==================== mem_wb_skid_flat
**src/rtl/mem_wb_skid_if.sv**
```systemverilog
// Handshake and payload bundle between the memory stage, the MEM/WB register and write-back.
// An entry transfers on a rising edge where valid and ready are both high. Valid must not depend on ready.
interface mem_wb_skid_if #(
   parameter int DATA_W     = 32,
   parameter int REG_ADDR_W = 5
);
   logic                  inValid;
   logic                  inReady;
   logic [DATA_W-1:0]     inResult;
   logic [DATA_W-1:0]     inReadData;
   logic [REG_ADDR_W-1:0] inRd;
   logic                  inMemToReg;
   logic                  inRegWrite;
   logic                  outValid;
   logic                  outReady;
   logic [DATA_W-1:0]     outResult;
   logic [DATA_W-1:0]     outReadData;
   logic [REG_ADDR_W-1:0] outRd;
   logic                  outMemToReg;
   logic                  outRegWrite;
   logic [DATA_W-1:0]     outWriteData;
   logic                  outWriteEnable;

   modport master (
      output inValid, inResult, inReadData, inRd, inMemToReg, inRegWrite, outReady,
      input  inReady, outValid, outResult, outReadData, outRd, outMemToReg, outRegWrite,
             outWriteData, outWriteEnable
   );

   modport slave (
      input  inValid, inResult, inReadData, inRd, inMemToReg, inRegWrite, outReady,
      output inReady, outValid, outResult, outReadData, outRd, outMemToReg, outRegWrite,
             outWriteData, outWriteEnable
   );
endinterface

```
**src/rtl/mem_wb_skid.sv**
```systemverilog
// MEM/WB pipeline register with optional one-entry skid buffer, flush and write-back select.
// SKID=1 gives a registered inReady; SKID=0 is a single register with combinational inReady.
module mem_wb_skid #(
   parameter int DATA_W     = 32,
   parameter int REG_ADDR_W = 5,
   parameter bit SKID       = 1'b1
) (
   input  logic         clock,
   input  logic         reset,
   input  logic         flush,
   mem_wb_skid_if.slave bus,
   output logic [1:0]   occupancy,
   output logic [1:0]   state_dbg
);
   typedef struct packed {
      logic [DATA_W-1:0]     result;
      logic [DATA_W-1:0]     read_data;
      logic [REG_ADDR_W-1:0] rd;
      logic                  mem_to_reg;
      logic                  reg_write;
   } payload_t;

   // Encoding doubles as the occupancy count.
   typedef enum logic [1:0] {
      EMPTY = 2'd0,
      ONE   = 2'd1,
      FULL  = 2'd2
   } state_t;

   state_t   state_q, state_d;
   payload_t main_q, main_d;
   payload_t skid_q, skid_d;
   payload_t in_pl;
   logic     ready_q, ready_d;
   logic     out_valid;
   logic     in_ready;
   logic     accept;
   logic     consume;

   assign in_pl     = {bus.inResult, bus.inReadData, bus.inRd, bus.inMemToReg, bus.inRegWrite};
   assign out_valid = (state_q != EMPTY);
   assign in_ready  = SKID ? ready_q : (!out_valid || bus.outReady);
   assign accept    = bus.inValid && in_ready;
   assign consume   = out_valid && bus.outReady;

   always_comb begin
      state_d = state_q;
      main_d  = main_q;
      skid_d  = skid_q;
      case (state_q)
         EMPTY: begin
            if (accept) begin
               state_d = ONE;
               main_d  = in_pl;
            end
         end
         ONE: begin
            if (accept && consume) begin
               main_d = in_pl;
            end else if (accept && SKID) begin
               state_d = FULL;
               skid_d  = in_pl;
            end else if (consume) begin
               state_d = EMPTY;
            end
         end
         FULL: begin
            if (consume) begin
               state_d = ONE;
               main_d  = skid_q;
            end
         end
         default: state_d = EMPTY;
      endcase
      // Flush only drops valid bits; payload registers keep whatever was loaded.
      if (flush) begin
         state_d = EMPTY;
      end
      ready_d = (state_d != FULL);
   end

   always_ff @(posedge clock or posedge reset) begin
      if (reset) begin
         state_q <= EMPTY;
         main_q  <= '0;
         skid_q  <= '0;
         ready_q <= 1'b1;
      end else begin
         state_q <= state_d;
         main_q  <= main_d;
         skid_q  <= skid_d;
         ready_q <= ready_d;
      end
   end

   assign bus.inReady        = in_ready;
   assign bus.outValid       = out_valid;
   assign bus.outResult      = main_q.result;
   assign bus.outReadData    = main_q.read_data;
   assign bus.outRd          = main_q.rd;
   assign bus.outMemToReg    = main_q.mem_to_reg;
   assign bus.outRegWrite    = main_q.reg_write;
   assign bus.outWriteData   = main_q.mem_to_reg ? main_q.read_data : main_q.result;
   assign bus.outWriteEnable = out_valid && main_q.reg_write && (main_q.rd != '0);
   assign occupancy          = state_q;
   assign state_dbg          = state_q;
endmodule

```
**src/flat_wrapper.sv**
```systemverilog
// flat-port wrapper written by rule: the top's interface ports become plain ports
module mem_wb_skid_flat 
#(
   parameter int DATA_W     = 32,
   parameter int REG_ADDR_W = 5,
   parameter bit SKID       = 1'b1
)
  (clock, reset, flush, occupancy, state_dbg, bus_inValid, bus_inResult, bus_inReadData, bus_inRd, bus_inMemToReg, bus_inRegWrite, bus_outReady, bus_inReady, bus_outValid, bus_outResult, bus_outReadData, bus_outRd, bus_outMemToReg, bus_outRegWrite, bus_outWriteData, bus_outWriteEnable);
  mem_wb_skid_if #(.DATA_W(DATA_W), .REG_ADDR_W(REG_ADDR_W)) bus_i ();
  input  logic clock;
  input  logic reset;
  input  logic flush;
  output logic [1:0] occupancy;
  output logic [1:0] state_dbg;
  input wire logic [$bits(bus_i.inValid)-1:0] bus_inValid;
  input wire logic [$bits(bus_i.inResult)-1:0] bus_inResult;
  input wire logic [$bits(bus_i.inReadData)-1:0] bus_inReadData;
  input wire logic [$bits(bus_i.inRd)-1:0] bus_inRd;
  input wire logic [$bits(bus_i.inMemToReg)-1:0] bus_inMemToReg;
  input wire logic [$bits(bus_i.inRegWrite)-1:0] bus_inRegWrite;
  input wire logic [$bits(bus_i.outReady)-1:0] bus_outReady;
  output wire logic [$bits(bus_i.inReady)-1:0] bus_inReady;
  output wire logic [$bits(bus_i.outValid)-1:0] bus_outValid;
  output wire logic [$bits(bus_i.outResult)-1:0] bus_outResult;
  output wire logic [$bits(bus_i.outReadData)-1:0] bus_outReadData;
  output wire logic [$bits(bus_i.outRd)-1:0] bus_outRd;
  output wire logic [$bits(bus_i.outMemToReg)-1:0] bus_outMemToReg;
  output wire logic [$bits(bus_i.outRegWrite)-1:0] bus_outRegWrite;
  output wire logic [$bits(bus_i.outWriteData)-1:0] bus_outWriteData;
  output wire logic [$bits(bus_i.outWriteEnable)-1:0] bus_outWriteEnable;
  assign bus_i.inValid = bus_inValid;
  assign bus_i.inResult = bus_inResult;
  assign bus_i.inReadData = bus_inReadData;
  assign bus_i.inRd = bus_inRd;
  assign bus_i.inMemToReg = bus_inMemToReg;
  assign bus_i.inRegWrite = bus_inRegWrite;
  assign bus_i.outReady = bus_outReady;
  assign bus_inReady = bus_i.inReady;
  assign bus_outValid = bus_i.outValid;
  assign bus_outResult = bus_i.outResult;
  assign bus_outReadData = bus_i.outReadData;
  assign bus_outRd = bus_i.outRd;
  assign bus_outMemToReg = bus_i.outMemToReg;
  assign bus_outRegWrite = bus_i.outRegWrite;
  assign bus_outWriteData = bus_i.outWriteData;
  assign bus_outWriteEnable = bus_i.outWriteEnable;
  mem_wb_skid #(.DATA_W(DATA_W), .REG_ADDR_W(REG_ADDR_W), .SKID(SKID)) u_core (.clock(clock), .reset(reset), .flush(flush), .bus(bus_i), .occupancy(occupancy), .state_dbg(state_dbg));
endmodule
```
**config.mk**
```make
export PLATFORM = sky130hd
export DESIGN_NAME = mem_wb_skid_flat
export DESIGN_NICKNAME = d
export VERILOG_FILES = /design/src/rtl/mem_wb_skid_if.sv /design/src/rtl/mem_wb_skid.sv /design/src/flat_wrapper.sv
export SDC_FILE = /design/constraint.sdc
export NUM_CORES = 1
export LEC_CHECK = 0
export ABC_CLOCK_PERIOD_IN_PS = 5100
export CORE_UTILIZATION = 33
export DETAILED_ROUTE_END_ITERATION = 8
export GPL_TIMING_DRIVEN = 1
export SLEW_MARGIN = 5
export SYNTH_ARGS = -nofsm -noshare
export SYNTH_HDL_FRONTEND = slang
export SYNTH_SLANG_ARGS = --single-unit
export TNS_END_PERCENT = 100
```
**constraint.sdc**
```tcl
create_clock -name clock -period 5.1 [get_ports clock]
set_clock_uncertainty 0.05 [all_clocks]
set_input_delay 1.02 -clock clock [delete_from_list [all_inputs] [get_ports clock]]
set_output_delay 1.02 -clock clock [all_outputs]
set_load 0.05 [all_outputs]
```
Fig. 1: mem_wb_skid_flat, floorplan with the power grid
Drawn at 2 px/um. Pins as bars on the die edge.
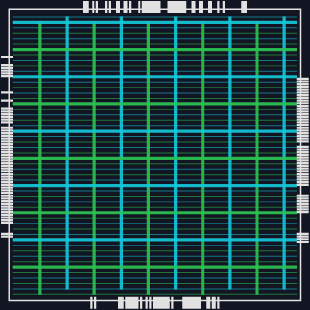
Key: cyan = VDD; green = VSS
The core has 51 rows. 186 signal pins sit on the boundary. 10 straps on met5. 10 straps on met4.

Fig. 2: mem_wb_skid_flat, cells colored by class
Drawn at 2 px/um. Fill, decap, tap and diode cells in gray.
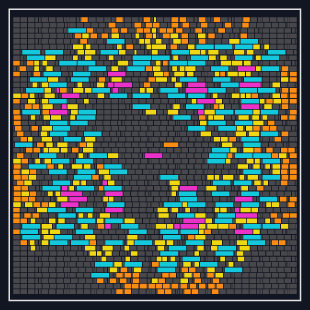
Key: magenta = clock drivers and dummy loads [cells 32]; orange = other buffers and delay cells [cells 192]; cyan = flip-flops [cells 145]; yellow = all other logic [cells 263]

Fig. 3: mem_wb_skid_flat, clock distribution
Drawn at 4 px/um.
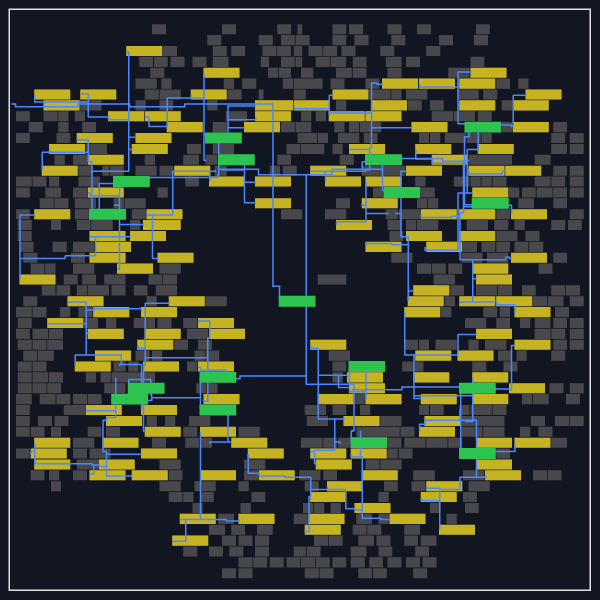
Key: blue = clock wires [length 1870 um]; green = cells driving clock nets [count 17]; yellow = flip-flops [count 145]
Position of the flops: spread over the die.

==> results.txt <==
Figures from the implementation reports.

- The pin slew with the least headroom to its limit reads 1030 ps.
- The via total after detailed routing is 4701.
- The ratio of final minimum period to clock period is 70.8%.
- The clock network latency to the later pin of the worst-skew pair reads 420 ps.
- The origin of the worst setup path is u_core.bus.outMemToReg.
- The category of the worst setup path capture point is a primary output.
- Of the total synthesized cell area, the portion taken by AND, OR, NAND and NOR gates is 1.30%.
- The core footprint is 0.0197 mm^2.
- The number of synthesized register bits is 145.
- For reference, the critical path cell chain is mux2_2 > clkdlybuf4s50_1.
- The distinct cell type count after synthesis reads 28.
- The master cell of the clock root buffer reads sky130_fd_sc_hd__clkbuf_16.
- The minimum period implied by the final worst setup slack is 3610 ps.
- The post-route report lists met1 wire length as 7740 um.
- The flow ran to the end, and the final reports show no timing, DRC or antenna violations.
- The number of standard cells after synthesis reads 453.
- The synthesized-area fraction occupied by xor and xnor cells reads 0%.
- The post-CTS clock slew at the launch and capture registers of the worst setup and hold paths is 60 ps.
power breakdown:
part	switching [mW]	leakage [nW]	internal [mW]
combinational	0.805	1.90	0.679
clock	0.509	0.310	0.874
sequential	0.204	1.68	1.40
total	1.52	3.89	2.96
area by class of cell:
cell class	count	area, um^2	share of cell area [%]
clock buffer	17	425	4.54
clock inverter	15	230	2.46
inverter	3	16.3	0.174
multi-input combinational	260	2810	30.0
sequential	145	3630	38.8
tap	265	332	3.54
timing repair buffer	192	1920	20.5
worst max path at each step:
stage	endpoint	slack, ps	depth (start not counted)
after global routing	bus_outWriteData[24]	1390	2
after floorplan	u_core.bus.outMemToReg	140	1
final	bus_outWriteData[8]	1490	2
after global placement	u_core.skid_q[24]	1450	5
after CTS	bus_outWriteData[8]	1460	2
after detailed placement	u_core.skid_q[49]	1390	5
synth_stat cells (all sizes together) (2+ instances only):
library cell | instances | share of area, %
buf | 12 | 2.7
clkbuf | 33 | 1.8
dfrtp | 144 | 53
inv | 3 | 0.17
mux2 | 103 | 21
nand3b | 2 | 0.41
o21a | 71 | 7.9
o21ai | 2 | 0.15
o32a | 71 | 11

==================== mux_demux_route4
**src/rtl/mux_demux_route4.sv**
```systemverilog
// mux_demux_route4: registered 4-lane route-through.
// An explicit 4:1 mux picks lane s of i. An explicit 1:4 demux then puts that
// value back on lane s of g and drives zeros on the other lanes. y, g and s_q
// are all registered, so no input reaches an output in the same cycle.
`timescale 1ns/1ps
module mux_demux_route4 #(
  parameter int W = 1
) (
  input  logic           clk,
  input  logic           rst_n,
  input  logic           en,
  input  logic [4*W-1:0] i,
  input  logic [1:0]     s,
  output logic [W-1:0]   y,
  output logic [4*W-1:0] g,
  output logic [1:0]     s_q
);

  logic [W-1:0]   mux_y;
  logic [4*W-1:0] demux_g;
  logic [W-1:0]   y_d;
  logic [W-1:0]   y_q;
  logic [4*W-1:0] g_d;
  logic [4*W-1:0] g_q;
  logic [1:0]     s_d;

  // 4:1 mux: select one input lane by s
  always_comb begin
    mux_y = '0;
    case (s)
      2'd0:    mux_y = i[0*W +: W];
      2'd1:    mux_y = i[1*W +: W];
      2'd2:    mux_y = i[2*W +: W];
      2'd3:    mux_y = i[3*W +: W];
      default: mux_y = '0;
    endcase
  end

  // 1:4 demux: drive the mux result onto lane s, zero elsewhere
  always_comb begin
    demux_g = '0;
    case (s)
      2'd0:    demux_g[0*W +: W] = mux_y;
      2'd1:    demux_g[1*W +: W] = mux_y;
      2'd2:    demux_g[2*W +: W] = mux_y;
      2'd3:    demux_g[3*W +: W] = mux_y;
      default: demux_g = '0;
    endcase
  end

  // Next-state: capture the routed value when enabled, otherwise hold
  always_comb begin
    y_d = y_q;
    g_d = g_q;
    s_d = s_q;
    if (en) begin
      y_d = mux_y;
      g_d = demux_g;
      s_d = s;
    end else begin
      y_d = y_q;
      g_d = g_q;
      s_d = s_q;
    end
  end

  // Output registers, cleared asynchronously by rst_n
  always_ff @(posedge clk or negedge rst_n) begin
    if (!rst_n) begin
      y_q <= '0;
      g_q <= '0;
      s_q <= 2'd0;
    end else begin
      y_q <= y_d;
      g_q <= g_d;
      s_q <= s_d;
    end
  end

  assign y = y_q;
  assign g = g_q;

endmodule

```
**config.mk**
```make
export PLATFORM = sky130hd
export DESIGN_NAME = mux_demux_route4
export DESIGN_NICKNAME = d
export VERILOG_FILES = /design/src/rtl/mux_demux_route4.sv
export SDC_FILE = /design/constraint.sdc
export NUM_CORES = 1
export LEC_CHECK = 0
export CORE_AREA = 2 2 39 41
export DETAILED_ROUTE_END_ITERATION = 12
export DIE_AREA = 0 0 41 43
export PLACE_DENSITY = 0.52
export REMOVE_ABC_BUFFERS = 1
export SLEW_MARGIN = 0
export SYNTH_ARGS = -nofsm -noshare
export SYNTH_HDL_FRONTEND = slang
export SYNTH_SLANG_ARGS = --single-unit
export TNS_END_PERCENT = 5
```
**constraint.sdc**
```tcl
create_clock -name clk -period 0.9 [get_ports clk]
set_clock_uncertainty 0.1 [all_clocks]
set_input_delay 0.135 -clock clk [delete_from_list [all_inputs] [get_ports clk]]
set_output_delay 0.135 -clock clk [all_outputs]
set_load 0.05 [all_outputs]
```
==> results.txt <==
Figures from the implementation reports.

- The category of cells accounting for the largest share of critical-path delay is flip-flops.
- The number of buffers inserted during clock tree synthesis reads 3.
- The final number of setup-violating endpoints reads 8.
- The cell-internal power is 0.676 mW.
- The number of cell rows is 14.
- The slowest stage of the critical path belongs to the cell sky130_fd_sc_hd__dfrtp_1.
- The worst hold-check path type reads input pin to asynchronous set/reset pin.
- The synthesized-area fraction occupied by adder cells is 0%.
- The wire length on met2 is 305 um.
- The stat command in Yosys gives a chip area of 303 um^2.
- met1 track demand over resource after global routing is 12.2%.
- The analysis attributes to net switching a power of 0.288 mW.
- For the worst setup path, the data arrival time is 900 ps.
- The number of antenna violations at the first check in global routing reads 0.
- The flow reports that combinational logic draws 32.4% of the design power.
- The final reports fail on negative setup slack.
- The final timing report gives a worst setup slack of -231 ps.
- Per the synthesis report, the number of distinct cell types is 12.
- The number of buffers inserted for hold repair after clock tree synthesis is 0.
- Per the timing report, the achievable frequency comes out to 884 MHz.
- The last weighted congestion value of the routability-driven placer is 0.673.
- The number of buffers between clock root and the deepest sink reads 2.
- For reference, the critical path cell chain is buf_6 > buf_12.
- The critical path class is flop to primary output.
- The design draws 0.965 mW.
- Ranked by instance count, the synthesized netlist is headed by sky130_fd_sc_hd__dfrtp_1, sky130_fd_sc_hd__inv_1, sky130_fd_sc_hd__o22ai_1, sky130_fd_sc_hd__nand2_1, sky130_fd_sc_hd__nand2b_1.
- The flow ran to the end, but the final reports show violations.
- The number of global-route vias before repair is 279.
- The share of synthesized registers carrying an async set or reset reads 100%.
- The met3 global-route usage reads 5.76%.
- The core region is 0.00138 mm^2.
- The largest fanout on the critical path reads 2.
- The OpenROAD report gives the critical path a required time of 660 ps.
- Per the synthesis report, the single largest cell type by area occupies 57.9% of cell area.
- The number of buffer and inverter instances along the worst setup path reads 2.
- The startpoint of the worst-slack reg-to-reg timing path is y.
- The post-route utilization of the core is recorded as 44.0%.
- Measured against its own limit, the worst slew margin works out to 78.0%.
- The number of nets in the layout reads 62.
[worst max path at each step]
| stage | slack (ps) | endpoint | cells past startpoint |
|---|---|---|---|
| 2_1_floorplan | -270 | y | 3 |
| 3_3_place_gp | -410 | s_q[1] | 2 |
| 3_5_place_dp | -410 | y | 4 |
| 4_1_cts | -240 | y | 2 |
| 5_1_grt | -260 | y | 2 |
| 6_report | -230 | y | 2 |
[power by group through the flow]
stage	Clock [mW]	Combinational (mW)	Sequential, mW
floorplan	0	0.0386	0.445
global placement	0	0.309	0.368
detailed placement	0	0.310	0.368
CTS	0.296	0.311	0.364
global route	0.321	0.330	0.366
finish	0.289	0.312	0.363
[timing repair]
action / 4_1_cts / 5_1_grt
resized: 3 / 3
pin swaps: 0 / 0
setup endpoints to repair: 14 / 10
buffers inserted: 0 / 0
[layout make-up]
cell class,count,area [um^2]
tap,16,20.0
sequential,7,175
timing repair buffer,20,262
inverter,5,18.8
multi-input combinational,16,108
fill,150,774
clock buffer,4,26.3
[registers in the layout (all words and copies together), names as in the netlist]
register / flops
g: 4
s_q: 2
y: 1
Fig. 4: mux_demux_route4, floorplan with the power grid
Drawn at 8 px/um. Pins as bars on the die edge.
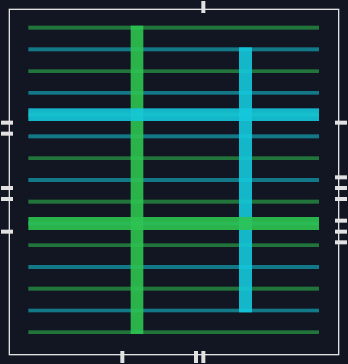
Key: green = VSS; cyan = VDD
2 straps on met4. The core has 14 rows. 16 signal pins sit on the boundary. 15 met1 rails follow the rows. 2 straps on met5.

Fig. 5: mux_demux_route4, cells colored by class
Drawn at 6 px/um. Fill, decap, tap and diode cells in gray.
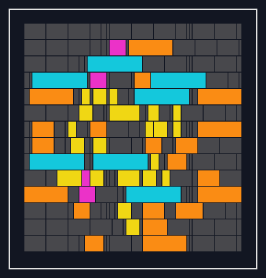
Key: orange = other buffers and delay cells [cells 20]; cyan = flip-flops [cells 7]; yellow = all other logic [cells 21]; magenta = clock drivers and dummy loads [cells 4]


==================== square_plotter_flat
Fig. 6: square_plotter_flat, clock distribution
Drawn at 6 px/um.
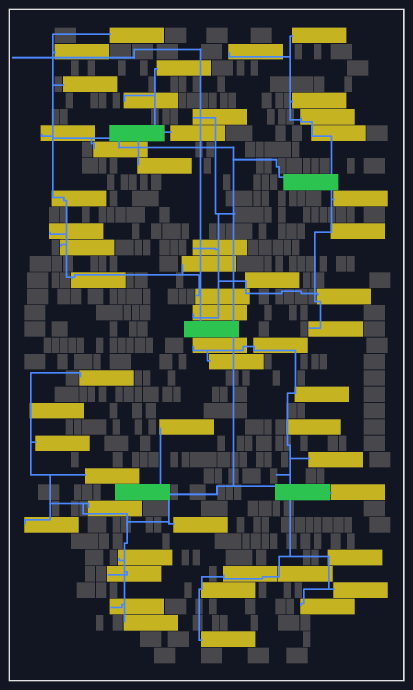
Fig. 7: square_plotter_flat, floorplan with the power grid
Drawn at 4 px/um. Pins as bars on the die edge.
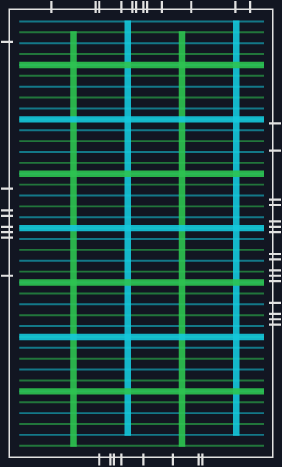
[src/rtl/square_plotter_if.sv]
// Request/pixel bundle between the layout logic, the square plotter and the VGA adapter.
// The master side issues draw requests; the slave side (the plotter) drives the pixel stream.
interface square_plotter_if;
    logic       req_valid;
    logic       req_ready;
    logic [7:0] req_x;
    logic [6:0] req_y;
    logic [1:0] req_size;
    logic [2:0] req_colour;
    logic [7:0] vga_x;
    logic [6:0] vga_y;
    logic [2:0] vga_colour;
    logic       vga_plot;
    logic       done;

    modport master (
        output req_valid, req_x, req_y, req_size, req_colour,
        input  req_ready, vga_x, vga_y, vga_colour, vga_plot, done
    );

    modport slave (
        input  req_valid, req_x, req_y, req_size, req_colour,
        output req_ready, vga_x, vga_y, vga_colour, vga_plot, done
    );
endinterface

[src/rtl/square_plotter.sv]
// Draws one filled square per accepted request, one pixel per clock in row-major order,
// clipping against the visible screen and pulsing done when the square is complete.
module square_plotter #(
    parameter int SCREEN_W    = 160,
    parameter int SCREEN_H    = 120,
    parameter int BIG_SIZE    = 20,
    parameter int MEDIUM_SIZE = 10,
    parameter int SMALL_SIZE  = 4
) (
    input  logic              clock,
    input  logic              reset,
    square_plotter_if.slave   bus
);

    typedef enum logic [1:0] {
        IDLE   = 2'd0,
        DRAW   = 2'd1,
        FINISH = 2'd2
    } state_t;

    state_t     state_r, state_s;
    logic [7:0] bx_r, bx_s;
    logic [6:0] by_r, by_s;
    logic [2:0] colour_r, colour_s;
    logic [4:0] n_r, n_s;
    logic [4:0] col_r, col_s;
    logic [4:0] row_r, row_s;
    logic [7:0] vga_x_r, vga_x_s;
    logic [6:0] vga_y_r, vga_y_s;
    logic [2:0] vga_colour_r, vga_colour_s;
    logic       vga_plot_r, vga_plot_s;
    logic       done_r, done_s;
    logic [8:0] sum_x_s, sum_y_s;
    logic       last_col_s, last_row_s;

    function automatic logic [4:0] side_of(input logic [1:0] size);
        logic [4:0] n;
        case (size)
            2'd0:    n = 5'(SMALL_SIZE);
            2'd1:    n = 5'(MEDIUM_SIZE);
            2'd2:    n = 5'(BIG_SIZE);
            default: n = 5'd1;
        endcase
        return n;
    endfunction

    // Nine-bit sums keep off-screen coordinates from wrapping back into view.
    assign sum_x_s    = {1'b0, bx_r} + {4'b0000, col_r};
    assign sum_y_s    = {2'b00, by_r} + {4'b0000, row_r};
    assign last_col_s = (col_r == (n_r - 5'd1));
    assign last_row_s = (row_r == (n_r - 5'd1));

    assign bus.req_ready  = (state_r == IDLE) && !reset;
    assign bus.vga_x      = vga_x_r;
    assign bus.vga_y      = vga_y_r;
    assign bus.vga_colour = vga_colour_r;
    assign bus.vga_plot   = vga_plot_r;
    assign bus.done       = done_r;

    // Next-state, counter and pixel-output logic.
    always_comb begin
        state_s      = state_r;
        bx_s         = bx_r;
        by_s         = by_r;
        colour_s     = colour_r;
        n_s          = n_r;
        col_s        = col_r;
        row_s        = row_r;
        vga_x_s      = vga_x_r;
        vga_y_s      = vga_y_r;
        vga_colour_s = vga_colour_r;
        vga_plot_s   = 1'b0;
        done_s       = 1'b0;
        case (state_r)
            IDLE: begin
                if (bus.req_valid) begin
                    bx_s     = bus.req_x;
                    by_s     = bus.req_y;
                    colour_s = bus.req_colour;
                    n_s      = side_of(bus.req_size);
                    col_s    = 5'd0;
                    row_s    = 5'd0;
                    state_s  = DRAW;
                end else begin
                    state_s  = IDLE;
                end
            end
            DRAW: begin
                vga_x_s      = sum_x_s[7:0];
                vga_y_s      = sum_y_s[6:0];
                vga_colour_s = colour_r;
                vga_plot_s   = (sum_x_s < 9'(SCREEN_W)) && (sum_y_s < 9'(SCREEN_H));
                if (last_col_s) begin
                    col_s = 5'd0;
                    row_s = row_r + 5'd1;
                end else begin
                    col_s = col_r + 5'd1;
                end
                if (last_col_s && last_row_s) begin
                    state_s = FINISH;
                end else begin
                    state_s = DRAW;
                end
            end
            FINISH: begin
                done_s  = 1'b1;
                state_s = IDLE;
            end
            default: begin
                state_s = IDLE;
            end
        endcase
    end

    // State, latched request and registered VGA outputs.
    always_ff @(posedge clock or posedge reset) begin
        if (reset) begin
            state_r      <= IDLE;
            bx_r         <= 8'd0;
            by_r         <= 7'd0;
            colour_r     <= 3'd0;
            n_r          <= 5'd0;
            col_r        <= 5'd0;
            row_r        <= 5'd0;
            vga_x_r      <= 8'd0;
            vga_y_r      <= 7'd0;
            vga_colour_r <= 3'd0;
            vga_plot_r   <= 1'b0;
            done_r       <= 1'b0;
        end else begin
            state_r      <= state_s;
            bx_r         <= bx_s;
            by_r         <= by_s;
            colour_r     <= colour_s;
            n_r          <= n_s;
            col_r        <= col_s;
            row_r        <= row_s;
            vga_x_r      <= vga_x_s;
            vga_y_r      <= vga_y_s;
            vga_colour_r <= vga_colour_s;
            vga_plot_r   <= vga_plot_s;
            done_r       <= done_s;
        end
    end

endmodule

[src/flat_wrapper.sv]
// flat-port wrapper written by rule: the top's interface ports become plain ports
module square_plotter_flat 
#(
    parameter int SCREEN_W    = 160,
    parameter int SCREEN_H    = 120,
    parameter int BIG_SIZE    = 20,
    parameter int MEDIUM_SIZE = 10,
    parameter int SMALL_SIZE  = 4
)
  (clock, reset, bus_req_valid, bus_req_x, bus_req_y, bus_req_size, bus_req_colour, bus_req_ready, bus_vga_x, bus_vga_y, bus_vga_colour, bus_vga_plot, bus_done);
  square_plotter_if bus_i ();
  input  logic clock;
  input  logic reset;
  input wire logic [$bits(bus_i.req_valid)-1:0] bus_req_valid;
  input wire logic [$bits(bus_i.req_x)-1:0] bus_req_x;
  input wire logic [$bits(bus_i.req_y)-1:0] bus_req_y;
  input wire logic [$bits(bus_i.req_size)-1:0] bus_req_size;
  input wire logic [$bits(bus_i.req_colour)-1:0] bus_req_colour;
  output wire logic [$bits(bus_i.req_ready)-1:0] bus_req_ready;
  output wire logic [$bits(bus_i.vga_x)-1:0] bus_vga_x;
  output wire logic [$bits(bus_i.vga_y)-1:0] bus_vga_y;
  output wire logic [$bits(bus_i.vga_colour)-1:0] bus_vga_colour;
  output wire logic [$bits(bus_i.vga_plot)-1:0] bus_vga_plot;
  output wire logic [$bits(bus_i.done)-1:0] bus_done;
  assign bus_i.req_valid = bus_req_valid;
  assign bus_i.req_x = bus_req_x;
  assign bus_i.req_y = bus_req_y;
  assign bus_i.req_size = bus_req_size;
  assign bus_i.req_colour = bus_req_colour;
  assign bus_req_ready = bus_i.req_ready;
  assign bus_vga_x = bus_i.vga_x;
  assign bus_vga_y = bus_i.vga_y;
  assign bus_vga_colour = bus_i.vga_colour;
  assign bus_vga_plot = bus_i.vga_plot;
  assign bus_done = bus_i.done;
  square_plotter #(.SCREEN_W(SCREEN_W), .SCREEN_H(SCREEN_H), .BIG_SIZE(BIG_SIZE), .MEDIUM_SIZE(MEDIUM_SIZE), .SMALL_SIZE(SMALL_SIZE)) u_core (.clock(clock), .reset(reset), .bus(bus_i));
endmodule
[config.mk]
export PLATFORM = sky130hd
export DESIGN_NAME = square_plotter_flat
export DESIGN_NICKNAME = d
export VERILOG_FILES = /design/src/rtl/square_plotter_if.sv /design/src/rtl/square_plotter.sv /design/src/flat_wrapper.sv
export SDC_FILE = /design/constraint.sdc
export NUM_CORES = 1
export LEC_CHECK = 0
export ABC_AREA = 1
export CAP_MARGIN = 20
export CORE_ASPECT_RATIO = 1.75
export CORE_MARGIN = 2
export CORE_UTILIZATION = 45
export CTS_CLUSTER_SIZE = 8
export DETAILED_ROUTE_END_ITERATION = 6
export PLACE_DENSITY_LB_ADDON = 0.1
export SYNTH_ARGS = -nofsm -noshare
export SYNTH_HDL_FRONTEND = slang
export SYNTH_SLANG_ARGS = --single-unit
[constraint.sdc]
create_clock -name clock -period 4.1 [get_ports clock]
set_input_delay 0.82 -clock clock [delete_from_list [all_inputs] [get_ports clock]]
set_output_delay 0.82 -clock clock [all_outputs]
set_load 0.02 [all_outputs]
==> results.txt <==
Figures from the implementation reports.

- The synthesized netlist net count is 428.
- The CTS tree is done.
- The amount of wire on met3 after detailed routing reads 182 um.
- The total die size is 0.00732 mm^2.
- The via density per instance reads 4.95.
- The destination of the worst hold path reads u_core.bus.vga_colour[1].
- The number of placed cells counting well taps reads 509.
- The share of the yosys chip area belonging to registers is 45.3%.
- Per the detail_route report, routed wire per instance is 12.5 um.
- The proportion of netlist area held by the largest area contributor reads 45.3%.
- The H-tree was split into 2 levels.
- In this run the tools logged warnings totalling 26.
- The net switching component of the power is 0.202 mW.
- The count of inserted tapcells is 82.
- The startpoint of the tightest hold check path is u_core.bus.vga_colour[1].
- The total power reads 0.996 mW.
- The layout contains a multi-input combinational cell count of 284.
- The library cell used most frequently in the layout, excluding fill and tap cells, is sky130_fd_sc_hd__nand2_1.
- The group that draws the most power in this run is sequential cells.
- The final setup TNS is 0 ps.
- Ranking logic cells in the layout by count gives the top entries sky130_fd_sc_hd__nand2_1, sky130_fd_sc_hd__dfrtp_1, sky130_fd_sc_hd__clkdlybuf4s50_1, sky130_fd_sc_hd__inv_1, sky130_fd_sc_hd__nand3_1.
- The tightest min-delay check is of the flop to flop type.
- The power attributed to combinational cells reads 0.0337 mW.
- The worst clock skew is 5.05 ps.
- The total placed instance area reads 0.00350 mm^2.
- The proportion of power drawn by flip-flops and latches reads 53.5%.
- The filler-free cell count of the finished design reads 517.
- The sequential cell count is 54.
- The data required time reported for the critical path is 3280 ps.
- The proportion of power drawn by the clock network is 43.2%.
- The region available for standard cell placement spans 0.00649 mm^2.
- The first detailed-routing pass ran for 5 iterations.
- The die is 112 um tall.
- The count of inserted antenna diode cells is 0.
- The main flop type after synthesis reads sky130_fd_sc_hd__dfrtp_1.
- Yosys attributes the largest share of cell area to sky130_fd_sc_hd__dfrtp_1, sky130_fd_sc_hd__nand2_1, sky130_fd_sc_hd__ha_1.
- The number of warnings reported in the yosys synthesis log reads 0.
- The power share of the combinational group is 3.4%.
- The fraction of standard cell area that is sequential reads 37.1%.
- The ratio of final minimum period to clock period reads 69.4%.
- The post-CTS clock slew at the launch and capture registers of the worst setup and hold paths reads 70 ps.
- The number of buffer cells added on primary ports is 43.
- The total count of max-transition violations in the final report reads 0.
- Once detailed placement completed, the half-perimeter wirelength came to 4820 um.
- Of the cells placed in the final design, the portion with a size suffix greater than 1 is 5.29%.
- The number of enable flip-flop cells reads 0.
- The number of instances on the worst hold path reads 2.
- The critical path startpoint category is an input pin.
- The destination of the worst register-to-register timing path is u_core.bus.vga_y[2].
- In this run, post-CTS hold repair placed 0 buffers.
- The routed design has 6460 um of wire.
- The reported max-cap violation count is 0.
- No sink is reached through more buffers than the 2 on the longest clock path.
- The worst setup path is captured at a primary output.
- The largest net degree at the start of global routing reads 37.
- For this design the ratio of total power to cell area is 273 mW/mm^2.
- Synthesis produced 390 cells.
- The initial core utilization is 45.9%.
- The wire length on met1 reads 2700 um.
- The first-pass GRT wire length is 11400 um.
- The run finished with clean final reports.
- The leakage power in the latest report is 1.87 nW.
- The number of buffers inserted to repair setup after CTS is 0.
- The worst reg-to-reg path cell count reads 5.
- The number of inserted filler cells in the final layout is 630.
- Per STA, the startpoint of the critical path is reset.
- The library cell with the largest summed area after synthesis is sky130_fd_sc_hd__dfrtp_1.
- The master cell of the clock root buffer is sky130_fd_sc_hd__clkbuf_16.
- The tally of clock buffers in the finished layout is 7.
- The starting DRC count in detailed routing is 108.
About Fig. 6:
Key: green = cells driving clock nets [count 5]; blue = clock wires [length 709 um]; yellow = flip-flops [count 54]
There are 6 routed clock nets.

About Fig. 7:
Key: cyan = VDD; green = VSS
40 met1 rails follow the rows. 44 signal pins sit on the boundary.

## metrics by stage
stage	util, %	worst slack (ps)
finish	56.2	1260
global route	56.2	1180
CTS	56.2	1240
detailed placement	53.9	1260
global placement	53.9	1270
floorplan	-	1970
## routing by layer
metal,vias up,track usage (%)
met5,-,0
met4,0,9.03
met3,13,3.74
met2,43,35.9
met1,1180,23.0
li1,1323,-
## critical path, stage by stage
cell,delay (ps)
sky130_fd_sc_hd__clkdlybuf4s50_1,430
sky130_fd_sc_hd__nor3_1,140
sky130_fd_sc_hd__clkdlybuf4s50_1,630
## flip-flops by register name, indices dropped and copies added, names as in the netlist
register               cells
u_core.bus.done            1
u_core.bus.vga_colour      3
u_core.bus.vga_plot        1
u_core.bus.vga_x           8
u_core.bus.vga_y           7
u_core.bx_r                8
u_core.by_r                7
u_core.col_r               5
u_core.colour_r            3
u_core.n_r                 4
u_core.row_r               5
u_core.state_r             2
## cells by family (layout without fill, tap and decap cells)
logic type,count (synthesis),count (layout),share of synthesized area (%)
compound gates,36,36,6.26
flops,54,54,45.3
fa+ha+maj,15,15,6.80
buf+inv,52,97,6.67
simple gates,222,222,31.7
xor+xnor,11,11,3.23

==================== regfile_write_arbiter_flat
==> src/rtl/regfile_write_arbiter_if.sv <==
// Register-file write-port arbitration bus: core writeback, debug host,
// clear control and the resulting register-file write port.
interface regfile_write_arbiter_if #(
  parameter int DATA_WIDTH = 32,
  parameter int ADDR_WIDTH = 5
);
  logic                  core_we;
  logic [ADDR_WIDTH-1:0] core_rd_address;
  logic [DATA_WIDTH-1:0] core_rd_data;

  logic                  dbg_valid;
  logic                  dbg_ready;
  logic [ADDR_WIDTH-1:0] dbg_address;
  logic [DATA_WIDTH-1:0] dbg_data;

  logic                  clear_start;
  logic                  clear_busy;
  logic                  clear_done;

  logic                  rf_write_enable;
  logic [ADDR_WIDTH-1:0] rf_rd_address;
  logic [DATA_WIDTH-1:0] rf_rd_data;

  modport master (
    output core_we, core_rd_address, core_rd_data,
    output dbg_valid, dbg_address, dbg_data,
    output clear_start,
    input  dbg_ready, clear_busy, clear_done,
    input  rf_write_enable, rf_rd_address, rf_rd_data
  );

  modport slave (
    input  core_we, core_rd_address, core_rd_data,
    input  dbg_valid, dbg_address, dbg_data,
    input  clear_start,
    output dbg_ready, clear_busy, clear_done,
    output rf_write_enable, rf_rd_address, rf_rd_data
  );
endinterface

==> src/rtl/regfile_write_arbiter.sv <==
// Fixed-priority arbiter for the single register-file write port:
// core writeback > clear sequencer > debug host, one registered write per cycle.
//
// state | meaning
// IDLE  | no clear running; debug host may be granted
// CLEAR | zeroing x1..x(last), one register per cycle not taken by the core
// DONE  | clear finished; clear_done pulses, back to IDLE
module regfile_write_arbiter #(
  parameter int DATA_WIDTH = 32,
  parameter int ADDR_WIDTH = 5
) (
  input logic                    clock,
  input logic                    reset,
  regfile_write_arbiter_if.slave bus
);

  localparam logic [ADDR_WIDTH-1:0] LAST_REG  = '1;
  localparam logic [ADDR_WIDTH-1:0] FIRST_REG = ADDR_WIDTH'(1);

  typedef enum logic [1:0] {
    IDLE  = 2'd0,
    CLEAR = 2'd1,
    DONE  = 2'd2
  } state_t;

  state_t                state;
  state_t                next_state;
  logic [ADDR_WIDTH-1:0] ptr;
  logic                  ptr_load;
  logic                  ptr_advance;

  logic                  dbg_ready_int;
  logic                  grant;
  logic [ADDR_WIDTH-1:0] grant_address;
  logic [DATA_WIDTH-1:0] grant_data;

  logic                  rf_write_enable_q;
  logic [ADDR_WIDTH-1:0] rf_rd_address_q;
  logic [DATA_WIDTH-1:0] rf_rd_data_q;
  logic                  clear_done_q;

  always_ff @(posedge clock) begin
    if (!reset) begin
      state <= IDLE;
      ptr   <= '0;
    end else begin
      state <= next_state;
      if (ptr_load) begin
        ptr <= FIRST_REG;
      end else if (ptr_advance) begin
        ptr <= ptr + 1'b1;
      end
    end
  end

  // A core write steals the slot, so the pointer only moves on free cycles.
  always_comb begin
    next_state  = state;
    ptr_load    = 1'b0;
    ptr_advance = 1'b0;
    case (state)
      IDLE: begin
        if (bus.clear_start) begin
          next_state = CLEAR;
          ptr_load   = 1'b1;
        end
      end
      CLEAR: begin
        if (!bus.core_we) begin
          if (ptr == LAST_REG) begin
            next_state = DONE;
          end else begin
            ptr_advance = 1'b1;
          end
        end
      end
      DONE:    next_state = IDLE;
      default: next_state = IDLE;
    endcase
  end

  always_comb begin
    dbg_ready_int = reset && !bus.core_we && (state == IDLE);
    grant         = 1'b0;
    grant_address = '0;
    grant_data    = '0;
    if (bus.core_we) begin
      grant         = 1'b1;
      grant_address = bus.core_rd_address;
      grant_data    = bus.core_rd_data;
    end else if (state == CLEAR) begin
      grant         = 1'b1;
      grant_address = ptr;
      grant_data    = '0;
    end else if (bus.dbg_valid && dbg_ready_int) begin
      grant         = 1'b1;
      grant_address = bus.dbg_address;
      grant_data    = bus.dbg_data;
    end
  end

  // x0 is hardwired zero: the slot is consumed but no write is issued.
  always_ff @(posedge clock) begin
    if (!reset) begin
      rf_write_enable_q <= 1'b0;
      rf_rd_address_q   <= '0;
      rf_rd_data_q      <= '0;
      clear_done_q      <= 1'b0;
    end else begin
      rf_write_enable_q <= grant && (grant_address != '0);
      if (grant) begin
        rf_rd_address_q <= grant_address;
        rf_rd_data_q    <= grant_data;
      end
      clear_done_q <= (state == CLEAR) && (next_state == DONE);
    end
  end

  assign bus.dbg_ready       = dbg_ready_int;
  assign bus.clear_busy      = (state == CLEAR);
  assign bus.clear_done      = clear_done_q;
  assign bus.rf_write_enable = rf_write_enable_q;
  assign bus.rf_rd_address   = rf_rd_address_q;
  assign bus.rf_rd_data      = rf_rd_data_q;

endmodule

==> src/flat_wrapper.sv <==
// flat-port wrapper written by rule: the top's interface ports become plain ports
module regfile_write_arbiter_flat 
#(
  parameter int DATA_WIDTH = 32,
  parameter int ADDR_WIDTH = 5
)
  (clock, reset, bus_core_we, bus_core_rd_address, bus_core_rd_data, bus_dbg_valid, bus_dbg_address, bus_dbg_data, bus_clear_start, bus_dbg_ready, bus_clear_busy, bus_clear_done, bus_rf_write_enable, bus_rf_rd_address, bus_rf_rd_data);
  regfile_write_arbiter_if #(.DATA_WIDTH(DATA_WIDTH), .ADDR_WIDTH(ADDR_WIDTH)) bus_i ();
  input logic clock;
  input logic reset;
  input wire logic [$bits(bus_i.core_we)-1:0] bus_core_we;
  input wire logic [$bits(bus_i.core_rd_address)-1:0] bus_core_rd_address;
  input wire logic [$bits(bus_i.core_rd_data)-1:0] bus_core_rd_data;
  input wire logic [$bits(bus_i.dbg_valid)-1:0] bus_dbg_valid;
  input wire logic [$bits(bus_i.dbg_address)-1:0] bus_dbg_address;
  input wire logic [$bits(bus_i.dbg_data)-1:0] bus_dbg_data;
  input wire logic [$bits(bus_i.clear_start)-1:0] bus_clear_start;
  output wire logic [$bits(bus_i.dbg_ready)-1:0] bus_dbg_ready;
  output wire logic [$bits(bus_i.clear_busy)-1:0] bus_clear_busy;
  output wire logic [$bits(bus_i.clear_done)-1:0] bus_clear_done;
  output wire logic [$bits(bus_i.rf_write_enable)-1:0] bus_rf_write_enable;
  output wire logic [$bits(bus_i.rf_rd_address)-1:0] bus_rf_rd_address;
  output wire logic [$bits(bus_i.rf_rd_data)-1:0] bus_rf_rd_data;
  assign bus_i.core_we = bus_core_we;
  assign bus_i.core_rd_address = bus_core_rd_address;
  assign bus_i.core_rd_data = bus_core_rd_data;
  assign bus_i.dbg_valid = bus_dbg_valid;
  assign bus_i.dbg_address = bus_dbg_address;
  assign bus_i.dbg_data = bus_dbg_data;
  assign bus_i.clear_start = bus_clear_start;
  assign bus_dbg_ready = bus_i.dbg_ready;
  assign bus_clear_busy = bus_i.clear_busy;
  assign bus_clear_done = bus_i.clear_done;
  assign bus_rf_write_enable = bus_i.rf_write_enable;
  assign bus_rf_rd_address = bus_i.rf_rd_address;
  assign bus_rf_rd_data = bus_i.rf_rd_data;
  regfile_write_arbiter #(.DATA_WIDTH(DATA_WIDTH), .ADDR_WIDTH(ADDR_WIDTH)) u_core (.clock(clock), .reset(reset), .bus(bus_i));
endmodule
==> config.mk <==
export PLATFORM = sky130hd
export DESIGN_NAME = regfile_write_arbiter_flat
export DESIGN_NICKNAME = d
export VERILOG_FILES = /design/src/rtl/regfile_write_arbiter_if.sv /design/src/rtl/regfile_write_arbiter.sv /design/src/flat_wrapper.sv
export SDC_FILE = /design/constraint.sdc
export NUM_CORES = 1
export LEC_CHECK = 0
export CAP_MARGIN = 0
export CORE_AREA = 4 4 87 69
export CTS_CLUSTER_DIAMETER = 40
export DETAILED_ROUTE_END_ITERATION = 10
export DIE_AREA = 0 0 91 73
export PLACE_DENSITY = 0.84
export SETUP_SLACK_MARGIN = 0.4
export SLEW_MARGIN = 25
export SYNTH_ARGS = -nofsm -noshare
export SYNTH_HDL_FRONTEND = slang
export SYNTH_SLANG_ARGS = --single-unit
==> constraint.sdc <==
create_clock -name clock -period 5.02 [get_ports clock]
set_clock_uncertainty 0.15 [all_clocks]
set_input_delay 0.502 -clock clock [delete_from_list [all_inputs] [get_ports clock]]
set_output_delay 0.502 -clock clock [all_outputs]
set_load 0.02 [all_outputs]
Fig. 8: regfile_write_arbiter_flat, clock distribution
Drawn at 6 px/um.
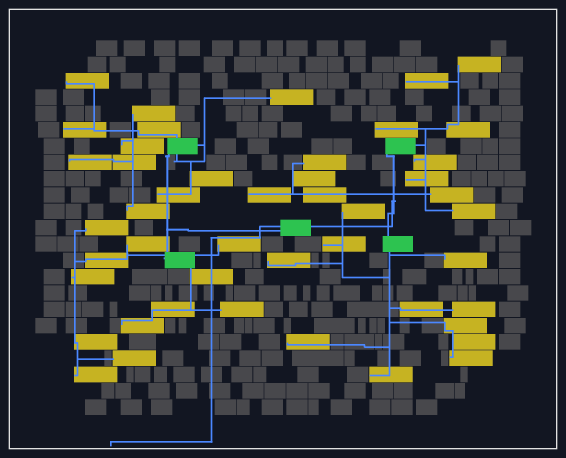
Key: green = cells driving clock nets [count 5]; yellow = flip-flops [count 46]; blue = clock wires [length 559 um]
There are 6 routed clock nets.

Fig. 9: regfile_write_arbiter_flat, cells colored by class
Drawn at 3 px/um. Fill, decap, tap and diode cells in gray.
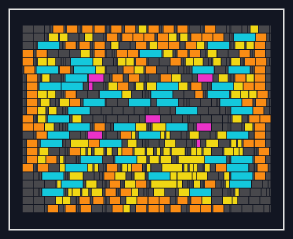
Key: magenta = clock drivers and dummy loads [cells 7]; yellow = all other logic [cells 127]; cyan = flip-flops [cells 46]; orange = other buffers and delay cells [cells 120]

Fig. 10: regfile_write_arbiter_flat, placement view
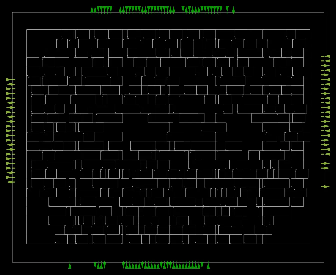
fill cell total of the finished layout: 452
fraction of the core area covered by cells at the end of the flow: 62.9%

==> results.txt <==
Figures from the implementation reports.

- The horizontal die dimension reads 91 um.
- The routed layout has 1963 vias.
- Of all nets on the critical path, the largest fanout is 7.
- Setup repair after global routing left no endpoint under its margin.
- The number of gates resized after CTS was 0.
- Before placement the cells fill 39.9% of the core.
- The number of nets in the layout reads 381.
- The sum of routed wire length over all layers reads 6220 um.
- The inverter tally of the final layout excluding the clock network is 1.
- The largest total area in the synthesized netlist belongs to sky130_fd_sc_hd__dfxtp_1.
- The dominant cell by count in the synthesized netlist reads sky130_fd_sc_hd__dfxtp_1.
- The endpoint required time on the critical path reads 4370 ps.
- After layout the signal buffers, clock cells excluded, come to 36.6% of cell area.
- The fraction of standard cell area that is sequential reads 28.3%.
- The netlist area before placement reads 0.00207 mm^2.
- The worst register-to-register path begins at u_core.state[1].
- The net switching component of the power reads 0.225 mW.
- The post-CTS clock slew at the launch and capture registers of the worst setup and hold paths is 70 ps.
- The flow ran to the end, and the final reports show no timing, DRC or antenna violations.
- The master cell of the clock root buffer is sky130_fd_sc_hd__clkbuf_8.
==> sequential cells by signal, summed over array words and instances (netlist names) <==
signal,count
u_core.bus.rf_rd_data,32
u_core.bus.rf_rd_address,5
u_core.ptr,5
u_core.state,2
u_core.bus.clear_done,1
u_core.bus.rf_write_enable,1
==> routing by layer <==
| metal | part of all wire [%] | GRT usage, % |
|---|---|---|
| met3 | 5.6 | 5.98 |
| met2 | 49 | 31.1 |
| met5 | 0 | 0 |
| met1 | 44 | 22.7 |
| met4 | 1.3 | 6.19 |
==> how the worst min path moves through the flow <==
| stage | startpoint | to |
|---|---|---|
| global route | u_core.bus.rf_rd_data[14] | u_core.bus.rf_rd_data[14] |
| CTS | u_core.bus.rf_rd_address[1] | u_core.bus.rf_rd_address[1] |
| detailed placement | u_core.bus.rf_rd_data[11] | u_core.bus.rf_rd_data[11] |
| floorplan | u_core.ptr[4] | u_core.ptr[4] |
| global placement | u_core.bus.rf_rd_address[1] | u_core.bus.rf_rd_address[1] |
| finish | u_core.bus.rf_rd_address[1] | u_core.bus.rf_rd_address[1] |

==================== lap_stopwatch
<file path="src/rtl/lap_stopwatch.sv">
// lap_stopwatch: BCD MM:SS stopwatch/countdown with tick prescaler, preset load, wrap/saturate and optional lap capture (enable with LAP_STOPWATCH_LAP_EN)
module lap_stopwatch #(
  parameter int TICK_DIV = 1,
  parameter bit WRAP = 1'b1
) (
  input  logic        clk,
  input  logic        reset_n,
  input  logic        start_stop,
  input  logic        clear,
  input  logic        load,
  input  logic [15:0] load_val,
  input  logic        mode,
  input  logic        lap,
  output logic [3:0]  sec_ones,
  output logic [3:0]  sec_tens,
  output logic [3:0]  min_ones,
  output logic [3:0]  min_tens,
  output logic        running,
  output logic        overflow,
  output logic        done,
  output logic [15:0] lap_time,
  output logic        lap_valid
);
  localparam int PW = TICK_DIV > 1 ? $clog2(TICK_DIV) : 1;
  logic [15:0] t, pre, clamped, inc, dec;
  logic [PW-1:0] presc;
  logic dir, ss_q, clr_q, ld_q;
  logic ss_e, clr_e, ld_e, ld_ok;
  assign {min_tens, min_ones, sec_tens, sec_ones} = t;
  assign ss_e = start_stop & ~ss_q;
  assign clr_e = clear & ~clr_q;
  assign ld_e = load & ~ld_q;
  assign ld_ok = ld_e & ~running;
  assign clamped = {load_val[15:12] > 4'd5 ? 4'd5 : load_val[15:12],
                    load_val[11:8]  > 4'd9 ? 4'd9 : load_val[11:8],
                    load_val[7:4]   > 4'd5 ? 4'd5 : load_val[7:4],
                    load_val[3:0]   > 4'd9 ? 4'd9 : load_val[3:0]};
  // time as it stands after clear/load; a down-mode start is refused if this is 00:00
  assign pre = clr_e ? '0 : ld_ok ? clamped : t;
  // BCD ripple increment and decrement of the current time
  always_comb begin
    inc = t;
    dec = t;
    inc[3:0] = sec_ones == 4'd9 ? 4'd0 : sec_ones + 4'd1;
    if (sec_ones == 4'd9) inc[7:4] = sec_tens == 4'd5 ? 4'd0 : sec_tens + 4'd1;
    if (t[7:0] == 8'h59) inc[11:8] = min_ones == 4'd9 ? 4'd0 : min_ones + 4'd1;
    if (t[11:0] == 12'h959) inc[15:12] = min_tens == 4'd5 ? 4'd0 : min_tens + 4'd1;
    dec[3:0] = sec_ones == 4'd0 ? 4'd9 : sec_ones - 4'd1;
    if (sec_ones == 4'd0) dec[7:4] = sec_tens == 4'd0 ? 4'd5 : sec_tens - 4'd1;
    if (t[7:0] == 8'h00) dec[11:8] = min_ones == 4'd0 ? 4'd9 : min_ones - 4'd1;
    if (t[11:0] == 12'h000) dec[15:12] = min_tens == 4'd0 ? 4'd5 : min_tens - 4'd1;
  end
  // control edges, run state, prescaler and digit update with clear > load > start_stop > tick
  always_ff @(posedge clk or negedge reset_n) begin
    if (!reset_n) begin
      t <= '0;
      presc <= '0;
      dir <= 1'b0;
      running <= 1'b0;
      overflow <= 1'b0;
      done <= 1'b0;
      ss_q <= 1'b0;
      clr_q <= 1'b0;
      ld_q <= 1'b0;
    end else begin
      ss_q <= start_stop;
      clr_q <= clear;
      ld_q <= load;
      done <= 1'b0;
      if (clr_e) begin
        t <= '0;
        presc <= '0;
        overflow <= 1'b0;
      end else if (ld_ok) begin
        t <= clamped;
        presc <= '0;
      end else if (running && !ss_e) begin
        if (presc == PW'(TICK_DIV - 1)) begin
          presc <= '0;
          if (!dir) begin
            if (t == 16'h5959) begin
              overflow <= 1'b1;
              if (WRAP) t <= '0;
              else running <= 1'b0;
            end else t <= inc;
          end else if (t == 16'h0000) running <= 1'b0;
          else begin
            t <= dec;
            if (dec == 16'h0000) begin
              done <= 1'b1;
              running <= 1'b0;
            end
          end
        end else presc <= presc + PW'(1);
      end
      if (ss_e) begin
        if (running) running <= 1'b0;
        else if (!(mode && pre == 16'h0000)) begin
          running <= 1'b1;
          dir <= mode;
        end
      end
    end
  end
`ifdef LAP_STOPWATCH_LAP_EN
  logic lap_q;
  // capture the time as it was before any coincident tick on each lap edge
  always_ff @(posedge clk or negedge reset_n) begin
    if (!reset_n) begin
      lap_q <= 1'b0;
      lap_time <= '0;
      lap_valid <= 1'b0;
    end else begin
      lap_q <= lap;
      lap_valid <= lap & ~lap_q;
      if (lap && !lap_q) lap_time <= t;
    end
  end
`else
  logic unused_lap;
  assign unused_lap = lap;
  assign lap_time = '0;
  assign lap_valid = 1'b0;
`endif
endmodule

</file>
<file path="config.mk">
export PLATFORM = sky130hd
export DESIGN_NAME = lap_stopwatch
export DESIGN_NICKNAME = d
export VERILOG_FILES = /design/src/rtl/lap_stopwatch.sv
export SDC_FILE = /design/constraint.sdc
export NUM_CORES = 1
export LEC_CHECK = 0
export CAP_MARGIN = 20
export CORE_ASPECT_RATIO = 0.7
export CORE_MARGIN = 2
export CORE_UTILIZATION = 50
export DETAILED_ROUTE_END_ITERATION = 12
export HOLD_SLACK_MARGIN = 0.12
export MAX_ROUTING_LAYER = met4
export PLACE_DENSITY = 0.8
export REMOVE_ABC_BUFFERS = 1
export SYNTH_ARGS = -nofsm -noshare
export SYNTH_HDL_FRONTEND = slang
export SYNTH_SLANG_ARGS = --single-unit
</file>
<file path="constraint.sdc">
create_clock -name clk -period 3 [get_ports clk]
set_input_delay 0.6 -clock clk [delete_from_list [all_inputs] [get_ports clk]]
set_output_delay 0.6 -clock clk [all_outputs]
set_load 0.03 [all_outputs]
</file>
Fig. 11: lap_stopwatch, floorplan with the power grid
Drawn at 4 px/um. Pins as bars on the die edge.
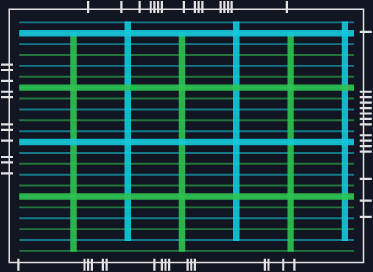
Key: green = VSS; cyan = VDD
59 signal pins sit on the boundary. 6 straps on met4. The core has 21 rows. 4 straps on met5. 22 met1 rails follow the rows.

==> results.txt <==
Figures from the implementation reports.

- The category of cells accounting for the largest share of critical-path delay is simple AND/OR/NAND/NOR gates.
- After detailed routing, the met3 layer carries 933 um of wire.
- The critical path crosses 7 cells after its start point.
- Yosys reported a register bit count of 23.
- Looking at the reg2reg group, the worst path starts from t[9].
- The category of the worst setup path capture point is a flop.
- The footprint of the flip-flops and latches reads 576 um^2.
- The largest net degree at the start of global routing is 24.
- In the global route stage, met2 resource usage came out at 37.0%.
- The half-perimeter wire length after placement reads 5590 um.
- The first-pass detailed-route iteration total reads 6.
- The proportion of power drawn by flip-flops and latches reads 23.8%.
- The stage delay of the slowest cell on the critical path is 560 ps.
- The worst reg-to-reg path cell count is 7.
- The main flop type after synthesis reads sky130_fd_sc_hd__dfrtp_1.
- The OpenROAD warning count reads 34.
- The number of buffers inserted during clock tree synthesis reads 3.
- The clock network latency to the later pin of the worst-skew pair is 270 ps.
- Ranking logic cells in the layout by count gives the top entries sky130_fd_sc_hd__clkdlybuf4s50_1, sky130_fd_sc_hd__dfrtp_1, sky130_fd_sc_hd__nor2_1, sky130_fd_sc_hd__nand2_1, sky130_fd_sc_hd__a21oi_1.
- The region available for standard cell placement spans 0.00478 mm^2.
- The synthesized-area fraction occupied by xor and xnor cells reads 1.77%.
- The fraction of final layout cells sized beyond drive strength 1 reads 8.55%.
- The leakage power figure reads 1.22 nW.
- The total die size is 0.00555 mm^2.
- The script parses the final routing iteration and logs DRC violations as 0.
- The startpoint of the tightest hold check path is overflow.
- The utilization after layout is 61.7%.
- The power share of the combinational group reads 68.9%.
- The met1 routing resource usage after global routing is 42.7%.
- The number of gates given a new drive strength after cts is 0.
- The share of synthesized registers carrying an async set or reset reads 100%.
- The number of cells reported by Yosys stat comes to 314.
- Overall power consumption after layout is estimated at 2.79 mW.
- For reference, the critical path cell chain is inv_1 > ha_1 > or3b_2 > nor4_4 > a21oi_2 > o21ai_2 > a22o_1.
- Looking at the post-CTS report, the setup buffer insertion count equals 0.
- The worst setup path is launched from a flop.
- The origin of the worst setup path reads t[9].
- The number of nets in the layout is 387.
- The number of buffer and inverter instances along the worst setup path reads 1.
- The timing-limited maximum frequency reads 384 MHz.
- The synthesized netlist has a Yosys-reported chip area of 0.00248 mm^2.
- The area growth from synthesis to layout is 19.0%.
- The flow ran to the end, and the final reports show no timing, DRC or antenna violations.
- According to the floorplan report, the die height is 62.9 um.
- The share of the yosys chip area belonging to registers is 23.2%.
- The number of global-route vias before repair was 2296.
- The net switching component of the power is 1.50 mW.
- CTS saw 23 sinks.
- The switching share of total power is 53.8%.
-- metrics by stage --
step           setup WS [ps]  cell area, um^2  std cells  hold WS [ps]
3_3_place_gp             492             2910        416           487
6_report                 395             2950        420           510
3_5_place_dp             493             2910        416           503
5_1_grt                  256             2950        420           573
4_1_cts                  466             2950        420           524
2_1_floorplan            394             2320        294           304
-- worst reg2reg max path, cell delays in order (launching register included) --
cell and delay [ps]:
sky130_fd_sc_hd__dfrtp_1 470, sky130_fd_sc_hd__inv_1 150, sky130_fd_sc_hd__ha_1 280, sky130_fd_sc_hd__or3b_2 560, sky130_fd_sc_hd__nor4_4 410, sky130_fd_sc_hd__a21oi_2 210, sky130_fd_sc_hd__o21ai_2 280, sky130_fd_sc_hd__a22o_1 190
-- final cells by class --
type | count | share of cell area [%]
Clock inverter | 1 | 0.170
Multi-Input combinational cell | 256 | 57.2
Tap cell | 69 | 2.92
Clock buffer | 3 | 1.40
Sequential cell | 23 | 19.5
Inverter | 15 | 1.91
Timing Repair Buffer | 53 | 16.9

==================== wr_ptr_ctrl_sync_flat
File: src/rtl/wr_ptr_ctrl_sync_if.sv
// Write-side pointer controller bus: write request and read pointer in,
// acknowledge, pointers, fill metrics and flags out.
//
// Signals (slave = controller side):
//   wr_en       in   write request
//   rd_gray_in  in   raw read-domain Gray pointer (asynchronous)
//   ovf_clr     in   clears sticky overflow
//   wr_ack      out  write accepted this cycle
//   wr_addr     out  RAM write address
//   wr_bin      out  binary write pointer
//   wr_gray     out  Gray write pointer, to read domain
//   full        out  FIFO full
//   almost_full out  fill level >= AF_LEVEL
//   fill_level  out  words held, write-side view
//   free_space  out  DEPTH - fill_level
//   overflow    out  sticky write-while-full flag
interface wr_ptr_ctrl_sync_if #(
    parameter int ADDR_WIDTH = 4
);
    logic                  wr_en;
    logic [ADDR_WIDTH:0]   rd_gray_in;
    logic                  ovf_clr;
    logic                  wr_ack;
    logic [ADDR_WIDTH-1:0] wr_addr;
    logic [ADDR_WIDTH:0]   wr_bin;
    logic [ADDR_WIDTH:0]   wr_gray;
    logic                  full;
    logic                  almost_full;
    logic [ADDR_WIDTH:0]   fill_level;
    logic [ADDR_WIDTH:0]   free_space;
    logic                  overflow;

    modport master (
        output wr_en,
        output rd_gray_in,
        output ovf_clr,
        input  wr_ack,
        input  wr_addr,
        input  wr_bin,
        input  wr_gray,
        input  full,
        input  almost_full,
        input  fill_level,
        input  free_space,
        input  overflow
    );

    modport slave (
        input  wr_en,
        input  rd_gray_in,
        input  ovf_clr,
        output wr_ack,
        output wr_addr,
        output wr_bin,
        output wr_gray,
        output full,
        output almost_full,
        output fill_level,
        output free_space,
        output overflow
    );
endinterface

File: src/rtl/wr_ptr_ctrl_sync.sv
// Write-side pointer controller for a dual-clock FIFO: synchronises the
// read Gray pointer, keeps binary/Gray write pointers, registered flags.
//
// Ports:
//   clk  write-domain clock, rising edge
//   rst  synchronous active-low reset
//   bus  wr_ptr_ctrl_sync_if.slave (request/ack, pointers, level, flags)
module wr_ptr_ctrl_sync #(
    parameter int ADDR_WIDTH  = 4,
    parameter int SYNC_STAGES = 2,
    parameter int AF_LEVEL    = (1 << ADDR_WIDTH) - 2
) (
    input logic               clk,
    input logic               rst,
    wr_ptr_ctrl_sync_if.slave bus
);

    localparam int PW    = ADDR_WIDTH + 1;
    localparam int DEPTH = 1 << ADDR_WIDTH;

    logic [PW-1:0] r_sync [SYNC_STAGES];
    logic [PW-1:0] r_bin;
    logic [PW-1:0] r_gray;
    logic          r_full;
    logic          r_af;
    logic [PW-1:0] r_fill;
    logic [PW-1:0] r_free;
    logic          r_ovf;

    logic [PW-1:0] w_rd_gray_sync;
    logic [PW-1:0] w_rd_bin_sync;
    logic          w_push;
    logic [PW-1:0] w_bin_next;
    logic [PW-1:0] w_gray_next;
    logic [PW-1:0] w_full_gray;
    logic          w_full_next;
    logic [PW-1:0] w_fill_next;
    logic [PW-1:0] w_free_next;
    logic          w_af_next;
    logic          w_ovf_set;

    // Read pointer crosses into this domain through a plain flop chain;
    // Gray coding guarantees at most one bit is in flight.
    always_ff @(posedge clk) begin
        if (!rst) begin
            for (int i = 0; i < SYNC_STAGES; i++) begin
                r_sync[i] <= '0;
            end
        end else begin
            r_sync[0] <= bus.rd_gray_in;
            for (int i = 1; i < SYNC_STAGES; i++) begin
                r_sync[i] <= r_sync[i-1];
            end
        end
    end

    assign w_rd_gray_sync = r_sync[SYNC_STAGES-1];

    // Binary bit i is the XOR of all Gray bits from i up to the MSB.
    always_comb begin
        w_rd_bin_sync = '0;
        for (int i = 0; i < PW; i++) begin
            w_rd_bin_sync[i] = ^(w_rd_gray_sync >> i);
        end
    end

    assign w_push      = bus.wr_en & ~r_full;
    assign w_bin_next  = r_bin + PW'(w_push);
    assign w_gray_next = w_bin_next ^ (w_bin_next >> 1);

    // Full in Gray space: top two bits inverted, the rest equal.
    assign w_full_gray = {~w_rd_gray_sync[ADDR_WIDTH -: 2],
                          w_rd_gray_sync[ADDR_WIDTH-2:0]};
    assign w_full_next = (w_gray_next == w_full_gray);

    assign w_fill_next = w_bin_next - w_rd_bin_sync;
    assign w_free_next = PW'(DEPTH) - w_fill_next;
    assign w_af_next   = (w_fill_next >= PW'(AF_LEVEL));

    assign w_ovf_set   = bus.wr_en & r_full;

    always_ff @(posedge clk) begin
        if (!rst) begin
            r_bin  <= '0;
            r_gray <= '0;
            r_full <= 1'b0;
            r_af   <= 1'b0;
            r_fill <= '0;
            r_free <= PW'(DEPTH);
        end else begin
            r_bin  <= w_bin_next;
            r_gray <= w_gray_next;
            r_full <= w_full_next;
            r_af   <= w_af_next;
            r_fill <= w_fill_next;
            r_free <= w_free_next;
        end
    end

    // Set has priority over clear so a same-cycle overflow is never lost.
    always_ff @(posedge clk) begin
        if (!rst) begin
            r_ovf <= 1'b0;
        end else if (w_ovf_set) begin
            r_ovf <= 1'b1;
        end else if (bus.ovf_clr) begin
            r_ovf <= 1'b0;
        end
    end

    assign bus.wr_ack      = w_push;
    assign bus.wr_addr     = r_bin[ADDR_WIDTH-1:0];
    assign bus.wr_bin      = r_bin;
    assign bus.wr_gray     = r_gray;
    assign bus.full        = r_full;
    assign bus.almost_full = r_af;
    assign bus.fill_level  = r_fill;
    assign bus.free_space  = r_free;
    assign bus.overflow    = r_ovf;

endmodule
File: src/flat_wrapper.sv
// flat-port wrapper written by rule: the top's interface ports become plain ports
module wr_ptr_ctrl_sync_flat 
#(
    parameter int ADDR_WIDTH  = 4,
    parameter int SYNC_STAGES = 2,
    parameter int AF_LEVEL    = (1 << ADDR_WIDTH) - 2
)
  (clk, rst, bus_wr_en, bus_rd_gray_in, bus_ovf_clr, bus_wr_ack, bus_wr_addr, bus_wr_bin, bus_wr_gray, bus_full, bus_almost_full, bus_fill_level, bus_free_space, bus_overflow);
  wr_ptr_ctrl_sync_if #(.ADDR_WIDTH(ADDR_WIDTH)) bus_i ();
  input logic clk;
  input logic rst;
  input wire logic [$bits(bus_i.wr_en)-1:0] bus_wr_en;
  input wire logic [$bits(bus_i.rd_gray_in)-1:0] bus_rd_gray_in;
  input wire logic [$bits(bus_i.ovf_clr)-1:0] bus_ovf_clr;
  output wire logic [$bits(bus_i.wr_ack)-1:0] bus_wr_ack;
  output wire logic [$bits(bus_i.wr_addr)-1:0] bus_wr_addr;
  output wire logic [$bits(bus_i.wr_bin)-1:0] bus_wr_bin;
  output wire logic [$bits(bus_i.wr_gray)-1:0] bus_wr_gray;
  output wire logic [$bits(bus_i.full)-1:0] bus_full;
  output wire logic [$bits(bus_i.almost_full)-1:0] bus_almost_full;
  output wire logic [$bits(bus_i.fill_level)-1:0] bus_fill_level;
  output wire logic [$bits(bus_i.free_space)-1:0] bus_free_space;
  output wire logic [$bits(bus_i.overflow)-1:0] bus_overflow;
  assign bus_i.wr_en = bus_wr_en;
  assign bus_i.rd_gray_in = bus_rd_gray_in;
  assign bus_i.ovf_clr = bus_ovf_clr;
  assign bus_wr_ack = bus_i.wr_ack;
  assign bus_wr_addr = bus_i.wr_addr;
  assign bus_wr_bin = bus_i.wr_bin;
  assign bus_wr_gray = bus_i.wr_gray;
  assign bus_full = bus_i.full;
  assign bus_almost_full = bus_i.almost_full;
  assign bus_fill_level = bus_i.fill_level;
  assign bus_free_space = bus_i.free_space;
  assign bus_overflow = bus_i.overflow;
  wr_ptr_ctrl_sync #(.ADDR_WIDTH(ADDR_WIDTH), .SYNC_STAGES(SYNC_STAGES), .AF_LEVEL(AF_LEVEL)) u_core (.clk(clk), .rst(rst), .bus(bus_i));
endmodule
File: config.mk
export PLATFORM = sky130hd
export DESIGN_NAME = wr_ptr_ctrl_sync_flat
export DESIGN_NICKNAME = d
export VERILOG_FILES = /design/src/rtl/wr_ptr_ctrl_sync_if.sv /design/src/rtl/wr_ptr_ctrl_sync.sv /design/src/flat_wrapper.sv
export SDC_FILE = /design/constraint.sdc
export NUM_CORES = 1
export LEC_CHECK = 0
export ABC_CLOCK_PERIOD_IN_PS = 6100
export CORE_ASPECT_RATIO = 1.4
export CORE_MARGIN = 5
export CORE_UTILIZATION = 40
export DETAILED_ROUTE_END_ITERATION = 8
export MAX_ROUTING_LAYER = met4
export PLACE_DENSITY = 0.7
export REMOVE_ABC_BUFFERS = 1
export SLEW_MARGIN = 0
export SYNTH_ARGS = -nofsm -noshare
export SYNTH_HDL_FRONTEND = slang
export SYNTH_SLANG_ARGS = --single-unit
File: constraint.sdc
create_clock -name clk -period 6.1 [get_ports clk]
set_input_delay 1.525 -clock clk [delete_from_list [all_inputs] [get_ports clk]]
set_output_delay 1.525 -clock clk [all_outputs]
set_load 0.05 [all_outputs]
==> results.txt <==
Figures from the implementation reports.

- Per the gpl log, the routability congestion estimate is 0.718.
- Measured against the total synthesized area, the mux share comes to 0%.
- Of the available clock period, the critical path in the final layout requires 74.6%.
- The worst clock skew is 5.59 ps.
- Per the detail_route report, DRC violations left total 0.
- The startpoint of the worst-slack reg-to-reg timing path is u_core.r_sync[0][9].
- The post-CTS clock slew at the launch and capture registers of the worst setup and hold paths is 60 ps.
- The first global-routing pass estimated 4200 um of wire.
- The flow ran to the end, and the final reports show no timing, DRC or antenna violations.
- The simple logic cell fraction of the synthesized area reads 20.2%.
- In the final report, the number of hold violations comes to 0.
- The critical path class is input pin to primary output.
- The first-pass detailed-route iteration total reads 4.
- The synthesized-area fraction occupied by adder cells reads 7.83%.
- After layout, the clock buffer instance count stands at 6.
- The reported max-cap violation count reads 0.
- VDD sags by at most 0.000167 V.
- The number of synthesized register bits is 31.
- The share of the yosys chip area belonging to registers is 45.1%.
- The remaining antenna violation count reads 0.
- After detailed placement, the total cell area comes to 0.00173 mm^2.
- The OpenROAD warning count reads 26.
- The logic gate fraction of the total cell area reads 37.4%.
- The worst hold-check path type is flop to flop.
- The fraction of final layout cells sized beyond drive strength 1 is 8.82%.
- The netlist area before placement reads 0.00138 mm^2.
power groups by stage:
| stage | clock network [mW] | logic, mW | registers, mW |
|---|---|---|---|
| 6_report | 0.152 | 0.240 | 0.236 |
| 5_1_grt | 0.168 | 0.259 | 0.239 |
| 4_1_cts | 0.157 | 0.243 | 0.237 |
| 3_5_place_dp | 0 | 0.241 | 0.241 |
| 3_3_place_gp | 0 | 0.238 | 0.239 |
| 2_1_floorplan | 0 | 0.0865 | 0.325 |
cells in the mapped netlist (all sizes together):
master	number
a2111oi	1
a21o	2
a21oi	4
and2	15
buf	6
clkbuf	2
dfxtp	31
fa	1
ha	7
inv	6
nand2	4
nand2b	2
nand3	5
nor2	15
nor2b	2
nor3	2
nor3b	2
nor4	1
o21ai	2
or3	2
xnor2	12
xnor3	1
xor2	9
worst max-delay path, stage by stage:
cell and delay, ps:
sky130_fd_sc_hd__clkdlybuf4s50_1 490, sky130_fd_sc_hd__nor2b_4 180, sky130_fd_sc_hd__clkdlybuf4s50_1 830
per-stage QoR:
stage          worst slack [ps]  utilization (%)
2_1_floorplan              2220                -
5_1_grt                    1490             54.3
4_1_cts                    1530             54.3
3_3_place_gp               1560             51.8
3_5_place_dp               1540             51.8
6_report                   1550             54.3
Fig. 12: wr_ptr_ctrl_sync_flat, floorplan with the power grid
Drawn at 4 px/um. Pins as bars on the die edge.
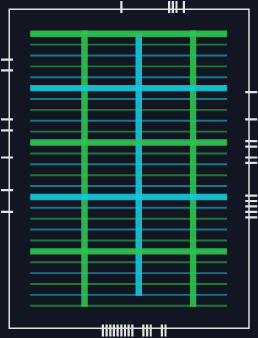
Key: green = VSS; cyan = VDD
5 straps on met5. 3 straps on met4. 26 met1 rails follow the rows.

Fig. 13: wr_ptr_ctrl_sync_flat, cells colored by class
Drawn at 3 px/um. Fill, decap, tap and diode cells in gray.
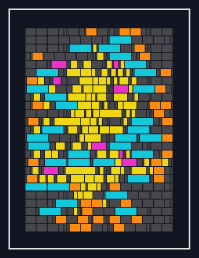
Key: orange = other buffers and delay cells [cells 36]; yellow = all other logic [cells 95]; cyan = flip-flops [cells 31]; magenta = clock drivers and dummy loads [cells 8]


==================== race_stimulus_gen_flat
Fig. 14: race_stimulus_gen_flat, floorplan with the power grid
Drawn at 4 px/um. Pins as bars on the die edge.
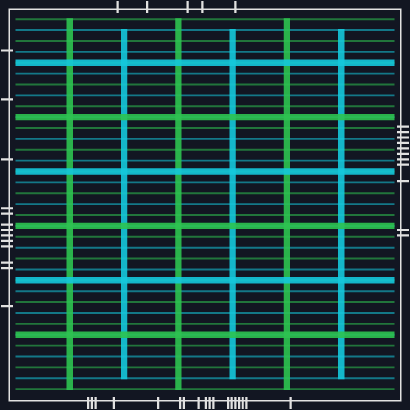
Fig. 15: race_stimulus_gen_flat, wiring by layer
Drawn at 4 px/um. Two of the layers only.
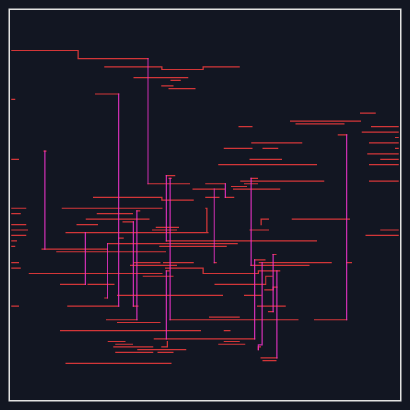
Fig. 16: race_stimulus_gen_flat, cells colored by class
Drawn at 3 px/um. Fill, decap, tap and diode cells in gray.
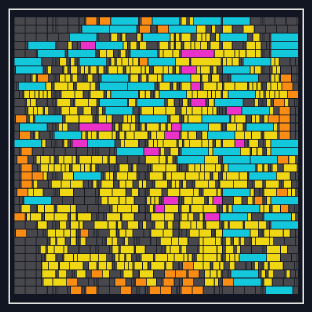
--- src/rtl/race_stim_pkg.sv ---
// Shared types, widths and helpers for the race stimulus generator.
// Purpose : FSM state enum, channel index constants, delay/hold widths and
//           helpers that reduce the three channel delays to a min mask / max delay.
// Ports   : none (package).
package race_stim_pkg;

  localparam int unsigned DLY_W  = 8;
  localparam int unsigned HOLD_W = 8;
  localparam int unsigned NUM_CH = 3;

  localparam int unsigned CH_A = 0;
  localparam int unsigned CH_B = 1;
  localparam int unsigned CH_C = 2;

  typedef enum logic [2:0] {
    IDLE  = 3'd0,
    CLEAR = 3'd1,
    RUN   = 3'd2,
    HOLD  = 3'd3,
    DONE  = 3'd4
  } state_e;

  // Mask of enabled channels whose delay equals the smallest enabled delay.
  function automatic logic [NUM_CH-1:0] min_mask(input logic [NUM_CH-1:0] en,
                                                 input logic [DLY_W-1:0]  dly_a,
                                                 input logic [DLY_W-1:0]  dly_b,
                                                 input logic [DLY_W-1:0]  dly_c);
    logic [DLY_W-1:0]  d [NUM_CH];
    logic [DLY_W-1:0]  mn;
    logic [NUM_CH-1:0] m;
    d[CH_A] = dly_a;
    d[CH_B] = dly_b;
    d[CH_C] = dly_c;
    mn = '1;
    for (int i = 0; i < NUM_CH; i++) begin
      if (en[i] && (d[i] < mn)) mn = d[i];
    end
    m = '0;
    for (int i = 0; i < NUM_CH; i++) begin
      m[i] = en[i] && (d[i] == mn);
    end
    return m;
  endfunction

  // Largest delay among enabled channels (0 when none enabled).
  function automatic logic [DLY_W-1:0] max_dly(input logic [NUM_CH-1:0] en,
                                               input logic [DLY_W-1:0]  dly_a,
                                               input logic [DLY_W-1:0]  dly_b,
                                               input logic [DLY_W-1:0]  dly_c);
    logic [DLY_W-1:0] d [NUM_CH];
    logic [DLY_W-1:0] mx;
    d[CH_A] = dly_a;
    d[CH_B] = dly_b;
    d[CH_C] = dly_c;
    mx = '0;
    for (int i = 0; i < NUM_CH; i++) begin
      if (en[i] && (d[i] > mx)) mx = d[i];
    end
    return mx;
  endfunction

endpackage

--- src/rtl/race_stimulus_gen_if.sv ---
// Sequencer <-> race stimulus generator bundle.
// Purpose : carries the launch request/config and the race outputs.
// Signals : start, en[2:0], dly_a/b/c, hold_cyc (sequencer -> generator);
//           det_clr, a, b, c, busy, done, exp_y[2:0] (generator -> detector/sequencer).
//           With RACE_STIM_CHECK_EN: y_obs[2:0] in, pass/fail out.
interface race_stimulus_gen_if;

  logic                               start;
  logic [2:0]                         en;
  logic [race_stim_pkg::DLY_W-1:0]    dly_a;
  logic [race_stim_pkg::DLY_W-1:0]    dly_b;
  logic [race_stim_pkg::DLY_W-1:0]    dly_c;
  logic [race_stim_pkg::HOLD_W-1:0]   hold_cyc;
  logic                               det_clr;
  logic                               a;
  logic                               b;
  logic                               c;
  logic                               busy;
  logic                               done;
  logic [2:0]                         exp_y;
`ifdef RACE_STIM_CHECK_EN
  logic [2:0]                         y_obs;
  logic                               pass;
  logic                               fail;
`endif

`ifdef RACE_STIM_CHECK_EN
  modport master (output start, en, dly_a, dly_b, dly_c, hold_cyc, y_obs,
                  input  det_clr, a, b, c, busy, done, exp_y, pass, fail);
  modport slave  (input  start, en, dly_a, dly_b, dly_c, hold_cyc, y_obs,
                  output det_clr, a, b, c, busy, done, exp_y, pass, fail);
`else
  modport master (output start, en, dly_a, dly_b, dly_c, hold_cyc,
                  input  det_clr, a, b, c, busy, done, exp_y);
  modport slave  (input  start, en, dly_a, dly_b, dly_c, hold_cyc,
                  output det_clr, a, b, c, busy, done, exp_y);
`endif

endinterface

--- src/rtl/race_stim_chan.sv ---
// One race channel.
// Purpose : latches its enable/delay at launch and drives a registered output
//           that rises once the race counter reaches its delay and stays up
//           through HOLD.
// Ports   : clk, rst (async, active-high); i_load latch strobe; i_en/i_dly config;
//           i_run_nxt/i_hold_nxt/i_cnt_nxt next-cycle FSM view; o_out channel level.
module race_stim_chan
  import race_stim_pkg::*;
(
  input  logic             clk,
  input  logic             rst,
  input  logic             i_load,
  input  logic             i_en,
  input  logic [DLY_W-1:0] i_dly,
  input  logic             i_run_nxt,
  input  logic             i_hold_nxt,
  input  logic [DLY_W-1:0] i_cnt_nxt,
  output logic             o_out
);

  logic             r_en;
  logic [DLY_W-1:0] r_dly;
  logic             r_out;

  // Config latch, only on launch.
  always_ff @(posedge clk or posedge rst) begin
    if (rst) begin
      r_en  <= 1'b0;
      r_dly <= '0;
    end else if (i_load) begin
      r_en  <= i_en;
      r_dly <= i_dly;
    end
  end

  // Output is computed from the next-cycle counter so the level lines up with
  // the RUN cycle whose count equals the delay; counter is monotonic so >= holds it up.
  always_ff @(posedge clk or posedge rst) begin
    if (rst) r_out <= 1'b0;
    else     r_out <= r_en & ((i_run_nxt & (i_cnt_nxt >= r_dly)) | i_hold_nxt);
  end

  assign o_out = r_out;

endmodule

--- src/rtl/race_stimulus_gen.sv ---
// Race stimulus generator (launcher side of the first-signal race).
// Purpose : on start, clears the detector, runs a/b/c up at their programmed
//           delays, holds them, then signals done and returns to idle.
//           exp_y publishes which enabled channels share the minimum delay.
// Ports   : clk, rst (async, active-high); bus (race_stimulus_gen_if.slave).
// Option  : RACE_STIM_CHECK_EN adds y_obs compare with pass/fail pulses in DONE.
module race_stimulus_gen
  import race_stim_pkg::*;
(
  input  logic                clk,
  input  logic                rst,
  race_stimulus_gen_if.slave  bus
);

  state_e            r_state;
  state_e            w_state_nxt;
  logic [DLY_W-1:0]  r_cnt;
  logic [DLY_W-1:0]  w_cnt_nxt;
  logic [HOLD_W-1:0] r_hold_cnt;
  logic [HOLD_W-1:0] w_hold_cnt_nxt;
  logic              w_load;

  logic [2:0]        r_en;
  logic [DLY_W-1:0]  r_max_dly;
  logic [HOLD_W-1:0] r_hold_len;
  logic [2:0]        r_exp_y;
  logic              r_det_clr;
  logic              r_busy;
  logic              r_done;
  logic [2:0]        w_ch_out;
  logic              w_run_nxt;
  logic              w_hold_nxt;

  // State and counter registers.
  always_ff @(posedge clk or posedge rst) begin
    if (rst) begin
      r_state    <= IDLE;
      r_cnt      <= '0;
      r_hold_cnt <= '0;
    end else begin
      r_state    <= w_state_nxt;
      r_cnt      <= w_cnt_nxt;
      r_hold_cnt <= w_hold_cnt_nxt;
    end
  end

  // Next-state and counter logic.
  always_comb begin
    w_state_nxt    = r_state;
    w_cnt_nxt      = r_cnt;
    w_hold_cnt_nxt = r_hold_cnt;
    w_load         = 1'b0;
    unique case (r_state)
      IDLE: begin
        if (bus.start) begin
          w_load      = 1'b1;
          w_state_nxt = CLEAR;
        end
      end
      CLEAR: begin
        w_cnt_nxt      = '0;
        w_hold_cnt_nxt = '0;
        w_state_nxt    = (r_en == 3'b000) ? DONE : RUN;
      end
      RUN: begin
        // Stop on the compare so the counter never wraps.
        if (r_cnt == r_max_dly) w_state_nxt = HOLD;
        else                    w_cnt_nxt   = r_cnt + DLY_W'(1);
      end
      HOLD: begin
        if (r_hold_cnt == (r_hold_len - HOLD_W'(1))) w_state_nxt    = DONE;
        else                                         w_hold_cnt_nxt = r_hold_cnt + HOLD_W'(1);
      end
      DONE:    w_state_nxt = IDLE;
      default: w_state_nxt = IDLE;
    endcase
  end

  // Launch-time config latch; exp_y stays stable until the next launch.
  always_ff @(posedge clk or posedge rst) begin
    if (rst) begin
      r_en       <= '0;
      r_max_dly  <= '0;
      r_hold_len <= HOLD_W'(1);
      r_exp_y    <= '0;
    end else if (w_load) begin
      r_en       <= bus.en;
      r_max_dly  <= max_dly(bus.en, bus.dly_a, bus.dly_b, bus.dly_c);
      r_hold_len <= (bus.hold_cyc == '0) ? HOLD_W'(1) : bus.hold_cyc;
      r_exp_y    <= min_mask(bus.en, bus.dly_a, bus.dly_b, bus.dly_c);
    end
  end

  // Status outputs registered from the next state so they align with it.
  always_ff @(posedge clk or posedge rst) begin
    if (rst) begin
      r_det_clr <= 1'b0;
      r_busy    <= 1'b0;
      r_done    <= 1'b0;
    end else begin
      r_det_clr <= (w_state_nxt == CLEAR);
      r_busy    <= (w_state_nxt != IDLE);
      r_done    <= (w_state_nxt == DONE);
    end
  end

  assign w_run_nxt  = (w_state_nxt == RUN);
  assign w_hold_nxt = (w_state_nxt == HOLD);

  race_stim_chan u_chan_a (
    .clk(clk), .rst(rst), .i_load(w_load), .i_en(bus.en[CH_A]), .i_dly(bus.dly_a),
    .i_run_nxt(w_run_nxt), .i_hold_nxt(w_hold_nxt), .i_cnt_nxt(w_cnt_nxt),
    .o_out(w_ch_out[CH_A])
  );

  race_stim_chan u_chan_b (
    .clk(clk), .rst(rst), .i_load(w_load), .i_en(bus.en[CH_B]), .i_dly(bus.dly_b),
    .i_run_nxt(w_run_nxt), .i_hold_nxt(w_hold_nxt), .i_cnt_nxt(w_cnt_nxt),
    .o_out(w_ch_out[CH_B])
  );

  race_stim_chan u_chan_c (
    .clk(clk), .rst(rst), .i_load(w_load), .i_en(bus.en[CH_C]), .i_dly(bus.dly_c),
    .i_run_nxt(w_run_nxt), .i_hold_nxt(w_hold_nxt), .i_cnt_nxt(w_cnt_nxt),
    .o_out(w_ch_out[CH_C])
  );

  assign bus.det_clr = r_det_clr;
  assign bus.busy    = r_busy;
  assign bus.done    = r_done;
  assign bus.exp_y   = r_exp_y;
  assign bus.a       = w_ch_out[CH_A];
  assign bus.b       = w_ch_out[CH_B];
  assign bus.c       = w_ch_out[CH_C];

`ifdef RACE_STIM_CHECK_EN
  logic r_pass;
  logic r_fail;

  // y_obs is compared on the edge entering DONE, i.e. as seen in the last
  // HOLD cycle (or in CLEAR when no channel is enabled).
  always_ff @(posedge clk or posedge rst) begin
    if (rst) begin
      r_pass <= 1'b0;
      r_fail <= 1'b0;
    end else begin
      r_pass <= (w_state_nxt == DONE) && (bus.y_obs == r_exp_y);
      r_fail <= (w_state_nxt == DONE) && (bus.y_obs != r_exp_y);
    end
  end

  assign bus.pass = r_pass;
  assign bus.fail = r_fail;
`endif

endmodule
--- src/flat_wrapper.sv ---
// flat-port wrapper written by rule: the top's interface ports become plain ports
module race_stimulus_gen_flat import race_stim_pkg::*;
  (clk, rst, bus_start, bus_en, bus_dly_a, bus_dly_b, bus_dly_c, bus_hold_cyc, bus_det_clr, bus_a, bus_b, bus_c, bus_busy, bus_done, bus_exp_y);
  race_stimulus_gen_if bus_i ();
  input  logic clk;
  input  logic rst;
  input wire logic [$bits(bus_i.start)-1:0] bus_start;
  input wire logic [$bits(bus_i.en)-1:0] bus_en;
  input wire logic [$bits(bus_i.dly_a)-1:0] bus_dly_a;
  input wire logic [$bits(bus_i.dly_b)-1:0] bus_dly_b;
  input wire logic [$bits(bus_i.dly_c)-1:0] bus_dly_c;
  input wire logic [$bits(bus_i.hold_cyc)-1:0] bus_hold_cyc;
  output wire logic [$bits(bus_i.det_clr)-1:0] bus_det_clr;
  output wire logic [$bits(bus_i.a)-1:0] bus_a;
  output wire logic [$bits(bus_i.b)-1:0] bus_b;
  output wire logic [$bits(bus_i.c)-1:0] bus_c;
  output wire logic [$bits(bus_i.busy)-1:0] bus_busy;
  output wire logic [$bits(bus_i.done)-1:0] bus_done;
  output wire logic [$bits(bus_i.exp_y)-1:0] bus_exp_y;
  assign bus_i.start = bus_start;
  assign bus_i.en = bus_en;
  assign bus_i.dly_a = bus_dly_a;
  assign bus_i.dly_b = bus_dly_b;
  assign bus_i.dly_c = bus_dly_c;
  assign bus_i.hold_cyc = bus_hold_cyc;
  assign bus_det_clr = bus_i.det_clr;
  assign bus_a = bus_i.a;
  assign bus_b = bus_i.b;
  assign bus_c = bus_i.c;
  assign bus_busy = bus_i.busy;
  assign bus_done = bus_i.done;
  assign bus_exp_y = bus_i.exp_y;
  race_stimulus_gen u_core (.clk(clk), .rst(rst), .bus(bus_i));
endmodule
--- config.mk ---
export PLATFORM = sky130hd
export DESIGN_NAME = race_stimulus_gen_flat
export DESIGN_NICKNAME = d
export VERILOG_FILES = /design/src/rtl/race_stim_pkg.sv /design/src/rtl/race_stimulus_gen_if.sv /design/src/rtl/race_stim_chan.sv /design/src/rtl/race_stimulus_gen.sv /design/src/flat_wrapper.sv
export SDC_FILE = /design/constraint.sdc
export NUM_CORES = 1
export LEC_CHECK = 0
export ABC_AREA = 0
export CAP_MARGIN = 10
export CORE_UTILIZATION = 58
export CTS_CLUSTER_DIAMETER = 60
export DETAILED_ROUTE_END_ITERATION = 16
export PLACE_DENSITY = 0.87
export SYNTH_ARGS = -nofsm -noshare
export SYNTH_HDL_FRONTEND = slang
export SYNTH_SLANG_ARGS = --single-unit
--- constraint.sdc ---
create_clock -name clk -period 9.7 [get_ports clk]
set_clock_uncertainty 0.05 [all_clocks]
set_input_delay 0.97 -clock clk [delete_from_list [all_inputs] [get_ports clk]]
set_output_delay 0.97 -clock clk [all_outputs]
set_load 0.01 [all_outputs]
==> results.txt <==
Figures from the implementation reports.

- The final setup TNS is 0 ps.
- Hold repair after CTS inserted 0 buffers.
- The number of synthesized register bits is 71.
- After detailed routing, the average wire length per cell comes to 18.7 um.
- The pin slew with the least headroom to its limit is 1110 ps.
- The switching share of total power is 40.8%.
- Of all flip-flops after synthesis, the portion carrying an async set or reset was 100%.
- The total die size is 0.00951 mm^2.
- The timing-limited maximum frequency is 154 MHz.
- The floorplan report lists the tap cell count as 108.
- At floorplan, the net count of the design was reported as 701.
- The inverter tally of the final layout excluding the clock network is 44.
- The category of the worst setup path capture point reads a flop.
- The total grt overflow reads 0.
- The number of warnings reported in the yosys synthesis log is 0.
- The run finished with clean final reports.
- The startpoint of the tightest hold check path reads u_core.bus.exp_y[0].
- The combined area of the multi-input logic cells reads 0.00326 mm^2.
- The fraction of final layout cells sized beyond drive strength 1 reads 7.86%.
- The proportion of power drawn by the clock network is 18.9%.
- The vertical die dimension reported for this design is 97.5 um.
- The post-route DRC violation count is 0.
- Sorting the synthesized cells by area gives the leading types as sky130_fd_sc_hd__dfrtp_1, sky130_fd_sc_hd__ha_1, sky130_fd_sc_hd__nand2_1.
- The number of cell rows reads 34.
- The dominant logic cell type in the layout is sky130_fd_sc_hd__nand2_1.
- The total power reads 1.46 mW.
- Walking the worst path, the cells encountered are clkdlybuf4s50_1 > nor2b_1 > ha_1 > o21a_1 > o311ai_0 > a21oi_1 > nor2_1 > mux2_2 > ha_1 > nand4_1 > nand3b_1 > a2111oi_0 > o211ai_1 > o21ai_1 > buf_4 > nor3_1 > a2111o_1 > o31ai_1.
- The netlist area before placement reads 0.00529 mm^2.
- The OpenROAD warning count reads 26.
- The largest net degree at the start of global routing reads 64.
- Summing over every cut layer, the via total after detailed routing is 4644.
- The most congested layer reported by global routing is met2.
- The stage delay of the slowest cell on the critical path is 900 ps.
- After synthesis, the largest area contributor takes up 33.1% of total cell area.
- The logic gate fraction of the total cell area reads 53.8%.
- Sequential cells were found to cover 33.6% of the synthesized design area.
- The worst setup path is launched from an input pin.
- The destination of the worst register-to-register timing path is u_core.u_chan_a.o_out.
- The worst reg-to-reg path cell count reads 15.
About Fig. 14:
Key: cyan = VDD; green = VSS
47 signal pins sit on the boundary. 6 straps on met4.

About Fig. 15:
Key: red = met3 [wire length 1080 um]; magenta = met4 [wire length 421 um]

About Fig. 16:
Key: yellow = all other logic [cells 512]; cyan = flip-flops [cells 71]; orange = other buffers and delay cells [cells 50]; magenta = clock drivers and dummy loads [cells 16]

## flip-flops by register name, indices dropped and copies added (netlist names)
| register | flops |
|---|---|
| u_core.u_chan_a.r_dly | 8 |
| u_core.u_chan_b.r_dly | 8 |
| u_core.r_cnt | 8 |
| u_core.r_en | 2 |
| u_core.u_chan_c.r_en | 1 |
| u_core.bus.done | 1 |
| u_core.u_chan_c.o_out | 1 |
| u_core.bus.det_clr | 1 |
| u_core.r_hold_len | 8 |
| u_core.u_chan_c.r_dly | 8 |
| u_core.r_max_dly | 8 |
| u_core.bus.exp_y | 3 |
| u_core.r_hold_cnt | 8 |
| u_core.u_chan_b.o_out | 1 |
| u_core.u_chan_a.o_out | 1 |
| u_core.bus.busy | 1 |
| u_core.r_state | 3 |
## worst max-delay path: cells and delay by family
family,cells,cell delay (ps)
buf+inv,2,1150
compound gates,8,2040
simple gates,5,1490
fa+ha+maj,2,600
mux,1,460
## power groups by stage
stage	Clock, mW	Sequential, mW	Combinational (mW)
after global routing	0.292	0.507	0.782
final	0.276	0.495	0.692
after detailed placement	0	0.498	0.679
after global placement	0	0.491	0.642
after floorplan	0	0.477	0.493
after CTS	0.279	0.493	0.690

==================== svi_bus_arbiter_flat
## src/rtl/svi_bus_arbiter_if.sv

```systemverilog
// Requester-side / bus-side bundle for svi_bus_arbiter.
//   i_req   : per-requester request level
//   i_last  : per-requester final-beat flag (only the owner's bit matters)
//   i_data  : requester data, requester k at [k*WIDTH +: WIDTH]
//   o_gnt   : one-hot registered grant
//   o_owner : index of current owner (valid with o_bus_vld)
//   o_bus   : shared bus value, zero when not valid
//   o_bus_vld : bus carries owner data
//   o_timeout : one-cycle pulse, grant ended by hold limit
// master modport = requester/consumer side, slave modport = arbiter.
interface svi_bus_arbiter_if #(
  parameter int N_REQ = 3,
  parameter int WIDTH = 8
);
  localparam int OW = (N_REQ > 1) ? $clog2(N_REQ) : 1;

  logic [N_REQ-1:0]       i_req;
  logic [N_REQ-1:0]       i_last;
  logic [N_REQ*WIDTH-1:0] i_data;
  logic [N_REQ-1:0]       o_gnt;
  logic [OW-1:0]          o_owner;
  logic [WIDTH-1:0]       o_bus;
  logic                   o_bus_vld;
  logic                   o_timeout;

  modport master (
    output i_req, i_last, i_data,
    input  o_gnt, o_owner, o_bus, o_bus_vld, o_timeout
  );

  modport slave (
    input  i_req, i_last, i_data,
    output o_gnt, o_owner, o_bus, o_bus_vld, o_timeout
  );
endinterface

```

## src/rtl/svi_bus_arbiter.sv

```systemverilog
// Round-robin arbiter sharing one WIDTH-bit bus between N_REQ requesters.
// Grants are registered and one-hot, limited to MAX_HOLD consecutive cycles,
// and every change of owner passes through exactly one idle TURN cycle so two
// drivers never overlap on the bus.
// Ports:
//   clk    : rising-edge clock
//   rst_n  : asynchronous active-low reset
//   bus_if : svi_bus_arbiter_if.slave (requests, last, data in; grant, owner,
//            bus, bus valid, timeout out)
module svi_bus_arbiter #(
  parameter int N_REQ    = 3,
  parameter int WIDTH    = 8,
  parameter int MAX_HOLD = 16
) (
  input  logic              clk,
  input  logic              rst_n,
  svi_bus_arbiter_if.slave  bus_if
);
  localparam int OW = (N_REQ > 1) ? $clog2(N_REQ) : 1;
  localparam int HW = $clog2(MAX_HOLD);

  typedef enum logic [1:0] {IDLE, GNT, TURN} state_e;

  state_e           state_q, state_d;
  logic [N_REQ-1:0] gnt_q, gnt_d;
  logic [OW-1:0]    owner_q, owner_d;
  logic [OW-1:0]    ptr_q, ptr_d;
  logic [HW-1:0]    hold_q, hold_d;
  logic             timeout_q, timeout_d;

  // Round-robin search split into two ascending scans: requesters above the
  // pointer take priority, otherwise the lowest requester at or below it wins.
  logic          hi_vld, lo_vld, win_vld;
  logic [OW-1:0] hi_idx, lo_idx, win_idx;

  always_comb begin
    hi_vld = 1'b0;
    hi_idx = '0;
    lo_vld = 1'b0;
    lo_idx = '0;
    for (int unsigned k = 0; k < N_REQ; k++) begin
      if (bus_if.i_req[k]) begin
        if (OW'(k) > ptr_q) begin
          if (!hi_vld) begin
            hi_vld = 1'b1;
            hi_idx = OW'(k);
          end
        end else if (!lo_vld) begin
          lo_vld = 1'b1;
          lo_idx = OW'(k);
        end
      end
    end
    win_vld = hi_vld | lo_vld;
    win_idx = hi_vld ? hi_idx : lo_idx;
  end

  logic own_last, own_req, hold_lim;

  always_comb begin
    own_last = bus_if.i_last[owner_q];
    own_req  = bus_if.i_req[owner_q];
    hold_lim = (hold_q == HW'(MAX_HOLD - 1));
  end

  always_comb begin
    state_d   = state_q;
    gnt_d     = gnt_q;
    owner_d   = owner_q;
    ptr_d     = ptr_q;
    hold_d    = hold_q;
    timeout_d = 1'b0;
    unique case (state_q)
      GNT: begin
        hold_d = hold_q + HW'(1);
        if (own_last || !own_req || hold_lim) begin
          state_d   = TURN;
          gnt_d     = '0;
          hold_d    = '0;
          // Only a grant cut short purely by the hold limit is a timeout.
          timeout_d = hold_lim && own_req && !own_last;
        end
      end
      default: begin
        // IDLE and TURN both arbitrate; the turnaround is already paid in TURN.
        gnt_d = '0;
        if (win_vld) begin
          state_d = GNT;
          gnt_d   = N_REQ'(1) << win_idx;
          owner_d = win_idx;
          ptr_d   = win_idx;
          hold_d  = '0;
        end else begin
          state_d = IDLE;
        end
      end
    endcase
  end

  always_ff @(posedge clk or negedge rst_n) begin
    if (!rst_n) begin
      state_q   <= IDLE;
      gnt_q     <= '0;
      owner_q   <= '0;
      ptr_q     <= OW'(N_REQ - 1);
      hold_q    <= '0;
      timeout_q <= 1'b0;
    end else begin
      state_q   <= state_d;
      gnt_q     <= gnt_d;
      owner_q   <= owner_d;
      ptr_q     <= ptr_d;
      hold_q    <= hold_d;
      timeout_q <= timeout_d;
    end
  end

  logic [WIDTH-1:0] bus_mux;

  always_comb begin
    bus_mux = '0;
    if (state_q == GNT) begin
      for (int unsigned k = 0; k < N_REQ; k++) begin
        if (owner_q == OW'(k)) bus_mux = bus_if.i_data[k*WIDTH +: WIDTH];
      end
    end
  end

  assign bus_if.o_gnt     = gnt_q;
  assign bus_if.o_owner   = owner_q;
  assign bus_if.o_bus     = bus_mux;
  assign bus_if.o_bus_vld = (state_q == GNT);
  assign bus_if.o_timeout = timeout_q;
endmodule

```

## src/flat_wrapper.sv

```systemverilog
// flat-port wrapper written by rule: the top's interface ports become plain ports
module svi_bus_arbiter_flat 
#(
  parameter int N_REQ    = 3,
  parameter int WIDTH    = 8,
  parameter int MAX_HOLD = 16
)
  (clk, rst_n, bus_if_i_req, bus_if_i_last, bus_if_i_data, bus_if_o_gnt, bus_if_o_owner, bus_if_o_bus, bus_if_o_bus_vld, bus_if_o_timeout);
  svi_bus_arbiter_if #(.N_REQ(N_REQ), .WIDTH(WIDTH)) bus_if_i ();
  input  logic clk;
  input  logic rst_n;
  input wire logic [$bits(bus_if_i.i_req)-1:0] bus_if_i_req;
  input wire logic [$bits(bus_if_i.i_last)-1:0] bus_if_i_last;
  input wire logic [$bits(bus_if_i.i_data)-1:0] bus_if_i_data;
  output wire logic [$bits(bus_if_i.o_gnt)-1:0] bus_if_o_gnt;
  output wire logic [$bits(bus_if_i.o_owner)-1:0] bus_if_o_owner;
  output wire logic [$bits(bus_if_i.o_bus)-1:0] bus_if_o_bus;
  output wire logic [$bits(bus_if_i.o_bus_vld)-1:0] bus_if_o_bus_vld;
  output wire logic [$bits(bus_if_i.o_timeout)-1:0] bus_if_o_timeout;
  assign bus_if_i.i_req = bus_if_i_req;
  assign bus_if_i.i_last = bus_if_i_last;
  assign bus_if_i.i_data = bus_if_i_data;
  assign bus_if_o_gnt = bus_if_i.o_gnt;
  assign bus_if_o_owner = bus_if_i.o_owner;
  assign bus_if_o_bus = bus_if_i.o_bus;
  assign bus_if_o_bus_vld = bus_if_i.o_bus_vld;
  assign bus_if_o_timeout = bus_if_i.o_timeout;
  svi_bus_arbiter #(.N_REQ(N_REQ), .WIDTH(WIDTH), .MAX_HOLD(MAX_HOLD)) u_core (.clk(clk), .rst_n(rst_n), .bus_if(bus_if_i));
endmodule
```

## config.mk

```make
export PLATFORM = sky130hd
export DESIGN_NAME = svi_bus_arbiter_flat
export DESIGN_NICKNAME = d
export VERILOG_FILES = /design/src/rtl/svi_bus_arbiter_if.sv /design/src/rtl/svi_bus_arbiter.sv /design/src/flat_wrapper.sv
export SDC_FILE = /design/constraint.sdc
export NUM_CORES = 1
export LEC_CHECK = 0
export CORE_MARGIN = 2
export CORE_UTILIZATION = 39
export DETAILED_ROUTE_END_ITERATION = 8
export HOLD_SLACK_MARGIN = 0.08
export PLACE_DENSITY = 0.79
export SLEW_MARGIN = 20
export SYNTH_ARGS = -nofsm -noshare
export SYNTH_HDL_FRONTEND = slang
export SYNTH_SLANG_ARGS = --single-unit
```

## constraint.sdc

```tcl
create_clock -name clk -period 1.99 [get_ports clk]
set_clock_uncertainty 0.1 [all_clocks]
set_input_delay 0.199 -clock clk [delete_from_list [all_inputs] [get_ports clk]]
set_output_delay 0.199 -clock clk [all_outputs]
set_load 0.05 [all_outputs]
```

==> results.txt <==
Figures from the implementation reports.

- Cell internal power was estimated by the tool at 1.19 mW.
- The worst slew margin relative to its limit is 62.1%.
- The power density over cell area reads 1500 mW/mm^2.
- Port buffering added 46 buffers.
- STA classifies the critical path endpoint as a primary output.
- The reported max-cap violation count is 0.
- Per the gpl log, the routability congestion estimate is 0.791.
- The total count of max-transition violations in the final report is 0.
- The horizontal die dimension is 52.5 um.
- Yosys instantiated no cell more often than sky130_fd_sc_hd__nor2_1.
- For reference, the final report shows the hold violation count at 0.
- The startpoint identified for the worst register-to-register timing path is u_core.state_q[1].
- By count the netlist is led by sky130_fd_sc_hd__nor2_1, sky130_fd_sc_hd__dfrtp_1, sky130_fd_sc_hd__nand2_1, sky130_fd_sc_hd__mux2i_1, sky130_fd_sc_hd__a21oi_1.
- The leakage power figure reads 0.648 nW.
- Using the TritonRoute via totals, the vias-per-cell ratio works out to 5.29.
- The number of buffers inserted during clock tree synthesis is 3.
- The global routing report lists met1 layer usage as 21.5%.
- The power share of the combinational group is 74.1%.
- The first-pass detailed-route iteration total is 4.
- The worst hold-check path type reads input pin to asynchronous set/reset pin.
- Summed over all routing layers, the global router reports a total usage of 19.8%.
- The worst reg-to-reg setup slack reads 430 ps.
- The share of synthesized registers carrying an async set or reset reads 100%.
- The flow measured a signed area growth from synthesis to layout of 70.8%.
- The pin slew with the least headroom to its limit is 567 ps.
- TritonCTS built the clock tree.
- The number of global-route vias before repair is 961.
- The count of inserted antenna diode cells reads 0.
- The average wire length per cell after detail routing reads 12.7 um.
- The amount of wire on met3 after detailed routing reads 272 um.
- The main kind of combinational logic by area reads AND-OR/OR-AND gates.
- The run finished with clean final reports.
- The tool warning count for the run is 26.
- The filler-free cell count of the finished design reads 188.
- The combined area of the multi-input logic cells is 558 um^2.
- Counting flops with a built-in enable in the synthesized netlist gives 0.
- The master cell of the clock root buffer is sky130_fd_sc_hd__clkbuf_4.
- The maximum VDD drop is 0.000833 V.
- The simple logic cell fraction of the synthesized area reads 22.6%.
- The synthesized-area fraction occupied by adder cells is 1.36%.
- The worst reg-to-reg path cell count is 4.
- The global routing met2 resource utilization reads 33.8%.
- The die span in y is 52.5 um.
- The timing-limited maximum frequency is 539 MHz.
- The fraction of final layout cells sized beyond drive strength 1 is 22.5%.
- The switching share of total power is 49.1%.
- The number of synthesized register bits reads 13.
- In the power breakdown, the biggest contributor is combinational cells.
- Once the clock tree was built, the resizer swapped 0 gates to a different size.
- The total non-filler cell area in the finished layout reads 0.00157 mm^2.
- Summing the areas of all compound-gate instances in the mapped netlist gives 22.6% of the synthesized area.
- The met3 global-route usage is 7.14%.
- The commonest register cell is sky130_fd_sc_hd__dfrtp_1.
- The net switching component of the power reads 1.15 mW.
- In this design, the largest share of critical-path delay is due to flip-flops.
- The final number of setup-violating endpoints reads 0.
- The total die size is 0.00276 mm^2.
- The power in the clock group is 0.159 mW.
- The worst-case hold slack reads 186 ps.
- For this configuration, the core starts out at a cell density of 41.5%.
- The remaining antenna violation count is 0.
- The number of standard cells reported by yosys is 112.
- For reference, the clock transition at the flip-flops on the worst setup and hold paths is 70 ps.
registers in the layout, indices dropped and copies added, names as in the netlist:
name	flops
u_core.state_q	2
u_core.bus_if.o_timeout	1
u_core.bus_if.o_gnt	3
u_core.ptr_q	2
u_core.hold_q	4
u_core.bus_if.o_owner	1
area by class of cell:
class                           instances  area share, %
Clock buffer                            4           1.68
Inverter                                2          0.479
Multi-Input combinational cell         88           35.6
Sequential cell                        13           21.0
Tap cell                               28           2.24
Timing Repair Buffer                   53           39.0
per-stage QoR:
step                utilization, %  setup slack, ps
global placement              69.5              196
global route                  70.8             11.0
CTS                           70.7             43.3
finish                        70.8              136
detailed placement            69.5              127
floorplan                        -              146
worst max path at each step:
stage,startpoint,endpoint,slack [ps],depth (start not counted)
6_report,u_core.ptr_q[0],bus_if_o_bus[7],140,6
5_1_grt,u_core.ptr_q[0],bus_if_o_bus[2],10,6
4_1_cts,u_core.ptr_q[0],bus_if_o_bus[7],40,6
3_5_place_dp,bus_if_i_req[1],u_core.bus_if.o_gnt[2],130,5
3_3_place_gp,bus_if_i_req[1],u_core.state_q[1],200,5
2_1_floorplan,u_core.bus_if.o_owner[1],u_core.state_q[1],150,5
Fig. 17: svi_bus_arbiter_flat, floorplan with the power grid
Drawn at 8 px/um. Pins as bars on the die edge.
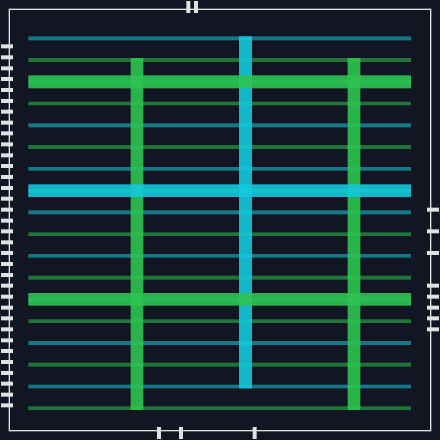
Key: green = VSS; cyan = VDD
The core has 17 rows. 3 straps on met5. 3 straps on met4.

Fig. 18: svi_bus_arbiter_flat, cells colored by class
Drawn at 6 px/um. Fill, decap, tap and diode cells in gray.
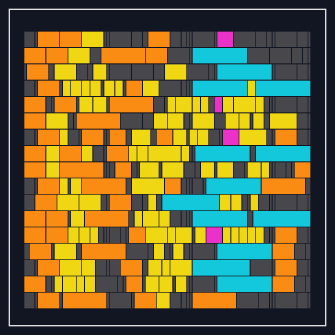
Key: magenta = clock drivers and dummy loads [cells 4]; yellow = all other logic [cells 90]; cyan = flip-flops [cells 13]; orange = other buffers and delay cells [cells 53]

Fig. 19: svi_bus_arbiter_flat, clock distribution
Drawn at 12 px/um.
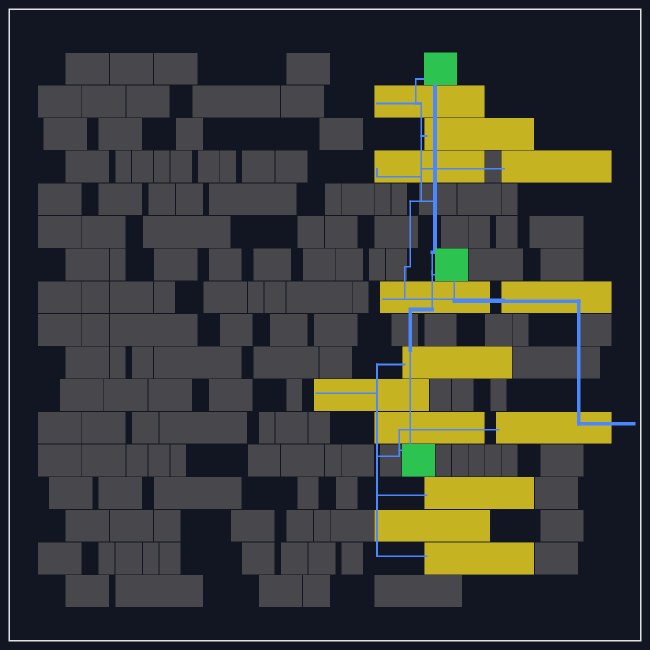
Key: green = cells driving clock nets [count 3]; yellow = flip-flops [count 13]; blue = clock wires [length 159 um]
There are 4 routed clock nets.


==================== awg_waveform_engine
<file path="src/rtl/awg_waveform_engine.sv">
// DDS waveform engine: phase accumulator, wave shaping, gain and offset with saturation.
// Latency 3 edges from a sampled tick to dac_valid. No backpressure; one sample per tick, back-to-back ticks accepted.
module awg_waveform_engine #(
    parameter int PHASE_W = 24
) (
    input  logic        clk,
    input  logic        rst,
    input  logic        enable,
    input  logic        sample_tick,
    input  logic [1:0]  waveform_type,
    input  logic [15:0] frequency,
    input  logic [9:0]  amplitude,
    input  logic [9:0]  dc_offset,
    output logic [9:0]  dac_data,
    output logic        dac_valid,
    output logic        phase_wrap
);

    logic [PHASE_W-1:0] phase_q, phase_d;
    logic [1:0]         wf_q, wf_d;
    logic [15:0]        freq_q, freq_d;
    logic [9:0]         amp_q, amp_d, off_q, off_d;
    logic               en_q;
    logic               wrap_q, wrap_d;
    logic               v1_q, v1_d, v2_q, v2_d;
    logic [11:0]        s1_q, s1_d;
    logic [9:0]         amp1_q, amp1_d, off1_q, off1_d;
    logic [12:0]        m2_q, m2_d;
    logic [9:0]         off2_q, off2_d;
    logic [9:0]         dac_data_q, dac_data_d;
    logic               dac_valid_q, dac_valid_d;

    // Until the first enabled edge has passed, the inputs drive the datapath directly.
    logic [1:0]         wf_e;
    logic [15:0]        freq_e;
    logic [9:0]         amp_e, off_e;
    logic               tick, carry, load;
    logic [PHASE_W:0]   acc;
    logic [9:0]         p;
    logic [8:0]         x, h;
    logic [15:0]        para;
    logic [11:0]        s_w;
    logic signed [22:0] mult;
    logic signed [13:0] y;
    logic [9:0]         y_sat;

    always_comb begin
        wf_e   = en_q ? wf_q   : waveform_type;
        freq_e = en_q ? freq_q : frequency;
        amp_e  = en_q ? amp_q  : amplitude;
        off_e  = en_q ? off_q  : dc_offset;
        tick   = enable & sample_tick;
        acc    = {1'b0, phase_q} + (PHASE_W+1)'(freq_e);
        carry  = acc[PHASE_W];
        load   = !enable || !en_q || (tick && carry);
        p      = phase_q[PHASE_W-1 -: 10];
    end

    // Parabolic sine: x*(511-x)/128 peaks at 510 mid half-period.
    always_comb begin
        x    = p[8:0];
        para = {7'd0, x} * {7'd0, 9'd511 - x};
        h    = 9'(para >> 7);
        case (wf_e)
            2'b00:   s_w = p[9] ? 12'd0 - {3'b000, h} : {3'b000, h};
            2'b01:   s_w = p[9] ? 12'hE00 : 12'd511;
            2'b10:   s_w = p[9] ? 12'd1534 - {1'b0, p, 1'b0} : {1'b0, p, 1'b0} - 12'd512;
            default: s_w = {2'b00, p} - 12'd512;
        endcase
    end

    always_comb begin
        mult  = 23'($signed(s1_q)) * 23'($signed({1'b0, amp1_q}));
        y     = 14'($signed(m2_q)) + $signed({4'b0000, off2_q});
        if (y[13])
            y_sat = 10'd0;
        else if (y[12:10] != 3'd0)
            y_sat = 10'h3FF;
        else
            y_sat = y[9:0];
    end

    always_comb begin
        phase_d     = phase_q;
        wf_d        = wf_q;
        freq_d      = freq_q;
        amp_d       = amp_q;
        off_d       = off_q;
        wrap_d      = 1'b0;
        v1_d        = 1'b0;
        v2_d        = 1'b0;
        s1_d        = s1_q;
        amp1_d      = amp1_q;
        off1_d      = off1_q;
        m2_d        = m2_q;
        off2_d      = off2_q;
        dac_data_d  = dac_data_q;
        dac_valid_d = 1'b0;
        if (load) begin
            wf_d   = waveform_type;
            freq_d = frequency;
            amp_d  = amplitude;
            off_d  = dc_offset;
        end
        if (!enable) begin
            phase_d    = '0;
            dac_data_d = off_q;
        end else begin
            v1_d        = tick;
            v2_d        = v1_q;
            dac_valid_d = v2_q;
            if (tick) begin
                phase_d = acc[PHASE_W-1:0];
                wrap_d  = carry;
                s1_d    = s_w;
                amp1_d  = amp_e;
                off1_d  = off_e;
            end
            if (v1_q) begin
                m2_d   = 13'(mult >>> 10);
                off2_d = off1_q;
            end
            if (v2_q)
                dac_data_d = y_sat;
        end
    end

    always_ff @(posedge clk or posedge rst) begin
        if (rst) begin
            phase_q     <= '0;
            wf_q        <= 2'b00;
            freq_q      <= 16'h0001;
            amp_q       <= 10'h3FF;
            off_q       <= 10'h200;
            en_q        <= 1'b0;
            wrap_q      <= 1'b0;
            v1_q        <= 1'b0;
            v2_q        <= 1'b0;
            s1_q        <= '0;
            amp1_q      <= '0;
            off1_q      <= '0;
            m2_q        <= '0;
            off2_q      <= '0;
            dac_data_q  <= 10'h200;
            dac_valid_q <= 1'b0;
        end else begin
            phase_q     <= phase_d;
            wf_q        <= wf_d;
            freq_q      <= freq_d;
            amp_q       <= amp_d;
            off_q       <= off_d;
            en_q        <= enable;
            wrap_q      <= wrap_d;
            v1_q        <= v1_d;
            v2_q        <= v2_d;
            s1_q        <= s1_d;
            amp1_q      <= amp1_d;
            off1_q      <= off1_d;
            m2_q        <= m2_d;
            off2_q      <= off2_d;
            dac_data_q  <= dac_data_d;
            dac_valid_q <= dac_valid_d;
        end
    end

    assign dac_data   = dac_data_q;
    assign dac_valid  = dac_valid_q;
    assign phase_wrap = wrap_q;

endmodule

</file>
<file path="config.mk">
export PLATFORM = sky130hd
export DESIGN_NAME = awg_waveform_engine
export DESIGN_NICKNAME = d
export VERILOG_FILES = /design/src/rtl/awg_waveform_engine.sv
export SDC_FILE = /design/constraint.sdc
export NUM_CORES = 1
export LEC_CHECK = 0
export ABC_AREA = 1
export CORE_MARGIN = 1.5
export CORE_UTILIZATION = 70
export CTS_BUF_LIST = sky130_fd_sc_hd__clkbuf_4
export DETAILED_ROUTE_END_ITERATION = 8
export HOLD_SLACK_MARGIN = 0.15
export MAX_ROUTING_LAYER = met4
export PLACE_DENSITY_LB_ADDON = 0.25
export SLEW_MARGIN = 20
export SYNTH_ARGS = -nofsm -noshare
export SYNTH_HDL_FRONTEND = slang
export SYNTH_SLANG_ARGS = --single-unit
</file>
<file path="constraint.sdc">
create_clock -name clk -period 7.54 [get_ports clk]
set_clock_uncertainty 0.05 [all_clocks]
set_input_delay 2.262 -clock clk [delete_from_list [all_inputs] [get_ports clk]]
set_output_delay 2.262 -clock clk [all_outputs]
set_load 0.02 [all_outputs]
</file>
==> results.txt <==
Figures from the implementation reports.

- The met1 routing resource usage after global routing reads 40.8%.
- The maximum VDD drop reads 0.000361 V.
- The startpoint of the worst-slack reg-to-reg timing path reads amp1_q[3].
- At the worst endpoint, the arrival time is 5820 ps.
- The wire length on met1 reads 13500 um.
- The depth of the CTS H-tree reads 4.
- The final-layout clock-cell area share reads 1.90%.
- Synthesis handed over a netlist of 1868 instances.
- The overall fraction of global-route tracks in use is 33.1%.
- The worst setup path endpoint reads m2_q[10].
- The leakage component of the power was reported as 8.47 nW.
- After detailed placement, the design holds a cell count of 2129.
- The critical path is of the flop to flop type.
- At floorplan, the net count of the design was reported as 2181.
- The run finished with clean final reports.
- The half-perimeter wire length after placement reads 25800 um.
- The die span in y is 146 um.
- The worst slew margin relative to its limit is 34.7%.
- The library cell with the largest summed area after synthesis reads sky130_fd_sc_hd__fa_1.
- The number of global-route vias before repair reads 12005.
- Ranked by instance count, the synthesized netlist is headed by sky130_fd_sc_hd__nand2_1, sky130_fd_sc_hd__inv_1, sky130_fd_sc_hd__fa_1, sky130_fd_sc_hd__nor2_1, sky130_fd_sc_hd__ha_1.
- The pin slew with the least headroom to its limit reads 976 ps.
- The stage logs contain a warning count of 37.
- The final layout contains routed wiring with a total length of 32700 um.
## power groups by stage
| stage | sequential [mW] | combinational [mW] | clock, mW |
|---|---|---|---|
| after floorplan | 0.886 | 3.54 | 0 |
| after global placement | 0.954 | 4.39 | 0 |
| after detailed placement | 0.960 | 4.54 | 0 |
| after CTS | 0.947 | 4.56 | 0.499 |
| after global routing | 0.964 | 5.25 | 0.528 |
| final | 0.948 | 4.56 | 0.493 |
## worst reg2reg max path: cells and delay by family, from the launching register on
family,cells,cell delay [ps]
compound gates,1,90
fa+ha+maj,6,3180
buf+inv,3,330
flops,1,520
simple gates,7,1180
## kinds of logic after synthesis
logic type	count (synthesis)	share of synthesized area, %
AOI/OAI and AO/OA	291	11.7
xor gates and xnor gates	32	2.01
adders and majority gates	271	31.6
buffers and inverters	481	13.0
DFF	130	22.9
and+or+nand+nor	663	18.9
## per-stage QoR
stage	worst slack [ps]	util [%]	area, um^2	total power [mW]
2_1_floorplan	1780	-	14300	4.42
3_3_place_gp	2200	73.9	14900	5.34
3_5_place_dp	2060	73.9	14900	5.50
4_1_cts	2080	75.4	15200	6.01
5_1_grt	1760	75.4	15200	6.74
6_report	2090	75.4	15200	6.01
Fig. 20: awg_waveform_engine, floorplan with the power grid
Drawn at 2 px/um. Pins as bars on the die edge.
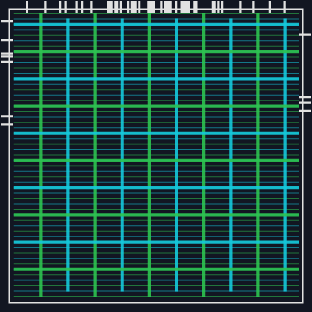
Key: green = VSS; cyan = VDD
53 met1 rails follow the rows. 10 straps on met4. The core has 52 rows. 10 straps on met5.

Fig. 21: awg_waveform_engine, cells colored by class
Drawn at 2 px/um. Fill, decap, tap and diode cells in gray.
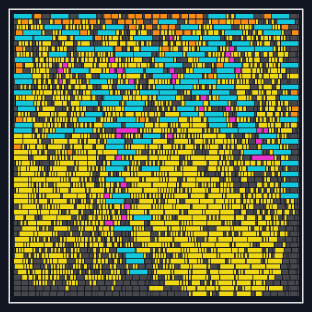
Key: yellow = all other logic [cells 1672]; cyan = flip-flops [cells 130]; magenta = clock drivers and dummy loads [cells 32]; orange = other buffers and delay cells [cells 57]


==================== sc_matrix_loader
===== config.mk =====
export PLATFORM = sky130hd
export DESIGN_NAME = sc_matrix_loader
export DESIGN_NICKNAME = d
export VERILOG_FILES = /design/src/rtl/sc_matrix_loader_pkg.sv /design/src/rtl/sc_row_counter.sv /design/src/rtl/sc_matrix_loader.sv
export SDC_FILE = /design/constraint.sdc
export NUM_CORES = 1
export LEC_CHECK = 0
export CAP_MARGIN = 25
export CORE_MARGIN = 2
export CORE_UTILIZATION = 39
export CTS_CLUSTER_SIZE = 16
export DETAILED_ROUTE_END_ITERATION = 7
export HOLD_SLACK_MARGIN = 0.08
export PLACE_DENSITY = 0.7
export SYNTH_ARGS = -nofsm -noshare
export SYNTH_HDL_FRONTEND = slang
export SYNTH_HIERARCHICAL = 1
export SYNTH_SLANG_ARGS = --single-unit
export TNS_END_PERCENT = 100

===== constraint.sdc =====
create_clock -name SC_MATRIXLOADER_CLOCK_50 -period 2.3 [get_ports SC_MATRIXLOADER_CLOCK_50]
set_clock_uncertainty 0.15 [all_clocks]
set_input_delay 0.23 -clock SC_MATRIXLOADER_CLOCK_50 [delete_from_list [all_inputs] [get_ports SC_MATRIXLOADER_CLOCK_50]]
set_output_delay 0.23 -clock SC_MATRIXLOADER_CLOCK_50 [all_outputs]
set_load 0.05 [all_outputs]

===== src/rtl/sc_matrix_loader_pkg.sv =====
// Shared constants for the matrix loader: FSM encoding and row-counter sizing.
package sc_matrix_loader_pkg;

  typedef enum logic [1:0] {
    ST_IDLE  = 2'd0,
    ST_CLEAR = 2'd1,
    ST_LOAD  = 2'd2,
    ST_DONE  = 2'd3
  } state_e;

  localparam int unsigned MIN_ROWS = 2;
  localparam int unsigned MAX_ROWS = 16;

  // Row counter width; never narrower than one bit.
  function automatic int unsigned row_cnt_w(input int unsigned rows);
    return (rows < 2) ? 1 : $clog2(rows);
  endfunction

endpackage


===== src/rtl/sc_row_counter.sv =====
// Row index counter that wraps to zero after the last row and flags the last row.
module sc_row_counter
  import sc_matrix_loader_pkg::*;
#(
  parameter int unsigned ROWS  = 8,
  parameter int unsigned CNT_W = row_cnt_w(ROWS)
) (
  input  logic             clk,
  input  logic             rst_n,
  input  logic             en,
  input  logic             clr,
  output logic [CNT_W-1:0] value,
  output logic             last
);

  localparam logic [CNT_W-1:0] LAST_VAL = CNT_W'(ROWS - 1);

  logic [CNT_W-1:0] cnt_q, cnt_d;

  always_comb begin
    cnt_d = cnt_q;
    if (clr) begin
      cnt_d = '0;
    end else if (en) begin
      cnt_d = (cnt_q == LAST_VAL) ? '0 : cnt_q + CNT_W'(1);
    end
  end

  always_ff @(posedge clk or negedge rst_n) begin
    if (!rst_n) cnt_q <= '0;
    else        cnt_q <= cnt_d;
  end

  assign value = cnt_q;
  assign last  = (cnt_q == LAST_VAL);

endmodule


===== src/rtl/sc_matrix_loader.sv =====
// Frame loader: optional clear strobe, then one load strobe per row as source data arrives.
module sc_matrix_loader
  import sc_matrix_loader_pkg::*;
#(
  parameter int LOADER_DATAWIDTH = 8,
  parameter int LOADER_ROWS      = 8
) (
  input  logic                        SC_MATRIXLOADER_CLOCK_50,
  input  logic                        SC_MATRIXLOADER_RESET_InLow,
  input  logic                        SC_MATRIXLOADER_start_InLow,
  input  logic                        SC_MATRIXLOADER_clearFirst_InHigh,
  input  logic                        SC_MATRIXLOADER_abort_InLow,
  input  logic                        SC_MATRIXLOADER_valid_InHigh,
  input  logic [LOADER_DATAWIDTH-1:0] SC_MATRIXLOADER_data_InBUS,
  output logic                        SC_MATRIXLOADER_ready_OutHigh,
  output logic                        SC_MATRIXLOADER_clear_OutLow,
  output logic [LOADER_ROWS-1:0]      SC_MATRIXLOADER_load_OutLow,
  output logic [LOADER_DATAWIDTH-1:0] SC_MATRIXLOADER_data_OutBUS,
  output logic                        SC_MATRIXLOADER_busy_OutHigh,
  output logic                        SC_MATRIXLOADER_done_OutHigh
);

  localparam int unsigned CNT_W = row_cnt_w(LOADER_ROWS);

  state_e                      state_q, state_d;
  logic                        ready_q, ready_d;
  logic                        clear_n_q, clear_n_d;
  logic                        busy_q, busy_d;
  logic                        done_q, done_d;
  logic [LOADER_ROWS-1:0]      load_n_q, load_n_d;
  logic [LOADER_DATAWIDTH-1:0] data_q, data_d;

  logic             cnt_en, cnt_clr, row_last;
  logic [CNT_W-1:0] row;

  sc_row_counter #(
    .ROWS  (LOADER_ROWS),
    .CNT_W (CNT_W)
  ) u_row_counter (
    .clk   (SC_MATRIXLOADER_CLOCK_50),
    .rst_n (SC_MATRIXLOADER_RESET_InLow),
    .en    (cnt_en),
    .clr   (cnt_clr),
    .value (row),
    .last  (row_last)
  );

  always_comb begin
    state_d  = state_q;
    cnt_en   = 1'b0;
    cnt_clr  = 1'b0;
    load_n_d = '1;
    data_d   = data_q;
    case (state_q)
      ST_IDLE: begin
        if (!SC_MATRIXLOADER_start_InLow) begin
          cnt_clr = 1'b1;
          state_d = SC_MATRIXLOADER_clearFirst_InHigh ? ST_CLEAR : ST_LOAD;
        end
      end
      ST_CLEAR: state_d = SC_MATRIXLOADER_abort_InLow ? ST_LOAD : ST_IDLE;
      ST_LOAD: begin
        // Abort wins over a coincident transfer: the row is dropped, not strobed.
        if (!SC_MATRIXLOADER_abort_InLow) begin
          state_d = ST_IDLE;
        end else if (SC_MATRIXLOADER_valid_InHigh && ready_q) begin
          cnt_en        = 1'b1;
          load_n_d[row] = 1'b0;
          data_d        = SC_MATRIXLOADER_data_InBUS;
          if (row_last) state_d = ST_DONE;
        end
      end
      ST_DONE: state_d = ST_IDLE;
      default: state_d = ST_IDLE;
    endcase

    // Status outputs are decoded from the next state so they line up with it once registered.
    ready_d   = (state_d == ST_LOAD);
    clear_n_d = (state_d != ST_CLEAR);
    busy_d    = (state_d != ST_IDLE);
    done_d    = (state_d == ST_DONE);
  end

  always_ff @(posedge SC_MATRIXLOADER_CLOCK_50 or negedge SC_MATRIXLOADER_RESET_InLow) begin
    if (!SC_MATRIXLOADER_RESET_InLow) begin
      state_q   <= ST_IDLE;
      ready_q   <= 1'b0;
      clear_n_q <= 1'b1;
      busy_q    <= 1'b0;
      done_q    <= 1'b0;
      load_n_q  <= '1;
      data_q    <= '0;
    end else begin
      state_q   <= state_d;
      ready_q   <= ready_d;
      clear_n_q <= clear_n_d;
      busy_q    <= busy_d;
      done_q    <= done_d;
      load_n_q  <= load_n_d;
      data_q    <= data_d;
    end
  end

  assign SC_MATRIXLOADER_ready_OutHigh = ready_q;
  assign SC_MATRIXLOADER_clear_OutLow  = clear_n_q;
  assign SC_MATRIXLOADER_load_OutLow   = load_n_q;
  assign SC_MATRIXLOADER_data_OutBUS   = data_q;
  assign SC_MATRIXLOADER_busy_OutHigh  = busy_q;
  assign SC_MATRIXLOADER_done_OutHigh  = done_q;

endmodule


==> results.txt <==
Figures from the implementation reports.

- The starting DRC count in detailed routing reads 6.
- The power report lists the sequential group at 0.574 mW.
- The cell sequence reported for the critical path is clkdlybuf4s50_1.
- The destination of the worst register-to-register timing path is u_row_counter/value[0].
- The wire length on met2 is 860 um.
- The maximum VDD drop reads 0.000790 V.
- Post-CTS repair changed the size of 0 cells.
- The last weighted congestion value of the routability-driven placer reads 0.727.
- The total count of max-transition violations in the final report is 0.
- The number of warnings reported in the stage logs is 26.
- The share of the yosys chip area belonging to registers reads 63.5%.
- Port buffering added 33 buffers.
- The main area contributors are sky130_fd_sc_hd__dfrtp_1, sky130_fd_sc_hd__dfstp_2, sky130_fd_sc_hd__mux2_1.
- The combined area of the multi-input logic cells reads 344 um^2.
- After floorplanning, the core was divided into 18 placement rows.
- The total grt overflow is 0.
- The number of warnings reported in the yosys synthesis log reads 6.
- Setup repair after global routing left no endpoint under its margin.
- The minimum period implied by the final worst setup slack reads 2020 ps.
- The startpoint of the worst-slack reg-to-reg timing path reads u_row_counter/value[0].
- The layout-stage area growth over the synthesis result reads 39.7%.
- The average wire length per cell after detail routing reads 12.8 um.
- The number of stages on the worst setup path reads 1.
- The largest fanout on the critical path reads 1.
- The number of buffers inserted for hold repair after clock tree synthesis is 0.
- The largest power group reads sequential cells.
- The worst reg-to-reg path cell count is 4.
- The core footprint reads 0.00245 mm^2.
- The flow ran to the end, and the final reports show no timing, DRC or antenna violations.
- Max-cap violations in this run came to 0.
- Once layout is complete, the cells apart from fillers number 139.
- The share of synthesized registers carrying an async set or reset is 100%.
==> sequential cells by signal, indices dropped and copies added, names as in the netlist <==
register                       cells
SC_MATRIXLOADER_busy_OutHigh       1
state_q                            2
u_row_counter/value                3
SC_MATRIXLOADER_load_OutLow        8
SC_MATRIXLOADER_data_OutBUS        8
SC_MATRIXLOADER_clear_OutLow       1
SC_MATRIXLOADER_done_OutHigh       1
SC_MATRIXLOADER_ready_OutHigh      1
==> metal layers <==
metal | vias to the layer above | track usage (%)
li1 | 327 | -
met1 | 335 | 19.0
met2 | 26 | 21.6
met3 | 2 | 3.55
met4 | 0 | 6.25
met5 | - | 0
==> per-stage QoR <==
stage          setup WS [ps]  power [mW]  hold WS, ps
2_1_floorplan            315       0.943         -216
3_3_place_gp             392        1.15          323
3_5_place_dp             341        1.16          326
4_1_cts                  259        1.35          108
5_1_grt                  215        1.41          146
6_report                 282        1.33          102
==> kinds of logic after synthesis <==
group | synth area share, %
AND/OR/NAND/NOR | 19.1
flip-flops | 63.5
multiplexers | 11.0
buffers and inverters | 2.24
AND-OR/OR-AND | 1.75
adder cells (fa/ha/maj) | 2.49
Fig. 22: sc_matrix_loader, clock distribution
Drawn at 10 px/um.
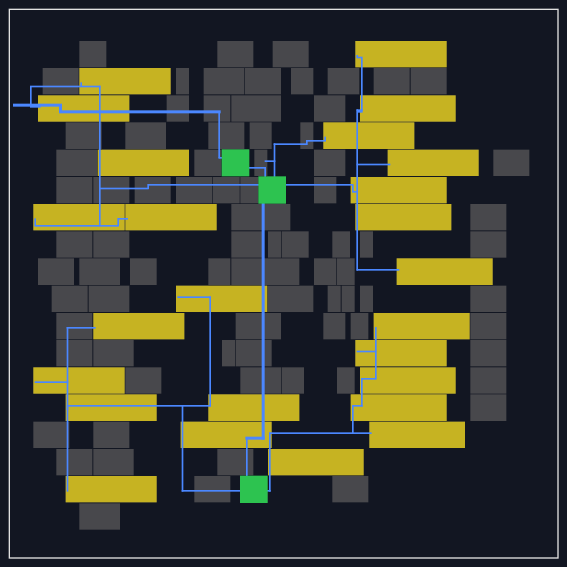
Key: yellow = flip-flops [count 25]; green = cells driving clock nets [count 3]; blue = clock wires [length 264 um]
There are 4 routed clock nets.


==================== digit_split
Fig. 23: digit_split, floorplan with the power grid
Drawn at 4 px/um. Pins as bars on the die edge.
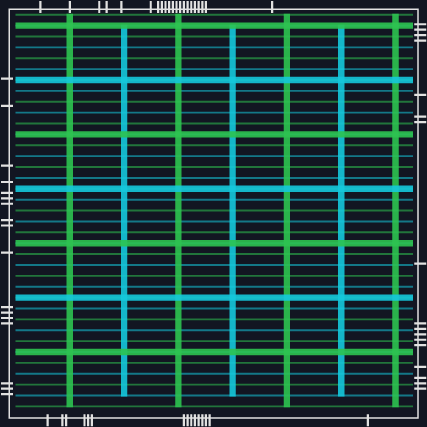
$ cat src/rtl/digit_split.sv
// Splits a signed 32-bit value into decimal digits, MSB first (sign code first if negative), then a done beat.
// One SCAN action per cycle (d+1 cycles per digit); stalls with the pending beat held while __valid && !__ready.
module digit_split #(
  parameter logic [31:0] SIGN_CODE = 32'd10
) (
  input  logic               __clock,
  input  logic               __reset,
  input  logic signed [31:0] n,
  input  logic               __start,
  input  logic               __ready,
  output logic               __valid,
  output logic               __done,
  output logic signed [31:0] __output_0
);

  typedef enum logic [1:0] {IDLE, SCAN, DONE} state_t;

  state_t      state_q, state_d;
  logic [31:0] mag_q, mag_d;
  logic [3:0]  idx_q, idx_d;
  logic [3:0]  digit_q, digit_d;
  logic        leading_q, leading_d;
  logic        valid_q, valid_d;
  logic        done_q, done_d;
  logic [31:0] out_q, out_d;
  logic [31:0] pow_cur;

  always_comb begin
    case (idx_q)
      4'd9:    pow_cur = 32'd1000000000;
      4'd8:    pow_cur = 32'd100000000;
      4'd7:    pow_cur = 32'd10000000;
      4'd6:    pow_cur = 32'd1000000;
      4'd5:    pow_cur = 32'd100000;
      4'd4:    pow_cur = 32'd10000;
      4'd3:    pow_cur = 32'd1000;
      4'd2:    pow_cur = 32'd100;
      4'd1:    pow_cur = 32'd10;
      default: pow_cur = 32'd1;
    endcase
  end

  always_comb begin
    state_d   = state_q;
    mag_d     = mag_q;
    idx_d     = idx_q;
    digit_d   = digit_q;
    leading_d = leading_q;
    valid_d   = valid_q;
    done_d    = done_q;
    out_d     = out_q;

    if (__ready) begin
      valid_d = 1'b0;
      done_d  = 1'b0;
    end

    if (__start) begin
      state_d   = SCAN;
      valid_d   = 1'b0;
      done_d    = 1'b0;
      // Two's complement negate in 32 bits: -2^31 maps to 2^31 as unsigned.
      mag_d     = n[31] ? (~n + 32'd1) : n;
      idx_d     = 4'd9;
      digit_d   = 4'd0;
      leading_d = 1'b1;
      if (n[31]) begin
        out_d   = SIGN_CODE;
        valid_d = 1'b1;
      end
    end else if (__ready || !valid_q) begin
      case (state_q)
        SCAN: begin
          if (mag_q >= pow_cur) begin
            mag_d   = mag_q - pow_cur;
            digit_d = digit_q + 4'd1;
          end else if (leading_q && digit_q == 4'd0 && idx_q != 4'd0) begin
            idx_d = idx_q - 4'd1;
          end else begin
            out_d     = {28'd0, digit_q};
            valid_d   = 1'b1;
            leading_d = 1'b0;
            digit_d   = 4'd0;
            if (idx_q == 4'd0) state_d = DONE;
            else               idx_d   = idx_q - 4'd1;
          end
        end
        DONE: begin
          valid_d = 1'b1;
          done_d  = 1'b1;
          state_d = IDLE;
        end
        default: ;
      endcase
    end
  end

  // __start wins over __reset, so reset only applies when no start is present.
  always_ff @(posedge __clock) begin
    if (__reset && !__start) begin
      state_q   <= IDLE;
      mag_q     <= 32'd0;
      idx_q     <= 4'd0;
      digit_q   <= 4'd0;
      leading_q <= 1'b0;
      valid_q   <= 1'b0;
      done_q    <= 1'b0;
      out_q     <= 32'd0;
    end else begin
      state_q   <= state_d;
      mag_q     <= mag_d;
      idx_q     <= idx_d;
      digit_q   <= digit_d;
      leading_q <= leading_d;
      valid_q   <= valid_d;
      done_q    <= done_d;
      out_q     <= out_d;
    end
  end

  assign __valid    = valid_q;
  assign __done     = done_q;
  assign __output_0 = out_q;

endmodule

$ cat config.mk
export PLATFORM = sky130hd
export DESIGN_NAME = digit_split
export DESIGN_NICKNAME = d
export VERILOG_FILES = /design/src/rtl/digit_split.sv
export SDC_FILE = /design/constraint.sdc
export NUM_CORES = 1
export LEC_CHECK = 0
export CORE_UTILIZATION = 50
export DETAILED_ROUTE_END_ITERATION = 8
export PLACE_DENSITY = 0.74
export SETUP_SLACK_MARGIN = 0.4
export SYNTH_ARGS = -nofsm -noshare
export SYNTH_HDL_FRONTEND = slang
export SYNTH_SLANG_ARGS = --single-unit
$ cat constraint.sdc
create_clock -name __clock -period 8.91 [get_ports __clock]
set_input_delay 1.3365 -clock __clock [delete_from_list [all_inputs] [get_ports __clock]]
set_output_delay 1.3365 -clock __clock [all_outputs]
set_load 0.01 [all_outputs]
==> results.txt <==
Figures from the implementation reports.

- The run finished with clean final reports.
- The total overflow left after global routing is 0.
- The number of buffers inserted during clock tree synthesis reads 5.
- The number of enable flip-flop cells is 0.
- The number of buffers inserted to repair setup after CTS reads 0.
- The number of sinks handled by clock tree synthesis is 49.
- The timing-limited maximum frequency is 196 MHz.
- The endpoint required time on the critical path reads 9090 ps.
- The total power reads 1.23 mW.
- The worst setup path is launched from a flop.
- The largest net degree at the start of global routing is 38.
- The main kind of combinational logic by area reads AND-OR/OR-AND gates.
- Listed in order, past its start point the critical path passes inv_1 > ha_1 > nand2_1 > nand2_1 > ha_1 > fa_1 > nor2b_1 > o2111ai_1 > a311oi_1 > nor3_1 > o211ai_2 > and2_1 > buf_4 > mux2i_1 > o22ai_1.
- Looking at the power breakdown, sequential logic takes 23.5% of the total.
- The final antenna diode tally reported by the flow is 0.
- The number of nets in the layout is 740.
- The number of warnings reported in the yosys synthesis log is 0.
- The endpoint arrival time on the critical path is 5290 ps.
- The core footprint reads 0.00973 mm^2.
- The post-route DRC violation count is 0.
- The category of cells accounting for the largest share of critical-path delay reads AND-OR/OR-AND gates.
- The reported max-cap violation count is 0.
- After detailed routing, the met3 layer carries 597 um of wire.
- The net switching component of the power reads 0.567 mW.
- The iteration count recorded for the first detailed-route pass is 5.
- The layout-stage area growth over the synthesis result is 9.37%.
- The number of instances on the worst hold path reads 2.
- The via density per instance is 6.02.
- The area fraction in mux cells reads 5.05%.
- The main flop type after synthesis is sky130_fd_sc_hd__dfxtp_1.
- After synthesis, the cell types taking the most area are sky130_fd_sc_hd__dfxtp_1, sky130_fd_sc_hd__ha_1, sky130_fd_sc_hd__xnor2_1.
- The leakage power figure is 2.20 nW.
- The filler-free cell count of the finished design is 796.
- Global routing consumed, over all layers together, 26.3% of the routing resources.
- Ranking logic cells in the layout by count gives the top entries sky130_fd_sc_hd__nand2_1, sky130_fd_sc_hd__dfxtp_1, sky130_fd_sc_hd__o21ai_0, sky130_fd_sc_hd__ha_1, sky130_fd_sc_hd__clkdlybuf4s50_1.
- The total die size reads 0.0104 mm^2.
- The minimum period implied by the final worst setup slack reads 5110 ps.
- The I/O pin count reads 70.
- The worst hold path terminates at __done.
- The number of buffer and inverter instances along the worst setup path reads 2.
- The maximum VDD drop reads 0.000110 V.
- The horizontal die dimension is 102 um.
- The number of cell rows is 36.
About Fig. 23:
Key: cyan = VDD; green = VSS
7 straps on met5. 7 straps on met4. 37 met1 rails follow the rows. 70 signal pins sit on the boundary.

==> sequential cells by signal, indices dropped and copies added, names as in the netlist <==
signal	flops
__done	1
__output_0	4
__valid	1
digit_q	4
idx_q	4
leading_q	1
mag_q	32
state_q	2
==> how the worst max path moves through the flow <==
stage / from / to
global route: idx_q[0] / mag_q[16]
CTS: idx_q[0] / mag_q[5]
global placement: idx_q[0] / mag_q[3]
detailed placement: idx_q[0] / mag_q[5]
finish: idx_q[0] / mag_q[5]
floorplan: idx_q[0] / mag_q[5]
==> power groups by stage <==
stage | registers (mW) | logic [mW] | clock network, mW
floorplan | 0.283 | 0.609 | 0
global placement | 0.291 | 0.736 | 0
detailed placement | 0.292 | 0.751 | 0
CTS | 0.287 | 0.757 | 0.172
global route | 0.293 | 0.849 | 0.179
finish | 0.288 | 0.770 | 0.169
==> area by class of cell <==
cell class,count,area (um^2)
Clock inverter,3,46.3
Fill cell,930,4280
Multi-Input combinational cell,541,3670
Timing Repair Buffer,45,440
Sequential cell,49,981
Inverter,20,75.1
Tap cell,133,166
Clock buffer,5,68.8

==================== dmem_arbiter
Fig. 24: dmem_arbiter, floorplan with the power grid
Drawn at 2 px/um. Pins as bars on the die edge.
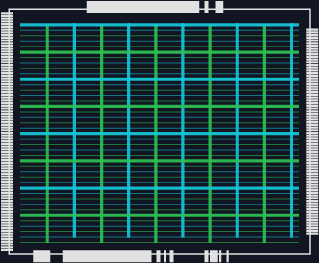
Fig. 25: dmem_arbiter, cells colored by class
Drawn at 2 px/um. Fill, decap, tap and diode cells in gray.
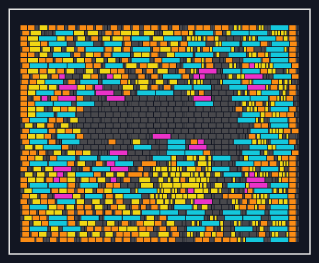
Fig. 26: dmem_arbiter, clock distribution
Drawn at 4 px/um.
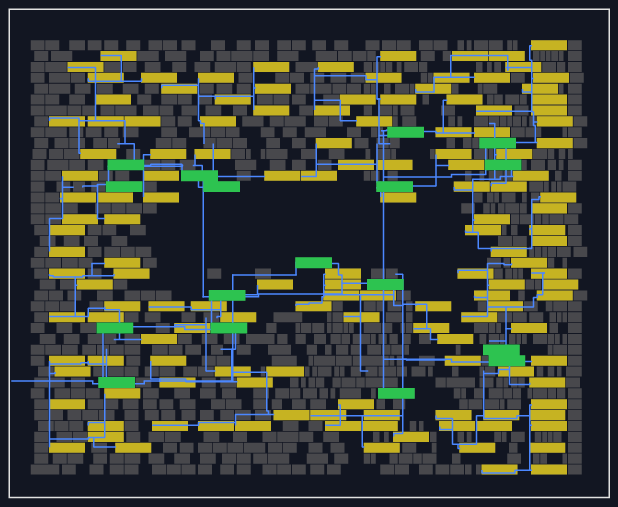
[src/rtl/dmem_arbiter_pkg.sv]
// Shared types and constants for the data-memory arbiter.
package dmem_arbiter_pkg;

    localparam logic [2:0]  PERIPH_SEL_DEFAULT = 3'd4;
    localparam int unsigned CNT_W              = 4;
    localparam int unsigned ADDR_W             = 32;
    localparam int unsigned DATA_W             = 32;

    // Requester-id encoding
    localparam logic REQ_CPU = 1'b0;
    localparam logic REQ_DMA = 1'b1;

    typedef enum logic [1:0] {
        ST_IDLE = 2'd0,
        ST_OWN0 = 2'd1,
        ST_OWN1 = 2'd2
    } arb_state_e;

    // Command latched into the issue stage
    typedef struct packed {
        logic [ADDR_W-1:0] addr;
        logic [DATA_W-1:0] wdata;
        logic              we;
        logic              id;
    } mem_cmd_t;

    // True when an address region field selects the peripheral window
    function automatic logic in_window(input logic [2:0] region, input logic [2:0] sel);
        return region == sel;
    endfunction

endpackage

[src/rtl/dmem_arbiter_rr_burst_arb.sv]
// Round-robin arbiter with a bounded burst for two requesters.
module rr_burst_arb
    import dmem_arbiter_pkg::*;
#(
    parameter int unsigned BURST_MAX = 4
) (
    input  logic clk,
    input  logic reset,
    input  logic req0,
    input  logic req1,
    output logic gnt0,
    output logic gnt1
);

    localparam logic [CNT_W-1:0] BMAX = CNT_W'(BURST_MAX);

    arb_state_e       state, state_n;
    logic             last, last_n;
    logic [CNT_W-1:0] cnt, cnt_n;
    logic             win;
    arb_state_e       own_w;

    // State, last-winner pointer and burst counter
    always_ff @(posedge clk or negedge reset) begin
        if (!reset) begin
            state <= ST_IDLE;
            last  <= 1'b1;
            cnt   <= '0;
        end else begin
            state <= state_n;
            last  <= last_n;
            cnt   <= cnt_n;
        end
    end

    // Winner selection, grants and next-state update
    always_comb begin
        state_n = state;
        last_n  = last;
        cnt_n   = cnt;
        win     = ~last;
        gnt0    = 1'b0;
        gnt1    = 1'b0;

        if (req0 && req1) begin
            case (state)
                ST_OWN0: win = (cnt < BMAX) ? REQ_CPU : REQ_DMA;
                ST_OWN1: win = (cnt < BMAX) ? REQ_DMA : REQ_CPU;
                default: win = ~last;
            endcase
        end else if (req1) begin
            win = REQ_DMA;
        end else begin
            win = REQ_CPU;
        end

        own_w = (win == REQ_DMA) ? ST_OWN1 : ST_OWN0;

        if (req0 || req1) begin
            // Grants are held off while reset is asserted
            gnt0   = reset && (win == REQ_CPU);
            gnt1   = reset && (win == REQ_DMA);
            last_n = win;
            if (state == own_w) begin
                if (cnt < BMAX) begin
                    cnt_n = cnt + CNT_W'(1);
                end
            end else begin
                cnt_n   = CNT_W'(1);
                state_n = own_w;
            end
        end else begin
            state_n = ST_IDLE;
            cnt_n   = '0;
        end
    end

endmodule

[src/rtl/dmem_arbiter.sv]
// Two-requester data-memory arbiter: arbitration, issue stage and read return.
module dmem_arbiter
    import dmem_arbiter_pkg::*;
#(
    parameter int unsigned BURST_MAX     = 4,
    parameter logic [2:0]  PERIPH_SEL    = PERIPH_SEL_DEFAULT,
    parameter bit          BLOCK_PERIPH1 = 1'b1
) (
    input  logic        clk,
    input  logic        reset,
    input  logic        req0,
    input  logic        req1,
    input  logic        we0,
    input  logic        we1,
    input  logic [31:0] addr0,
    input  logic [31:0] addr1,
    input  logic [31:0] wdata0,
    input  logic [31:0] wdata1,
    output logic        gnt0,
    output logic        gnt1,
    output logic [31:0] rdata0,
    output logic [31:0] rdata1,
    output logic        rvalid0,
    output logic        rvalid1,
    output logic        err1,
    output logic [31:0] mem_addr,
    output logic [31:0] mem_wdata,
    output logic        mem_rd,
    output logic        mem_wr,
    input  logic [31:0] mem_rdata
);

    logic     acc0, acc1, acc, blk;
    mem_cmd_t cmd;
    logic     iss_rd, iss_id, iss_blk;

    rr_burst_arb #(
        .BURST_MAX (BURST_MAX)
    ) u_arb (
        .clk   (clk),
        .reset (reset),
        .req0  (req0),
        .req1  (req1),
        .gnt0  (gnt0),
        .gnt1  (gnt1)
    );

    // Select the accepted command and flag blocked peripheral accesses
    always_comb begin
        acc0      = req0 && gnt0;
        acc1      = req1 && gnt1;
        acc       = acc0 || acc1;
        cmd.addr  = addr0;
        cmd.wdata = wdata0;
        cmd.we    = we0;
        cmd.id    = REQ_CPU;
        if (acc1) begin
            cmd.addr  = addr1;
            cmd.wdata = wdata1;
            cmd.we    = we1;
            cmd.id    = REQ_DMA;
        end
        blk = acc1 && BLOCK_PERIPH1 && in_window(addr1[30:28], PERIPH_SEL);
    end

    // Issue stage: drive the memory one cycle after the grant
    always_ff @(posedge clk or negedge reset) begin
        if (!reset) begin
            mem_rd    <= 1'b0;
            mem_wr    <= 1'b0;
            err1      <= 1'b0;
            mem_addr  <= '0;
            mem_wdata <= '0;
            iss_rd    <= 1'b0;
            iss_id    <= REQ_CPU;
            iss_blk   <= 1'b0;
        end else begin
            mem_rd  <= acc && !cmd.we && !blk;
            mem_wr  <= acc && cmd.we && !blk;
            err1    <= blk;
            iss_rd  <= acc && !cmd.we;
            iss_id  <= cmd.id;
            iss_blk <= blk;
            // Blocked accesses never expose their address to the memory bus
            if (acc && !blk) begin
                mem_addr  <= cmd.addr;
                mem_wdata <= cmd.wdata;
            end
        end
    end

    // Return stage: capture read data at the end of the issue cycle
    always_ff @(posedge clk or negedge reset) begin
        if (!reset) begin
            rdata0  <= '0;
            rdata1  <= '0;
            rvalid0 <= 1'b0;
            rvalid1 <= 1'b0;
        end else begin
            rvalid0 <= iss_rd && (iss_id == REQ_CPU);
            rvalid1 <= iss_rd && (iss_id == REQ_DMA);
            if (iss_rd && (iss_id == REQ_CPU)) begin
                rdata0 <= iss_blk ? '0 : mem_rdata;
            end
            if (iss_rd && (iss_id == REQ_DMA)) begin
                rdata1 <= iss_blk ? '0 : mem_rdata;
            end
        end
    end

endmodule

[config.mk]
export PLATFORM = sky130hd
export DESIGN_NAME = dmem_arbiter
export DESIGN_NICKNAME = d
export VERILOG_FILES = /design/src/rtl/dmem_arbiter_pkg.sv /design/src/rtl/dmem_arbiter_rr_burst_arb.sv /design/src/rtl/dmem_arbiter.sv
export SDC_FILE = /design/constraint.sdc
export NUM_CORES = 1
export LEC_CHECK = 0
export CAP_MARGIN = 20
export CORE_ASPECT_RATIO = 0.8
export CORE_MARGIN = 5
export CORE_UTILIZATION = 42
export CTS_CLUSTER_SIZE = 20
export DETAILED_ROUTE_END_ITERATION = 12
export HOLD_SLACK_MARGIN = 0.12
export PLACE_DENSITY = 0.85
export SYNTH_ARGS = -nofsm -noshare
export SYNTH_HDL_FRONTEND = slang
export SYNTH_SLANG_ARGS = --single-unit
[constraint.sdc]
create_clock -name clk -period 3.2 [get_ports clk]
set_input_delay 0.64 -clock clk [delete_from_list [all_inputs] [get_ports clk]]
set_output_delay 0.64 -clock clk [all_outputs]
set_load 0.05 [all_outputs]
==> results.txt <==
Figures from the implementation reports.

- In the layout the commonest cells are sky130_fd_sc_hd__clkdlybuf4s50_1, sky130_fd_sc_hd__dfrtp_1, sky130_fd_sc_hd__mux2_2, sky130_fd_sc_hd__nand2_1, sky130_fd_sc_hd__o21ai_0.
- The clock network latency to the later pin of the worst-skew pair is 410 ps.
- The worst register-to-register path has a setup slack of 490 ps.
- The synthesized netlist was found by Yosys to have 538 cells.
- The post-route DRC violation count is 0.
- The detailed router finished its first iteration with 202 violations.
- The simple logic cell fraction of the synthesized area is 9.59%.
- The origin of the worst setup path reads u_arb.state[0].
- TritonCTS created 17 clock buffers.
- The leakage power figure reads 4.52 nW.
- The largest power group is combinational cells.
- The power report attributes to the combinational group a share of 45.6%.
- Setup repair after global routing left no endpoint under its margin.
- The net switching component of the power reads 3.37 mW.
- Switching power as a fraction of the total was reported as 42.2%.
- The region available for standard cell placement spans 0.0152 mm^2.
- In this run the critical register-to-register path is captured at mem_addr[8].
- The first global-routing pass estimated 28500 um of wire.
- The endpoint arrival time on the critical path reads 2420 ps.
- Per report_power, the Combinational row totals 3.64 mW.
- The critical path class is flop to primary output.
- The run finished with clean final reports.
- The total power reads 7.99 mW.
- Averaged over all synthesized cells, the footprint is 12.2 um^2.
- The number of warnings reported in the yosys synthesis log reads 0.
- Summed over all failing endpoints, the final setup total negative slack is 0 ps.
- The number of sinks handled by clock tree synthesis reads 142.
- The number of nets in the layout reads 1007.
- CTS placed an instance of sky130_fd_sc_hd__clkbuf_16 at the clock tree root.
- The via density per instance is 4.90.
- In this run, flip-flops and latches consume 31.4% of the power.
- The half-perimeter wire length after placement reads 14000 um.
- The ratio of final minimum period to clock period is 95.6%.
- The number of antenna diodes in the final layout is 0.
- The fraction of final layout cells sized beyond drive strength 1 is 22.1%.
- The share of synthesized registers carrying an async set or reset is 100%.
- The distinct cell type count after synthesis is 41.
- The library cell with the largest summed area after synthesis reads sky130_fd_sc_hd__dfrtp_1.
- The startpoint identified for the worst register-to-register timing path is u_arb.state[0].
- The sum of routed wire length over all layers is 18600 um.
- OpenSTA lists the critical path endpoint as gnt0.
- The dominant logic cell type in the layout reads sky130_fd_sc_hd__clkdlybuf4s50_1.
- The proportion of netlist area held by the largest area contributor reads 53.9%.
- The worst hold-check path type is input pin to asynchronous set/reset pin.
- The chip area line of the yosys report is 0.00655 mm^2.
- The power in the clock group reads 1.84 mW.
- The slew check shows that the tightest pin keeps a relative margin of 30.8%.
- For this run, the total global-route usage over all layers was measured as 20.1%.
- The global routing report lists met3 layer usage as 9.11%.
- Entering global routing, the biggest net connects 66 pins.
- Per the layout report, the design carries 1104 filler cells.
- The total overflow left after global routing is 0.
- By count the netlist is led by sky130_fd_sc_hd__dfrtp_1, sky130_fd_sc_hd__mux2_2, sky130_fd_sc_hd__nand2_1, sky130_fd_sc_hd__o21ai_0, sky130_fd_sc_hd__nand2b_1.
About Fig. 24:
Key: green = VSS; cyan = VDD
41 met1 rails follow the rows. 301 signal pins sit on the boundary. 8 straps on met5. 10 straps on met4.

About Fig. 25:
Key: cyan = flip-flops [cells 142]; orange = other buffers and delay cells [cells 314]; yellow = all other logic [cells 361]; magenta = clock drivers and dummy loads [cells 32]

About Fig. 26:
Key: blue = clock wires [length 1720 um]; yellow = flip-flops [count 142]; green = cells driving clock nets [count 17]
Position of the flops: spread over the die. There are 18 routed clock nets.

## routing by layer
layer	routed length, um	share of wire [%]
met4	297	1.6
met1	6850	37
met2	9190	49
met5	0	0
met3	2280	12
## registers in the layout, indices dropped and copies added, names as in the netlist
name	count
mem_addr	32
mem_wdata	32
rdata0	32
rdata1	32
u_arb.cnt	4
u_arb.state	2
iss_blk	1
iss_id	1
iss_rd	1
mem_rd	1
mem_wr	1
rvalid0	1
rvalid1	1
u_arb.last	1
## worst max-delay path, stage by stage, from the launching register on
cell and delay [ps]:
sky130_fd_sc_hd__dfrtp_1 390, sky130_fd_sc_hd__inv_2 130, sky130_fd_sc_hd__ha_1 260, sky130_fd_sc_hd__or4b_2 620, sky130_fd_sc_hd__o31ai_2 110, sky130_fd_sc_hd__nor2_2 100
sky130_fd_sc_hd__mux2i_1 150, sky130_fd_sc_hd__nor2b_1 60, sky130_fd_sc_hd__buf_4 190
## cell type report
type	count	area, um^2	area share (%)
Clock buffer	18	429	4.14
Clock inverter	14	124	1.20
Inverter	12	45.0	0.435
Multi-Input combinational cell	349	2790	26.9
Sequential cell	142	3550	34.3
Tap cell	210	263	2.54
Timing Repair Buffer	314	3150	30.4

==================== lsu_mem_stage_flat
Fig. 27: lsu_mem_stage_flat, floorplan with the power grid
Drawn at 4 px/um. Pins as bars on the die edge.
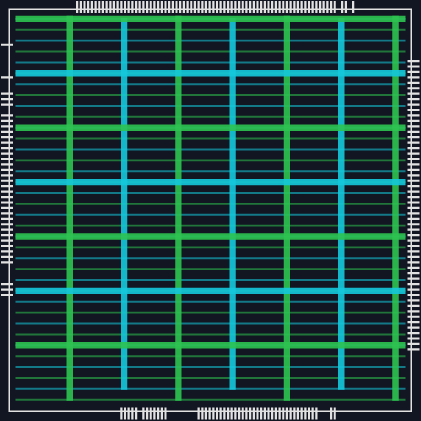
Fig. 28: lsu_mem_stage_flat, cells colored by class
Drawn at 3 px/um. Fill, decap, tap and diode cells in gray.
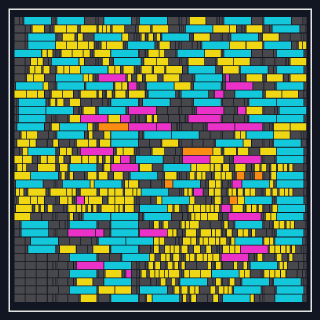
## src/rtl/lsu_mem_stage_pkg.sv

```systemverilog
// Shared constants and types for the load/store memory stage.
// Holds funct3 encodings, FSM state type, error codes and lane helpers.
package lsu_mem_stage_pkg;

  localparam logic [2:0] F3_B  = 3'b000;
  localparam logic [2:0] F3_H  = 3'b001;
  localparam logic [2:0] F3_W  = 3'b010;
  localparam logic [2:0] F3_BU = 3'b100;
  localparam logic [2:0] F3_HU = 3'b101;

  localparam logic [1:0] ERR_NONE     = 2'b00;
  localparam logic [1:0] ERR_MISALIGN = 2'b01;
  localparam logic [1:0] ERR_TIMEOUT  = 2'b10;
  localparam logic [1:0] ERR_ILLEGAL  = 2'b11;

  typedef enum logic [1:0] {
    IDLE = 2'b00,
    REQ  = 2'b01,
    DONE = 2'b10
  } lsu_state_t;

  function automatic logic legal_load(input logic [2:0] f3);
    return (f3 == F3_B) || (f3 == F3_H) || (f3 == F3_W) ||
           (f3 == F3_BU) || (f3 == F3_HU);
  endfunction

  function automatic logic legal_store(input logic [2:0] f3);
    return (f3 == F3_B) || (f3 == F3_H) || (f3 == F3_W);
  endfunction

  // Size lives in funct3[1:0] for both loads and stores.
  function automatic logic [3:0] byte_enables(input logic [2:0] f3, input logic [1:0] a);
    logic [3:0] be;
    case (f3[1:0])
      2'b00:   be = 4'b0001 << a;
      2'b01:   be = 4'b0011 << a;
      default: be = 4'b1111;
    endcase
    return be;
  endfunction

  function automatic logic [31:0] store_lanes(input logic [2:0] f3, input logic [31:0] d);
    logic [31:0] w;
    case (f3[1:0])
      2'b00:   w = {4{d[7:0]}};
      2'b01:   w = {2{d[15:0]}};
      default: w = d;
    endcase
    return w;
  endfunction

endpackage

```

## src/rtl/lsu_mem_stage_if.sv

```systemverilog
// Data-memory request/ready bus between the memory stage and the data memory.
interface lsu_mem_stage_if;
  logic        req;
  logic        we;
  logic [31:0] addr;
  logic [3:0]  be;
  logic [31:0] wdata;
  logic        ready;
  logic [31:0] rdata;

  modport master (output req, we, addr, be, wdata, input ready, rdata);
  modport slave  (input req, we, addr, be, wdata, output ready, rdata);
endinterface

```

## src/rtl/lsu_mem_stage_load_align.sv

```systemverilog
// Picks the addressed byte/half out of a read word and sign/zero-extends it.
module lsu_load_align
  import lsu_mem_stage_pkg::*;
(
  input  logic [31:0] rdata,
  input  logic [1:0]  offset,
  input  logic [2:0]  funct3,
  output logic [31:0] result
);

  logic [31:0] shifted;
  logic [7:0]  b;
  logic [15:0] h;

  always_comb begin
    shifted = rdata >> {offset, 3'b000};
    b       = shifted[7:0];
    h       = shifted[15:0];
    case (funct3)
      F3_B:    result = {{24{b[7]}}, b};
      F3_H:    result = {{16{h[15]}}, h};
      F3_BU:   result = {24'h0, b};
      F3_HU:   result = {16'h0, h};
      default: result = rdata;
    endcase
  end

endmodule

```

## src/rtl/lsu_mem_stage.sv

```systemverilog
// Memory-access stage: request/ready handshake with data memory, lane steering,
// load extension, pipeline stall and misaligned/illegal/timeout error reporting.
//
//  state | meaning
//  IDLE  | waiting for a load/store; legal aligned request accepted here
//  REQ   | dmem_req held until dmem_ready or timer expiry
//  DONE  | stall released, load_valid/err pulse, enables ignored
module lsu_mem_stage
  import lsu_mem_stage_pkg::*;
#(
  parameter int TIMEOUT_CYCLES = 255
) (
  input  logic        clk,
  input  logic        reset,
  input  logic        mem_read_en,
  input  logic        mem_write_en,
  input  logic [2:0]  funct3,
  input  logic [31:0] alu_result,
  input  logic [31:0] rs2_data,
  output logic        stall,
  output logic [31:0] load_data,
  output logic        load_valid,
  output logic        err,
  output logic [1:0]  err_code,
  lsu_mem_stage_if.master dmem
);

  localparam int TW = (TIMEOUT_CYCLES > 1) ? $clog2(TIMEOUT_CYCLES + 1) : 1;
  localparam logic [TW-1:0] TMR_LOAD = TW'(TIMEOUT_CYCLES);
  localparam logic [TW-1:0] TMR_ONE  = TW'(1);

  lsu_state_t state_q, state_d;

  logic [31:0]   addr_q;
  logic [3:0]    be_q;
  logic [31:0]   wdata_q;
  logic          we_q;
  logic [2:0]    f3_q;
  logic [1:0]    off_q;
  logic [TW-1:0] tmr_q;

  logic        rd_only, wr_only, any_en;
  logic        illegal, misalign, req_ok, req_bad;
  logic        accept, complete, expire;
  logic [31:0] load_ext;

  always_comb begin
    rd_only  = mem_read_en & ~mem_write_en;
    wr_only  = mem_write_en & ~mem_read_en;
    any_en   = mem_read_en | mem_write_en;
    illegal  = (mem_read_en & mem_write_en) |
               (rd_only & ~legal_load(funct3)) |
               (wr_only & ~legal_store(funct3));
    misalign = ((funct3[1:0] == 2'b01) & alu_result[0]) |
               ((funct3[1:0] == 2'b10) & (alu_result[1:0] != 2'b00));
    req_ok   = any_en & ~illegal & ~misalign;
    req_bad  = any_en & (illegal | misalign);
  end

  // Ready wins over expiry when both land in the same REQ cycle.
  always_comb begin
    state_d  = state_q;
    stall    = 1'b0;
    accept   = 1'b0;
    complete = 1'b0;
    expire   = 1'b0;
    case (state_q)
      IDLE: begin
        if (req_ok) begin
          accept  = 1'b1;
          stall   = 1'b1;
          state_d = REQ;
        end
      end
      REQ: begin
        stall = 1'b1;
        if (dmem.ready) begin
          complete = 1'b1;
          state_d  = DONE;
        end else if ((TIMEOUT_CYCLES != 0) && (tmr_q == TMR_ONE)) begin
          expire  = 1'b1;
          state_d = DONE;
        end
      end
      DONE: state_d = IDLE;
      default: state_d = IDLE;
    endcase
  end

  always_ff @(posedge clk or posedge reset) begin
    if (reset) state_q <= IDLE;
    else       state_q <= state_d;
  end

  always_ff @(posedge clk or posedge reset) begin
    if (reset) begin
      addr_q  <= '0;
      be_q    <= '0;
      wdata_q <= '0;
      we_q    <= 1'b0;
      f3_q    <= '0;
      off_q   <= '0;
      tmr_q   <= '0;
    end else if (accept) begin
      addr_q  <= {alu_result[31:2], 2'b00};
      be_q    <= byte_enables(funct3, alu_result[1:0]);
      wdata_q <= store_lanes(funct3, rs2_data);
      we_q    <= mem_write_en;
      f3_q    <= funct3;
      off_q   <= alu_result[1:0];
      tmr_q   <= TMR_LOAD;
    end else if ((state_q == REQ) && !dmem.ready && (TIMEOUT_CYCLES != 0)) begin
      tmr_q   <= tmr_q - TMR_ONE;
    end
  end

  lsu_load_align u_align (
    .rdata  (dmem.rdata),
    .offset (off_q),
    .funct3 (f3_q),
    .result (load_ext)
  );

  always_ff @(posedge clk or posedge reset) begin
    if (reset) begin
      load_data  <= '0;
      load_valid <= 1'b0;
      err        <= 1'b0;
      err_code   <= ERR_NONE;
    end else begin
      load_valid <= 1'b0;
      err        <= 1'b0;
      if (complete && !we_q) begin
        load_data  <= load_ext;
        load_valid <= 1'b1;
      end
      if (expire) begin
        err      <= 1'b1;
        err_code <= ERR_TIMEOUT;
      end else if ((state_q == IDLE) && req_bad) begin
        err      <= 1'b1;
        err_code <= illegal ? ERR_ILLEGAL : ERR_MISALIGN;
      end
    end
  end

  assign dmem.req   = (state_q == REQ);
  assign dmem.we    = we_q;
  assign dmem.addr  = addr_q;
  assign dmem.be    = be_q;
  assign dmem.wdata = wdata_q;

endmodule

```

## src/flat_wrapper.sv

```systemverilog
// flat-port wrapper written by rule: the top's interface ports become plain ports
module lsu_mem_stage_flat import lsu_mem_stage_pkg::*;
#(
  parameter int TIMEOUT_CYCLES = 255
)
  (clk, reset, mem_read_en, mem_write_en, funct3, alu_result, rs2_data, stall, load_data, load_valid, err, err_code, dmem_req, dmem_we, dmem_addr, dmem_be, dmem_wdata, dmem_ready, dmem_rdata);
  lsu_mem_stage_if dmem_i ();
  input  logic clk;
  input  logic reset;
  input  logic mem_read_en;
  input  logic mem_write_en;
  input  logic [2:0] funct3;
  input  logic [31:0] alu_result;
  input  logic [31:0] rs2_data;
  output logic stall;
  output logic [31:0] load_data;
  output logic load_valid;
  output logic err;
  output logic [1:0] err_code;
  output wire logic [$bits(dmem_i.req)-1:0] dmem_req;
  output wire logic [$bits(dmem_i.we)-1:0] dmem_we;
  output wire logic [$bits(dmem_i.addr)-1:0] dmem_addr;
  output wire logic [$bits(dmem_i.be)-1:0] dmem_be;
  output wire logic [$bits(dmem_i.wdata)-1:0] dmem_wdata;
  input wire logic [$bits(dmem_i.ready)-1:0] dmem_ready;
  input wire logic [$bits(dmem_i.rdata)-1:0] dmem_rdata;
  assign dmem_req = dmem_i.req;
  assign dmem_we = dmem_i.we;
  assign dmem_addr = dmem_i.addr;
  assign dmem_be = dmem_i.be;
  assign dmem_wdata = dmem_i.wdata;
  assign dmem_i.ready = dmem_ready;
  assign dmem_i.rdata = dmem_rdata;
  lsu_mem_stage #(.TIMEOUT_CYCLES(TIMEOUT_CYCLES)) u_core (.clk(clk), .reset(reset), .mem_read_en(mem_read_en), .mem_write_en(mem_write_en), .funct3(funct3), .alu_result(alu_result), .rs2_data(rs2_data), .stall(stall), .load_data(load_data), .load_valid(load_valid), .err(err), .err_code(err_code), .dmem(dmem_i));
endmodule
```

## config.mk

```make
export PLATFORM = sky130hd
export DESIGN_NAME = lsu_mem_stage_flat
export DESIGN_NICKNAME = d
export VERILOG_FILES = /design/src/rtl/lsu_mem_stage_pkg.sv /design/src/rtl/lsu_mem_stage_if.sv /design/src/rtl/lsu_mem_stage_load_align.sv /design/src/rtl/lsu_mem_stage.sv /design/src/flat_wrapper.sv
export SDC_FILE = /design/constraint.sdc
export NUM_CORES = 1
export LEC_CHECK = 0
export CAP_MARGIN = 40
export CORE_UTILIZATION = 60
export CTS_CLUSTER_SIZE = 25
export DETAILED_ROUTE_END_ITERATION = 7
export DONT_BUFFER_PORTS = 1
export PLACE_DENSITY_LB_ADDON = 0.3
export SYNTH_ARGS = -nofsm -noshare
export SYNTH_HDL_FRONTEND = slang
export SYNTH_SLANG_ARGS = --single-unit
```

## constraint.sdc

```tcl
create_clock -name clk -period 4.1 [get_ports clk]
set_input_delay 0.615 -clock clk [delete_from_list [all_inputs] [get_ports clk]]
set_output_delay 0.615 -clock clk [all_outputs]
set_load 0.02 [all_outputs]
```

==> results.txt <==
Figures from the implementation reports.

- The flow ran to the end, and the final reports show no timing, DRC or antenna violations.
- Total global-route track usage over all layers is 27.3%.
- The number of synthesized register bits reads 118.
- The final setup TNS is 0 ps.
- The initial core utilization is 62.3%.
- For the worst reg-to-reg path, the endpoint reported by OpenROAD is u_core.dmem.wdata[30].
- The origin of the worst setup path reads u_core.state_q[0].
- The tree is rooted in a sky130_fd_sc_hd__clkbuf_8.
- The number of buffers inserted during clock tree synthesis is 17.
- The I/O pin count is 211.
- The layout summary lists the proportion of cells stronger than drive strength 1 as 19.8%.
- The worst slew margin relative to its limit reads 40.1%.
- The endpoint arrival time on the critical path is 2620 ps.
- The share of synthesized registers carrying an async set or reset reads 100%.
- The ratio of final minimum period to clock period is 78.8%.
- The chip area line of the yosys report is 0.00578 mm^2.
- The via total after detailed routing is 3954.
- The worst hold-check path type is input pin to asynchronous set/reset pin.
- Across the routed clock network, the largest skew measured is 8.49 ps.
- The number of buffer cells added on primary ports is 0.
- The starting DRC count in detailed routing is 197.
- The via density per instance is 6.08.
- The filler-free cell count of the finished design reads 650.
- Final hold analysis gives a worst-case slack of 99.6 ps.
- The number of standard cells after synthesis is 519.
- The depth of the CTS H-tree is 4.
- By area the synthesized netlist is led by sky130_fd_sc_hd__dfrtp_1, sky130_fd_sc_hd__mux2_4, sky130_fd_sc_hd__mux2i_1.
- Post-CTS timing repair inserted 0 buffers for setup.
- In the placement report, post-DP HPWL is listed as 9340 um.
- Before any placement, the netlist area is recorded as 0.00578 mm^2.
- The number of standard cells reported by yosys is 519.
- The CTS tree is done.
- Setup repair after global routing left no endpoint under its margin.
- The synthesized design devotes to its leading area cell type 51.1% of total area.
- The worst setup path endpoint is stall.
- The minimum period implied by the final worst setup slack is 3230 ps.
- The library cell with the largest summed area after synthesis is sky130_fd_sc_hd__dfrtp_1.
- The number of nets in the layout reads 614.
- The synthesized-area fraction occupied by adder cells is 0.433%.
- The main flop type after synthesis reads sky130_fd_sc_hd__dfrtp_1.
- The startpoint of the worst-slack reg-to-reg timing path reads u_core.state_q[0].
- The timing-limited maximum frequency reads 309 MHz.
- In the routed design, unresolved DRC markers number 0.
- The number of global-route vias before repair reads 3910.
- The number of cell rows reads 35.
- The cell type of the slowest stage on the worst timing path reads sky130_fd_sc_hd__nor3_4.
- The number of warnings reported in the yosys synthesis log reads 0.
- The sum of routed wire length over all layers is 13400 um.
- The endpoint required time on the critical path is 3480 ps.
- The worst reg-to-reg path cell count is 4.
- The number of gates given a new drive strength after cts reads 0.
- For this sky-water flow run, the detailed-routed wirelength per cell is reported as 20.6 um.
- The number of placed cells counting well taps reads 618.
- The simple logic cell fraction of the synthesized area reads 11.8%.
- The count of inserted antenna diode cells is 0.
- The portion of synthesized area spent on multiplexers is 19.9%.
- Ranked by instance count, the synthesized netlist is headed by sky130_fd_sc_hd__dfrtp_1, sky130_fd_sc_hd__nand2_1, sky130_fd_sc_hd__a21oi_1, sky130_fd_sc_hd__mux2_4, sky130_fd_sc_hd__nand3_1.
- Of all nets on the critical path, the largest fanout is 21.
- The critical path class reads flop to primary output.
- The first-pass GRT wire length reads 20900 um.
- Summing the sequential cell areas from Yosys gives 51.1% of the chip area.
- The cell sequence reported for the critical path is nor3_4 > nand3_2 > nand2_1.
- The dominant logic cell type in the layout is sky130_fd_sc_hd__dfrtp_1.
- The layout-stage area growth over the synthesis result is 11.0%.
- Hold repair after CTS inserted 0 buffers.
- The synthesized-area fraction occupied by xor and xnor cells reads 0.758%.
- The finished layout reports a core utilization of 69.1%.
- The post-CTS clock slew at the launch and capture registers of the worst setup and hold paths is 60 ps.
- The power density over cell area reads 890 mW/mm^2.
- The number of enable flip-flop cells reads 0.
About Fig. 27:
Key: cyan = VDD; green = VSS
7 straps on met4. 7 straps on met5.

About Fig. 28:
Key: magenta = clock drivers and dummy loads [cells 32]; yellow = all other logic [cells 365]; orange = other buffers and delay cells [cells 6]; cyan = flip-flops [cells 118]

layout make-up:
type	instances	area (um^2)
multi-input cells	349	2560
clock buffers	18	418
clock inverters	14	178
inverters	16	62.6
fillers	685	2870
well taps	129	161
repair buffers	6	85.1
flip-flops and latches	118	2950
through the flow:
step | worst slack, ps | area, um^2
detailed placement | 1000 | 5820
floorplan | 356 | 5780
global route | 643 | 6420
global placement | 1090 | 5760
finish | 867 | 6420
CTS | 779 | 6420
critical path, delay by kind of cell, from the launching register on:
family	cells	cell delay, ps
flops	1	460
simple gates	3	1650
routing by layer:
metal	GRT usage (%)	vias up	wire length, um
li1	-	1803	-
met1	35.6	1940	5530
met2	40.9	185	6380
met3	10.5	26	1180
met4	11.1	0	318
met5	0	-	0
cells by family after synthesis:
logic type                 Yosys count
and+or+nand+nor                    135
DFF                                118
AOI/OAI and AO/OA                  114
muxes                               91
buffers and inverters               53
xor gates and xnor gates             5
adders and majority gates            2
other                                1
power by group:
part | switching (mW) | internal (mW) | total (mW)
clock | 0.543 | 0.931 | 1.47
combinational | 0.641 | 0.747 | 1.39
sequential | 1.15 | 1.70 | 2.85
total | 2.33 | 3.38 | 5.71


==> layout pictures side by side <==
Cells colored by class.
(a)
Drawn at 4 px/um. Fill, decap, tap and diode cells in gray.
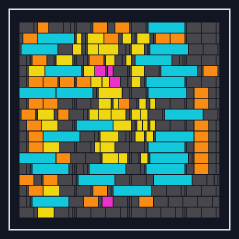
(b)
Drawn at 3 px/um. Fill, decap, tap and diode cells in gray.
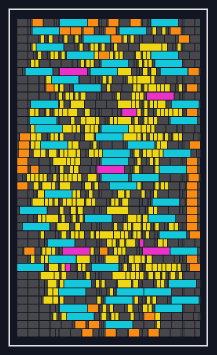
(c)
Drawn at 3 px/um. Fill, decap, tap and diode cells in gray.
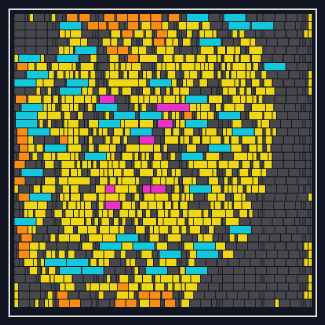
(d)
Drawn at 3 px/um. Fill, decap, tap and diode cells in gray.
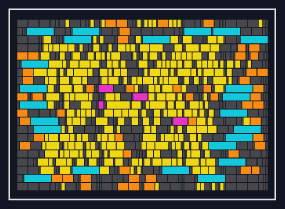
(d) is lap_stopwatch.
(c) is digit_split.
(b) is square_plotter_flat.
(a) is sc_matrix_loader.

Key to (c):
Key: yellow = all other logic [cells 561]; magenta = clock drivers and dummy loads [cells 8]; cyan = flip-flops [cells 49]; orange = other buffers and delay cells [cells 45]


==> gallery <==
Wiring by layer.
image #1
Drawn at 4 px/um. Two of the layers only.
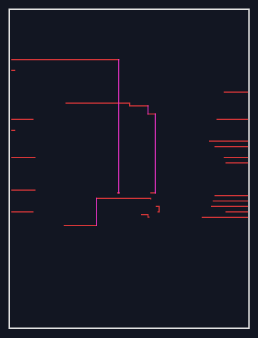
image #2
Drawn at 2 px/um. Two of the layers only.
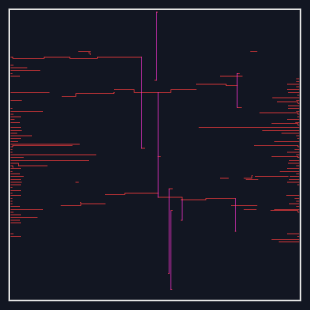
image #3
Drawn at 4 px/um. Two of the layers only.
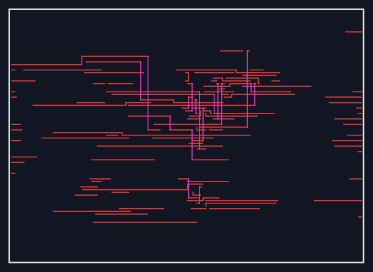
image #4
Drawn at 4 px/um. Two of the layers only.
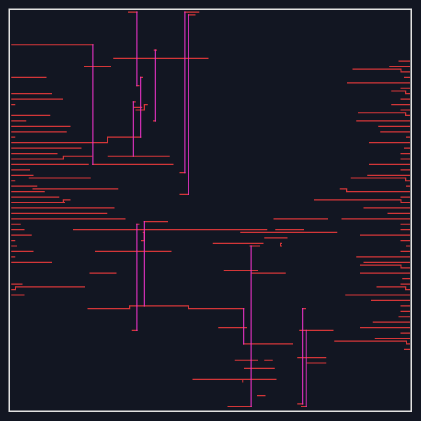
image #5
Drawn at 4 px/um. Two of the layers only.
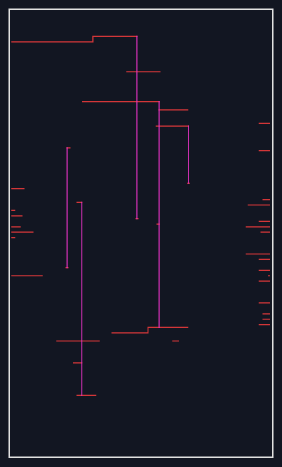
image #6
Drawn at 4 px/um. Two of the layers only.
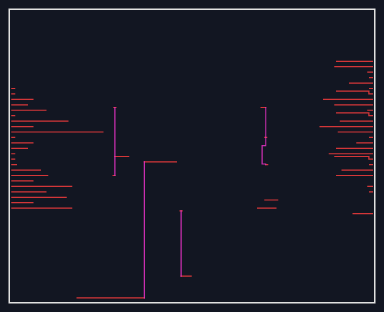
Image #3 is lap_stopwatch.
Image #5 is square_plotter_flat.
Image #6 is regfile_write_arbiter_flat.
Image #1 is wr_ptr_ctrl_sync_flat.
Image #2 is mem_wb_skid_flat.
Image #4 is lsu_mem_stage_flat.

Key to image #4:
Key: magenta = met4 [wire length 319 um]; red = met3 [wire length 1180 um]

No activity file was given, so power comes from the tool's default toggle rates.
